# ---- fight_referee ----
**fight_referee: the metal 4 layer**

Scale bar: 50 um.
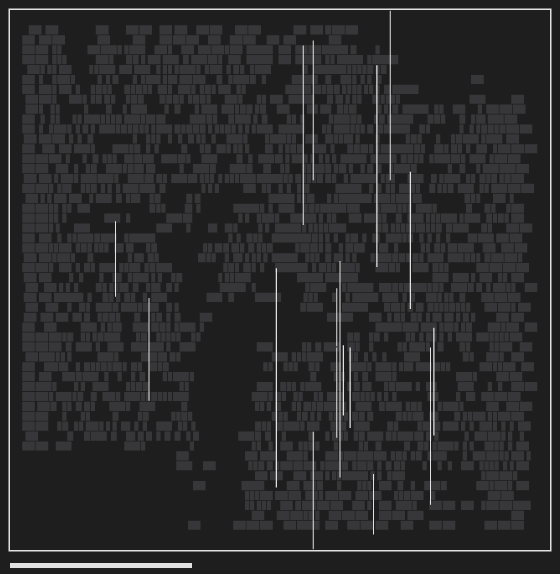

$ cat src/rtl/fight_referee_pkg.sv
// fight_pkg: shared encodings for the fight match logic.
//   - player current_state codes (also used by the player module)
//   - hitFlag, round_state and winner encodings
//   - box field layout {x1,x2,y1,y2}, 10 bits per coordinate
//   - small helpers for box normalisation and saturating damage
package fight_pkg;

  localparam int COORD_W = 10;
  localparam int BOX_W   = 4 * COORD_W;

  // Field offsets inside a 40-bit box {x1,x2,y1,y2}
  localparam int X1_LSB = 3 * COORD_W;
  localparam int X2_LSB = 2 * COORD_W;
  localparam int Y1_LSB = 1 * COORD_W;
  localparam int Y2_LSB = 0;

  typedef enum logic [3:0] {
    S_IDLE           = 4'd0,
    S_MOVEFORWARDS   = 4'd1,
    S_MOVEBACKWARDS  = 4'd2,
    S_B_ATTACK_START = 4'd3,
    S_B_ATTACK_END   = 4'd4,
    S_B_ATTACK_PULL  = 4'd5,
    S_D_ATTACK_START = 4'd6,
    S_D_ATTACK_END   = 4'd7,
    S_D_ATTACK_PULL  = 4'd8,
    S_HITSTUN        = 4'd9,
    S_BLOCKSTUN      = 4'd10
  } player_state_e;

  typedef enum logic [1:0] {
    HIT_NONE  = 2'b00,
    HIT_BASIC = 2'b01,
    HIT_DIR   = 2'b10
  } hit_flag_e;

  typedef enum logic [1:0] {
    R_INTRO = 2'd0,
    R_FIGHT = 2'd1,
    R_KO    = 2'd2,
    R_OVER  = 2'd3
  } round_state_e;

  typedef enum logic [1:0] {
    W_NONE = 2'b00,
    W_P1   = 2'b01,
    W_P2   = 2'b10,
    W_DRAW = 2'b11
  } winner_e;

  function automatic logic [COORD_W-1:0] coord_min(input logic [COORD_W-1:0] a,
                                                   input logic [COORD_W-1:0] b);
    return (a < b) ? a : b;
  endfunction

  function automatic logic [COORD_W-1:0] coord_max(input logic [COORD_W-1:0] a,
                                                   input logic [COORD_W-1:0] b);
    return (a < b) ? b : a;
  endfunction

  // Health never wraps: a hit bigger than what is left just empties the bar.
  function automatic logic [2:0] health_sub(input logic [2:0] health,
                                            input logic [2:0] dmg);
    return (health > dmg) ? 3'(health - dmg) : 3'd0;
  endfunction

endpackage

$ cat src/rtl/fight_referee_box_overlap.sv
// box_overlap: combinational normalise-and-compare of two boxes.
//   a_box   in  40  {x1,x2,y1,y2}; either corner order accepted
//   b_box   in  40  {x1,x2,y1,y2}; either corner order accepted
//   overlap out 1   boxes share at least one point (edges touching count)
module box_overlap
  import fight_pkg::*;
(
  input  logic [BOX_W-1:0] a_box,
  input  logic [BOX_W-1:0] b_box,
  output logic             overlap
);

  logic [COORD_W-1:0] a_xlo, a_xhi, a_ylo, a_yhi;
  logic [COORD_W-1:0] b_xlo, b_xhi, b_ylo, b_yhi;
  logic               x_ovl, y_ovl;

  // Sprites facing left hand us boxes with x1 > x2, so sort each axis first.
  assign a_xlo = coord_min(a_box[X1_LSB +: COORD_W], a_box[X2_LSB +: COORD_W]);
  assign a_xhi = coord_max(a_box[X1_LSB +: COORD_W], a_box[X2_LSB +: COORD_W]);
  assign a_ylo = coord_min(a_box[Y1_LSB +: COORD_W], a_box[Y2_LSB +: COORD_W]);
  assign a_yhi = coord_max(a_box[Y1_LSB +: COORD_W], a_box[Y2_LSB +: COORD_W]);
  assign b_xlo = coord_min(b_box[X1_LSB +: COORD_W], b_box[X2_LSB +: COORD_W]);
  assign b_xhi = coord_max(b_box[X1_LSB +: COORD_W], b_box[X2_LSB +: COORD_W]);
  assign b_ylo = coord_min(b_box[Y1_LSB +: COORD_W], b_box[Y2_LSB +: COORD_W]);
  assign b_yhi = coord_max(b_box[Y1_LSB +: COORD_W], b_box[Y2_LSB +: COORD_W]);

  assign x_ovl   = (a_xlo <= b_xhi) && (b_xlo <= a_xhi);
  assign y_ovl   = (a_ylo <= b_yhi) && (b_ylo <= a_yhi);
  assign overlap = x_ovl && y_ovl;

endmodule

$ cat src/rtl/fight_referee.sv
// fight_referee: match controller between the two players and the top level.
// Resolves hits once per frame, tracks health and round wins, and sequences
// rounds R_INTRO -> R_FIGHT -> R_KO -> (R_INTRO | R_OVER).
//   clk                       frame clock, one tick per game frame
//   rst                       synchronous, active-low reset
//   start                     begins a new match (only honoured in R_OVER)
//   p1_state / p2_state       player current_state codes
//   p*_basic_box / p*_dir_box attack boxes {x1,x2,y1,y2}
//   p*_hurt_box               main hurtbox {x1,x2,y1,y2}
//   p1_hitFlag / p2_hitFlag   registered one-frame hit flag to the defender
//   p1_health / p2_health     remaining health
//   p1_wins / p2_wins         rounds won this match
//   round_state               current round phase
//   freeze                    high outside R_FIGHT
//   players_rst               one-frame pulse re-initialising the players
//   winner                    round/match result, valid in R_KO and R_OVER
// Optional: define FIGHT_TIMER_EN to add a per-round countdown (`timer`).
module fight_referee
  import fight_pkg::*;
#(
  parameter int unsigned MAX_HEALTH    = 7,
  parameter int unsigned DMG_BASIC     = 1,
  parameter int unsigned DMG_DIR       = 2,
  parameter int unsigned INTRO_FRAMES  = 90,
  parameter int unsigned KO_FRAMES     = 120,
  parameter int unsigned ROUNDS_TO_WIN = 2
`ifdef FIGHT_TIMER_EN
  ,
  parameter int unsigned ROUND_SECONDS  = 60,
  parameter int unsigned FRAMES_PER_SEC = 60
`endif
) (
  input  logic             clk,
  input  logic             rst,
  input  logic             start,
  input  logic [3:0]       p1_state,
  input  logic [3:0]       p2_state,
  input  logic [BOX_W-1:0] p1_basic_box,
  input  logic [BOX_W-1:0] p2_basic_box,
  input  logic [BOX_W-1:0] p1_dir_box,
  input  logic [BOX_W-1:0] p2_dir_box,
  input  logic [BOX_W-1:0] p1_hurt_box,
  input  logic [BOX_W-1:0] p2_hurt_box,
  output logic [1:0]       p1_hitFlag,
  output logic [1:0]       p2_hitFlag,
  output logic [2:0]       p1_health,
  output logic [2:0]       p2_health,
  output logic [1:0]       p1_wins,
  output logic [1:0]       p2_wins,
  output logic [1:0]       round_state,
  output logic             freeze,
  output logic             players_rst,
  output logic [1:0]       winner
`ifdef FIGHT_TIMER_EN
  ,
  output logic [6:0]       timer
`endif
);

  localparam logic [2:0] HEALTH_FULL = 3'(MAX_HEALTH);
  localparam logic [2:0] DMG_B       = 3'(DMG_BASIC);
  localparam logic [2:0] DMG_D       = 3'(DMG_DIR);
  localparam logic [7:0] INTRO_LAST  = 8'(INTRO_FRAMES - 1);
  localparam logic [7:0] KO_LAST     = 8'(KO_FRAMES - 1);
  localparam logic [1:0] WINS_GOAL   = 2'(ROUNDS_TO_WIN);

  round_state_e round_q, round_d;
  winner_e      winner_q, winner_d;
  hit_flag_e    p1_hit_q, p1_hit_d, p2_hit_q, p2_hit_d;
  logic [7:0]   cnt_q, cnt_d;
  logic [2:0]   p1_health_q, p1_health_d, p2_health_q, p2_health_d;
  logic [1:0]   p1_wins_q, p1_wins_d, p2_wins_q, p2_wins_d;
  logic         p1_landed_q, p1_landed_d, p2_landed_q, p2_landed_d;
  logic         players_rst_q, players_rst_d;
`ifdef FIGHT_TIMER_EN
  localparam logic [6:0] TIMER_LOAD = 7'(ROUND_SECONDS);
  localparam logic [7:0] SEC_LAST   = 8'(FRAMES_PER_SEC - 1);
  logic [6:0]   timer_q, timer_d;
`endif

  // Round-end bookkeeping shared by KO and timeout paths.
  logic    end_round;
  winner_e end_winner;

  // ---------------------------------------------------------------------------
  // Hit detection
  // ---------------------------------------------------------------------------
  logic             p1_attacking, p2_attacking;
  logic             p1_is_dir, p2_is_dir;
  logic [BOX_W-1:0] p1_atk_box, p2_atk_box;
  logic             p1_ovl, p2_ovl;
  logic             p1_hits, p2_hits;

  assign p1_is_dir    = (p1_state == S_D_ATTACK_END);
  assign p2_is_dir    = (p2_state == S_D_ATTACK_END);
  assign p1_attacking = (p1_state == S_B_ATTACK_END) || p1_is_dir;
  assign p2_attacking = (p2_state == S_B_ATTACK_END) || p2_is_dir;
  assign p1_atk_box   = p1_is_dir ? p1_dir_box : p1_basic_box;
  assign p2_atk_box   = p2_is_dir ? p2_dir_box : p2_basic_box;

  box_overlap u_p1_vs_p2 (
    .a_box   (p1_atk_box),
    .b_box   (p2_hurt_box),
    .overlap (p1_ovl)
  );

  box_overlap u_p2_vs_p1 (
    .a_box   (p2_atk_box),
    .b_box   (p1_hurt_box),
    .overlap (p2_ovl)
  );

  // The landed latch masks the rest of the active window after one hit.
  assign p1_hits = (round_q == R_FIGHT) && p1_attacking && !p1_landed_q && p1_ovl;
  assign p2_hits = (round_q == R_FIGHT) && p2_attacking && !p2_landed_q && p2_ovl;

  // ---------------------------------------------------------------------------
  // Next-state logic
  // ---------------------------------------------------------------------------
  always_comb begin
    // NOTE: every signal written here gets a default first, so no path can
    // leave one unassigned and infer a latch.
    round_d       = round_q;
    winner_d      = winner_q;
    cnt_d         = cnt_q;
    p1_health_d   = p1_health_q;
    p2_health_d   = p2_health_q;
    p1_wins_d     = p1_wins_q;
    p2_wins_d     = p2_wins_q;
    p1_hit_d      = HIT_NONE;
    p2_hit_d      = HIT_NONE;
    p1_landed_d   = p1_attacking ? p1_landed_q : 1'b0;
    p2_landed_d   = p2_attacking ? p2_landed_q : 1'b0;
    players_rst_d = 1'b0;
    end_round     = 1'b0;
    end_winner    = W_NONE;
`ifdef FIGHT_TIMER_EN
    timer_d       = timer_q;
`endif

    // Both attackers are resolved independently so trades land both ways.
    if (p1_hits) begin
      p1_landed_d = 1'b1;
      p2_hit_d    = p1_is_dir ? HIT_DIR : HIT_BASIC;
      if (p2_state != S_MOVEBACKWARDS)
        p2_health_d = health_sub(p2_health_q, p1_is_dir ? DMG_D : DMG_B);
    end
    if (p2_hits) begin
      p2_landed_d = 1'b1;
      p1_hit_d    = p2_is_dir ? HIT_DIR : HIT_BASIC;
      if (p1_state != S_MOVEBACKWARDS)
        p1_health_d = health_sub(p1_health_q, p2_is_dir ? DMG_D : DMG_B);
    end

    case (round_q)
      R_OVER: begin
        if (start) begin
          round_d       = R_INTRO;
          cnt_d         = 8'd0;
          winner_d      = W_NONE;
          p1_wins_d     = 2'd0;
          p2_wins_d     = 2'd0;
          p1_health_d   = HEALTH_FULL;
          p2_health_d   = HEALTH_FULL;
          players_rst_d = 1'b1;
`ifdef FIGHT_TIMER_EN
          timer_d       = TIMER_LOAD;
`endif
        end
      end

      R_INTRO: begin
        if (cnt_q == INTRO_LAST) begin
          round_d = R_FIGHT;
          cnt_d   = 8'd0;
        end else begin
          cnt_d = cnt_q + 8'd1;
        end
      end

      R_FIGHT: begin
        // KO is judged on post-hit health so the round ends on the same
        // frame the finishing flag goes out.
        if (p1_health_d == 3'd0 || p2_health_d == 3'd0) begin
          end_round = 1'b1;
          if (p1_health_d == 3'd0 && p2_health_d == 3'd0) end_winner = W_DRAW;
          else if (p2_health_d == 3'd0)                   end_winner = W_P1;
          else                                            end_winner = W_P2;
        end
`ifdef FIGHT_TIMER_EN
        // In R_FIGHT the frame counter doubles as the sub-second divider.
        if (cnt_q == SEC_LAST) begin
          cnt_d = 8'd0;
          if (timer_q != 7'd0) timer_d = timer_q - 7'd1;
        end else begin
          cnt_d = cnt_q + 8'd1;
        end
        if (!end_round && timer_d == 7'd0) begin
          end_round = 1'b1;
          if (p1_health_d > p2_health_d)      end_winner = W_P1;
          else if (p2_health_d > p1_health_d) end_winner = W_P2;
          else                                end_winner = W_DRAW;
        end
`endif
        if (end_round) begin
          round_d  = R_KO;
          cnt_d    = 8'd0;
          winner_d = end_winner;
          if (end_winner == W_P1 && p1_wins_q != 2'd3) p1_wins_d = p1_wins_q + 2'd1;
          if (end_winner == W_P2 && p2_wins_q != 2'd3) p2_wins_d = p2_wins_q + 2'd1;
        end
      end

      R_KO: begin
        if (cnt_q == KO_LAST) begin
          cnt_d = 8'd0;
          if (p1_wins_q >= WINS_GOAL || p2_wins_q >= WINS_GOAL) begin
            round_d = R_OVER;
          end else begin
            round_d       = R_INTRO;
            winner_d      = W_NONE;
            p1_health_d   = HEALTH_FULL;
            p2_health_d   = HEALTH_FULL;
            players_rst_d = 1'b1;
`ifdef FIGHT_TIMER_EN
            timer_d       = TIMER_LOAD;
`endif
          end
        end else begin
          cnt_d = cnt_q + 8'd1;
        end
      end

      default: round_d = R_OVER;
    endcase
  end

  // ---------------------------------------------------------------------------
  // State registers
  // ---------------------------------------------------------------------------
  always_ff @(posedge clk) begin
    if (!rst) begin
      round_q       <= R_OVER;
      winner_q      <= W_NONE;
      cnt_q         <= 8'd0;
      p1_health_q   <= HEALTH_FULL;
      p2_health_q   <= HEALTH_FULL;
      p1_wins_q     <= 2'd0;
      p2_wins_q     <= 2'd0;
      p1_hit_q      <= HIT_NONE;
      p2_hit_q      <= HIT_NONE;
      p1_landed_q   <= 1'b0;
      p2_landed_q   <= 1'b0;
      players_rst_q <= 1'b0;
`ifdef FIGHT_TIMER_EN
      timer_q       <= 7'(ROUND_SECONDS);
`endif
    end else begin
      // NOTE: non-blocking assignments so every flop loads from the values
      // that existed before this edge, independent of statement order.
      round_q       <= round_d;
      winner_q      <= winner_d;
      cnt_q         <= cnt_d;
      p1_health_q   <= p1_health_d;
      p2_health_q   <= p2_health_d;
      p1_wins_q     <= p1_wins_d;
      p2_wins_q     <= p2_wins_d;
      p1_hit_q      <= p1_hit_d;
      p2_hit_q      <= p2_hit_d;
      p1_landed_q   <= p1_landed_d;
      p2_landed_q   <= p2_landed_d;
      players_rst_q <= players_rst_d;
`ifdef FIGHT_TIMER_EN
      timer_q       <= timer_d;
`endif
    end
  end

  assign p1_hitFlag  = p1_hit_q;
  assign p2_hitFlag  = p2_hit_q;
  assign p1_health   = p1_health_q;
  assign p2_health   = p2_health_q;
  assign p1_wins     = p1_wins_q;
  assign p2_wins     = p2_wins_q;
  assign round_state = round_q;
  assign freeze      = (round_q != R_FIGHT);
  assign players_rst = players_rst_q;
  assign winner      = winner_q;
`ifdef FIGHT_TIMER_EN
  assign timer       = timer_q;
`endif

endmodule

$ cat config.mk
export PLATFORM = sky130hd
export DESIGN_NAME = fight_referee
export DESIGN_NICKNAME = d
export VERILOG_FILES = /design/src/rtl/fight_referee_pkg.sv /design/src/rtl/fight_referee_box_overlap.sv /design/src/rtl/fight_referee.sv
export SDC_FILE = /design/constraint.sdc
export NUM_CORES = 1
export LEC_CHECK = 0
export ABC_AREA = 1
export CORE_MARGIN = 3
export CORE_UTILIZATION = 40
export CTS_CLUSTER_SIZE = 40
export DETAILED_ROUTE_END_ITERATION = 10
export HOLD_SLACK_MARGIN = 0.03
export PLACE_DENSITY = 0.81
export SETUP_SLACK_MARGIN = 0.15
export SYNTH_ARGS = -nofsm -noshare
export SYNTH_HDL_FRONTEND = slang
export SYNTH_SLANG_ARGS = --single-unit
$ cat constraint.sdc
create_clock -name clk -period 7.1 [get_ports clk]
set_clock_uncertainty 0.2 [all_clocks]
set_input_delay 1.42 -clock clk [delete_from_list [all_inputs] [get_ports clk]]
set_output_delay 1.42 -clock clk [all_outputs]
set_load 0.01 [all_outputs]
# ---- hilo_mult_unit_flat ----
### src/rtl/hilo_mult_if.sv
// Issue/read bundle between the decode stage and the HI/LO multiply unit.
// The master side is the pipeline (decoder/consumer); the slave side is the unit.
interface hilo_mult_if;
    logic        start;
    logic [3:0]  alu_op;
    logic [31:0] op_a;
    logic [31:0] op_b;
    logic [1:0]  regsel;
    logic [31:0] rd_data;
    logic        busy;
    logic        done;
    logic        stall;
    logic [31:0] hi;
    logic [31:0] lo;

    modport master (
        output start, alu_op, op_a, op_b, regsel,
        input  rd_data, busy, done, stall, hi, lo
    );

    modport slave (
        input  start, alu_op, op_a, op_b, regsel,
        output rd_data, busy, done, stall, hi, lo
    );
endinterface

### src/rtl/hilo_mult_unit.sv
// Iterative 32x32 mult/multu unit with HI/LO result registers.
// Radix-2 shift-add over unsigned magnitudes; the sign is re-applied on the
// final step so HI/LO change on exactly one edge per multiply.
module hilo_mult_unit (
    input  logic       clk,
    input  logic       rst,
    hilo_mult_if.slave bus
);
    typedef enum logic [1:0] {IDLE, RUN, DONE} state_t;

    localparam logic [3:0] OP_MULT = 4'b0110;

    state_t      state_reg, state_next;
    logic [5:0]  cnt_reg;
    logic [63:0] acc_reg;
    logic [63:0] mcand_reg;
    logic [32:0] mplier_reg;
    logic        neg_reg;
    logic [31:0] hi_reg, lo_reg;

    logic        accept;
    logic        signed_mode;
    logic [32:0] mag_a, mag_b;
    logic [63:0] add_term;
    logic [63:0] acc_sum;
    logic [63:0] product;
    logic        last_step;

    // A start is only honoured from IDLE; starts while busy are dropped.
    assign accept      = (state_reg == IDLE) && bus.start;
    assign signed_mode = (bus.alu_op == OP_MULT);
    assign last_step   = (state_reg == RUN) && (cnt_reg == 6'd31);

    // 33-bit magnitudes so that -2^31 maps to +2^31 without overflow.
    assign mag_a = (signed_mode && bus.op_a[31]) ? (33'd0 - {1'b1, bus.op_a}) : {1'b0, bus.op_a};
    assign mag_b = (signed_mode && bus.op_b[31]) ? (33'd0 - {1'b1, bus.op_b}) : {1'b0, bus.op_b};

    assign add_term = mplier_reg[0] ? mcand_reg : 64'd0;
    assign acc_sum  = acc_reg + add_term;
    // Negating a zero sum yields zero, so a zero operand never produces -0 garbage.
    assign product  = neg_reg ? (64'd0 - acc_sum) : acc_sum;

    // State register.
    always_ff @(posedge clk) begin
        if (rst) begin
            state_reg <= IDLE;
        end else begin
            state_reg <= state_next;
        end
    end

    // Next-state logic: IDLE -> RUN on accepted start, RUN for 32 steps, one DONE cycle.
    always_comb begin
        state_next = state_reg;
        case (state_reg)
            IDLE:    if (bus.start) state_next = RUN;
            RUN:     if (cnt_reg == 6'd31) state_next = DONE;
            DONE:    state_next = IDLE;
            default: state_next = IDLE;
        endcase
    end

    // Datapath: operand capture, shift-add steps and the single HI/LO write.
    always_ff @(posedge clk) begin
        if (rst) begin
            cnt_reg    <= '0;
            acc_reg    <= '0;
            mcand_reg  <= '0;
            mplier_reg <= '0;
            neg_reg    <= 1'b0;
            hi_reg     <= '0;
            lo_reg     <= '0;
        end else if (accept) begin
            cnt_reg    <= '0;
            acc_reg    <= '0;
            mcand_reg  <= {31'd0, mag_a};
            mplier_reg <= mag_b;
            neg_reg    <= signed_mode && (bus.op_a[31] ^ bus.op_b[31]);
        end else if (state_reg == RUN) begin
            acc_reg    <= acc_sum;
            mcand_reg  <= {mcand_reg[62:0], 1'b0};
            mplier_reg <= {1'b0, mplier_reg[32:1]};
            cnt_reg    <= cnt_reg + 6'd1;
            if (last_step) begin
                hi_reg <= product[63:32];
                lo_reg <= product[31:0];
            end
        end
    end

    assign bus.busy  = (state_reg != IDLE);
    assign bus.done  = (state_reg == DONE);
    assign bus.stall = bus.busy && ((bus.regsel == 2'b01) || (bus.regsel == 2'b10) || bus.start);
    assign bus.hi    = hi_reg;
    assign bus.lo    = lo_reg;

    // Read mux built per bit: HI on 01, LO on 10, zero otherwise.
    generate
        for (genvar gi = 0; gi < 32; gi++) begin : g_rd
            assign bus.rd_data[gi] = ((bus.regsel == 2'b01) && hi_reg[gi]) ||
                                     ((bus.regsel == 2'b10) && lo_reg[gi]);
        end
    endgenerate
endmodule

### src/flat_wrapper.sv
// flat-port wrapper written by rule: the top's interface ports become plain ports
module hilo_mult_unit_flat 
  (clk, rst, bus_start, bus_alu_op, bus_op_a, bus_op_b, bus_regsel, bus_rd_data, bus_busy, bus_done, bus_stall, bus_hi, bus_lo);
  hilo_mult_if bus_i ();
  input  logic clk;
  input  logic rst;
  input wire logic [$bits(bus_i.start)-1:0] bus_start;
  input wire logic [$bits(bus_i.alu_op)-1:0] bus_alu_op;
  input wire logic [$bits(bus_i.op_a)-1:0] bus_op_a;
  input wire logic [$bits(bus_i.op_b)-1:0] bus_op_b;
  input wire logic [$bits(bus_i.regsel)-1:0] bus_regsel;
  output wire logic [$bits(bus_i.rd_data)-1:0] bus_rd_data;
  output wire logic [$bits(bus_i.busy)-1:0] bus_busy;
  output wire logic [$bits(bus_i.done)-1:0] bus_done;
  output wire logic [$bits(bus_i.stall)-1:0] bus_stall;
  output wire logic [$bits(bus_i.hi)-1:0] bus_hi;
  output wire logic [$bits(bus_i.lo)-1:0] bus_lo;
  assign bus_i.start = bus_start;
  assign bus_i.alu_op = bus_alu_op;
  assign bus_i.op_a = bus_op_a;
  assign bus_i.op_b = bus_op_b;
  assign bus_i.regsel = bus_regsel;
  assign bus_rd_data = bus_i.rd_data;
  assign bus_busy = bus_i.busy;
  assign bus_done = bus_i.done;
  assign bus_stall = bus_i.stall;
  assign bus_hi = bus_i.hi;
  assign bus_lo = bus_i.lo;
  hilo_mult_unit u_core (.clk(clk), .rst(rst), .bus(bus_i));
endmodule
### config.mk
export PLATFORM = sky130hd
export DESIGN_NAME = hilo_mult_unit_flat
export DESIGN_NICKNAME = d
export VERILOG_FILES = /design/src/rtl/hilo_mult_if.sv /design/src/rtl/hilo_mult_unit.sv /design/src/flat_wrapper.sv
export SDC_FILE = /design/constraint.sdc
export NUM_CORES = 1
export LEC_CHECK = 0
export CAP_MARGIN = 20
export CORE_ASPECT_RATIO = 2
export CORE_MARGIN = 10
export CORE_UTILIZATION = 50
export CTS_CLUSTER_SIZE = 24
export DETAILED_ROUTE_END_ITERATION = 7
export PLACE_DENSITY_LB_ADDON = 0.1
export SLEW_MARGIN = 20
export SYNTH_ARGS = -nofsm -noshare
export SYNTH_HDL_FRONTEND = slang
export SYNTH_SLANG_ARGS = --single-unit
### constraint.sdc
create_clock -name clk -period 5.2 [get_ports clk]
set_input_delay 1.3 -clock clk [delete_from_list [all_inputs] [get_ports clk]]
set_output_delay 1.3 -clock clk [all_outputs]
set_load 0.02 [all_outputs]
# ---- therm_mod_accum_flat ----
==> src/rtl/therm_pkg.sv <==
// Shared types and decode helpers for the thermometer-code modular accumulator.
package therm_pkg;

  localparam int THERM_MAX_W = 32;
  localparam int CNT_MAX_W   = 8;

  typedef struct packed {
    logic [CNT_MAX_W-1:0] count;
    logic                 bubble;
  } s1_word_t;

  function automatic int therm_cw(input int n);
    return $clog2(n + 1);
  endfunction

  // Leading-ones count from bit n-1 down, stopping at the first zero.
  function automatic logic [CNT_MAX_W-1:0] therm_count(input logic [THERM_MAX_W-1:0] word,
                                                       input int n);
    logic [CNT_MAX_W-1:0] cnt;
    logic                 run;
    cnt = {CNT_MAX_W{1'b0}};
    run = 1'b1;
    for (int i = THERM_MAX_W - 1; i >= 0; i--) begin
      if (i < n) begin
        if (word[i] == 1'b0) begin
          run = 1'b0;
        end else if (run) begin
          cnt = cnt + CNT_MAX_W'(1'b1);
        end else begin
          cnt = cnt;
        end
      end else begin
        run = run;
      end
    end
    return cnt;
  endfunction

  function automatic logic therm_bubble(input logic [THERM_MAX_W-1:0] word, input int n);
    logic seen_zero;
    logic bub;
    seen_zero = 1'b0;
    bub       = 1'b0;
    for (int i = THERM_MAX_W - 1; i >= 0; i--) begin
      if (i < n) begin
        if (word[i] == 1'b0) begin
          seen_zero = 1'b1;
        end else if (seen_zero) begin
          bub = 1'b1;
        end else begin
          bub = bub;
        end
      end else begin
        bub = bub;
      end
    end
    return bub;
  endfunction

endpackage

==> src/rtl/therm_mod_accum_if.sv <==
// Control, input-word and result bus of the thermometer-code modular accumulator.
interface therm_mod_accum_if #(
  parameter int N_THERM = 4,
  parameter int W       = 2
);
  logic               clear;
  logic               load_valid;
  logic [W-1:0]       load_value;
  logic               in_valid;
  logic               in_ready;
  logic [N_THERM-1:0] in_therm;
  logic               out_valid;
  logic               out_ready;
  logic [W-1:0]       out_sum;
  logic               out_wrap;
  logic               out_err;

  modport master (
    output clear, load_valid, load_value, in_valid, in_therm, out_ready,
    input  in_ready, out_valid, out_sum, out_wrap, out_err
  );

  modport slave (
    input  clear, load_valid, load_value, in_valid, in_therm, out_ready,
    output in_ready, out_valid, out_sum, out_wrap, out_err
  );
endinterface

==> src/rtl/therm_decode.sv <==
// Combinational thermometer decoder: leading-ones count plus bubble flag.
// The bubble flag is only built when THERM_BUBBLE_CHECK_EN is defined.
module therm_decode
  import therm_pkg::*;
#(
  parameter int N_THERM = 4
) (
  input  logic [N_THERM-1:0] therm,
  output s1_word_t           word
);

  logic [THERM_MAX_W-1:0] therm_ext_s;

  assign therm_ext_s = THERM_MAX_W'(therm);

  // Decode count and optional bubble flag
  always_comb begin
    word       = '{count: {CNT_MAX_W{1'b0}}, bubble: 1'b0};
    word.count = therm_count(therm_ext_s, N_THERM);
`ifdef THERM_BUBBLE_CHECK_EN
    word.bubble = therm_bubble(therm_ext_s, N_THERM);
`else
    word.bubble = 1'b0;
`endif
  end

endmodule

==> src/rtl/therm_mod_accum.sv <==
// Two-stage thermometer-code modular accumulator with valid/ready flow control,
// load and clear. out_err carries the bubble flag when THERM_BUBBLE_CHECK_EN is defined.
module therm_mod_accum
  import therm_pkg::*;
#(
  parameter int N_THERM = 4,
  parameter int W       = 2
) (
  input  logic              clk,
  input  logic              rst_n,
  therm_mod_accum_if.slave  bus
);

  localparam int CW    = therm_cw(N_THERM);
  localparam int SUM_W = ((W > CW) ? W : CW) + 1;

  s1_word_t         dec_word_s;
  logic             s1_valid_r;
  logic [CW-1:0]    s1_count_r;
  logic             s1_bubble_r;
  logic             out_valid_r;
  logic [W-1:0]     out_sum_r;
  logic             out_wrap_r;
  logic             out_err_r;
  logic [W-1:0]     acc_r;
  logic [W-1:0]     base_s;
  logic [SUM_W-1:0] sum_s;
  logic             adv_s;
  logic             accept_s;
  logic             unused_cnt_s;

  therm_decode #(.N_THERM(N_THERM)) u_decode (
    .therm (bus.in_therm),
    .word  (dec_word_s)
  );

  // Count never exceeds N_THERM, so bits above CW are always zero
  assign unused_cnt_s = ^dec_word_s.count[CNT_MAX_W-1:CW];

  // Handshake and sum; a concurrent load replaces the base before the add
  always_comb begin
    adv_s    = s1_valid_r && (!out_valid_r || bus.out_ready);
    accept_s = bus.in_valid && (!s1_valid_r || adv_s) && !bus.clear;
    if (bus.load_valid) begin
      base_s = bus.load_value;
    end else begin
      base_s = acc_r;
    end
    sum_s = SUM_W'(base_s) + SUM_W'(s1_count_r);
  end

  assign bus.in_ready  = !s1_valid_r || adv_s;
  assign bus.out_valid = out_valid_r;
  assign bus.out_sum   = out_sum_r;
  assign bus.out_wrap  = out_wrap_r;
  assign bus.out_err   = out_err_r;

  // Stage 1: hold the decoded word until stage 2 advances
  always_ff @(posedge clk or negedge rst_n) begin
    if (!rst_n) begin
      s1_valid_r  <= 1'b0;
      s1_count_r  <= {CW{1'b0}};
      s1_bubble_r <= 1'b0;
    end else if (bus.clear) begin
      s1_valid_r <= 1'b0;
    end else if (accept_s) begin
      s1_valid_r  <= 1'b1;
      s1_count_r  <= dec_word_s.count[CW-1:0];
      s1_bubble_r <= dec_word_s.bubble;
    end else if (adv_s) begin
      s1_valid_r <= 1'b0;
    end else begin
      s1_valid_r <= s1_valid_r;
    end
  end

  // Stage 2: accumulate, register result; outputs hold while stalled
  always_ff @(posedge clk or negedge rst_n) begin
    if (!rst_n) begin
      acc_r       <= {W{1'b0}};
      out_valid_r <= 1'b0;
      out_sum_r   <= {W{1'b0}};
      out_wrap_r  <= 1'b0;
      out_err_r   <= 1'b0;
    end else if (bus.clear) begin
      acc_r       <= {W{1'b0}};
      out_valid_r <= 1'b0;
    end else if (adv_s) begin
      acc_r       <= sum_s[W-1:0];
      out_sum_r   <= sum_s[W-1:0];
      out_wrap_r  <= |sum_s[SUM_W-1:W];
      out_err_r   <= s1_bubble_r;
      out_valid_r <= 1'b1;
    end else begin
      acc_r <= base_s;
      if (bus.out_ready) begin
        out_valid_r <= 1'b0;
      end else begin
        out_valid_r <= out_valid_r;
      end
    end
  end

endmodule

==> src/flat_wrapper.sv <==
// flat-port wrapper written by rule: the top's interface ports become plain ports
module therm_mod_accum_flat import therm_pkg::*;
#(
  parameter int N_THERM = 4,
  parameter int W       = 2
)
  (clk, rst_n, bus_clear, bus_load_valid, bus_load_value, bus_in_valid, bus_in_therm, bus_out_ready, bus_in_ready, bus_out_valid, bus_out_sum, bus_out_wrap, bus_out_err);
  therm_mod_accum_if #(.N_THERM(N_THERM), .W(W)) bus_i ();
  input  logic clk;
  input  logic rst_n;
  input wire logic [$bits(bus_i.clear)-1:0] bus_clear;
  input wire logic [$bits(bus_i.load_valid)-1:0] bus_load_valid;
  input wire logic [$bits(bus_i.load_value)-1:0] bus_load_value;
  input wire logic [$bits(bus_i.in_valid)-1:0] bus_in_valid;
  input wire logic [$bits(bus_i.in_therm)-1:0] bus_in_therm;
  input wire logic [$bits(bus_i.out_ready)-1:0] bus_out_ready;
  output wire logic [$bits(bus_i.in_ready)-1:0] bus_in_ready;
  output wire logic [$bits(bus_i.out_valid)-1:0] bus_out_valid;
  output wire logic [$bits(bus_i.out_sum)-1:0] bus_out_sum;
  output wire logic [$bits(bus_i.out_wrap)-1:0] bus_out_wrap;
  output wire logic [$bits(bus_i.out_err)-1:0] bus_out_err;
  assign bus_i.clear = bus_clear;
  assign bus_i.load_valid = bus_load_valid;
  assign bus_i.load_value = bus_load_value;
  assign bus_i.in_valid = bus_in_valid;
  assign bus_i.in_therm = bus_in_therm;
  assign bus_i.out_ready = bus_out_ready;
  assign bus_in_ready = bus_i.in_ready;
  assign bus_out_valid = bus_i.out_valid;
  assign bus_out_sum = bus_i.out_sum;
  assign bus_out_wrap = bus_i.out_wrap;
  assign bus_out_err = bus_i.out_err;
  therm_mod_accum #(.N_THERM(N_THERM), .W(W)) u_core (.clk(clk), .rst_n(rst_n), .bus(bus_i));
endmodule
==> config.mk <==
export PLATFORM = sky130hd
export DESIGN_NAME = therm_mod_accum_flat
export DESIGN_NICKNAME = d
export VERILOG_FILES = /design/src/rtl/therm_pkg.sv /design/src/rtl/therm_mod_accum_if.sv /design/src/rtl/therm_decode.sv /design/src/rtl/therm_mod_accum.sv /design/src/flat_wrapper.sv
export SDC_FILE = /design/constraint.sdc
export NUM_CORES = 1
export LEC_CHECK = 0
export CAP_MARGIN = 5
export CORE_AREA = 2 2 39 41
export DETAILED_ROUTE_END_ITERATION = 16
export DIE_AREA = 0 0 41 43
export GPL_ROUTABILITY_DRIVEN = 0
export GPL_TIMING_DRIVEN = 1
export PLACE_DENSITY = 0.76
export SETUP_SLACK_MARGIN = 0.15
export SLEW_MARGIN = 20
export SYNTH_ARGS = -nofsm -noshare
export SYNTH_HDL_FRONTEND = slang
export SYNTH_SLANG_ARGS = --single-unit
==> constraint.sdc <==
create_clock -name clk -period 3 [get_ports clk]
set_input_delay 0.6 -clock clk [delete_from_list [all_inputs] [get_ports clk]]
set_output_delay 0.6 -clock clk [all_outputs]
set_load 0.01 [all_outputs]
**therm_mod_accum_flat: metal layers overlaid**

Only two layers are drawn.
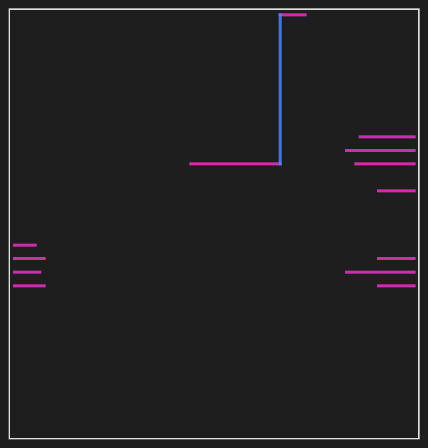
magenta -> metal 3  # wire length 57.6 um
blue -> metal 4  # wire length 15.0 um

==> results.txt, therm_mod_accum_flat <==
Synthesis and PnR results.

- The flow ran to the end, and the final reports show no timing, DRC or antenna violations.
- The script extracted a net switching power of 0.000103 W.
- The number of inserted diodes reads 0.
- The highest routed metal layer is met4.
- The count of port buffers added during placement is 16.
- The register with the most flip-flops is u_core.s1_count_r.
- The share of the clock period used by the worst path after layout reads 79.8%.
- The sequential share of cell area reads 32.2%.
- The path category of the worst min-delay check reads reg2reg.
- The combined global-route utilization of all metal layers is 15.2%.
- The stage-log warning count is 26.
- The xor/xnor cell area share of the yosys netlist reads 0%.
- The standard cell core area is 1380 um^2.
- The share of synthesized cell area in and, or, nand and nor gates is 14.8%.
- The maximum number of pins on one net before global-route repair is 11.
- The maximum vdd drop reads 210 uV.
- The global route total overflow is 0.
- The clock tree buffer depth is 2.
- In the per-layer breakdown of the detailed-route log, met1 shows 377 um.
- The number of global-route vias before repair was 476.
- In this run the maximum-capacitance check reported violations numbering 0.
- The length of the first detailed-routing pass in iterations is 3.
- The number of buffers outside the clock class in the layout reads 16.
- The dominant kind of combinational cell is multiplexers.
- Per the Yosys statistics, synthesis produced 55 cells.
- The total power after layout reads 0.000383 W.
- The async set-or-reset flop fraction in the synthesized netlist is 100%.
- The flip-flop count of the largest register, all copies and words added is 3.
- Combinational logic is responsible for 32.1% of the overall power.
- The met1 routing resource usage after global routing reads 15.7%.
- Switching power as a fraction of the total was reported as 26.8%.
- The later-pin clock latency in the skew report reads 0.26 ns.
- The clock root buffer is sky130_fd_sc_hd__clkbuf_4.
- The dominant register cell reads sky130_fd_sc_hd__dfrtp_1.
- The horizontal die size is 41 um.
- The critical path is of the in2out type.
- Sorting the synthesized cells by how often they occur yields sky130_fd_sc_hd__dfrtp_1 (10), sky130_fd_sc_hd__inv_1 (7), sky130_fd_sc_hd__mux2_2 (5), sky130_fd_sc_hd__a21oi_1 (4), sky130_fd_sc_hd__nand2_1 (4).
## therm_mod_accum_flat: power groups by stage
stage,registers (W),clock network [W],logic [W]
2_1_floorplan,0.000180,0,0.0000575
3_3_place_gp,0.000174,0,0.000122
3_5_place_dp,0.000175,0,0.000125
4_1_cts,0.000173,0.0000917,0.000125
5_1_grt,0.000175,0.000101,0.000139
6_report,0.000172,0.0000884,0.000123
## therm_mod_accum_flat: worst max-delay path, cell delays in order
cell	delay, ns
sky130_fd_sc_hd__clkdlybuf4s50_1	0.49
sky130_fd_sc_hd__nand3b_1	0.16
sky130_fd_sc_hd__clkdlybuf4s50_1	0.55
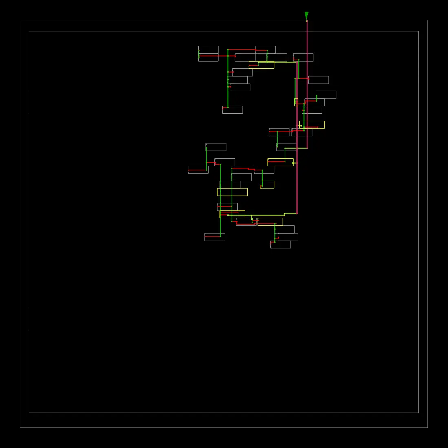
**Above:** fight_referee (clock wiring as the flow saved it).
number of clock buffer instances in the layout: 7
power attributed to the clock group: 0.000246 W
insertion delay to the later sink of the worst-skew pair: 0.28 ns

About 'the metal 4 layer' of fight_referee:
main direction = vertical
longest straight run = 59.8 um
wire length on this layer = 594 um
nets with wire on the layer = 16
share of all routed wire = 2.3%

==> results.txt, fight_referee <==
Synthesis and PnR results.

- The flow ran to the end, and the final reports show no timing, DRC or antenna violations.
- The timing report gives the biggest stage delay along the critical path as 0.48 ns.
- Setup repair after global routing left no endpoint under its margin.
- The async set-or-reset flop fraction in the synthesized netlist reads 0%.
- The count of hold buffers inserted by post-cts repair reads 0.
- The layout buffering overhead excluding clock cells is 25.2%.
- The source of the worst register-to-register timing path is p2_health[0]$_SDFF_PN1_.
- The post-synthesis to final-layout area growth is 38.8%.
- Sorting the synthesized cells by area gives the leading types as sky130_fd_sc_hd__ha_1 (24%), sky130_fd_sc_hd__nand2_1 (23%), sky130_fd_sc_hd__inv_1 (8.0%), sky130_fd_sc_hd__o21ai_0 (7.7%), sky130_fd_sc_hd__dfxtp_1 (7.2%).
- The post-synthesis share of cell area spent on full adders, half adders and majority gates reads 24.3%.
- The number of non-clock inverters in the layout reads 181.
- The final non-filler cell total reads 1,905.
- In the post-synthesis netlist, the cell with the most instances is sky130_fd_sc_hd__nand2_1.
- The combined global-route utilization of all metal layers reads 22.0%.
- The length of the first detailed-routing pass in iterations is 5.
- The sequential share of cell area reads 5.17%.
- On the worst setup and hold paths after CTS, the clock-pin slew comes to 0.05 ns.
- The combinational share of power reads 68.9%.
- The count of multi-input gates reads 1,140.
- The total via count in the routed design is 9,558.
- Looking at the hold checks, the worst path lands on winner[0]$_SDFFE_PN0P_.
- The proportion of power drawn by the clock network is 16.2%.
- For this design the static power due to leakage is 5.81 nW.
- Summing all multi-input logic gate instances after layout gives 6640 um^2.
- The sort of element at the start of the critical path reads an input pin.
- The end of the worst register-to-register path reads p2_wins[0]$_SDFFE_PN0P_.
- The count of pins on the block boundary reads 271.
-- fight_referee: state kept, by name (all words and copies together), names as in the netlist --
signal and count:
p1_landed_q 1, p2_hitFlag 2, p2_health 3, winner 2, p2_landed_q 1, p2_wins 2
players_rst 1, cnt_q 8, p1_wins 2, p1_hitFlag 2, round_state 2, p1_health 3
-- fight_referee: worst max-delay path, delay by kind of cell --
kind,cells,cell delay [ns]
simple gates,21,2.31
fa+ha+maj,2,0.57
buf+inv,5,1.42
compound gates,4,0.63
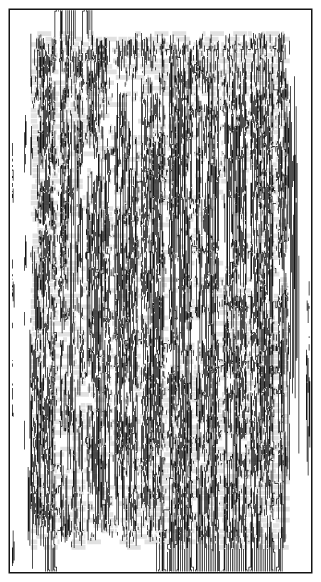
**Above:** hilo_mult_unit_flat (the metal 2 layer).
share of all routed wire = 54%
longest straight run = 146 um

==> results.txt, hilo_mult_unit_flat <==
Synthesis and PnR results.

- After layout, the setup clock skew is reported as 0.0126 ns.
- By instance count, the leading cell after synthesis is sky130_fd_sc_hd__nand2_1.
- The average detailed-routed wire length per instance reads 23.0 um.
- The data arrival time of the critical path reads 5.50 ns.
- Ranking logic cells in the layout by count gives the top entries sky130_fd_sc_hd__nand2_1 (435), sky130_fd_sc_hd__buf_4 (235), sky130_fd_sc_hd__dfxtp_1 (232).
- The leakage power in the latest report is 8.12 nW.
- The combinational share of power reads 17.4%.
- The total placed instance area reads 20,200 um^2.
- The horizontal die size is 150 um.
- The minimum hold slack reads 0.439 ns.
- The path category of the worst min-delay check is reg2reg.
- The finished layout holds 3,046 standard cells, fillers aside.
- The final setup TNS reads 0 ns.
- The number of nets in the synthesized netlist is 2,470.
- The number of sequential cells reads 234.
- The total via count in the routed design is 18,600.
- The highest achievable clock rate reads 0.196 GHz.
- The transition time at the pin with the least slew margin is 1.09 ns.
- The part of the power in registers is 43.5%.
- The synthesized netlist handed to floorplanning was reported with a cell count of 2,327.
- The critical path crosses 16 cells after its start point.
- The compound-gate portion of the synthesized area is 26.3%.
- The detail-routed via count per cell is 6.12.
- The register cell area after layout is 4690 um^2.
- For reference, the top cells by count after synthesis are sky130_fd_sc_hd__nand2_1 (438), sky130_fd_sc_hd__dfxtp_1 (234), sky130_fd_sc_hd__nor2_1 (227), sky130_fd_sc_hd__a21oi_1 (217), sky130_fd_sc_hd__clkbuf_1 (148).
- The flow ran to the end, and the final reports show no timing, DRC or antenna violations.
-- hilo_mult_unit_flat: power by group through the flow --
stage	logic, W	registers (W)	clock network [W]
2_1_floorplan	0.000421	0.00191	0
3_3_place_gp	0.000697	0.00192	0
3_5_place_dp	0.000712	0.00192	0
4_1_cts	0.000717	0.00188	0.00170
5_1_grt	0.000812	0.00189	0.00178
6_report	0.000752	0.00188	0.00169
-- hilo_mult_unit_flat: metal layers --
metal	part of all wire [%]	track usage [%]	up-vias
met3	4.3	4.06	282
met1	32	28.6	8818
met4	10	28.0	0
met2	54	61.8	685
met5	0	0	-
li1	-	-	8855

==> layout pictures side by side <==
Cell sizes after repair.
(a)
Scale bar: 50 um.
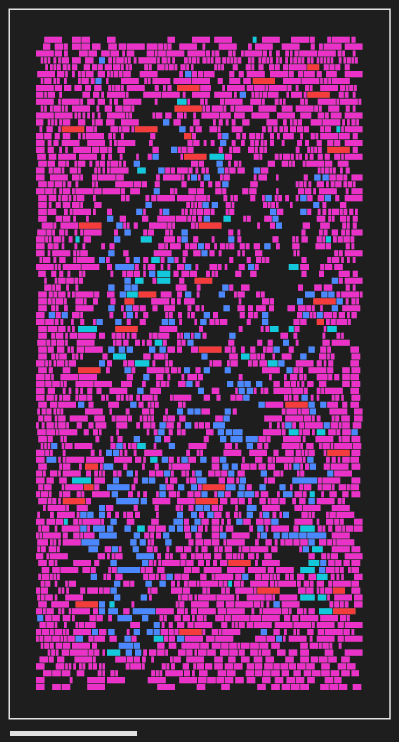
(b)
Scale bar: 50 um.
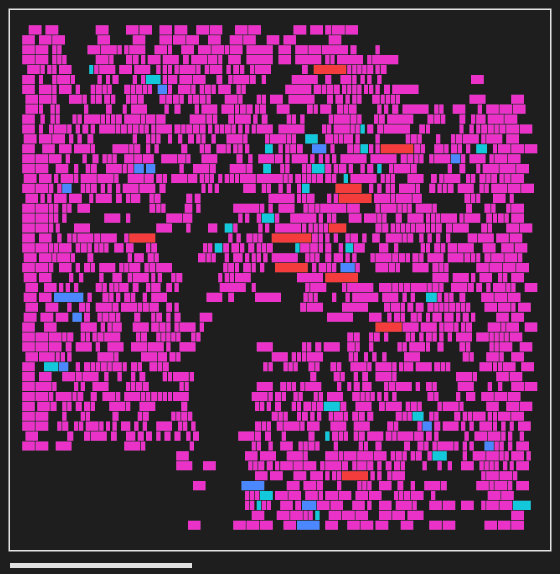
(c)
Scale bar: 10 um.
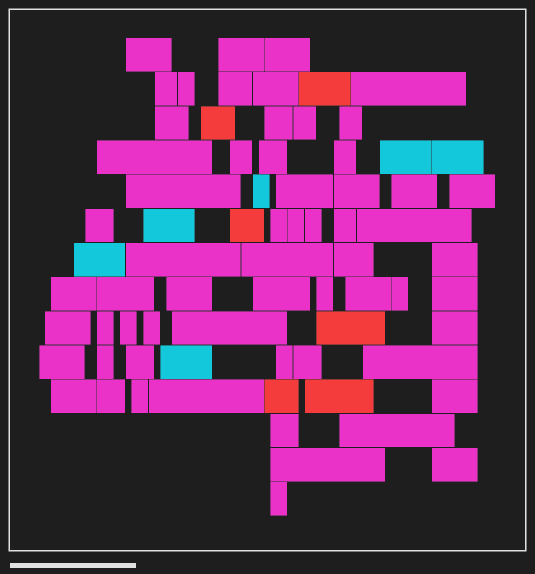
- (b) = fight_referee
- (a) = hilo_mult_unit_flat
- (c) = therm_mod_accum_flat
The one with the smallest die is (c).

Key to (c):
magenta -> _0 and _1 cells  # cells 61, share 84%, most used clkdlybuf4s50_1
cyan -> _2 cells  # cells 6, share 8.2%, most used mux2_2
red -> _3 and _4 cells  # cells 6, share 8.2%, most used clkbuf_4


# ---- dec_lut_scheduler ----
**dec_lut_scheduler: the metal 2 layer**

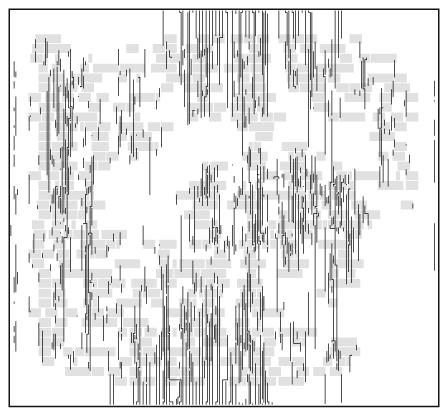

<file path="src/rtl/dec_lut_scheduler.sv">
// Two-requester round-robin front end for a shared DEC_LUT decoder: latches the granted
// codeword, masks stale found during blanking, bounds the wait and returns N per request.
module dec_lut_scheduler #(
  parameter int unsigned W_BITS      = 34,
  parameter int unsigned N_BITS      = 21,
  parameter int unsigned BLANK_CYC   = 2,
  parameter int unsigned TIMEOUT_CYC = 1024
) (
  input  logic              clk,
  input  logic              rst,
  input  logic              req0_valid,
  output logic              req0_ready,
  input  logic [W_BITS-1:0] req0_w,
  input  logic              req1_valid,
  output logic              req1_ready,
  input  logic [W_BITS-1:0] req1_w,
  output logic [W_BITS-1:0] dec_w,
  input  logic              dec_found,
  input  logic [N_BITS-1:0] dec_n,
  output logic              resp_valid,
  input  logic              resp_ready,
  output logic              resp_id,
  output logic [N_BITS-1:0] resp_n,
  output logic              resp_timeout,
  output logic              busy
);

  localparam int unsigned CntMax = (BLANK_CYC > TIMEOUT_CYC) ? BLANK_CYC : TIMEOUT_CYC;
  localparam int unsigned CntW   = $clog2(CntMax) + 1;

  localparam logic [CntW-1:0] BlankLast   = CntW'(BLANK_CYC - 1);
  localparam logic [CntW-1:0] TimeoutLast = CntW'(TIMEOUT_CYC - 1);
  localparam logic [CntW-1:0] CntOne      = CntW'(1);

  typedef enum logic [1:0] {StIdle, StBlank, StWait, StResp} state_e;

  state_e              state_q, state_d;
  logic [W_BITS-1:0]   dec_w_q, dec_w_d;
  logic                id_q, id_d;
  logic                rr_q, rr_d;
  logic [CntW-1:0]     cnt_q, cnt_d;
  logic [N_BITS-1:0]   resp_n_q, resp_n_d;
  logic                resp_to_q, resp_to_d;

  logic grant_any;
  logic grant_id;

  // Pointer owner wins when valid; otherwise the other requester takes the slot.
  assign grant_any = (state_q == StIdle) && !rst && (req0_valid || req1_valid);
  assign grant_id  = rr_q ? req1_valid : !req0_valid;

  assign req0_ready   = grant_any && !grant_id;
  assign req1_ready   = grant_any && grant_id;
  assign dec_w        = dec_w_q;
  assign resp_valid   = (state_q == StResp);
  assign resp_id      = id_q;
  assign resp_n       = resp_n_q;
  assign resp_timeout = resp_to_q;
  assign busy         = (state_q != StIdle);

  always_comb begin
    state_d   = state_q;
    dec_w_d   = dec_w_q;
    id_d      = id_q;
    rr_d      = rr_q;
    cnt_d     = cnt_q;
    resp_n_d  = resp_n_q;
    resp_to_d = resp_to_q;
    case (state_q)
      StIdle: begin
        if (grant_any) begin
          dec_w_d = grant_id ? req1_w : req0_w;
          id_d    = grant_id;
          rr_d    = !grant_id;
          cnt_d   = '0;
          state_d = StBlank;
        end
      end
      StBlank: begin
        if (cnt_q == BlankLast) begin
          cnt_d   = '0;
          state_d = StWait;
        end else begin
          cnt_d = cnt_q + CntOne;
        end
      end
      StWait: begin
        // found takes precedence over an expiring timeout in the same cycle
        if (dec_found) begin
          resp_n_d  = dec_n;
          resp_to_d = 1'b0;
          state_d   = StResp;
        end else if (cnt_q == TimeoutLast) begin
          resp_n_d  = '0;
          resp_to_d = 1'b1;
          state_d   = StResp;
        end else begin
          cnt_d = cnt_q + CntOne;
        end
      end
      StResp: begin
        if (resp_ready) begin
          state_d = StIdle;
        end
      end
      default: state_d = StIdle;
    endcase
  end

  always_ff @(posedge clk) begin
    if (rst) begin
      state_q   <= StIdle;
      dec_w_q   <= '0;
      id_q      <= 1'b0;
      rr_q      <= 1'b0;
      cnt_q     <= '0;
      resp_n_q  <= '0;
      resp_to_q <= 1'b0;
    end else begin
      state_q   <= state_d;
      dec_w_q   <= dec_w_d;
      id_q      <= id_d;
      rr_q      <= rr_d;
      cnt_q     <= cnt_d;
      resp_n_q  <= resp_n_d;
      resp_to_q <= resp_to_d;
    end
  end

endmodule

</file>
<file path="config.mk">
export PLATFORM = sky130hd
export DESIGN_NAME = dec_lut_scheduler
export DESIGN_NICKNAME = d
export VERILOG_FILES = /design/src/rtl/dec_lut_scheduler.sv
export SDC_FILE = /design/constraint.sdc
export NUM_CORES = 1
export LEC_CHECK = 0
export CORE_AREA = 5 5 114 105
export CTS_BUF_LIST = sky130_fd_sc_hd__clkbuf_8
export CTS_CLUSTER_SIZE = 10
export DETAILED_ROUTE_END_ITERATION = 7
export DIE_AREA = 0 0 119 110
export PLACE_DENSITY = 0.63
export SLEW_MARGIN = 20
export SYNTH_ARGS = -nofsm -noshare
export SYNTH_HDL_FRONTEND = slang
export SYNTH_SLANG_ARGS = --single-unit
</file>
<file path="constraint.sdc">
create_clock -name clk -period 2.44 [get_ports clk]
set_input_delay 0.61 -clock clk [delete_from_list [all_inputs] [get_ports clk]]
set_output_delay 0.61 -clock clk [all_outputs]
set_load 0.005 [all_outputs]
</file>
# ---- blackjack_game_ctrl ----
**src/rtl/blackjack_pkg.sv**
```systemverilog
// Shared types and hand arithmetic for the blackjack game controller.
package blackjack_pkg;

  localparam int unsigned HAND_W    = 5;
  localparam int unsigned RANK_W    = 4;
  localparam int unsigned CNT_W     = 4;
  localparam int unsigned BLACKJACK = 21;

  typedef enum logic [2:0] {
    BET         = 3'd0,
    DEAL        = 3'd1,
    SHOW_DEALER = 3'd2,
    PLAYER      = 3'd3,
    REVEAL      = 3'd4,
    DEALER_DRAW = 3'd5,
    RESULT      = 3'd6
  } phase_e;

  typedef enum logic [1:0] {
    RES_NONE = 2'd0,
    RES_WIN  = 2'd1,
    RES_LOSE = 2'd2,
    RES_DRAW = 2'd3
  } result_e;

  // Face cards count as 10; an ace counts as 1 here and is promoted in best_total.
  function automatic logic [HAND_W-1:0] card_value(input logic [RANK_W-1:0] rank);
    return (rank > RANK_W'(10)) ? HAND_W'(10) : HAND_W'(rank);
  endfunction

  function automatic logic [HAND_W-1:0] best_total(input logic [HAND_W-1:0] hard,
                                                   input logic              has_ace);
    return (has_ace && hard <= HAND_W'(BLACKJACK - 10)) ? hard + HAND_W'(10) : hard;
  endfunction

endpackage

```
**src/rtl/hand_accum.sv**
```systemverilog
// One blackjack hand: hard sum, ace flag, card count and registered best/bust.
module hand_accum
  import blackjack_pkg::*;
(
  input  logic              clk,
  input  logic              reset,
  input  logic              clear,
  input  logic              add,
  input  logic [RANK_W-1:0] rank,
  output logic [HAND_W-1:0] hard,
  output logic              has_ace,
  output logic [HAND_W-1:0] best,
  output logic              bust,
  output logic [CNT_W-1:0]  count
);

  logic [HAND_W-1:0] hard_q, hard_d, best_q, best_d;
  logic              ace_q, ace_d, bust_q, bust_d;
  logic [CNT_W-1:0]  count_q, count_d;

  always_comb begin
    hard_d  = hard_q;
    ace_d   = ace_q;
    count_d = count_q;
    if (clear) begin
      hard_d  = '0;
      ace_d   = 1'b0;
      count_d = '0;
    end else if (add) begin
      hard_d  = hard_q + card_value(rank);
      ace_d   = ace_q | (rank == RANK_W'(1));
      count_d = (count_q == '1) ? count_q : count_q + CNT_W'(1);
    end
    // best/bust are registered from the next-state sum so they land with the card.
    best_d = best_total(hard_d, ace_d);
    bust_d = best_d > HAND_W'(BLACKJACK);
  end

  always_ff @(posedge clk or negedge reset) begin
    if (!reset) begin
      hard_q  <= '0;
      ace_q   <= 1'b0;
      count_q <= '0;
      best_q  <= '0;
      bust_q  <= 1'b0;
    end else begin
      hard_q  <= hard_d;
      ace_q   <= ace_d;
      count_q <= count_d;
      best_q  <= best_d;
      bust_q  <= bust_d;
    end
  end

  assign hard    = hard_q;
  assign has_ace = ace_q;
  assign best    = best_q;
  assign bust    = bust_q;
  assign count   = count_q;

endmodule

```
**src/rtl/blackjack_game_ctrl.sv**
```systemverilog
// Blackjack round sequencer: bet, deal, player/dealer turns, payout.
// Optional double-down in PLAYER is enabled by defining DOUBLE_DOWN_EN.
module blackjack_game_ctrl
  import blackjack_pkg::*;
#(
  parameter int unsigned       COIN_W       = 8,
  parameter logic [COIN_W-1:0] START_COINS  = COIN_W'(20),
  parameter int unsigned       DEALER_STAND = 17
) (
  input  logic              clk,
  input  logic              reset,
  input  logic              next,
  input  logic              hit,
  input  logic              stand,
  input  logic              double,
  input  logic              bet_8,
  input  logic              bet_4,
  input  logic              bet_2,
  input  logic              bet_1,
  output logic              card_req,
  input  logic              card_ack,
  input  logic [RANK_W-1:0] card_rank,
  output logic [2:0]        phase,
  output logic [HAND_W-1:0] player_total,
  output logic [HAND_W-1:0] dealer_total,
  output logic [COIN_W-1:0] coins,
  output logic              LED_Win,
  output logic              LED_Lose,
  output logic              LED_Draw
);

  phase_e            state_q, state_d;
  logic [3:0]        btn_c, btn_q, prev_q, edge_c;
  logic              pend_q, pend_d, eval_q, eval_d, tgt_q, tgt_d, dbl_q, dbl_d;
  logic [1:0]        deal_idx_q, deal_idx_d;
  logic [COIN_W-1:0] bet_q, bet_d, coins_q, coins_d;
  logic [HAND_W-1:0] upcard_q, upcard_d, dtot_q, dtot_d;
  logic              req_q, req_d, win_q, win_d, lose_q, lose_d, draw_q, draw_d;
  logic              ack_acc, busy_c, go_next, go_hit, go_stand, go_dbl, clear_c;
  logic [3:0]        bet_c;
  logic [COIN_W+1:0] credit_c, sum_c;
  result_e           res_c;

  logic [HAND_W-1:0] p_hard, p_best, d_hard, d_best;
  logic              p_ace, p_bust, d_ace, d_bust;
  logic [CNT_W-1:0]  p_cnt, d_cnt;
  logic              unused_c;

`ifdef DOUBLE_DOWN_EN
  assign btn_c    = {double, stand, hit, next};
  assign unused_c = ^{p_hard, p_ace, d_hard, d_ace, d_cnt};
`else
  assign btn_c    = {1'b0, stand, hit, next};
  assign unused_c = ^{p_hard, p_ace, d_hard, d_ace, d_cnt, p_cnt, double, go_dbl};
`endif

  assign bet_c    = {bet_8, bet_4, bet_2, bet_1};
  assign edge_c   = btn_q & ~prev_q;
  assign ack_acc  = card_ack & pend_q;
  assign busy_c   = pend_q | eval_q;
  assign go_next  = edge_c[0] & ~busy_c;
  assign go_hit   = edge_c[1] & ~busy_c;
  assign go_stand = edge_c[2] & ~busy_c;
  assign go_dbl   = edge_c[3] & ~busy_c;

  hand_accum u_player (
    .clk(clk), .reset(reset), .clear(clear_c), .add(ack_acc & ~tgt_q), .rank(card_rank),
    .hard(p_hard), .has_ace(p_ace), .best(p_best), .bust(p_bust), .count(p_cnt)
  );

  hand_accum u_dealer (
    .clk(clk), .reset(reset), .clear(clear_c), .add(ack_acc & tgt_q), .rank(card_rank),
    .hard(d_hard), .has_ace(d_ace), .best(d_best), .bust(d_bust), .count(d_cnt)
  );

  always_comb begin
    state_d    = state_q;
    pend_d     = pend_q & ~ack_acc;
    eval_d     = ack_acc;
    tgt_d      = tgt_q;
    dbl_d      = dbl_q;
    deal_idx_d = deal_idx_q;
    bet_d      = bet_q;
    coins_d    = coins_q;
    upcard_d   = upcard_q;
    req_d      = 1'b0;
    win_d      = win_q;
    lose_d     = lose_q;
    draw_d     = draw_q;
    clear_c    = 1'b0;
    res_c      = RES_NONE;
    credit_c   = '0;
    sum_c      = '0;

    case (state_q)
      BET: begin
        if (go_next && bet_c != 4'd0 && COIN_W'(bet_c) <= coins_q) begin
          coins_d    = coins_q - COIN_W'(bet_c);
          bet_d      = COIN_W'(bet_c);
          deal_idx_d = 2'd0;
          clear_c    = 1'b1;
          state_d    = DEAL;
        end
      end
      DEAL: begin
        // Even deal slots go to the player, odd slots to the dealer.
        if (ack_acc) begin
          deal_idx_d = deal_idx_q + 2'd1;
          if (deal_idx_q == 2'd1) upcard_d = card_value(card_rank);
          if (deal_idx_q == 2'd3) state_d = SHOW_DEALER;
        end else if (!busy_c) begin
          req_d  = 1'b1;
          pend_d = 1'b1;
          tgt_d  = deal_idx_q[0];
        end
      end
      SHOW_DEALER: if (go_next) state_d = PLAYER;
      PLAYER: begin
        if (eval_q) begin
          dbl_d = 1'b0;
          if (p_bust)     state_d = RESULT;
          else if (dbl_q) state_d = REVEAL;
        end else if (go_stand) begin
          state_d = REVEAL;
`ifdef DOUBLE_DOWN_EN
        end else if (go_dbl && p_cnt == CNT_W'(2) && coins_q >= bet_q) begin
          coins_d = coins_q - bet_q;
          bet_d   = bet_q << 1;
          dbl_d   = 1'b1;
          req_d   = 1'b1;
          pend_d  = 1'b1;
          tgt_d   = 1'b0;
`endif
        end else if (go_hit) begin
          req_d  = 1'b1;
          pend_d = 1'b1;
          tgt_d  = 1'b0;
        end
      end
      REVEAL: if (go_next) state_d = DEALER_DRAW;
      DEALER_DRAW: begin
        if (!busy_c) begin
          if (d_best < HAND_W'(DEALER_STAND)) begin
            req_d  = 1'b1;
            pend_d = 1'b1;
            tgt_d  = 1'b1;
          end else begin
            state_d = RESULT;
          end
        end
      end
      RESULT: begin
        // First RESULT cycle settles the outcome; afterwards wait for next.
        if (!(win_q | lose_q | draw_q)) begin
          if (p_bust)                        res_c = RES_LOSE;
          else if (d_bust || p_best > d_best) res_c = RES_WIN;
          else if (p_best == d_best)         res_c = RES_DRAW;
          else                               res_c = RES_LOSE;
          win_d  = (res_c == RES_WIN);
          lose_d = (res_c == RES_LOSE);
          draw_d = (res_c == RES_DRAW);
          if (res_c == RES_WIN)       credit_c = {1'b0, bet_q, 1'b0};
          else if (res_c == RES_DRAW) credit_c = {2'b00, bet_q};
          sum_c   = (COIN_W+2)'(coins_q) + credit_c;
          coins_d = (sum_c > (COIN_W+2)'({COIN_W{1'b1}})) ? '1 : COIN_W'(sum_c);
        end else if (go_next) begin
          win_d    = 1'b0;
          lose_d   = 1'b0;
          draw_d   = 1'b0;
          bet_d    = '0;
          upcard_d = '0;
          clear_c  = 1'b1;
          state_d  = BET;
        end
      end
      default: state_d = BET;
    endcase

    dtot_d = (state_q inside {REVEAL, DEALER_DRAW, RESULT}) ? d_best : upcard_q;
  end

  always_ff @(posedge clk or negedge reset) begin
    if (!reset) begin
      state_q    <= BET;
      btn_q      <= '0;
      prev_q     <= '0;
      pend_q     <= 1'b0;
      eval_q     <= 1'b0;
      tgt_q      <= 1'b0;
      dbl_q      <= 1'b0;
      deal_idx_q <= '0;
      bet_q      <= '0;
      coins_q    <= START_COINS;
      upcard_q   <= '0;
      dtot_q     <= '0;
      req_q      <= 1'b0;
      win_q      <= 1'b0;
      lose_q     <= 1'b0;
      draw_q     <= 1'b0;
    end else begin
      state_q    <= state_d;
      btn_q      <= btn_c;
      prev_q     <= btn_q;
      pend_q     <= pend_d;
      eval_q     <= eval_d;
      tgt_q      <= tgt_d;
      dbl_q      <= dbl_d;
      deal_idx_q <= deal_idx_d;
      bet_q      <= bet_d;
      coins_q    <= coins_d;
      upcard_q   <= upcard_d;
      dtot_q     <= dtot_d;
      req_q      <= req_d;
      win_q      <= win_d;
      lose_q     <= lose_d;
      draw_q     <= draw_d;
    end
  end

  assign card_req     = req_q;
  assign phase        = state_q;
  assign player_total = p_best;
  assign dealer_total = dtot_q;
  assign coins        = coins_q;
  assign LED_Win      = win_q;
  assign LED_Lose     = lose_q;
  assign LED_Draw     = draw_q;

endmodule

```
**config.mk**
```make
export PLATFORM = sky130hd
export DESIGN_NAME = blackjack_game_ctrl
export DESIGN_NICKNAME = d
export VERILOG_FILES = /design/src/rtl/blackjack_pkg.sv /design/src/rtl/hand_accum.sv /design/src/rtl/blackjack_game_ctrl.sv
export SDC_FILE = /design/constraint.sdc
export NUM_CORES = 1
export LEC_CHECK = 0
export ABC_AREA = 1
export CAP_MARGIN = 5
export CORE_ASPECT_RATIO = 1.4
export CORE_UTILIZATION = 52
export DETAILED_ROUTE_END_ITERATION = 8
export PLACE_DENSITY_LB_ADDON = 0.1
export SLEW_MARGIN = 10
export SYNTH_ARGS = -nofsm -noshare
export SYNTH_HDL_FRONTEND = slang
export SYNTH_SLANG_ARGS = --single-unit
```
**constraint.sdc**
```tcl
create_clock -name clk -period 3 [get_ports clk]
set_input_delay 0.45 -clock clk [delete_from_list [all_inputs] [get_ports clk]]
set_output_delay 0.45 -clock clk [all_outputs]
set_load 0.01 [all_outputs]
```
# ---- unsigned_sqrt_seq ----
===== config.mk =====
export PLATFORM = sky130hd
export DESIGN_NAME = unsigned_sqrt_seq
export DESIGN_NICKNAME = d
export VERILOG_FILES = /design/src/rtl/unsigned_sqrt_seq.sv
export SDC_FILE = /design/constraint.sdc
export NUM_CORES = 1
export LEC_CHECK = 0
export CORE_MARGIN = 8
export CORE_UTILIZATION = 49
export DETAILED_ROUTE_END_ITERATION = 10
export PLACE_DENSITY_LB_ADDON = 0.08
export SLEW_MARGIN = 30
export SYNTH_ARGS = -nofsm -noshare
export SYNTH_HDL_FRONTEND = slang
export SYNTH_SLANG_ARGS = --single-unit

===== constraint.sdc =====
create_clock -name clk -period 2.3 [get_ports clk]
set_clock_uncertainty 0.2 [all_clocks]
set_input_delay 0.46 -clock clk [delete_from_list [all_inputs] [get_ports clk]]
set_output_delay 0.46 -clock clk [all_outputs]
set_load 0.01 [all_outputs]

===== src/rtl/unsigned_sqrt_seq.sv =====
// -----------------------------------------------------------------------------
// unsigned_sqrt_seq
//
// Sequential unsigned integer square root. It accepts a DATA_W-bit radicand
// and returns the floor root (ROOT_W = DATA_W/2 bits) and the remainder
// data_i - root^2 (ROOT_W+1 bits). The digit-by-digit method resolves one
// root bit per clock. It is the inverse of the 8-bit squarer in its default
// 16-bit configuration.
//
// Optional build macro: SQRT_ROUND_NEAREST_EN
//   When this macro is defined, a ROUND state is added after the last
//   iteration. root_o then reports the root rounded to nearest, saturating
//   at 2^ROOT_W-1. rem_o still reports the floor remainder. Latency becomes
//   ROOT_W+1 edges.
//   When the macro is undefined, root_o is the floor root and the latency is
//   ROOT_W edges.
//
// Ports:
//   clk        in   system clock, rising edge
//   rst_n      in   asynchronous active-low reset
//   in_valid   in   radicand valid
//   in_ready   out  block can accept a radicand (registered, depends on state only)
//   data_i     in   DATA_W   unsigned radicand, sampled on the accept edge
//   out_valid  out  result valid, held until out_ready
//   out_ready  in   downstream accepts result
//   root_o     out  ROOT_W   floor (or rounded) square root
//   rem_o      out  ROOT_W+1 floor remainder, 0..2*floor_root
// -----------------------------------------------------------------------------
module unsigned_sqrt_seq #(
  parameter  int DATA_W = 16,
  localparam int ROOT_W = DATA_W / 2
) (
  input  logic              clk,
  input  logic              rst_n,
  input  logic              in_valid,
  output logic              in_ready,
  input  logic [DATA_W-1:0] data_i,
  output logic              out_valid,
  input  logic              out_ready,
  output logic [ROOT_W-1:0] root_o,
  output logic [ROOT_W:0]   rem_o
);

  // The algorithm consumes the radicand two bits at a time.
  if ((DATA_W % 2) != 0 || DATA_W < 4) begin : g_bad_width
    $error("unsigned_sqrt_seq: DATA_W must be even and at least 4");
  end

  localparam int CNT_W = (ROOT_W > 1) ? $clog2(ROOT_W) : 1;
  localparam logic [CNT_W-1:0] CNT_INIT = CNT_W'(ROOT_W - 1);

`ifdef SQRT_ROUND_NEAREST_EN
  typedef enum logic [1:0] {S_IDLE, S_CALC, S_ROUND, S_DONE} state_t;
`else
  typedef enum logic [1:0] {S_IDLE, S_CALC, S_DONE} state_t;
`endif

  state_t            state_q;
  logic [DATA_W-1:0] rad_q;       // radicand, consumed from the MSB end
  logic [ROOT_W+1:0] rem_q;       // partial remainder, wide enough for the trial
  logic [ROOT_W-1:0] root_q;      // partial root
  logic [CNT_W-1:0]  cnt_q;       // iterations left after the current one
  logic              in_ready_q;
  logic              out_valid_q;
  logic [ROOT_W-1:0] root_o_q;
  logic [ROOT_W:0]   rem_o_q;

  // One digit-by-digit iteration.
  logic [ROOT_W+1:0] rem_shift_d;
  logic [ROOT_W+1:0] trial_d;
  logic [ROOT_W+1:0] rem_d;
  logic [ROOT_W-1:0] root_d;
  logic [DATA_W-1:0] rad_d;
  logic              take_d;

  always_comb begin
    // Before the shift, the remainder is at most 2*partial_root. The partial
    // root has at most ROOT_W-1 significant bits at that point, so the low
    // ROOT_W bits of rem_q hold all of the remainder.
    rem_shift_d = {rem_q[ROOT_W-1:0], rad_q[DATA_W-1 -: 2]};
    trial_d     = {root_q, 2'b01};
    take_d      = (rem_shift_d >= trial_d);
    rem_d       = take_d ? (rem_shift_d - trial_d) : rem_shift_d;
    root_d      = {root_q[ROOT_W-2:0], take_d};
    rad_d       = {rad_q[DATA_W-3:0], 2'b00};
  end

`ifdef SQRT_ROUND_NEAREST_EN
  // Round half-down: take root+1 only when the remainder exceeds the root.
  // The result is held at the maximum code instead of wrapping.
  logic [ROOT_W-1:0] root_rnd_d;
  always_comb begin
    root_rnd_d = root_q;
    if ((rem_q[ROOT_W:0] > {1'b0, root_q}) && (root_q != {ROOT_W{1'b1}})) begin
      root_rnd_d = root_q + 1'b1;
    end
  end
`endif

  // The top remainder bits only carry trial headroom. They never feed the
  // next shift.
  logic unused_rem_bits;
  assign unused_rem_bits = ^rem_q[ROOT_W+1:ROOT_W];

  always_ff @(posedge clk or negedge rst_n) begin
    if (!rst_n) begin
      state_q     <= S_IDLE;
      rad_q       <= '0;
      rem_q       <= '0;
      root_q      <= '0;
      cnt_q       <= '0;
      in_ready_q  <= 1'b1;
      out_valid_q <= 1'b0;
      root_o_q    <= '0;
      rem_o_q     <= '0;
    end else begin
      case (state_q)
        S_IDLE: begin
          if (in_valid && in_ready_q) begin
            rad_q      <= data_i;
            rem_q      <= '0;
            root_q     <= '0;
            cnt_q      <= CNT_INIT;
            in_ready_q <= 1'b0;
            state_q    <= S_CALC;
          end
        end

        S_CALC: begin
          rad_q  <= rad_d;
          rem_q  <= rem_d;
          root_q <= root_d;
          cnt_q  <= cnt_q - 1'b1;
          if (cnt_q == '0) begin
            rem_o_q <= rem_d[ROOT_W:0];
`ifdef SQRT_ROUND_NEAREST_EN
            state_q <= S_ROUND;
`else
            root_o_q    <= root_d;
            out_valid_q <= 1'b1;
            state_q     <= S_DONE;
`endif
          end
        end

`ifdef SQRT_ROUND_NEAREST_EN
        S_ROUND: begin
          root_o_q    <= root_rnd_d;
          out_valid_q <= 1'b1;
          state_q     <= S_DONE;
        end
`endif

        S_DONE: begin
          // No same-cycle accept: in_ready comes back one cycle after the
          // output handshake.
          if (out_ready) begin
            out_valid_q <= 1'b0;
            in_ready_q  <= 1'b1;
            state_q     <= S_IDLE;
          end
        end

        default: begin
          state_q <= S_IDLE;
        end
      endcase
    end
  end

  assign in_ready  = in_ready_q;
  assign out_valid = out_valid_q;
  assign root_o    = root_o_q;
  assign rem_o     = rem_o_q;

endmodule


**dec_lut_scheduler: metal layers overlaid**

Only two layers are drawn.
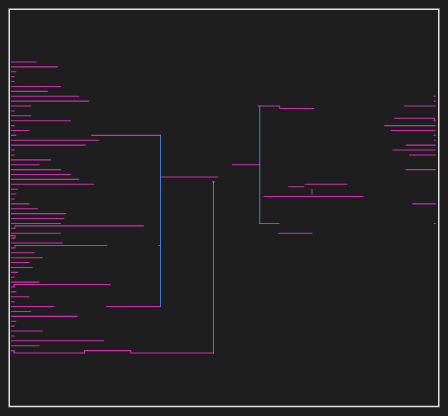
magenta -> metal 3  # wire length 838 um
blue -> metal 4  # wire length 128 um

## Picture notes: 'the metal 2 layer' of dec_lut_scheduler
share of all routed wire = 49%
nets with wire on the layer = 489
main direction = vertical

==> results.txt, dec_lut_scheduler <==
Synthesis and PnR results.

- Max-cap violations in this run came to 0.
- The worst setup path is captured at a primary output.
- The cell taking the most area after synthesis reads sky130_fd_sc_hd__dfxtp_1.
- Note that the worst hold path type here is reg2reg.
- The CTS buffer count is 9.
- The delay of the slowest cell on the worst path is 0.49 ns.
- Combinational cells consume a total of 0.00203 W.
- The total length of routed met3 wires is 837 um.
- After layout, the worst path uses 96.9% of the clock period.
- The final non-filler cell total is 616.
- The flow reports that sequential cells draw 35.4% of the design power.
- The gate count of the mapped netlist is 319.
- The flow ran to the end, and the final reports show no timing, DRC or antenna violations.
- After synthesis, flip-flops and latches occupy 45.8% of the total area.
- Of the cells placed in the final design, the portion with a size suffix greater than 1 is 9.73%.
- The timing report gives the worst reg2reg path a setup slack of 0.20 ns.
- Across every metal layer, demand over resource in global routing totals 14.1%.
- For the final routed database, the setup TNS stands at 0 ns.
- The kind of critical path is in2out.
- The total of flip-flops plus latches after synthesis is 71.
- The area reported by Yosys stat reads 3110 um^2.
- The later-pin clock latency in the skew report reads 0.34 ns.
- The path depth of the worst reg2reg path reads 6.
- The transition time at the pin with the least slew margin is 0.645 ns.
- The global route total overflow reads 0.
- The die area reads 13,100 um^2.
- The post-route cell area is 5070 um^2.
- The maximum level of the CTS H-tree is 3.
- The final route contains 2,970 vias.
- The leakage power reads 2.00 nW.
- The highest-utilization routing layer at the global route stage is met2.
- The most common logic cells in the final layout are sky130_fd_sc_hd__clkdlybuf4s50_1 (151), sky130_fd_sc_hd__dfxtp_1 (70), sky130_fd_sc_hd__nor2_1 (44).
- The dominant register cell is sky130_fd_sc_hd__dfxtp_1.
- Looking at the reg2reg group, the worst path starts from cnt_q[0]$_SDFFE_PP0P_.
- The reported sequential group power reads 0.00159 W.
- The proportion of power drawn by the clock network reads 19.5%.
- The minimum hold slack reads 0.481 ns.
[dec_lut_scheduler: final cells by class]
type                    instances  area (um^2)  area share (%)
repair buffers                171         1670            32.9
multi-input cells             218         1600            31.6
flip-flops and latches         71         1420            28.0
well taps                     133          166            3.28
clock buffers                  12          165            3.26
inverters                       8         32.5           0.641
clock inverters                 3         17.5           0.345
[dec_lut_scheduler: worst max-delay path, delay by kind of cell]
family | cells | cell delay, ns
buf+inv | 3 | 0.80
mux | 1 | 0.17
simple gates | 1 | 0.17
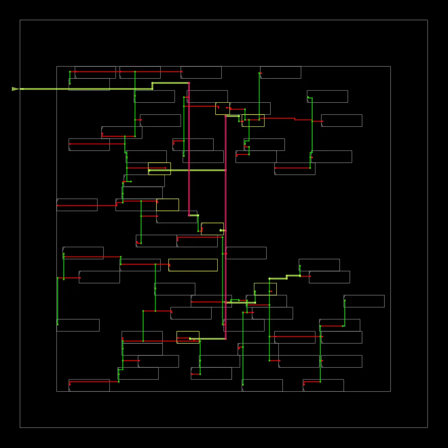
**Above:** unsigned_sqrt_seq (clock wiring as the flow saved it).
number of clock buffer instances in the layout: 6
num sequential: 56
cts bufs inserted: 5
power attributed to the clock group: 0.000685 W
insertion delay to the later sink of the worst-skew pair: 0.32 ns

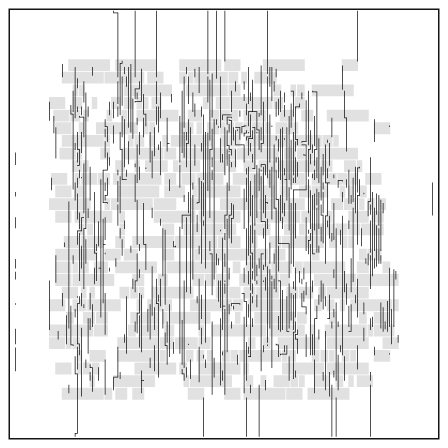
**Above:** unsigned_sqrt_seq (the metal 2 layer).
main direction = vertical
longest straight run = 35.7 um
nets with wire on the layer = 338
wire length on this layer = 3,420 um
share of all routed wire = 47%
aggregate routed wire length: 7250 um
via count: 2,527
M2 GR Usage: 26.9%

==> results.txt, unsigned_sqrt_seq <==
Synthesis and PnR results.

- The yosys cell count reads 307.
- The flip-flop count of the largest register, all copies and words added is 16.
- The final routed DRC violation total is 0.
- As logged by OpenROAD, the buffers inserted on ports number 38.
- The longest incremental delay of any stage on the critical path is reported as 0.43 ns.
- Per report_power, the sequential group accounts for 57.0% of the total.
- The wire length of the first global-routing pass reads 11,800 um.
- The group that draws the most power in this run is sequential cells.
- The sum of buffers and inverters on the critical path is 1.
- Per the run summary, max-cap violations total 0.
- The count of multi-input gates reads 220.
- The nature of the critical path endpoint is a register.
- The combinational power reported by the tool is 0.0000570 W.
- The clock root buffer is sky130_fd_sc_hd__clkbuf_8.
- The die area is 8480 um^2.
- The number of global-route vias before repair is 2,421.
- The shortest period the worst path allows is 2.23 ns.
- The DRC marker count from the first detailed-route iteration reads 239.
- The routed length on met2 is 3420 um.
- The async set-or-reset flop fraction in the synthesized netlist reads 100%.
- The leakage power reads 1.73 nW.
- The layout buffering overhead excluding clock cells reads 16.9%.
- The dominant kind of combinational cell reads AND-OR/OR-AND gates.
- Yosys mapped the design onto 45 distinct sky130hd cell types.
- The final layout net count reads 401.
- The sink count of the clock tree reads 56.
- The run finished with clean final reports.
- The data arrival time of the critical path is 2.23 ns.
- The post-CTS setup buffer count is 0.
- The source of the worst register-to-register timing path is rem_q[7]$_DFFE_PN0P_.
- The power per cell area is 463 nW/um^2.
- The floorplan has 27 rows.
- The well-tap cell count reads 72.
## unsigned_sqrt_seq: metrics by stage
step | setup slack [ns] | cell area (um^2) | std cells | total power [W] | TNS, ns
2_1_floorplan | 0.0907 | 2840 | 307 | 0.00101 | 0
3_3_place_gp | 0.0830 | 3460 | 429 | 0.00106 | 0
3_5_place_dp | 0.0369 | 3460 | 429 | 0.00106 | 0
4_1_cts | 0.00783 | 3590 | 438 | 0.00175 | 0
5_1_grt | -0.00245 | 3730 | 442 | 0.00177 | -0.00245
6_report | 0.0709 | 3730 | 442 | 0.00173 | 0
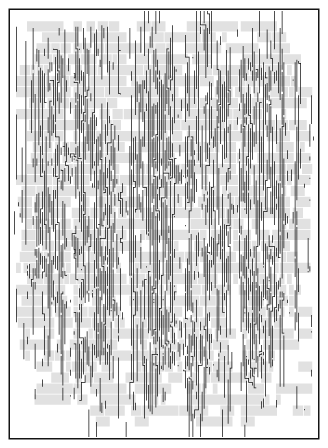
**Above:** blackjack_game_ctrl (the metal 2 layer).
main direction = vertical
share of all routed wire = 55%
longest straight run = 50.3 um
nets with wire on the layer = 590
wire length on this layer = 6,050 um

==> results.txt, blackjack_game_ctrl <==
Synthesis and PnR results.

- The wire length on met1 is 4090 um.
- Summed over all nets, wire length on met2 after detailed routing comes to 6050 um.
- The net switching power in the latest report is 0.00254 W.
- The clock edge transition at the registers on the reported setup and hold paths reads 0.07 ns.
- The standard cell core area is 7410 um^2.
- The area taken by multi-input combinational cells is reported as 2400 um^2.
- The final reports fail on negative setup slack.
- Across all setup checks in the final design, the least slack found is -0.0769 ns.
- The share of total power dissipated in sequential elements is 24.4%.
- The number of nets produced by synthesis is 542.
- met2 is the most crowded layer.
- The run finished, with violations left.
- By area the synthesized netlist is led by sky130_fd_sc_hd__dfrtp_1 (37%), sky130_fd_sc_hd__nand2_1 (9.1%), sky130_fd_sc_hd__ha_1 (8.7%), sky130_fd_sc_hd__inv_1 (7.1%), sky130_fd_sc_hd__o21ai_0 (4.6%).
- The number of endpoints failing setup at the final stage reads 8.
- The average detailed-routed wire length per instance is 15.0 um.
[blackjack_game_ctrl: logic make-up after synthesis]
logic type	synth area share [%]
buf+inv	8.68
flops	38.0
compound gates	13.3
fa+ha+maj	10.7
xor+xnor	1.53
simple gates	27.8
[blackjack_game_ctrl: repair_timing]
action | in CTS | in global routing
setup endpoints to repair | 11 | 15
pin swaps | 31 | 36
buffers inserted | 10 | 8
gates resized | 40 | 42
gates cloned | 0 | 0
hold buffers | 0 | 0

==> notes/layouts.md <==
Pictures saved along the way, in no particular order.

Cell sizes after repair.
Scale bar: 20 um.
shot_01.png
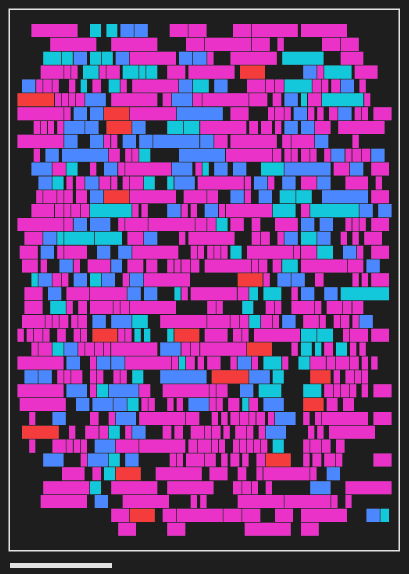
shot_02.png
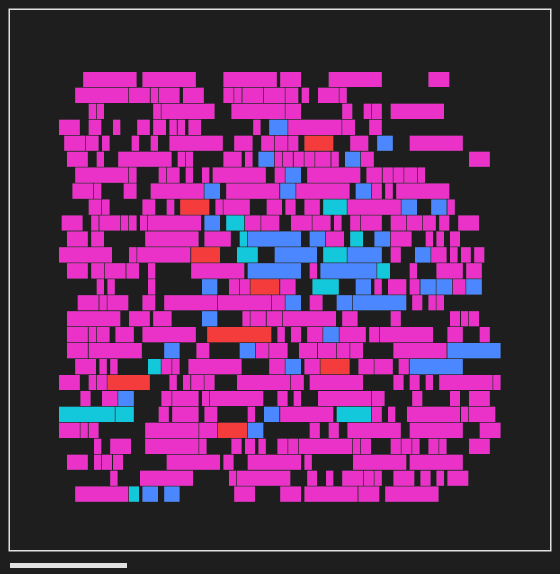
shot_03.png
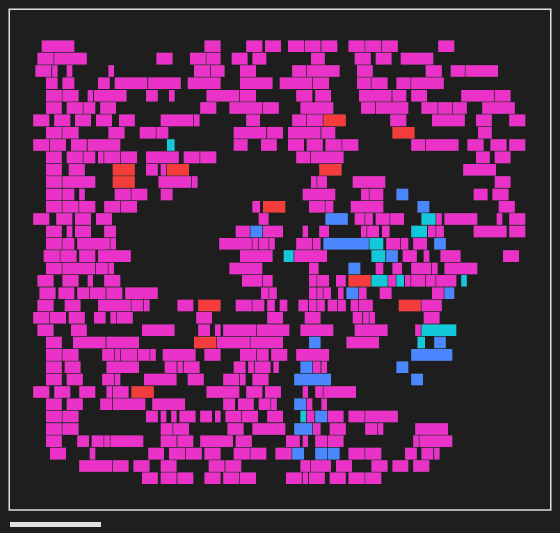
Of these, largest die: shot_03.png
Of these, fewest cells: shot_02.png
- shot_01.png = blackjack_game_ctrl
- shot_03.png = dec_lut_scheduler
- shot_02.png = unsigned_sqrt_seq

Key to shot_03.png:
blue -> _3 and _4 cells  # cells 23, share 4.8%, most used buf_4
magenta -> _0 and _1 cells  # cells 436, share 90%, most used clkdlybuf4s50_1
cyan -> _2 cells  # cells 12, share 2.5%
red -> _6 and larger  # cells 12, share 2.5%, most used clkbuf_8


# ---- slave_link_rx ----
[config.mk]
export PLATFORM = sky130hd
export DESIGN_NAME = slave_link_rx
export DESIGN_NICKNAME = d
export VERILOG_FILES = /design/src/rtl/link_pkg.sv /design/src/rtl/link_rx_fifo.sv /design/src/rtl/slave_link_rx.sv
export SDC_FILE = /design/constraint.sdc
export NUM_CORES = 1
export LEC_CHECK = 0
export CAP_MARGIN = 20
export CELL_PAD_IN_SITES_DETAIL_PLACEMENT = 2
export CELL_PAD_IN_SITES_GLOBAL_PLACEMENT = 2
export CORE_MARGIN = 3
export CORE_UTILIZATION = 42
export CTS_CLUSTER_DIAMETER = 100
export DETAILED_ROUTE_END_ITERATION = 8
export DONT_BUFFER_PORTS = 1
export GPL_ROUTABILITY_DRIVEN = 1
export PLACE_DENSITY = 0.86
export SLEW_MARGIN = 10
export SYNTH_ARGS = -nofsm -noshare
export SYNTH_HDL_FRONTEND = slang
export SYNTH_SLANG_ARGS = --single-unit
[constraint.sdc]
create_clock -name clk -period 5.5 [get_ports clk]
set_clock_uncertainty 0.1 [all_clocks]
set_input_delay 1.1 -clock clk [delete_from_list [all_inputs] [get_ports clk]]
set_output_delay 1.1 -clock clk [all_outputs]
set_load 0.02 [all_outputs]
[src/rtl/link_pkg.sv]
// Shared definitions for the slave-to-master one-wire sample link (receiver and transmitter).
package link_pkg;

    localparam int FRAME_BITS = 22;
    localparam int DATA_W     = 18;

    typedef enum logic [2:0] {
        ST_IDLE,
        ST_START,
        ST_SHIFT,
        ST_PARITY,
        ST_STOP,
        ST_RECOVER
    } state_e;

    typedef struct packed {
        logic              ch;
        logic [DATA_W-1:0] data;
    } sample_t;

    // Even parity over {ch, data, p}: returns 1 when the frame's parity bit is wrong.
    function automatic logic parity_bad(sample_t s, logic p);
        return ^{s, p};
    endfunction

endpackage

[src/rtl/link_rx_fifo.sv]
// Synchronous first-word-fall-through FIFO of link samples.
module link_rx_fifo #(
    parameter int DEPTH = 4
) (
    input  logic              clk,
    input  logic              reset,
    input  logic              push,
    input  link_pkg::sample_t push_data,
    input  logic              pop,
    output link_pkg::sample_t pop_data,
    output logic              full,
    output logic              empty
);
    import link_pkg::*;

    localparam int AW = $clog2(DEPTH);

    sample_t       mem_q [DEPTH];
    sample_t       mem_d [DEPTH];
    logic [AW:0]   wr_ptr_q, wr_ptr_d;
    logic [AW:0]   rd_ptr_q, rd_ptr_d;
    logic          push_ok;
    logic          pop_ok;

    assign empty    = (wr_ptr_q == rd_ptr_q);
    assign full     = (wr_ptr_q[AW] != rd_ptr_q[AW]) && (wr_ptr_q[AW-1:0] == rd_ptr_q[AW-1:0]);
    assign pop_data = mem_q[rd_ptr_q[AW-1:0]];

    // A pop in the same cycle frees the slot, so a push into a full FIFO still lands.
    assign pop_ok  = pop & ~empty;
    assign push_ok = push & (~full | pop_ok);

    always_comb begin
        mem_d    = mem_q;
        wr_ptr_d = wr_ptr_q;
        rd_ptr_d = rd_ptr_q;
        if (push_ok) begin
            mem_d[wr_ptr_q[AW-1:0]] = push_data;
            wr_ptr_d = wr_ptr_q + {{AW{1'b0}}, 1'b1};
        end
        if (pop_ok) begin
            rd_ptr_d = rd_ptr_q + {{AW{1'b0}}, 1'b1};
        end
    end

    always_ff @(posedge clk) begin
        if (reset) begin
            for (int unsigned i = 0; i < DEPTH; i++) begin
                mem_q[i] <= '0;
            end
            wr_ptr_q <= '0;
            rd_ptr_q <= '0;
        end else begin
            mem_q    <= mem_d;
            wr_ptr_q <= wr_ptr_d;
            rd_ptr_q <= rd_ptr_d;
        end
    end

endmodule

[src/rtl/slave_link_rx.sv]
// Master-side receiver for one slave serial link: deserialises, checks and buffers
// {ch, data} frames and presents them as a valid/ready sample stream.
module slave_link_rx #(
    parameter int BIT_CYCLES = 4,
    parameter int DATA_W     = 18,
    parameter int FIFO_DEPTH = 4
) (
    input  logic              clk,
    input  logic              reset,
    input  logic              serial_in,
    input  logic              clear_errors,
    output logic              sample_valid,
    input  logic              sample_ready,
    output logic [DATA_W-1:0] sample_data,
    output logic              sample_ch,
    output logic              parity_error,
    output logic              framing_error,
    output logic              overflow,
    output logic [7:0]        drop_count
);
    import link_pkg::*;

    localparam int CNT_W = $clog2(BIT_CYCLES);
    localparam int BIT_W = $clog2(FRAME_BITS);
    localparam logic [CNT_W-1:0] CNT_HALF = CNT_W'(BIT_CYCLES / 2 - 1);
    localparam logic [CNT_W-1:0] CNT_FULL = CNT_W'(BIT_CYCLES - 1);

    logic              sync1_q, sync1_d;
    logic              sync2_q, sync2_d;
    logic [1:0]        settle_q, settle_d;
    logic              prev_high_q, prev_high_d;
    state_e            state_q, state_d;
    logic [CNT_W-1:0]  cnt_q, cnt_d;
    logic [BIT_W-1:0]  bit_q, bit_d;
    logic [DATA_W:0]   shift_q, shift_d;
    logic              par_q, par_d;
    logic              push_q, push_d;
    logic              parity_error_q, parity_error_d;
    logic              framing_error_q, framing_error_d;
    logic              overflow_q, overflow_d;
    logic [7:0]        drop_count_q, drop_count_d;

    logic              line;
    logic              expire;
    logic              perr_set;
    logic              ferr_set;
    logic              ovf_set;
    logic [7:0]        drop_base;
    logic              fifo_full;
    logic              fifo_empty;
    logic              pop;
    sample_t           fifo_head;

    assign line   = sync2_q;
    assign expire = (cnt_q == '0);

    // The sync flops reset high and are not trusted until two real samples have passed;
    // a start needs a genuine high-to-low edge, so a reset mid-frame waits for the line to go idle.
    always_comb begin
        sync1_d     = serial_in;
        sync2_d     = sync1_q;
        settle_d    = {settle_q[0], 1'b1};
        prev_high_d = settle_q[1] & line;
    end

    always_comb begin
        state_d  = state_q;
        cnt_d    = cnt_q;
        bit_d    = bit_q;
        shift_d  = shift_q;
        par_d    = par_q;
        push_d   = 1'b0;
        perr_set = 1'b0;
        ferr_set = 1'b0;
        case (state_q)
            ST_IDLE: begin
                if (prev_high_q && !line) begin
                    state_d = ST_START;
                    cnt_d   = CNT_HALF;
                end
            end
            ST_START: begin
                if (!expire) begin
                    cnt_d = cnt_q - CNT_W'(1);
                end else if (!line) begin
                    state_d = ST_SHIFT;
                    cnt_d   = CNT_FULL;
                    bit_d   = '0;
                end else begin
                    state_d = ST_IDLE;
                end
            end
            ST_SHIFT: begin
                if (!expire) begin
                    cnt_d = cnt_q - CNT_W'(1);
                end else begin
                    shift_d = {shift_q[DATA_W-1:0], line};
                    cnt_d   = CNT_FULL;
                    bit_d   = bit_q + BIT_W'(1);
                    if (bit_q == BIT_W'(DATA_W)) begin
                        state_d = ST_PARITY;
                    end
                end
            end
            ST_PARITY: begin
                if (!expire) begin
                    cnt_d = cnt_q - CNT_W'(1);
                end else begin
                    par_d   = line;
                    cnt_d   = CNT_FULL;
                    state_d = ST_STOP;
                end
            end
            ST_STOP: begin
                if (!expire) begin
                    cnt_d = cnt_q - CNT_W'(1);
                end else if (!line) begin
                    ferr_set = 1'b1;
                    cnt_d    = CNT_FULL;
                    state_d  = ST_RECOVER;
                end else if (parity_bad(sample_t'(shift_q), par_q)) begin
                    perr_set = 1'b1;
                    state_d  = ST_IDLE;
                end else begin
                    push_d  = 1'b1;
                    state_d = ST_IDLE;
                end
            end
            ST_RECOVER: begin
                if (!line) begin
                    cnt_d = CNT_FULL;
                end else if (expire) begin
                    state_d = ST_IDLE;
                end else begin
                    cnt_d = cnt_q - CNT_W'(1);
                end
            end
            default: state_d = ST_IDLE;
        endcase
    end

    assign pop     = ~fifo_empty & sample_ready;
    assign ovf_set = push_q & fifo_full & ~pop;

    // Sticky flags: a set in the same cycle as clear_errors wins.
    always_comb begin
        parity_error_d  = perr_set | (parity_error_q & ~clear_errors);
        framing_error_d = ferr_set | (framing_error_q & ~clear_errors);
        overflow_d      = ovf_set | (overflow_q & ~clear_errors);
        drop_base       = clear_errors ? '0 : drop_count_q;
        drop_count_d    = drop_base;
        if (ovf_set && drop_base != 8'hFF) begin
            drop_count_d = drop_base + 8'd1;
        end
    end

    always_ff @(posedge clk) begin
        if (reset) begin
            sync1_q         <= 1'b1;
            sync2_q         <= 1'b1;
            settle_q        <= '0;
            prev_high_q     <= 1'b0;
            state_q         <= ST_IDLE;
            cnt_q           <= '0;
            bit_q           <= '0;
            shift_q         <= '0;
            par_q           <= 1'b0;
            push_q          <= 1'b0;
            parity_error_q  <= 1'b0;
            framing_error_q <= 1'b0;
            overflow_q      <= 1'b0;
            drop_count_q    <= '0;
        end else begin
            sync1_q         <= sync1_d;
            sync2_q         <= sync2_d;
            settle_q        <= settle_d;
            prev_high_q     <= prev_high_d;
            state_q         <= state_d;
            cnt_q           <= cnt_d;
            bit_q           <= bit_d;
            shift_q         <= shift_d;
            par_q           <= par_d;
            push_q          <= push_d;
            parity_error_q  <= parity_error_d;
            framing_error_q <= framing_error_d;
            overflow_q      <= overflow_d;
            drop_count_q    <= drop_count_d;
        end
    end

    link_rx_fifo #(
        .DEPTH (FIFO_DEPTH)
    ) u_fifo (
        .clk       (clk),
        .reset     (reset),
        .push      (push_q),
        .push_data (sample_t'(shift_q)),
        .pop       (pop),
        .pop_data  (fifo_head),
        .full      (fifo_full),
        .empty     (fifo_empty)
    );

    assign sample_valid  = ~fifo_empty;
    assign sample_data   = fifo_head.data;
    assign sample_ch     = fifo_head.ch;
    assign parity_error  = parity_error_q;
    assign framing_error = framing_error_q;
    assign overflow      = overflow_q;
    assign drop_count    = drop_count_q;

endmodule

# ---- ocp_mem_slave_bridge_flat ----
## src/rtl/ocp_mem_slave_bridge_if.sv

```systemverilog
// ---------------------------------------------------------------------------
// ocp_mem_slave_bridge_if.sv
// OCP single-transaction bundle between an OCP master and a slave responder.
//   m_cmd[2:0]     master -> slave  command (000 IDLE, 001 WR, 010 RD)
//   m_addr         master -> slave  command address
//   m_data         master -> slave  write data
//   m_resp_accept  master -> slave  master takes the current response
//   s_cmd_accept   slave -> master  one-cycle pulse, command taken
//   s_resp[1:0]    slave -> master  response (00 NULL, 01 DVA, 11 ERR)
//   s_data         slave -> master  read data
// ---------------------------------------------------------------------------
interface ocp_if #(
    parameter int DATA_WIDTH = 32,
    parameter int ADDR_WIDTH = 5
);
    logic [2:0]            m_cmd;
    logic [ADDR_WIDTH-1:0] m_addr;
    logic [DATA_WIDTH-1:0] m_data;
    logic                  m_resp_accept;
    logic                  s_cmd_accept;
    logic [1:0]            s_resp;
    logic [DATA_WIDTH-1:0] s_data;

    modport master (
        output m_cmd, m_addr, m_data, m_resp_accept,
        input  s_cmd_accept, s_resp, s_data
    );

    modport slave (
        input  m_cmd, m_addr, m_data, m_resp_accept,
        output s_cmd_accept, s_resp, s_data
    );
endinterface

```

## src/rtl/ocp_mem_slave_bridge.sv

```systemverilog
// ---------------------------------------------------------------------------
// ocp_mem_slave_bridge.sv
// OCP slave-side responder. Takes one OCP read/write command at a time,
// performs it as a single access on a simple variable-latency memory port
// and returns DVA (with read data) or ERR on OCP. A per-access timeout turns
// a memory that never acknowledges into an ERR response.
//
// Ports:
//   clk        rising-edge clock
//   reset      asynchronous active-low reset
//   enable     clock enable; all registers hold while 0
//   s_ocp      OCP slave bundle (command in, accept/response/data out)
//   mem_req    access request, held until mem_ack
//   mem_we     1 = write, 0 = read
//   mem_addr   access address
//   mem_wdata  write data
//   mem_rdata  read data, valid in the mem_ack cycle
//   mem_ack    access complete, only looked at while mem_req=1
//   busy       1 whenever a transaction is in progress
// ---------------------------------------------------------------------------
module ocp_mem_slave_bridge #(
    parameter int DATA_WIDTH     = 32,
    parameter int ADDR_WIDTH     = 5,
    parameter int TIMEOUT_CYCLES = 16
) (
    input  logic                  clk,
    input  logic                  reset,
    input  logic                  enable,
    ocp_if.slave                  s_ocp,
    output logic                  mem_req,
    output logic                  mem_we,
    output logic [ADDR_WIDTH-1:0] mem_addr,
    output logic [DATA_WIDTH-1:0] mem_wdata,
    input  logic [DATA_WIDTH-1:0] mem_rdata,
    input  logic                  mem_ack,
    output logic                  busy
);

    localparam logic [2:0] CMD_IDLE = 3'b000;
    localparam logic [2:0] CMD_WR   = 3'b001;
    localparam logic [2:0] CMD_RD   = 3'b010;

    localparam logic [1:0] RESP_NULL = 2'b00;
    localparam logic [1:0] RESP_DVA  = 2'b01;
    localparam logic [1:0] RESP_ERR  = 2'b11;

    // Counter only has to reach TIMEOUT_CYCLES-1; keep at least one bit.
    localparam int CNT_W = (TIMEOUT_CYCLES > 1) ? $clog2(TIMEOUT_CYCLES) : 1;
    localparam logic [CNT_W-1:0] CNT_LAST =
        CNT_W'((TIMEOUT_CYCLES == 0) ? 0 : TIMEOUT_CYCLES - 1);
    localparam logic [CNT_W-1:0] CNT_MAX = '1;
    localparam bit TIMEOUT_EN = (TIMEOUT_CYCLES != 0);

    typedef enum logic [1:0] {
        ST_IDLE     = 2'd0,
        ST_MEM_WAIT = 2'd1,
        ST_RESP     = 2'd2
    } state_t;

    state_t                state_q,        state_d;
    logic                  s_cmd_accept_q, s_cmd_accept_d;
    logic [1:0]            s_resp_q,       s_resp_d;
    logic [DATA_WIDTH-1:0] s_data_q,       s_data_d;
    logic                  mem_req_q,      mem_req_d;
    logic                  mem_we_q,       mem_we_d;
    logic [ADDR_WIDTH-1:0] mem_addr_q,     mem_addr_d;
    logic [DATA_WIDTH-1:0] mem_wdata_q,    mem_wdata_d;
    logic [CNT_W-1:0]      cnt_q,          cnt_d;

    always_ff @(posedge clk or negedge reset) begin
        if (!reset) begin
            state_q        <= ST_IDLE;
            s_cmd_accept_q <= 1'b0;
            s_resp_q       <= RESP_NULL;
            s_data_q       <= '0;
            mem_req_q      <= 1'b0;
            mem_we_q       <= 1'b0;
            mem_addr_q     <= '0;
            mem_wdata_q    <= '0;
            cnt_q          <= '0;
        end else if (enable) begin
            state_q        <= state_d;
            s_cmd_accept_q <= s_cmd_accept_d;
            s_resp_q       <= s_resp_d;
            s_data_q       <= s_data_d;
            mem_req_q      <= mem_req_d;
            mem_we_q       <= mem_we_d;
            mem_addr_q     <= mem_addr_d;
            mem_wdata_q    <= mem_wdata_d;
            cnt_q          <= cnt_d;
        end
    end

    always_comb begin
        state_d        = state_q;
        s_cmd_accept_d = 1'b0;          // accept is a single-cycle pulse
        s_resp_d       = s_resp_q;
        s_data_d       = s_data_q;
        mem_req_d      = mem_req_q;
        mem_we_d       = mem_we_q;
        mem_addr_d     = mem_addr_q;
        mem_wdata_d    = mem_wdata_q;
        cnt_d          = cnt_q;

        unique case (state_q)
            ST_IDLE: begin
                if (s_ocp.m_cmd == CMD_WR || s_ocp.m_cmd == CMD_RD) begin
                    mem_addr_d     = s_ocp.m_addr;
                    mem_wdata_d    = s_ocp.m_data;
                    mem_we_d       = (s_ocp.m_cmd == CMD_WR);
                    mem_req_d      = 1'b1;
                    s_cmd_accept_d = 1'b1;
                    cnt_d          = '0;
                    state_d        = ST_MEM_WAIT;
                end else if (s_ocp.m_cmd != CMD_IDLE) begin
                    // Unsupported command: accept it and answer ERR
                    // without touching memory.
                    s_cmd_accept_d = 1'b1;
                    s_resp_d       = RESP_ERR;
                    state_d        = ST_RESP;
                end
            end

            ST_MEM_WAIT: begin
                // Ack is checked before the timeout so a same-cycle ack wins.
                if (mem_ack && mem_req_q) begin
                    mem_req_d = 1'b0;
                    s_resp_d  = RESP_DVA;
                    if (!mem_we_q)
                        s_data_d = mem_rdata;
                    state_d   = ST_RESP;
                end else if (TIMEOUT_EN && cnt_q == CNT_LAST) begin
                    mem_req_d = 1'b0;
                    s_resp_d  = RESP_ERR;
                    state_d   = ST_RESP;
                end else if (cnt_q != CNT_MAX) begin
                    // Saturate so a disabled timeout never wraps.
                    cnt_d = cnt_q + CNT_W'(1);
                end
            end

            ST_RESP: begin
                if (s_ocp.m_resp_accept) begin
                    s_resp_d = RESP_NULL;
                    state_d  = ST_IDLE;
                end
            end

            default: begin
                state_d = ST_IDLE;
            end
        endcase
    end

    assign s_ocp.s_cmd_accept = s_cmd_accept_q;
    assign s_ocp.s_resp       = s_resp_q;
    assign s_ocp.s_data       = s_data_q;
    assign mem_req            = mem_req_q;
    assign mem_we             = mem_we_q;
    assign mem_addr           = mem_addr_q;
    assign mem_wdata          = mem_wdata_q;
    assign busy               = (state_q != ST_IDLE);

endmodule

```

## src/flat_wrapper.sv

```systemverilog
// flat-port wrapper written by rule: the top's interface ports become plain ports
module ocp_mem_slave_bridge_flat 
#(
    parameter int DATA_WIDTH     = 32,
    parameter int ADDR_WIDTH     = 5,
    parameter int TIMEOUT_CYCLES = 16
)
  (clk, reset, enable, mem_req, mem_we, mem_addr, mem_wdata, mem_rdata, mem_ack, busy, s_ocp_m_cmd, s_ocp_m_addr, s_ocp_m_data, s_ocp_m_resp_accept, s_ocp_s_cmd_accept, s_ocp_s_resp, s_ocp_s_data);
  ocp_if #(.DATA_WIDTH(DATA_WIDTH), .ADDR_WIDTH(ADDR_WIDTH)) s_ocp_i ();
  input  logic clk;
  input  logic reset;
  input  logic enable;
  output logic mem_req;
  output logic mem_we;
  output logic [ADDR_WIDTH-1:0] mem_addr;
  output logic [DATA_WIDTH-1:0] mem_wdata;
  input  logic [DATA_WIDTH-1:0] mem_rdata;
  input  logic mem_ack;
  output logic busy;
  input wire logic [$bits(s_ocp_i.m_cmd)-1:0] s_ocp_m_cmd;
  input wire logic [$bits(s_ocp_i.m_addr)-1:0] s_ocp_m_addr;
  input wire logic [$bits(s_ocp_i.m_data)-1:0] s_ocp_m_data;
  input wire logic [$bits(s_ocp_i.m_resp_accept)-1:0] s_ocp_m_resp_accept;
  output wire logic [$bits(s_ocp_i.s_cmd_accept)-1:0] s_ocp_s_cmd_accept;
  output wire logic [$bits(s_ocp_i.s_resp)-1:0] s_ocp_s_resp;
  output wire logic [$bits(s_ocp_i.s_data)-1:0] s_ocp_s_data;
  assign s_ocp_i.m_cmd = s_ocp_m_cmd;
  assign s_ocp_i.m_addr = s_ocp_m_addr;
  assign s_ocp_i.m_data = s_ocp_m_data;
  assign s_ocp_i.m_resp_accept = s_ocp_m_resp_accept;
  assign s_ocp_s_cmd_accept = s_ocp_i.s_cmd_accept;
  assign s_ocp_s_resp = s_ocp_i.s_resp;
  assign s_ocp_s_data = s_ocp_i.s_data;
  ocp_mem_slave_bridge #(.DATA_WIDTH(DATA_WIDTH), .ADDR_WIDTH(ADDR_WIDTH), .TIMEOUT_CYCLES(TIMEOUT_CYCLES)) u_core (.clk(clk), .reset(reset), .enable(enable), .s_ocp(s_ocp_i), .mem_req(mem_req), .mem_we(mem_we), .mem_addr(mem_addr), .mem_wdata(mem_wdata), .mem_rdata(mem_rdata), .mem_ack(mem_ack), .busy(busy));
endmodule
```

## config.mk

```make
export PLATFORM = sky130hd
export DESIGN_NAME = ocp_mem_slave_bridge_flat
export DESIGN_NICKNAME = d
export VERILOG_FILES = /design/src/rtl/ocp_mem_slave_bridge_if.sv /design/src/rtl/ocp_mem_slave_bridge.sv /design/src/flat_wrapper.sv
export SDC_FILE = /design/constraint.sdc
export NUM_CORES = 1
export LEC_CHECK = 0
export CORE_MARGIN = 4
export CORE_UTILIZATION = 30
export CTS_CLUSTER_SIZE = 28
export DETAILED_ROUTE_END_ITERATION = 6
export GPL_TIMING_DRIVEN = 0
export SLEW_MARGIN = 0
export SYNTH_ARGS = -nofsm -noshare
export SYNTH_HDL_FRONTEND = slang
export SYNTH_SLANG_ARGS = --single-unit
```

## constraint.sdc

```tcl
create_clock -name clk -period 2.2 [get_ports clk]
set_input_delay 0.66 -clock clk [delete_from_list [all_inputs] [get_ports clk]]
set_output_delay 0.66 -clock clk [all_outputs]
set_load 0.05 [all_outputs]
```

**ocp_mem_slave_bridge_flat: the metal 4 layer**

Scale bar: 20 um.
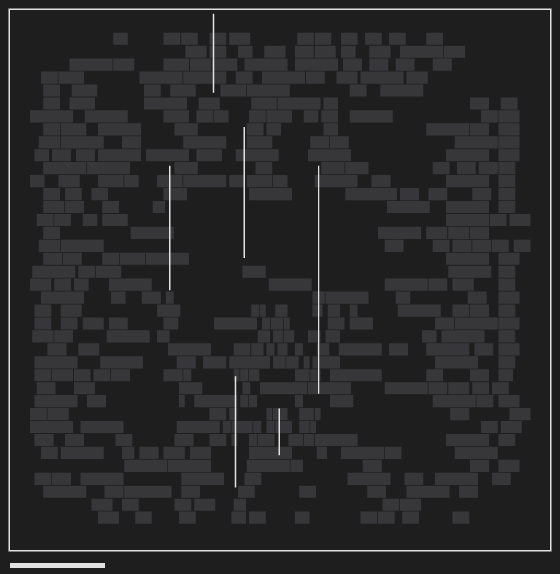
nets with wire on the layer = 5
wire length on this layer = 150 um
via count: 2,361
aggregate routed wire length: 7920 um

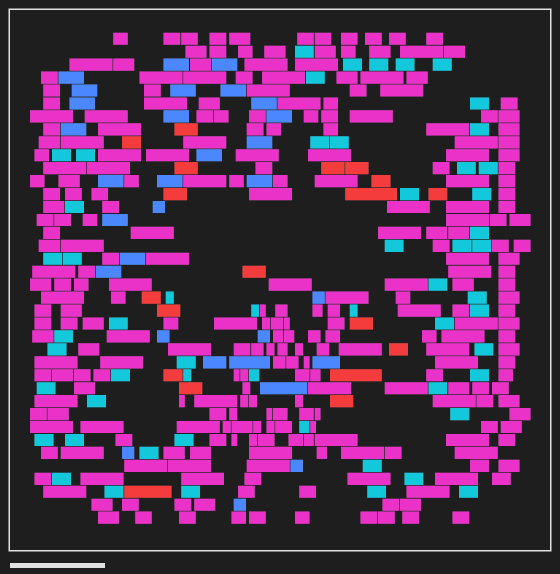
**Above:** ocp_mem_slave_bridge_flat (cell sizes after repair).
Scale bar: 20 um.
magenta -> _0 and _1 cells  # cells 278, share 73%
red -> _6 and larger  # cells 19, share 5.0%, most used clkbuf_8
blue -> _3 and _4 cells  # cells 30, share 7.9%, most used mux2_4
cyan -> _2 cells  # cells 55, share 14%, most used mux2_2
Buffers excl. clock: 163
final design instance area without fill: 5370 um^2

==> results.txt, ocp_mem_slave_bridge_flat <==
Synthesis and PnR results.

- The flow ran to the end, and the final reports show no timing, DRC or antenna violations.
- The fraction of post-synthesis cell area in the top cell type by area is 60.0%.
- By instance count after routing, the leading logic cell types are sky130_fd_sc_hd__clkdlybuf4s50_1 (80), sky130_fd_sc_hd__dfrtp_1 (80), sky130_fd_sc_hd__mux2_2 (49).
- The count of port buffers added during placement is 150.
- The number of standard-cell rows in the floorplan reads 38.
- The number of global-route vias before repair reads 2,650.
- The delay of the slowest cell on the worst path is 0.80 ns.
- The final routed DRC violation total reads 0.
- The max-capacitance violation count is 0.
- According to the finish report, the design has a final net count of 455.
- The number of nets with antenna violations after routing reads 0.
- Buffers inserted during clock tree synthesis total 9.
- The post-CTS setup buffer count reads 0.
- The number of sequential cells is 80.
- The total placed instance area reads 5040 um^2.
- The count of hold buffers inserted by post-cts repair reads 0.
- The critical path maximum fanout is 2.
- Entering global routing, the biggest net connects 48 pins.
- Looking at the clock tree report, the H-tree level count equals 3.
- The share of synthesized cell area in and, or, nand and nor gates is 4.20%.
- The power consumed by combinational cells reads 0.00386 W.
- The register-to-register setup slack is 0.39 ns.
- 152 I/O pins were placed.
- After synthesis, the mean cell area works out to 15.7 um^2.
- The number of placed cells counting well taps reads 504.
- The sequential-to-total area share from yosys stat reads 60.0%.
- The multi-input combinational cell area is 1240 um^2.
- The yosys cell count is 213.
- The clock tree buffer depth reads 2.
- Counting both buffers and inverters, the worst setup path holds a total of 1.
- According to the timing report, the arrival time at the worst endpoint equals 1.48 ns.
- The path category of the worst min-delay check reads in2async.
- The script extracted a total leakage power of 3.00 nW.
- The final design was reported to hold multi-input combinational gates totalling 119.
- The area reported by Yosys stat is 3340 um^2.
- Per the layout report, the design carries 11 clock buffers.
- The power per cell area reads 1360 nW/um^2.
- TritonCTS built the clock tree.
- The length of the first detailed-routing pass in iterations is 4.
- For the worst reg-to-reg path, the startpoint reported by OpenROAD is u_core.state_q[1]$_DFFE_PN0P_.
-- ocp_mem_slave_bridge_flat: registers in the layout, indices dropped and copies added, names as in the netlist --
name,flops
u_core.mem_wdata,32
u_core.s_ocp.s_data,32
u_core.mem_addr,5
u_core.cnt_q,4
u_core.s_ocp.s_resp,2
u_core.state_q,2
u_core.mem_req,1
u_core.mem_we,1
u_core.s_ocp.s_cmd_accept,1
-- ocp_mem_slave_bridge_flat: layer usage --
layer	global-route usage [%]	vias to the layer above	share of wire, %
li1	-	1099	-
met2	18.9	103	45
met5	0	-	0
met4	4.25	0	1.9
met1	15.9	1143	44
met3	5.36	16	9.1
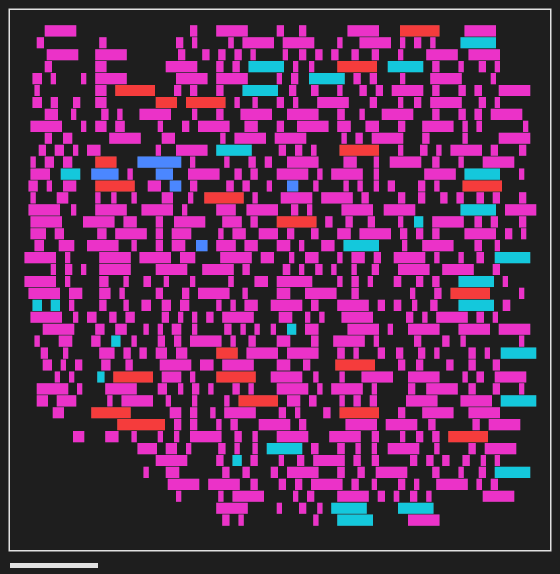
**Above:** slave_link_rx (cell sizes after repair).
Scale bar: 20 um.
red -> _6 and larger  # cells 21, share 3.3%, most used clkbuf_16
blue -> _3 and _4 cells  # cells 6, share 0.94%, most used buf_4
magenta -> _0 and _1 cells  # cells 586, share 92%, most used nand2_1
cyan -> _2 cells  # cells 27, share 4.2%, most used mux4_2
final design instance area without fill: 6220 um^2
Area Overhead vs Synth: 8.09%

==> results.txt, slave_link_rx <==
Synthesis and PnR results.

- The timing report attributes the biggest portion of critical-path delay to flip-flops.
- The switching share of power reads 20.4%.
- The violation tally recorded at the end of detailed-routing iteration 0 is 263.
- 0 antenna diodes ended up in the layout.
- After Yosys synthesis, full adders, half adders and majority gates account for 1.96% of the synthesized area.
- The nature of the critical path endpoint reads a primary output.
- The final timing report lists a hold violation count of 0.
- The run finished with clean final reports.
- The final setup TNS is 0 ns.
- The registers of the reported paths see a clock transition of 0.05 ns.
- Looking at the clock tree report, the maximum root-to-sink buffer count equals 2.
- Timing analysis after detailed placement gives a worst setup slack of 2.24 ns.
- The slowest cell on the critical path is sky130_fd_sc_hd__dfxtp_1.
- The total via count in the routed design is 4,763.
- The kind of critical path is reg2out.
- For this floorplan the total number of well-tap instances is 176.
- The number of placed cells counting well taps reads 792.
- In this run, synthesis inferred 0 flip-flops with an integrated enable.
- Excluding fillers, the count of instances in the completed layout stands at 816.
- The mux contribution to synthesized area reads 7.95%.
## slave_link_rx: power groups by stage
stage	clock, W	combinational (W)	sequential (W)
finish	0.00102	0.0000271	0.000945
global route	0.00108	0.0000312	0.000945
CTS	0.00104	0.0000275	0.000944
detailed placement	0	0.0000264	0.000964
global placement	0	0.0000243	0.000964
floorplan	0	0.0000348	0.000961
## slave_link_rx: state kept, by name, summed over array words and instances (netlist names), 2 cells and up
register / flops
bit_q: 5
cnt_q: 2
drop_count: 8
settle_q: 2
shift_q: 19
state_q: 3
u_fifo.mem_q: 76
u_fifo.rd_ptr_q: 3
u_fifo.wr_ptr_q: 3

## Gallery

Metal layers overlaid.
Only two layers are drawn.
Plate I
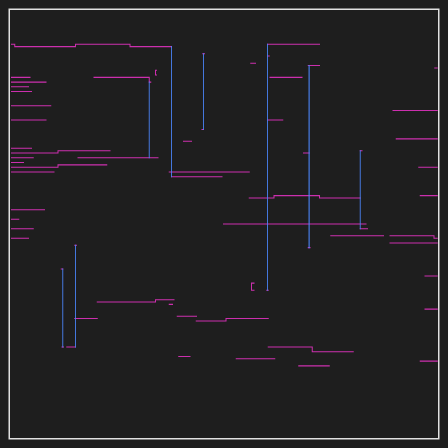
Plate II
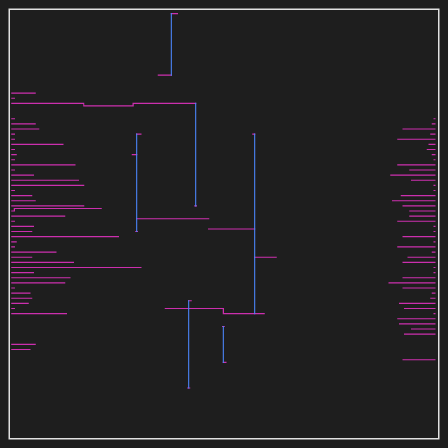
The one with the most wire is Plate I.
| from | picture |
|---|---|
| slave_link_rx | Plate I |
| ocp_mem_slave_bridge_flat | Plate II |

Key to Plate I:
blue -> metal 4  # wire length 278 um
magenta -> metal 3  # wire length 599 um


# ---- sar_search ----
==> src/rtl/sar_search.sv <==
// ---------------------------------------------------------------------------
// sar_search
// Successive-approximation search controller. Walks a WIDTH-bit candidate
// from MSB to LSB, asking an external comparator on each step whether the
// target is >= the candidate, and builds the result one bit per answer.
//
// Parameters
//   WIDTH    operand/result width in bits (>= 2)
//
// Ports
//   clk      sole clock, rising edge
//   rst_n    asynchronous active-low reset
//   start    begin a search (sampled only in IDLE)
//   trial    candidate presented to the comparator (valid while cmp_req)
//   cmp_req  comparison request; trial held stable while high
//   cmp_ack  comparator answer valid (only looked at in REQ)
//   cmp_ge   target >= trial, valid with cmp_ack
//   cmp_eq   target == trial, valid with cmp_ack
//   busy     high in REQ and DONE
//   done     one-cycle pulse, result valid
//   result   search outcome, held until overwritten by the next search
//
// Build option
//   SAR_SEARCH_EQ_EARLY_EN  when defined, an acknowledged cmp_eq ends the
//                           search at once with result = current trial.
//                           When undefined cmp_eq is ignored and every
//                           search makes exactly WIDTH comparisons.
// ---------------------------------------------------------------------------
// state  | meaning
// -------+------------------------------------------------------------------
// IDLE   | waiting for start; trial/result hold their last values
// REQ    | cmp_req high, waiting for cmp_ack on the current bit index
// DONE   | single-cycle done pulse, then back to IDLE unconditionally
// ---------------------------------------------------------------------------
module sar_search #(
   parameter int WIDTH = 4
) (
   input  logic             clk,
   input  logic             rst_n,
   input  logic             start,
   output logic [WIDTH-1:0] trial,
   output logic             cmp_req,
   input  logic             cmp_ack,
   input  logic             cmp_ge,
   input  logic             cmp_eq,
   output logic             busy,
   output logic             done,
   output logic [WIDTH-1:0] result
);

   localparam int IW = $clog2(WIDTH);

   localparam logic [1:0] S_IDLE = 2'd0;
   localparam logic [1:0] S_REQ  = 2'd1;
   localparam logic [1:0] S_DONE = 2'd2;

   localparam logic [WIDTH-1:0] MSB_ONLY = {1'b1, {(WIDTH-1){1'b0}}};
   localparam logic [WIDTH-1:0] LSB_ONE  = {{(WIDTH-1){1'b0}}, 1'b1};

   logic [1:0]       state_q,  state_d;
   logic [IW-1:0]    idx_q,    idx_d;
   logic [WIDTH-1:0] acc_q,    acc_d;
   logic [WIDTH-1:0] trial_q,  trial_d;
   logic [WIDTH-1:0] result_q, result_d;

   logic [WIDTH-1:0] acc_upd;
   logic [IW-1:0]    idx_dec;
   logic             eq_hit;

`ifdef SAR_SEARCH_EQ_EARLY_EN
   assign eq_hit = cmp_eq;
`else
   logic unused_cmp_eq;
   assign unused_cmp_eq = cmp_eq;
   assign eq_hit        = 1'b0;
`endif

   assign idx_dec = idx_q - 1'b1;

   always_comb begin
      acc_upd          = acc_q;
      acc_upd[idx_q]   = cmp_ge;

      state_d  = state_q;
      idx_d    = idx_q;
      acc_d    = acc_q;
      trial_d  = trial_q;
      result_d = result_q;

      case (state_q)
         S_IDLE: begin
            if (start) begin
               state_d = S_REQ;
               idx_d   = IW'(WIDTH - 1);
               acc_d   = '0;
               trial_d = MSB_ONLY;
            end
         end

         S_REQ: begin
            if (cmp_ack) begin
               if (eq_hit) begin
                  // exact match: the current candidate is the answer
                  result_d = trial_q;
                  state_d  = S_DONE;
               end else begin
                  acc_d = acc_upd;
                  if (idx_q != '0) begin
                     // next candidate = bits decided so far plus the next bit set
                     idx_d   = idx_dec;
                     trial_d = acc_upd | (LSB_ONE << idx_dec);
                  end else begin
                     result_d = acc_upd;
                     state_d  = S_DONE;
                  end
               end
            end
         end

         S_DONE: begin
            state_d = S_IDLE;
         end

         default: begin
            state_d = S_IDLE;
         end
      endcase
   end

   always_ff @(posedge clk or negedge rst_n) begin
      if (!rst_n) begin
         state_q  <= S_IDLE;
         idx_q    <= '0;
         acc_q    <= '0;
         trial_q  <= '0;
         result_q <= '0;
      end else begin
         state_q  <= state_d;
         idx_q    <= idx_d;
         acc_q    <= acc_d;
         trial_q  <= trial_d;
         result_q <= result_d;
      end
   end

   assign trial   = trial_q;
   assign result  = result_q;
   assign cmp_req = (state_q == S_REQ);
   assign done    = (state_q == S_DONE);
   assign busy    = (state_q == S_REQ) || (state_q == S_DONE);

endmodule

==> config.mk <==
export PLATFORM = sky130hd
export DESIGN_NAME = sar_search
export DESIGN_NICKNAME = d
export VERILOG_FILES = /design/src/rtl/sar_search.sv
export SDC_FILE = /design/constraint.sdc
export NUM_CORES = 1
export LEC_CHECK = 0
export CAP_MARGIN = 20
export CORE_AREA = 2 2 44 46
export CTS_BUF_LIST = sky130_fd_sc_hd__clkbuf_16
export DETAILED_ROUTE_END_ITERATION = 10
export DIE_AREA = 0 0 46 48
export PLACE_DENSITY = 0.82
export SLEW_MARGIN = 20
export SYNTH_ARGS = -nofsm -noshare
export SYNTH_HDL_FRONTEND = slang
export SYNTH_SLANG_ARGS = --single-unit
export TNS_END_PERCENT = 100
==> constraint.sdc <==
create_clock -name clk -period 2.65 [get_ports clk]
set_clock_uncertainty 0.05 [all_clocks]
set_input_delay 0.53 -clock clk [delete_from_list [all_inputs] [get_ports clk]]
set_output_delay 0.53 -clock clk [all_outputs]
set_load 0.02 [all_outputs]
# ---- pe_output_collector_flat ----
$ cat src/rtl/pe_output_collector_if.sv
// Handshake bundle between the PE, the output collector and the downstream consumer.
interface pe_output_collector_if #(
   parameter int DATA_WIDTH = 16
);
   logic [DATA_WIDTH-1:0] pe_out;
   logic                  pe_compute_done;
   logic [DATA_WIDTH-1:0] out_data;
   logic                  out_valid;
   logic                  out_ready;
   logic                  fifo_full;
   logic                  frame_done;
   logic                  overflow;

   modport master (
      output pe_out, pe_compute_done, out_ready,
      input  out_data, out_valid, fifo_full, frame_done, overflow
   );

   modport slave (
      input  pe_out, pe_compute_done, out_ready,
      output out_data, out_valid, fifo_full, frame_done, overflow
   );
endinterface

$ cat src/rtl/pe_output_collector.sv
// Sums NUM_CHANNELS PE results per output, saturates, optionally clamps negatives (PE_COLLECT_RELU_EN)
// and queues results in a FIFO for a valid/ready consumer; flags the last result of each frame.
module pe_output_collector #(
   parameter int DATA_WIDTH   = 16,
   parameter int NUM_CHANNELS = 1,
   parameter int NUM_OUTPUTS  = 3,
   parameter int FIFO_DEPTH   = 4
) (
   input logic                clk,
   input logic                reset,
   pe_output_collector_if.slave bus
);
   localparam int ACC_W = DATA_WIDTH + $clog2(NUM_CHANNELS) + 1;
   localparam int CH_W  = (NUM_CHANNELS > 1) ? $clog2(NUM_CHANNELS) : 1;
   localparam int OC_W  = (NUM_OUTPUTS > 1) ? $clog2(NUM_OUTPUTS) : 1;
   localparam int AW    = $clog2(FIFO_DEPTH);

   localparam logic [CH_W-1:0] CH_LAST = CH_W'(NUM_CHANNELS - 1);
   localparam logic [OC_W-1:0] OC_LAST = OC_W'(NUM_OUTPUTS - 1);
   localparam logic signed [ACC_W-1:0] SAT_MAX = {{(ACC_W-DATA_WIDTH+1){1'b0}}, {(DATA_WIDTH-1){1'b1}}};
   localparam logic signed [ACC_W-1:0] SAT_MIN = {{(ACC_W-DATA_WIDTH+1){1'b1}}, {(DATA_WIDTH-1){1'b0}}};

   typedef enum logic [0:0] {ST_ACCUM, ST_PUSH} state_e;

   state_e                  state_q, state_d;
   logic                    done_q, done_d;
   logic signed [ACC_W-1:0] acc_q, acc_d;
   logic [CH_W-1:0]         chan_cnt_q, chan_cnt_d;
   logic [OC_W-1:0]         out_cnt_q, out_cnt_d;
   logic [DATA_WIDTH-1:0]   res_q, res_d;
   logic [AW:0]             wr_ptr_q, wr_ptr_d, rd_ptr_q, rd_ptr_d;
   logic [DATA_WIDTH-1:0]   mem_q [FIFO_DEPTH];
   logic [DATA_WIDTH-1:0]   mem_d [FIFO_DEPTH];
   logic                    frame_done_q, frame_done_d;
   logic                    overflow_q, overflow_d;

   logic                    evt, push, pop, fifo_full, fifo_empty;
   logic signed [ACC_W-1:0] pe_ext, sum, sat;
   logic [DATA_WIDTH-1:0]   res_val;

   assign fifo_empty = (wr_ptr_q == rd_ptr_q);
   assign fifo_full  = (wr_ptr_q[AW] != rd_ptr_q[AW]) && (wr_ptr_q[AW-1:0] == rd_ptr_q[AW-1:0]);

   always_comb begin
      state_d      = ST_ACCUM;
      done_d       = bus.pe_compute_done;
      acc_d        = acc_q;
      chan_cnt_d   = chan_cnt_q;
      out_cnt_d    = out_cnt_q;
      res_d        = res_q;
      wr_ptr_d     = wr_ptr_q;
      rd_ptr_d     = rd_ptr_q;
      mem_d        = mem_q;
      frame_done_d = 1'b0;
      overflow_d   = overflow_q;

      evt    = bus.pe_compute_done && !done_q;
      pe_ext = {{(ACC_W-DATA_WIDTH){bus.pe_out[DATA_WIDTH-1]}}, bus.pe_out};
      sum    = acc_q + pe_ext;
      sat    = sum;
      if (sum > SAT_MAX) sat = SAT_MAX;
      if (sum < SAT_MIN) sat = SAT_MIN;
`ifdef PE_COLLECT_RELU_EN
      res_val = sat[ACC_W-1] ? '0 : sat[DATA_WIDTH-1:0];
`else
      res_val = sat[DATA_WIDTH-1:0];
`endif

      // Accumulation runs in either state so an event landing in PUSH is not lost.
      if (evt) begin
         if (chan_cnt_q == CH_LAST) begin
            res_d      = res_val;
            acc_d      = '0;
            chan_cnt_d = '0;
            state_d    = ST_PUSH;
         end else begin
            acc_d      = sum;
            chan_cnt_d = chan_cnt_q + CH_W'(1);
         end
      end

      pop  = !fifo_empty && bus.out_ready;
      push = (state_q == ST_PUSH) && (!fifo_full || pop);

      if (state_q == ST_PUSH) begin
         if (push) begin
            mem_d[wr_ptr_q[AW-1:0]] = res_q;
            wr_ptr_d = wr_ptr_q + (AW+1)'(1);
         end else begin
            overflow_d = 1'b1;
         end
         if (out_cnt_q == OC_LAST) begin
            out_cnt_d    = '0;
            frame_done_d = 1'b1;
         end else begin
            out_cnt_d = out_cnt_q + OC_W'(1);
         end
      end

      if (pop) rd_ptr_d = rd_ptr_q + (AW+1)'(1);
   end

   always_ff @(posedge clk) begin
      if (reset) begin
         state_q      <= ST_ACCUM;
         done_q       <= 1'b0;
         acc_q        <= '0;
         chan_cnt_q   <= '0;
         out_cnt_q    <= '0;
         res_q        <= '0;
         wr_ptr_q     <= '0;
         rd_ptr_q     <= '0;
         mem_q        <= '{default: '0};
         frame_done_q <= 1'b0;
         overflow_q   <= 1'b0;
      end else begin
         state_q      <= state_d;
         done_q       <= done_d;
         acc_q        <= acc_d;
         chan_cnt_q   <= chan_cnt_d;
         out_cnt_q    <= out_cnt_d;
         res_q        <= res_d;
         wr_ptr_q     <= wr_ptr_d;
         rd_ptr_q     <= rd_ptr_d;
         mem_q        <= mem_d;
         frame_done_q <= frame_done_d;
         overflow_q   <= overflow_d;
      end
   end

   assign bus.out_data   = mem_q[rd_ptr_q[AW-1:0]];
   assign bus.out_valid  = !fifo_empty;
   assign bus.fifo_full  = fifo_full;
   assign bus.frame_done = frame_done_q;
   assign bus.overflow   = overflow_q;
endmodule

$ cat src/flat_wrapper.sv
// flat-port wrapper written by rule: the top's interface ports become plain ports
module pe_output_collector_flat 
#(
   parameter int DATA_WIDTH   = 16,
   parameter int NUM_CHANNELS = 1,
   parameter int NUM_OUTPUTS  = 3,
   parameter int FIFO_DEPTH   = 4
)
  (clk, reset, bus_pe_out, bus_pe_compute_done, bus_out_ready, bus_out_data, bus_out_valid, bus_fifo_full, bus_frame_done, bus_overflow);
  pe_output_collector_if #(.DATA_WIDTH(DATA_WIDTH)) bus_i ();
  input logic clk;
  input logic reset;
  input wire logic [$bits(bus_i.pe_out)-1:0] bus_pe_out;
  input wire logic [$bits(bus_i.pe_compute_done)-1:0] bus_pe_compute_done;
  input wire logic [$bits(bus_i.out_ready)-1:0] bus_out_ready;
  output wire logic [$bits(bus_i.out_data)-1:0] bus_out_data;
  output wire logic [$bits(bus_i.out_valid)-1:0] bus_out_valid;
  output wire logic [$bits(bus_i.fifo_full)-1:0] bus_fifo_full;
  output wire logic [$bits(bus_i.frame_done)-1:0] bus_frame_done;
  output wire logic [$bits(bus_i.overflow)-1:0] bus_overflow;
  assign bus_i.pe_out = bus_pe_out;
  assign bus_i.pe_compute_done = bus_pe_compute_done;
  assign bus_i.out_ready = bus_out_ready;
  assign bus_out_data = bus_i.out_data;
  assign bus_out_valid = bus_i.out_valid;
  assign bus_fifo_full = bus_i.fifo_full;
  assign bus_frame_done = bus_i.frame_done;
  assign bus_overflow = bus_i.overflow;
  pe_output_collector #(.DATA_WIDTH(DATA_WIDTH), .NUM_CHANNELS(NUM_CHANNELS), .NUM_OUTPUTS(NUM_OUTPUTS), .FIFO_DEPTH(FIFO_DEPTH)) u_core (.clk(clk), .reset(reset), .bus(bus_i));
endmodule
$ cat config.mk
export PLATFORM = sky130hd
export DESIGN_NAME = pe_output_collector_flat
export DESIGN_NICKNAME = d
export VERILOG_FILES = /design/src/rtl/pe_output_collector_if.sv /design/src/rtl/pe_output_collector.sv /design/src/flat_wrapper.sv
export SDC_FILE = /design/constraint.sdc
export NUM_CORES = 1
export LEC_CHECK = 0
export CAP_MARGIN = 20
export CORE_UTILIZATION = 60
export DETAILED_ROUTE_END_ITERATION = 12
export PLACE_DENSITY = 0.85
export SLEW_MARGIN = 20
export SYNTH_ARGS = -nofsm -noshare
export SYNTH_HDL_FRONTEND = slang
export SYNTH_SLANG_ARGS = --single-unit
export TNS_END_PERCENT = 100
$ cat constraint.sdc
create_clock -name clk -period 3.5 [get_ports clk]
set_input_delay 0.7 -clock clk [delete_from_list [all_inputs] [get_ports clk]]
set_output_delay 0.7 -clock clk [all_outputs]
set_load 0.05 [all_outputs]
# ---- fir_mac_engine_flat ----
===== config.mk =====
export PLATFORM = sky130hd
export DESIGN_NAME = fir_mac_engine_flat
export DESIGN_NICKNAME = d
export VERILOG_FILES = /design/src/rtl/fir_mac_engine_if.sv /design/src/rtl/fir_mac_engine.sv /design/src/flat_wrapper.sv
export SDC_FILE = /design/constraint.sdc
export NUM_CORES = 2
export LEC_CHECK = 0
export ABC_AREA = 1
export CAP_MARGIN = 20
export CORE_AREA = 2 2 434 436
export DETAILED_ROUTE_END_ITERATION = 10
export DIE_AREA = 0 0 436 438
export PLACE_DENSITY = 0.85
export SYNTH_ARGS = -nofsm -noshare
export SYNTH_HDL_FRONTEND = slang
export SYNTH_SLANG_ARGS = --single-unit

===== constraint.sdc =====
create_clock -name clock -period 98.5 [get_ports clock]
set_clock_uncertainty 0.2 [all_clocks]
set_input_delay 19.7 -clock clock [delete_from_list [all_inputs] [get_ports clock]]
set_output_delay 19.7 -clock clock [all_outputs]
set_load 0.05 [all_outputs]

===== src/rtl/fir_mac_engine_if.sv =====
`default_nettype none
// ============================================================================
//  Module      : fir_mac_engine_if
//  Description : Sample, coefficient and result signals of the FIR MAC
//                engine. The master side is the sample source, the coefficient
//                loader and the result sink. The slave side is the engine.
//  Revision    : 1.0  initial release
// ============================================================================
interface fir_mac_engine_if #(
    parameter int WIDTH     = 16,
    parameter int TAPS_LOG2 = 6
);
    localparam int ACC_WIDTH = 2 * WIDTH + TAPS_LOG2;

    // Sample handshake
    logic signed [WIDTH-1:0]     FIR_input;
    logic                        input_valid;
    logic                        input_ready;

    // Coefficient write port
    logic                        coef_we;
    logic [TAPS_LOG2-1:0]        coef_addr;
    logic signed [WIDTH-1:0]     coef_data;

    // Result
    logic signed [ACC_WIDTH-1:0] FIR_output;
    logic                        output_valid;

    modport master (
        output FIR_input,
        output input_valid,
        input  input_ready,
        output coef_we,
        output coef_addr,
        output coef_data,
        input  FIR_output,
        input  output_valid
    );

    modport slave (
        input  FIR_input,
        input  input_valid,
        output input_ready,
        input  coef_we,
        input  coef_addr,
        input  coef_data,
        output FIR_output,
        output output_valid
    );
endinterface
`default_nettype wire


===== src/rtl/fir_mac_engine.sv =====
`default_nettype none
// ============================================================================
//  Module      : fir_mac_engine
//  Description : Sequential single-multiplier FIR stage. It takes one sample
//                per handshake. It then walks all TAPS taps, one per clock, and
//                emits one accumulated result. Coefficients can be written only
//                while the engine is idle.
//  Revision    : 1.0  initial release
// ============================================================================
module fir_mac_engine #(
    parameter int WIDTH     = 16,
    parameter int TAPS_LOG2 = 6
) (
    input  wire logic        clock,
    input  wire logic        reset,
    fir_mac_engine_if.slave  bus
);
    localparam int TAPS       = 2 ** TAPS_LOG2;
    localparam int PROD_WIDTH = 2 * WIDTH;
    localparam int ACC_WIDTH  = 2 * WIDTH + TAPS_LOG2;
    localparam int EXT_WIDTH  = ACC_WIDTH - PROD_WIDTH;

    // The last tap is marked by an all-ones counter, so the counter simply
    // wraps back to zero as it leaves the last tap.
    localparam logic [TAPS_LOG2-1:0] c_LAST_TAP = '1;
    localparam logic [TAPS_LOG2-1:0] c_CNT_ONE  = TAPS_LOG2'(1);

    typedef enum logic [0:0] {
        S_IDLE = 1'b0,
        S_MAC  = 1'b1
    } state_t;

    state_t                      r_state;
    state_t                      w_state_next;
    logic                        w_ready;

    logic [TAPS_LOG2-1:0]        r_cnt;
    logic signed [ACC_WIDTH-1:0] r_acc;
    logic signed [ACC_WIDTH-1:0] r_out;
    logic                        r_ovalid;

    logic signed [WIDTH-1:0]     r_x [TAPS];
    logic signed [WIDTH-1:0]     r_c [TAPS];

    logic                        w_accept;
    logic                        w_coef_wr;
    logic                        w_last;
    logic signed [WIDTH-1:0]     w_x_tap;
    logic signed [WIDTH-1:0]     w_c_tap;
    logic signed [PROD_WIDTH-1:0] w_prod;
    logic signed [ACC_WIDTH-1:0] w_prod_ext;
    logic signed [ACC_WIDTH-1:0] w_sum;

    // A sample is accepted and a coefficient write is performed only in IDLE.
    // Both can happen on the same edge.
    assign w_accept  = (r_state == S_IDLE) && bus.input_valid;
    assign w_coef_wr = (r_state == S_IDLE) && bus.coef_we;
    assign w_last    = (r_state == S_MAC) && (r_cnt == c_LAST_TAP);

    // One shared multiplier and adder. The full-width product is sign-extended
    // into the accumulator. The extra TAPS_LOG2 guard bits make overflow
    // impossible, so no saturation is needed.
    assign w_x_tap    = r_x[r_cnt];
    assign w_c_tap    = r_c[r_cnt];
    assign w_prod     = $signed(PROD_WIDTH'(w_x_tap)) * $signed(PROD_WIDTH'(w_c_tap));
    assign w_prod_ext = {{EXT_WIDTH{w_prod[PROD_WIDTH-1]}}, w_prod};
    assign w_sum      = r_acc + w_prod_ext;

    // State register
    always_ff @(posedge clock) begin
        if (reset) begin
            r_state <= S_IDLE;
        end else begin
            r_state <= w_state_next;
        end
    end

    // Next-state and ready decode
    always_comb begin
        w_state_next = r_state;
        w_ready      = 1'b0;
        case (r_state)
            S_IDLE: begin
                w_ready = 1'b1;
                if (bus.input_valid) begin
                    w_state_next = S_MAC;
                end
            end
            S_MAC: begin
                if (r_cnt == c_LAST_TAP) begin
                    w_state_next = S_IDLE;
                end
            end
            default: begin
                w_state_next = S_IDLE;
            end
        endcase
    end

    // Tap counter and accumulator: clear on accept, then one MAC per cycle
    always_ff @(posedge clock) begin
        if (reset) begin
            r_cnt <= '0;
            r_acc <= '0;
        end else if (w_accept) begin
            r_cnt <= '0;
            r_acc <= '0;
        end else if (r_state == S_MAC) begin
            r_cnt <= r_cnt + c_CNT_ONE;
            r_acc <= w_sum;
        end
    end

    // Sample history shift register: x[0] holds the newest accepted sample
    always_ff @(posedge clock) begin
        if (reset) begin
            for (int k = 0; k < TAPS; k++) begin
                r_x[k] <= '0;
            end
        end else if (w_accept) begin
            for (int k = TAPS - 1; k > 0; k--) begin
                r_x[k] <= r_x[k-1];
            end
            r_x[0] <= bus.FIR_input;
        end
    end

    // Coefficient bank. Writes during MAC are dropped, so a result always
    // comes from one consistent set of coefficients.
    always_ff @(posedge clock) begin
        if (reset) begin
            for (int k = 0; k < TAPS; k++) begin
                r_c[k] <= '0;
            end
        end else if (w_coef_wr) begin
            r_c[bus.coef_addr] <= bus.coef_data;
        end
    end

    // Result register and one-cycle valid pulse on the last-tap edge
    always_ff @(posedge clock) begin
        if (reset) begin
            r_out    <= '0;
            r_ovalid <= 1'b0;
        end else begin
            r_ovalid <= w_last;
            if (w_last) begin
                r_out <= w_sum;
            end
        end
    end

    assign bus.input_ready  = w_ready;
    assign bus.FIR_output   = r_out;
    assign bus.output_valid = r_ovalid;

endmodule
`default_nettype wire


===== src/flat_wrapper.sv =====
// flat-port wrapper written by rule: the top's interface ports become plain ports
module fir_mac_engine_flat 
#(
    parameter int WIDTH     = 16,
    parameter int TAPS_LOG2 = 6
)
  (clock, reset, bus_FIR_input, bus_input_valid, bus_input_ready, bus_coef_we, bus_coef_addr, bus_coef_data, bus_FIR_output, bus_output_valid);
  fir_mac_engine_if #(.WIDTH(WIDTH), .TAPS_LOG2(TAPS_LOG2)) bus_i ();
  input  wire logic clock;
  input  wire logic reset;
  input wire logic [$bits(bus_i.FIR_input)-1:0] bus_FIR_input;
  input wire logic [$bits(bus_i.input_valid)-1:0] bus_input_valid;
  output wire logic [$bits(bus_i.input_ready)-1:0] bus_input_ready;
  input wire logic [$bits(bus_i.coef_we)-1:0] bus_coef_we;
  input wire logic [$bits(bus_i.coef_addr)-1:0] bus_coef_addr;
  input wire logic [$bits(bus_i.coef_data)-1:0] bus_coef_data;
  output wire logic [$bits(bus_i.FIR_output)-1:0] bus_FIR_output;
  output wire logic [$bits(bus_i.output_valid)-1:0] bus_output_valid;
  assign bus_i.FIR_input = bus_FIR_input;
  assign bus_i.input_valid = bus_input_valid;
  assign bus_input_ready = bus_i.input_ready;
  assign bus_i.coef_we = bus_coef_we;
  assign bus_i.coef_addr = bus_coef_addr;
  assign bus_i.coef_data = bus_coef_data;
  assign bus_FIR_output = bus_i.FIR_output;
  assign bus_output_valid = bus_i.output_valid;
  fir_mac_engine #(.WIDTH(WIDTH), .TAPS_LOG2(TAPS_LOG2)) u_core (.clock(clock), .reset(reset), .bus(bus_i));
endmodule

# ---- ab_tile_streamer ----
==> src/rtl/ab_tile_streamer.sv <==
// rtl/ab_tile_streamer.sv - tiled A/B beat streamer feeding the matrix-multiply PE array
//
// Reads two row-major N x N matrices from 1-cycle-latency RAMs and emits, for
// each (i, j) tile and each n, Si beats of A[i*Si+ii][n] paired with
// B[n][j*Si+ii]. Beats leave lock-stepped through a 2-entry output FIFO.
//
// Ports:
//   clk, rst           clock (rising edge), asynchronous active-low reset
//   start, N_in        job start pulse (sampled in IDLE) and matrix dimension
//   A_rd_en/addr/data  A RAM read port (data one cycle after the strobe)
//   B_rd_en/addr/data  B RAM read port (strobe identical to A_rd_en)
//   A_out, A_valid_out A beat towards the PE array
//   B_out, B_valid_out B beat towards the PE array (valid identical to A)
//   out_ready          downstream accept
//   busy, done, err    job in progress, end-of-job pulse, sticky config error
module ab_tile_streamer #(
    parameter int DATA_WIDTH  = 64,
    parameter int A_NUM_WIDTH = 3,
    parameter int B_NUM_WIDTH = 3,
    parameter int N_MAX_WIDTH = 32,
    parameter int ADDR_WIDTH  = 16
) (
    input  logic                   clk,
    input  logic                   rst,
    input  logic                   start,
    input  logic [N_MAX_WIDTH-1:0] N_in,
    output logic                   A_rd_en,
    output logic [ADDR_WIDTH-1:0]  A_rd_addr,
    input  logic [DATA_WIDTH-1:0]  A_rd_data,
    output logic                   B_rd_en,
    output logic [ADDR_WIDTH-1:0]  B_rd_addr,
    input  logic [DATA_WIDTH-1:0]  B_rd_data,
    output logic [DATA_WIDTH-1:0]  A_out,
    output logic                   A_valid_out,
    output logic [DATA_WIDTH-1:0]  B_out,
    output logic                   B_valid_out,
    input  logic                   out_ready,
    output logic                   busy,
    output logic                   done,
    output logic                   err
);

    localparam int PW = 2 * N_MAX_WIDTH;
    localparam logic [PW-1:0] ADDR_SPACE = PW'(1) << ADDR_WIDTH;

    // The PE array pairs A rows with B columns one-to-one inside a tile.
    generate
        if (A_NUM_WIDTH != B_NUM_WIDTH) begin : g_tile_mismatch
            $error("ab_tile_streamer: A_NUM_WIDTH must equal B_NUM_WIDTH");
        end
    endgenerate

    typedef enum logic [1:0] {
        S_IDLE  = 2'd0,
        S_RUN   = 2'd1,
        S_DRAIN = 2'd2,
        S_DONE  = 2'd3
    } state_t;

    state_t state_q, state_d;

    // Job configuration
    logic [ADDR_WIDTH-1:0] n_reg;     // N
    logic [ADDR_WIDTH-1:0] n_last;    // N-1
    logic [ADDR_WIDTH-1:0] t_last;    // N/Si-1, shared by i and j
    logic [ADDR_WIDTH-1:0] stride;    // Si*N, A address step between i tiles

    // Loop counters and incremental address bases
    logic [A_NUM_WIDTH-1:0] ii;
    logic [ADDR_WIDTH-1:0]  n_idx, j_idx, i_idx;
    logic [ADDR_WIDTH-1:0]  a_tile;   // i*Si*N
    logic [ADDR_WIDTH-1:0]  a_row;    // (i*Si+ii)*N
    logic [ADDR_WIDTH-1:0]  b_row;    // n*N
    logic [ADDR_WIDTH-1:0]  b_col;    // j*Si

    // Output FIFO and RAM pipeline
    logic [DATA_WIDTH-1:0] fa_mem [2];
    logic [DATA_WIDTH-1:0] fb_mem [2];
    logic                  wr_ptr, rd_ptr;
    logic [1:0]            count;
    logic                  inflight;

    logic [PW-1:0]         n_sq;
    logic [ADDR_WIDTH-1:0] n_new;
    logic                  cfg_bad, accept_start;
    logic                  push, pop, issue, last_read;
    logic                  last_ii, last_n, last_j, last_i;
    logic [1:0]            used;
    logic [ADDR_WIDTH-1:0] a_tile_next;

    assign n_sq    = PW'(N_in) * PW'(N_in);
    assign n_new   = N_in[ADDR_WIDTH-1:0];
    assign cfg_bad = (N_in == '0) || (N_in[A_NUM_WIDTH-1:0] != '0) || (n_sq > ADDR_SPACE);
    assign accept_start = (state_q == S_IDLE) && start && !cfg_bad;

    assign push = inflight;
    assign pop  = (count != 2'd0) && out_ready;

    // Entries that will still be held after this cycle: FIFO contents plus the
    // read whose data lands this cycle, minus the beat leaving. A slot freed by
    // a same-cycle pop is reusable at once, which keeps a 1 beat/cycle stream.
    assign used  = count + {1'b0, inflight} - {1'b0, pop};
    assign issue = (state_q == S_RUN) && (used < 2'd2);

    assign last_ii   = &ii;
    assign last_n    = (n_idx == n_last);
    assign last_j    = (j_idx == t_last);
    assign last_i    = (i_idx == t_last);
    assign last_read = issue && last_ii && last_n && last_j && last_i;

    assign a_tile_next = a_tile + stride;

    assign A_rd_addr = a_row + n_idx;
    assign B_rd_addr = b_row + b_col + ADDR_WIDTH'(ii);

    assign A_out       = fa_mem[rd_ptr];
    assign B_out       = fb_mem[rd_ptr];
    assign A_valid_out = (count != 2'd0);
    assign B_valid_out = (count != 2'd0);

    always_ff @(posedge clk or negedge rst) begin
        if (!rst) begin
            state_q <= S_IDLE;
        end else begin
            state_q <= state_d;
        end
    end

    always_comb begin
        state_d = state_q;
        A_rd_en = 1'b0;
        B_rd_en = 1'b0;
        busy    = 1'b0;
        done    = 1'b0;
        case (state_q)
            S_IDLE: begin
                if (accept_start) begin
                    state_d = S_RUN;
                end
            end
            S_RUN: begin
                busy    = 1'b1;
                A_rd_en = issue;
                B_rd_en = issue;
                if (last_read) begin
                    state_d = S_DRAIN;
                end
            end
            S_DRAIN: begin
                busy = 1'b1;
                // Nothing can be issued here, so used==0 means FIFO empty and
                // nothing in flight once this cycle's pop completes.
                if (used == 2'd0) begin
                    state_d = S_DONE;
                end
            end
            S_DONE: begin
                done    = 1'b1;
                state_d = S_IDLE;
            end
            default: state_d = S_IDLE;
        endcase
    end

    always_ff @(posedge clk or negedge rst) begin
        if (!rst) begin
            err <= 1'b0;
        end else if ((state_q == S_IDLE) && start) begin
            err <= cfg_bad;
        end
    end

    always_ff @(posedge clk or negedge rst) begin
        if (!rst) begin
            n_reg  <= '0;
            n_last <= '0;
            t_last <= '0;
            stride <= '0;
            ii     <= '0;
            n_idx  <= '0;
            j_idx  <= '0;
            i_idx  <= '0;
            a_tile <= '0;
            a_row  <= '0;
            b_row  <= '0;
            b_col  <= '0;
        end else if (accept_start) begin
            n_reg  <= n_new;
            n_last <= n_new - ADDR_WIDTH'(1);
            t_last <= (n_new >> A_NUM_WIDTH) - ADDR_WIDTH'(1);
            stride <= n_new << A_NUM_WIDTH;
            ii     <= '0;
            n_idx  <= '0;
            j_idx  <= '0;
            i_idx  <= '0;
            a_tile <= '0;
            a_row  <= '0;
            b_row  <= '0;
            b_col  <= '0;
        end else if (issue) begin
            if (!last_ii) begin
                ii    <= ii + A_NUM_WIDTH'(1);
                a_row <= a_row + n_reg;
            end else begin
                ii <= '0;
                if (!last_n) begin
                    n_idx <= n_idx + ADDR_WIDTH'(1);
                    b_row <= b_row + n_reg;
                    a_row <= a_tile;
                end else begin
                    n_idx <= '0;
                    b_row <= '0;
                    if (!last_j) begin
                        j_idx <= j_idx + ADDR_WIDTH'(1);
                        b_col <= b_col + ADDR_WIDTH'(1 << A_NUM_WIDTH);
                        a_row <= a_tile;
                    end else begin
                        j_idx <= '0;
                        b_col <= '0;
                        if (!last_i) begin
                            i_idx  <= i_idx + ADDR_WIDTH'(1);
                            a_tile <= a_tile_next;
                            a_row  <= a_tile_next;
                        end else begin
                            i_idx  <= '0;
                            a_tile <= '0;
                            a_row  <= '0;
                        end
                    end
                end
            end
        end
    end

    always_ff @(posedge clk or negedge rst) begin
        if (!rst) begin
            for (int k = 0; k < 2; k++) begin
                fa_mem[k] <= '0;
                fb_mem[k] <= '0;
            end
            wr_ptr   <= 1'b0;
            rd_ptr   <= 1'b0;
            count    <= 2'd0;
            inflight <= 1'b0;
        end else begin
            inflight <= issue;
            if (push) begin
                fa_mem[wr_ptr] <= A_rd_data;
                fb_mem[wr_ptr] <= B_rd_data;
                wr_ptr         <= ~wr_ptr;
            end
            if (pop) begin
                rd_ptr <= ~rd_ptr;
            end
            count <= count + {1'b0, push} - {1'b0, pop};
        end
    end

endmodule

==> config.mk <==
export PLATFORM = sky130hd
export DESIGN_NAME = ab_tile_streamer
export DESIGN_NICKNAME = d
export VERILOG_FILES = /design/src/rtl/ab_tile_streamer.sv
export SDC_FILE = /design/constraint.sdc
export NUM_CORES = 2
export LEC_CHECK = 0
export ABC_AREA = 1
export ABC_CLOCK_PERIOD_IN_PS = 7100
export CORE_ASPECT_RATIO = 0.5
export CORE_MARGIN = 5
export CORE_UTILIZATION = 45
export CTS_CLUSTER_DIAMETER = 200
export CTS_CLUSTER_SIZE = 30
export DETAILED_ROUTE_END_ITERATION = 10
export GPL_TIMING_DRIVEN = 1
export PLACE_DENSITY = 0.66
export SYNTH_ARGS = -nofsm -noshare
export SYNTH_HDL_FRONTEND = slang
export SYNTH_SLANG_ARGS = --single-unit
==> constraint.sdc <==
create_clock -name clk -period 7.1 [get_ports clk]
set_clock_uncertainty 0.1 [all_clocks]
set_input_delay 1.42 -clock clk [delete_from_list [all_inputs] [get_ports clk]]
set_output_delay 1.42 -clock clk [all_outputs]
set_load 0.05 [all_outputs]

==> screenshots <==
Metal layers overlaid.
Only two layers are drawn.
panel A
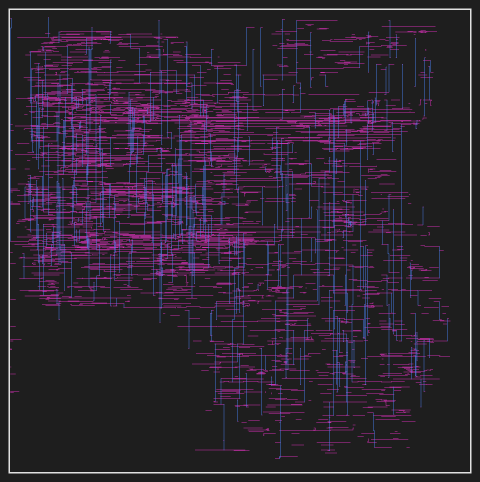
panel B
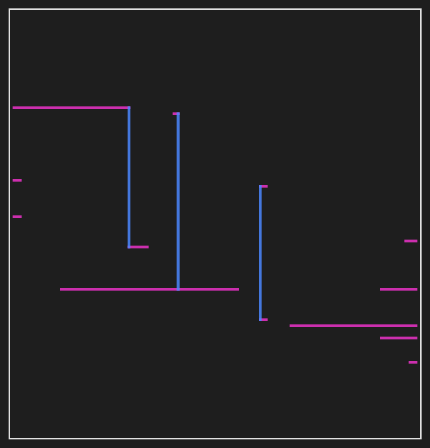
panel C
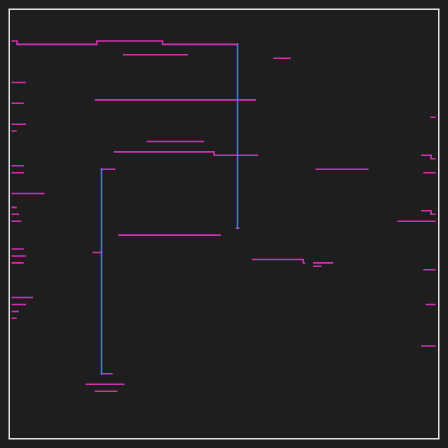
panel D
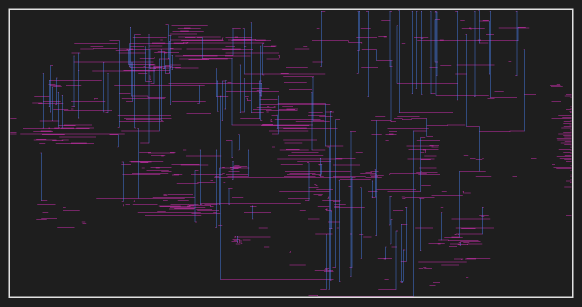
| picture | from |
|---|---|
| panel B | sar_search |
| panel D | ab_tile_streamer |
| panel C | pe_output_collector_flat |
| panel A | fir_mac_engine_flat |

Key to panel C:
magenta -> metal 3  # wire length 256 um
blue -> metal 4  # wire length 76.2 um

**pe_output_collector_flat: the metal 2 layer**

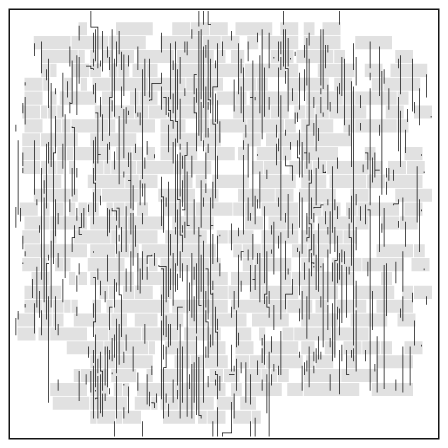
share of all routed wire = 46%
longest straight run = 50.7 um
wire length on this layer = 3,410 um
main direction = vertical
nets with wire on the layer = 364
M2 GR Usage: 34.4%
via count: 2,745
aggregate routed wire length: 7450 um

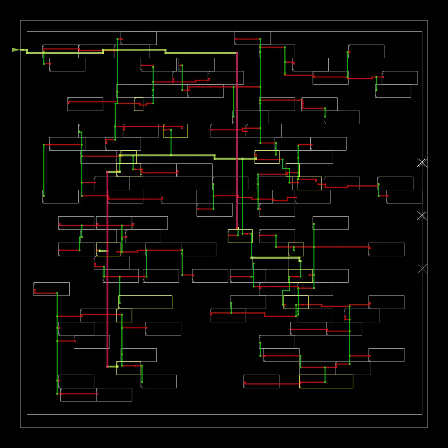
**Above:** pe_output_collector_flat (clock wiring as the flow saved it).
num sequential: 92
TritonCTS sink count: 92

==> results.txt, pe_output_collector_flat <==
Synthesis and PnR results.

- The async set-or-reset flop fraction in the synthesized netlist is 0%.
- In this run the vertical extent of the chip is 83.9 um.
- In the routed layout, each cell is associated on average with a via count of 5.63.
- The gate count of the mapped netlist reads 378.
- The standard cell core area is 6420 um^2.
- The repair_antennas step left the layout with diodes totalling 0.
- The synthesis run shows the most used standard cells to be sky130_fd_sc_hd__dfxtp_1 (92), sky130_fd_sc_hd__nand2b_1 (65), sky130_fd_sc_hd__mux2i_1 (49), sky130_fd_sc_hd__nand2_1 (34).
- Relative to the synthesized area, the layout overhead comes to 15.4%.
- The path depth of the worst reg2reg path reads 4.
- The horizontal die dimension reported for this design is 83.9 um.
- The final routed DRC violation total reads 5.
- The area reported by Yosys stat reads 4030 um^2.
- The estimated wirelength of the detail-placed design is 4930 um.
- The number of nets produced by synthesis is 403.
- At the worst endpoint, the arrival time is 2.40 ns.
- STA lists the startpoint of the worst register-to-register path as u_core.rd_ptr_q[0]$_SDFFE_PP0P_.
- The clock distribution area overhead in the final layout is 4.79%.
- The worst slack at placement reads 0.767 ns.
- For reference, the critical path cell chain is buf_4, buf_4, mux4_2, clkdlybuf4s50_1.
- The clock tree buffer count of the final layout reads 9.
- The total placed instance area reads 4430 um^2.
- TritonCTS built the clock tree.
- The post-CTS setup buffer count reads 0.
- The highest achievable clock rate is 0.322 GHz.
- The most used logic cell in the final layout is sky130_fd_sc_hd__dfxtp_1.
- The library cells used most frequently in the layout, excluding fill and tap cells, are sky130_fd_sc_hd__dfxtp_1 (92), sky130_fd_sc_hd__nand2b_1 (65), sky130_fd_sc_hd__mux2i_1 (49).
- Leaving out the clock tree, the finished layout contains a buffer count of 45.
- The number of nets with antenna violations after routing reads 0.
- The flow ran to the end, but the final reports show violations.
- The number of global-route vias before repair reads 2,656.
- The die area reads 7040 um^2.
- Counting the warning lines in the Yosys log gives 0.
- The report lists the number of cells resized after CTS as 0.
- In the final layout, the share of cells above drive strength 1 is 10.9%.
- OpenROAD emitted warnings numbering 29.
- The worst setup path is launched from a register.
- The count of final max-slew check failures reads 0.
- The final reports fail on design-rule violations.
[pe_output_collector_flat: sequential cells by signal, summed over array words and instances (netlist names)]
signal / cells
u_core.mem_q: 64
u_core.res_q: 16
u_core.rd_ptr_q: 3
u_core.wr_ptr_q: 3
u_core.out_cnt_q: 2
u_core.bus.frame_done: 1
u_core.bus.overflow: 1
u_core.done_q: 1
u_core.state_q: 1
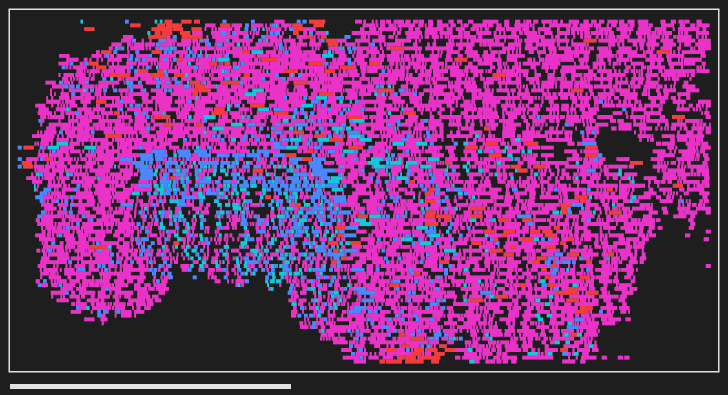
**Above:** ab_tile_streamer (cell sizes after repair).
Scale bar: 200 um.
cyan -> _2 cells  # cells 438, share 5.4%, most used nand2_2
red -> _6 and larger  # cells 201, share 2.5%, most used buf_12
blue -> _3 and _4 cells  # cells 786, share 9.8%, most used buf_4
magenta -> _0 and _1 cells  # cells 6,636, share 82%, most used nand2_1

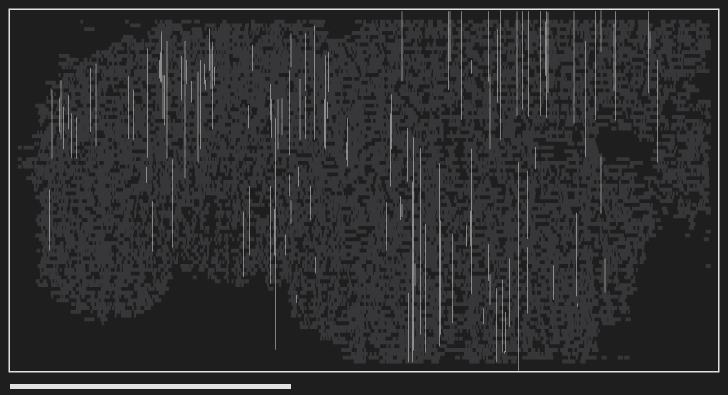
**Above:** ab_tile_streamer (the metal 4 layer).
Scale bar: 200 um.
wire length on this layer = 5,670 um
share of all routed wire = 3.4%
via count: 47,100
aggregate routed wire length: 165,000 um

==> results.txt, ab_tile_streamer <==
Synthesis and PnR results.

- The path depth of the worst reg2reg path reads 15.
- The number of endpoints failing setup at the final stage reads 161.
- The DRC marker count from the first detailed-route iteration reads 3,208.
- In the detailed route, the total length drawn on met2 is 79,800 um.
- Note, the detailed placer reported a final HPWL of 128,000 um.
- TritonCTS reports the number of clock sinks as 422.
- The total of flip-flops plus latches after synthesis reads 422.
- The most used logic cell in the final layout reads sky130_fd_sc_hd__nand2_1.
- The final critical-path setup slack reads -1.45 ns.
- The final non-filler cell total reads 9,687.
- The number of fill cells is 10,900.
- The final reports fail on negative setup slack.
- The run finished, with violations left.
- The dominant register cell is sky130_fd_sc_hd__dfrtp_1.
- The registers reported with the highest flop counts are fa_mem: 128 flops, fb_mem: 128 flops.
==> ab_tile_streamer: logic make-up after synthesis <==
kind of cell	count (synthesis)	share of synthesized area, %
simple gates	2770	20.0
buf+inv	2019	14.0
fa+ha+maj	1188	38.1
compound gates	600	5.82
flops	422	19.2
xor+xnor	178	2.84
mux	2	0.0364
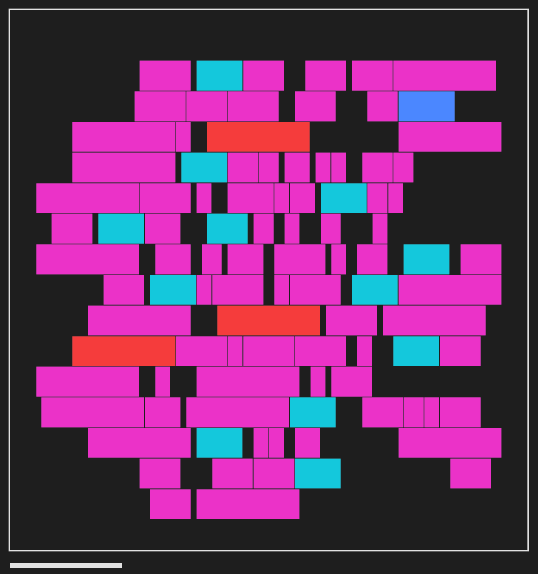
**Above:** sar_search (cell sizes after repair).
Scale bar: 10 um.
red -> _6 and larger  # cells 3, share 3.1%, most used clkbuf_16
blue -> _3 and _4 cells  # cells 1, share 1.0%, most used nor2b_4
cyan -> _2 cells  # cells 12, share 12%, most used mux2_2
magenta -> _0 and _1 cells  # cells 81, share 84%, most used dfrtp_1

==> results.txt, sar_search <==
Synthesis and PnR results.

- The report gives the cell count of the worst hold path as 2.
- The average detailed-routed wire length per instance is 14.4 um.
- The shortest period the worst path allows reads 2.22 ns.
- The detail-routed via count per cell is 5.26.
- The multi-input combinational cell area is 480 um^2.
- Summed over all nets, wire length on met2 after detailed routing comes to 726 um.
- The end of the worst register-to-register path reads trial[3]$_DFFE_PN0P_.
- The area reported by Yosys stat is 905 um^2.
- According to the floorplan report, the die height is 48 um.
- The highest-utilization routing layer at the global route stage reads met1.
- Summing every instance area after synthesis gives 905 um^2.
- After detailed routing, the total wire length is 1640 um.
- The global route total overflow is 0.
- The count of port buffers added during placement is 15.
- The met3 usage in global routing reads 6.04%.
- The total length of routed met3 wires reads 61 um.
- The length of the first detailed-routing pass in iterations reads 4.
- The final-report hold violation count is 0.
- The cell taking the most area after synthesis is sky130_fd_sc_hd__dfrtp_1.
- Counting only logic cells after layout, the most numerous master is sky130_fd_sc_hd__dfrtp_1.
- The most critical min-delay path falls under reg2reg.
- The run finished with clean final reports.
- The capture point of the worst path reads cmp_req.
- The maximum number of pins on one net before global-route repair is 17.
- The compound-gate portion of the synthesized area is 10.9%.
- The gate count of the mapped netlist reads 79.
sar_search: area by class of cell:
class | count | area share (%)
Clock buffer | 3 | 6.53
Sequential cell | 16 | 34.8
Timing Repair Buffer | 15 | 13.1
Multi-Input combinational cell | 57 | 41.8
Clock inverter | 1 | 0.326
Inverter | 5 | 1.63
Tap cell | 17 | 1.85
sar_search: kinds of logic (layout without fill, tap and decap cells):
| family | count (synthesis) | after routing |
|---|---|---|
| adders and majority gates | 11 | 11 |
| buffers and inverters | 6 | 24 |
| and+or+nand+nor | 20 | 20 |
| muxes | 13 | 13 |
| AOI/OAI and AO/OA | 13 | 13 |
| DFF | 16 | 16 |
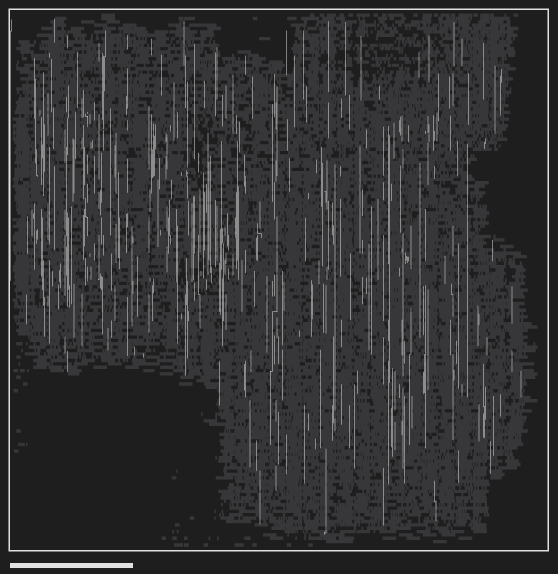
**Above:** fir_mac_engine_flat (the metal 4 layer).
Scale bar: 100 um.
longest straight run = 205 um
wire length on this layer = 14,100 um
main direction = vertical
nets with wire on the layer = 245
share of all routed wire = 5.0%
via count: 81,600
aggregate routed wire length: 283,000 um

==> results.txt, fir_mac_engine_flat <==
Synthesis and PnR results.

- Per the finish-stage timing summary, setup violations number 0.
- The most used logic cell in the final layout is sky130_fd_sc_hd__nor2_1.
- The family with the most delay on the worst path is buffers and inverters.
- The register cell area after layout is 63,300 um^2.
- The run finished with clean final reports.
- Looking at the critical path, the highest net fanout was 106.
- In the final layout, the fill cell count is 14,000.
- The async set-or-reset flop fraction in the synthesized netlist is 0%.
- The critical path's most frequent cell reads sky130_fd_sc_hd__buf_4.
- The cell type taking the most area is flip-flops and latches.
- The sink count of the clock tree reads 2,138.
- The final design utilization is 62.7%.
- The final routed DRC violation total is 0.
- The worst slack at placement is 74.12 ns.
- Per the GRT congestion report, total overflow comes to 0.
- The nature of the critical path endpoint is a register.
- The number of nets with antenna violations after routing reads 0.
- Setup repair after global routing left no endpoint under its margin.
- The count of final max-slew check failures reads 0.
fir_mac_engine_flat: worst register-to-register path: cells and delay by family, from the launching register on:
kind,cells,cell delay [ns]
buf+inv,11,3.41
fa+ha+maj,7,4.05
simple gates,12,2.89
compound gates,5,1.11
flops,1,0.50
fir_mac_engine_flat: registers in the layout (all words and copies together), names as in the netlist, named ones only:
| signal | count |
|---|---|
| u_core.r_acc | 38 |
| u_core.r_x | 1024 |
| u_core.bus.FIR_output | 38 |
| u_core.r_c | 1024 |
| u_core.r_cnt | 6 |
| u_core.r_state | 1 |
| u_core.bus.output_valid | 1 |


==> gallery <==
The metal 2 layer.
picture 1
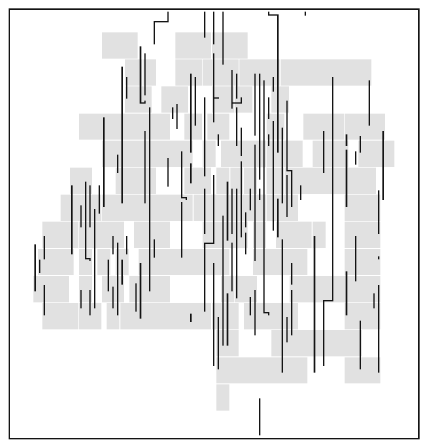
picture 2
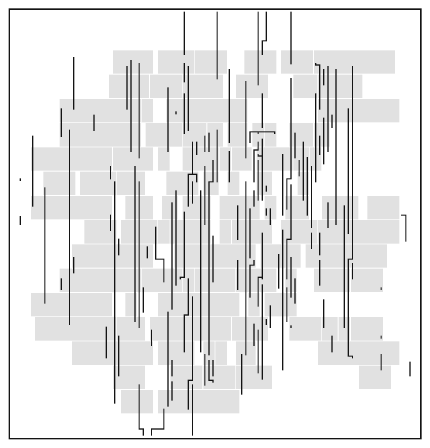
picture 3
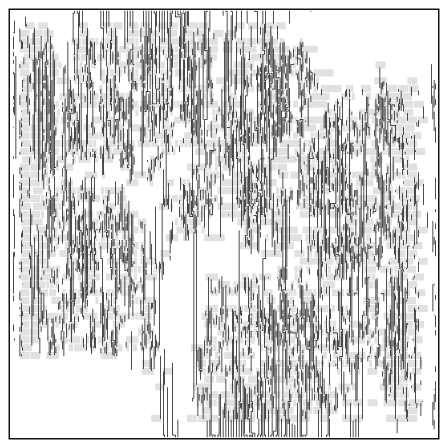
picture 4
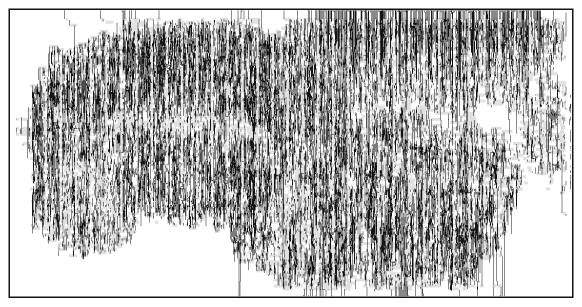
picture 5
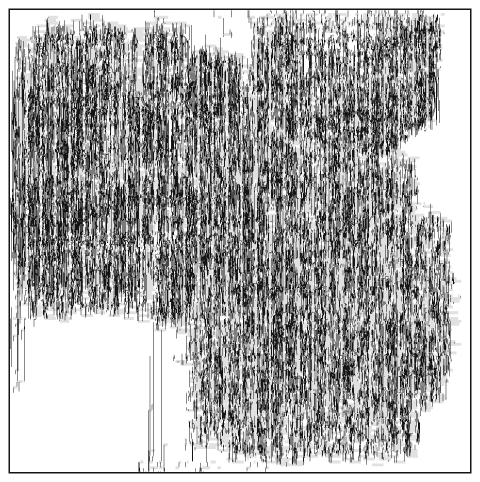
picture 6
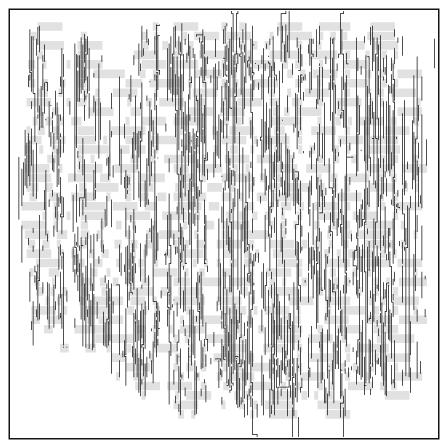
| from | picture |
|---|---|
| fight_referee | picture 3 |
| therm_mod_accum_flat | picture 1 |
| fir_mac_engine_flat | picture 5 |
| slave_link_rx | picture 6 |
| ab_tile_streamer | picture 4 |
| sar_search | picture 2 |

Key to picture 1:
nets with wire on the layer = 82
main direction = vertical
longest straight run = 23.3 um
wire length on this layer = 546 um
share of all routed wire = 55%


## Gallery

The metal 4 layer.
image #1
Scale bar: 20 um.
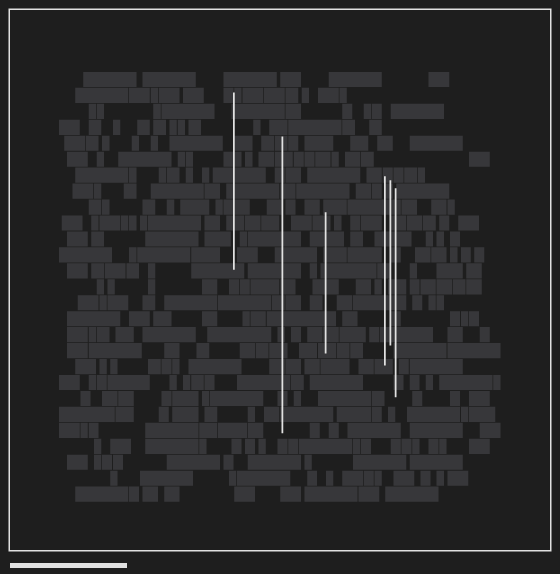
image #2
Scale bar: 50 um.
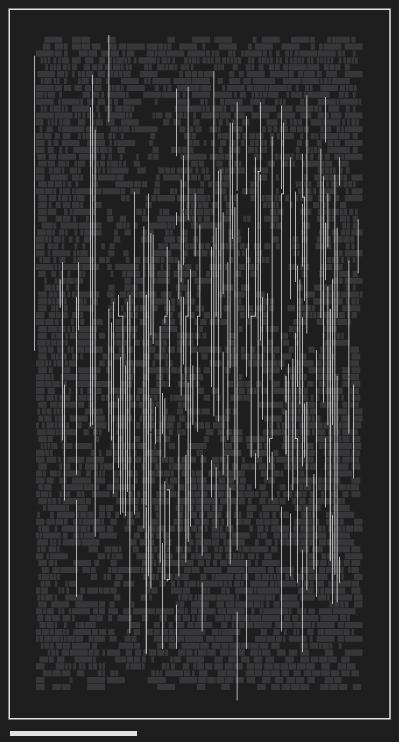
image #3
Scale bar: 20 um.
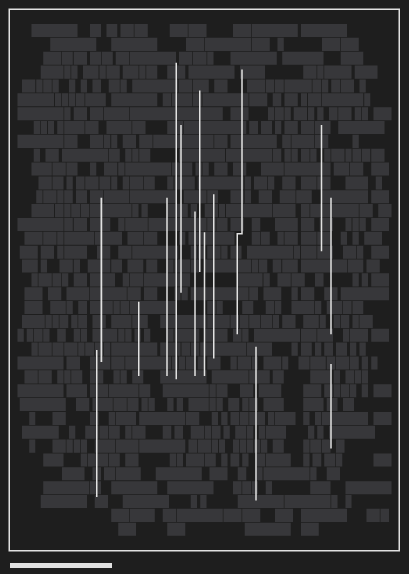
image #4
Scale bar: 20 um.
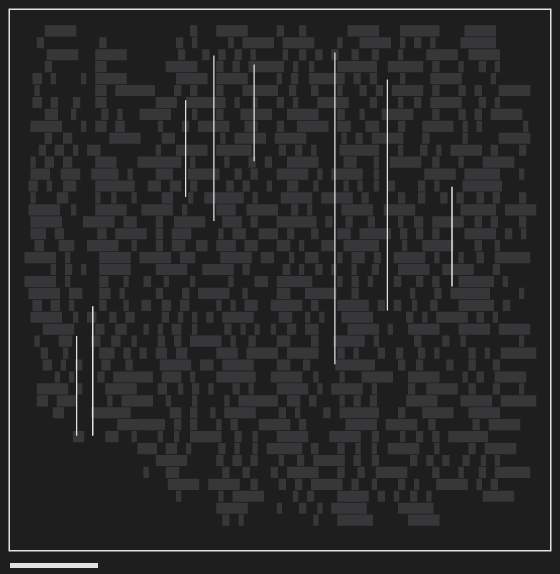
image #1: unsigned_sqrt_seq
image #2: hilo_mult_unit_flat
image #4: slave_link_rx
image #3: blackjack_game_ctrl
The one with the largest die is image #2.

Key to image #1:
main direction = vertical
share of all routed wire = 2.8%
nets with wire on the layer = 6
longest straight run = 50.3 um

No activity file was given, so power comes from the tool's default toggle rates.
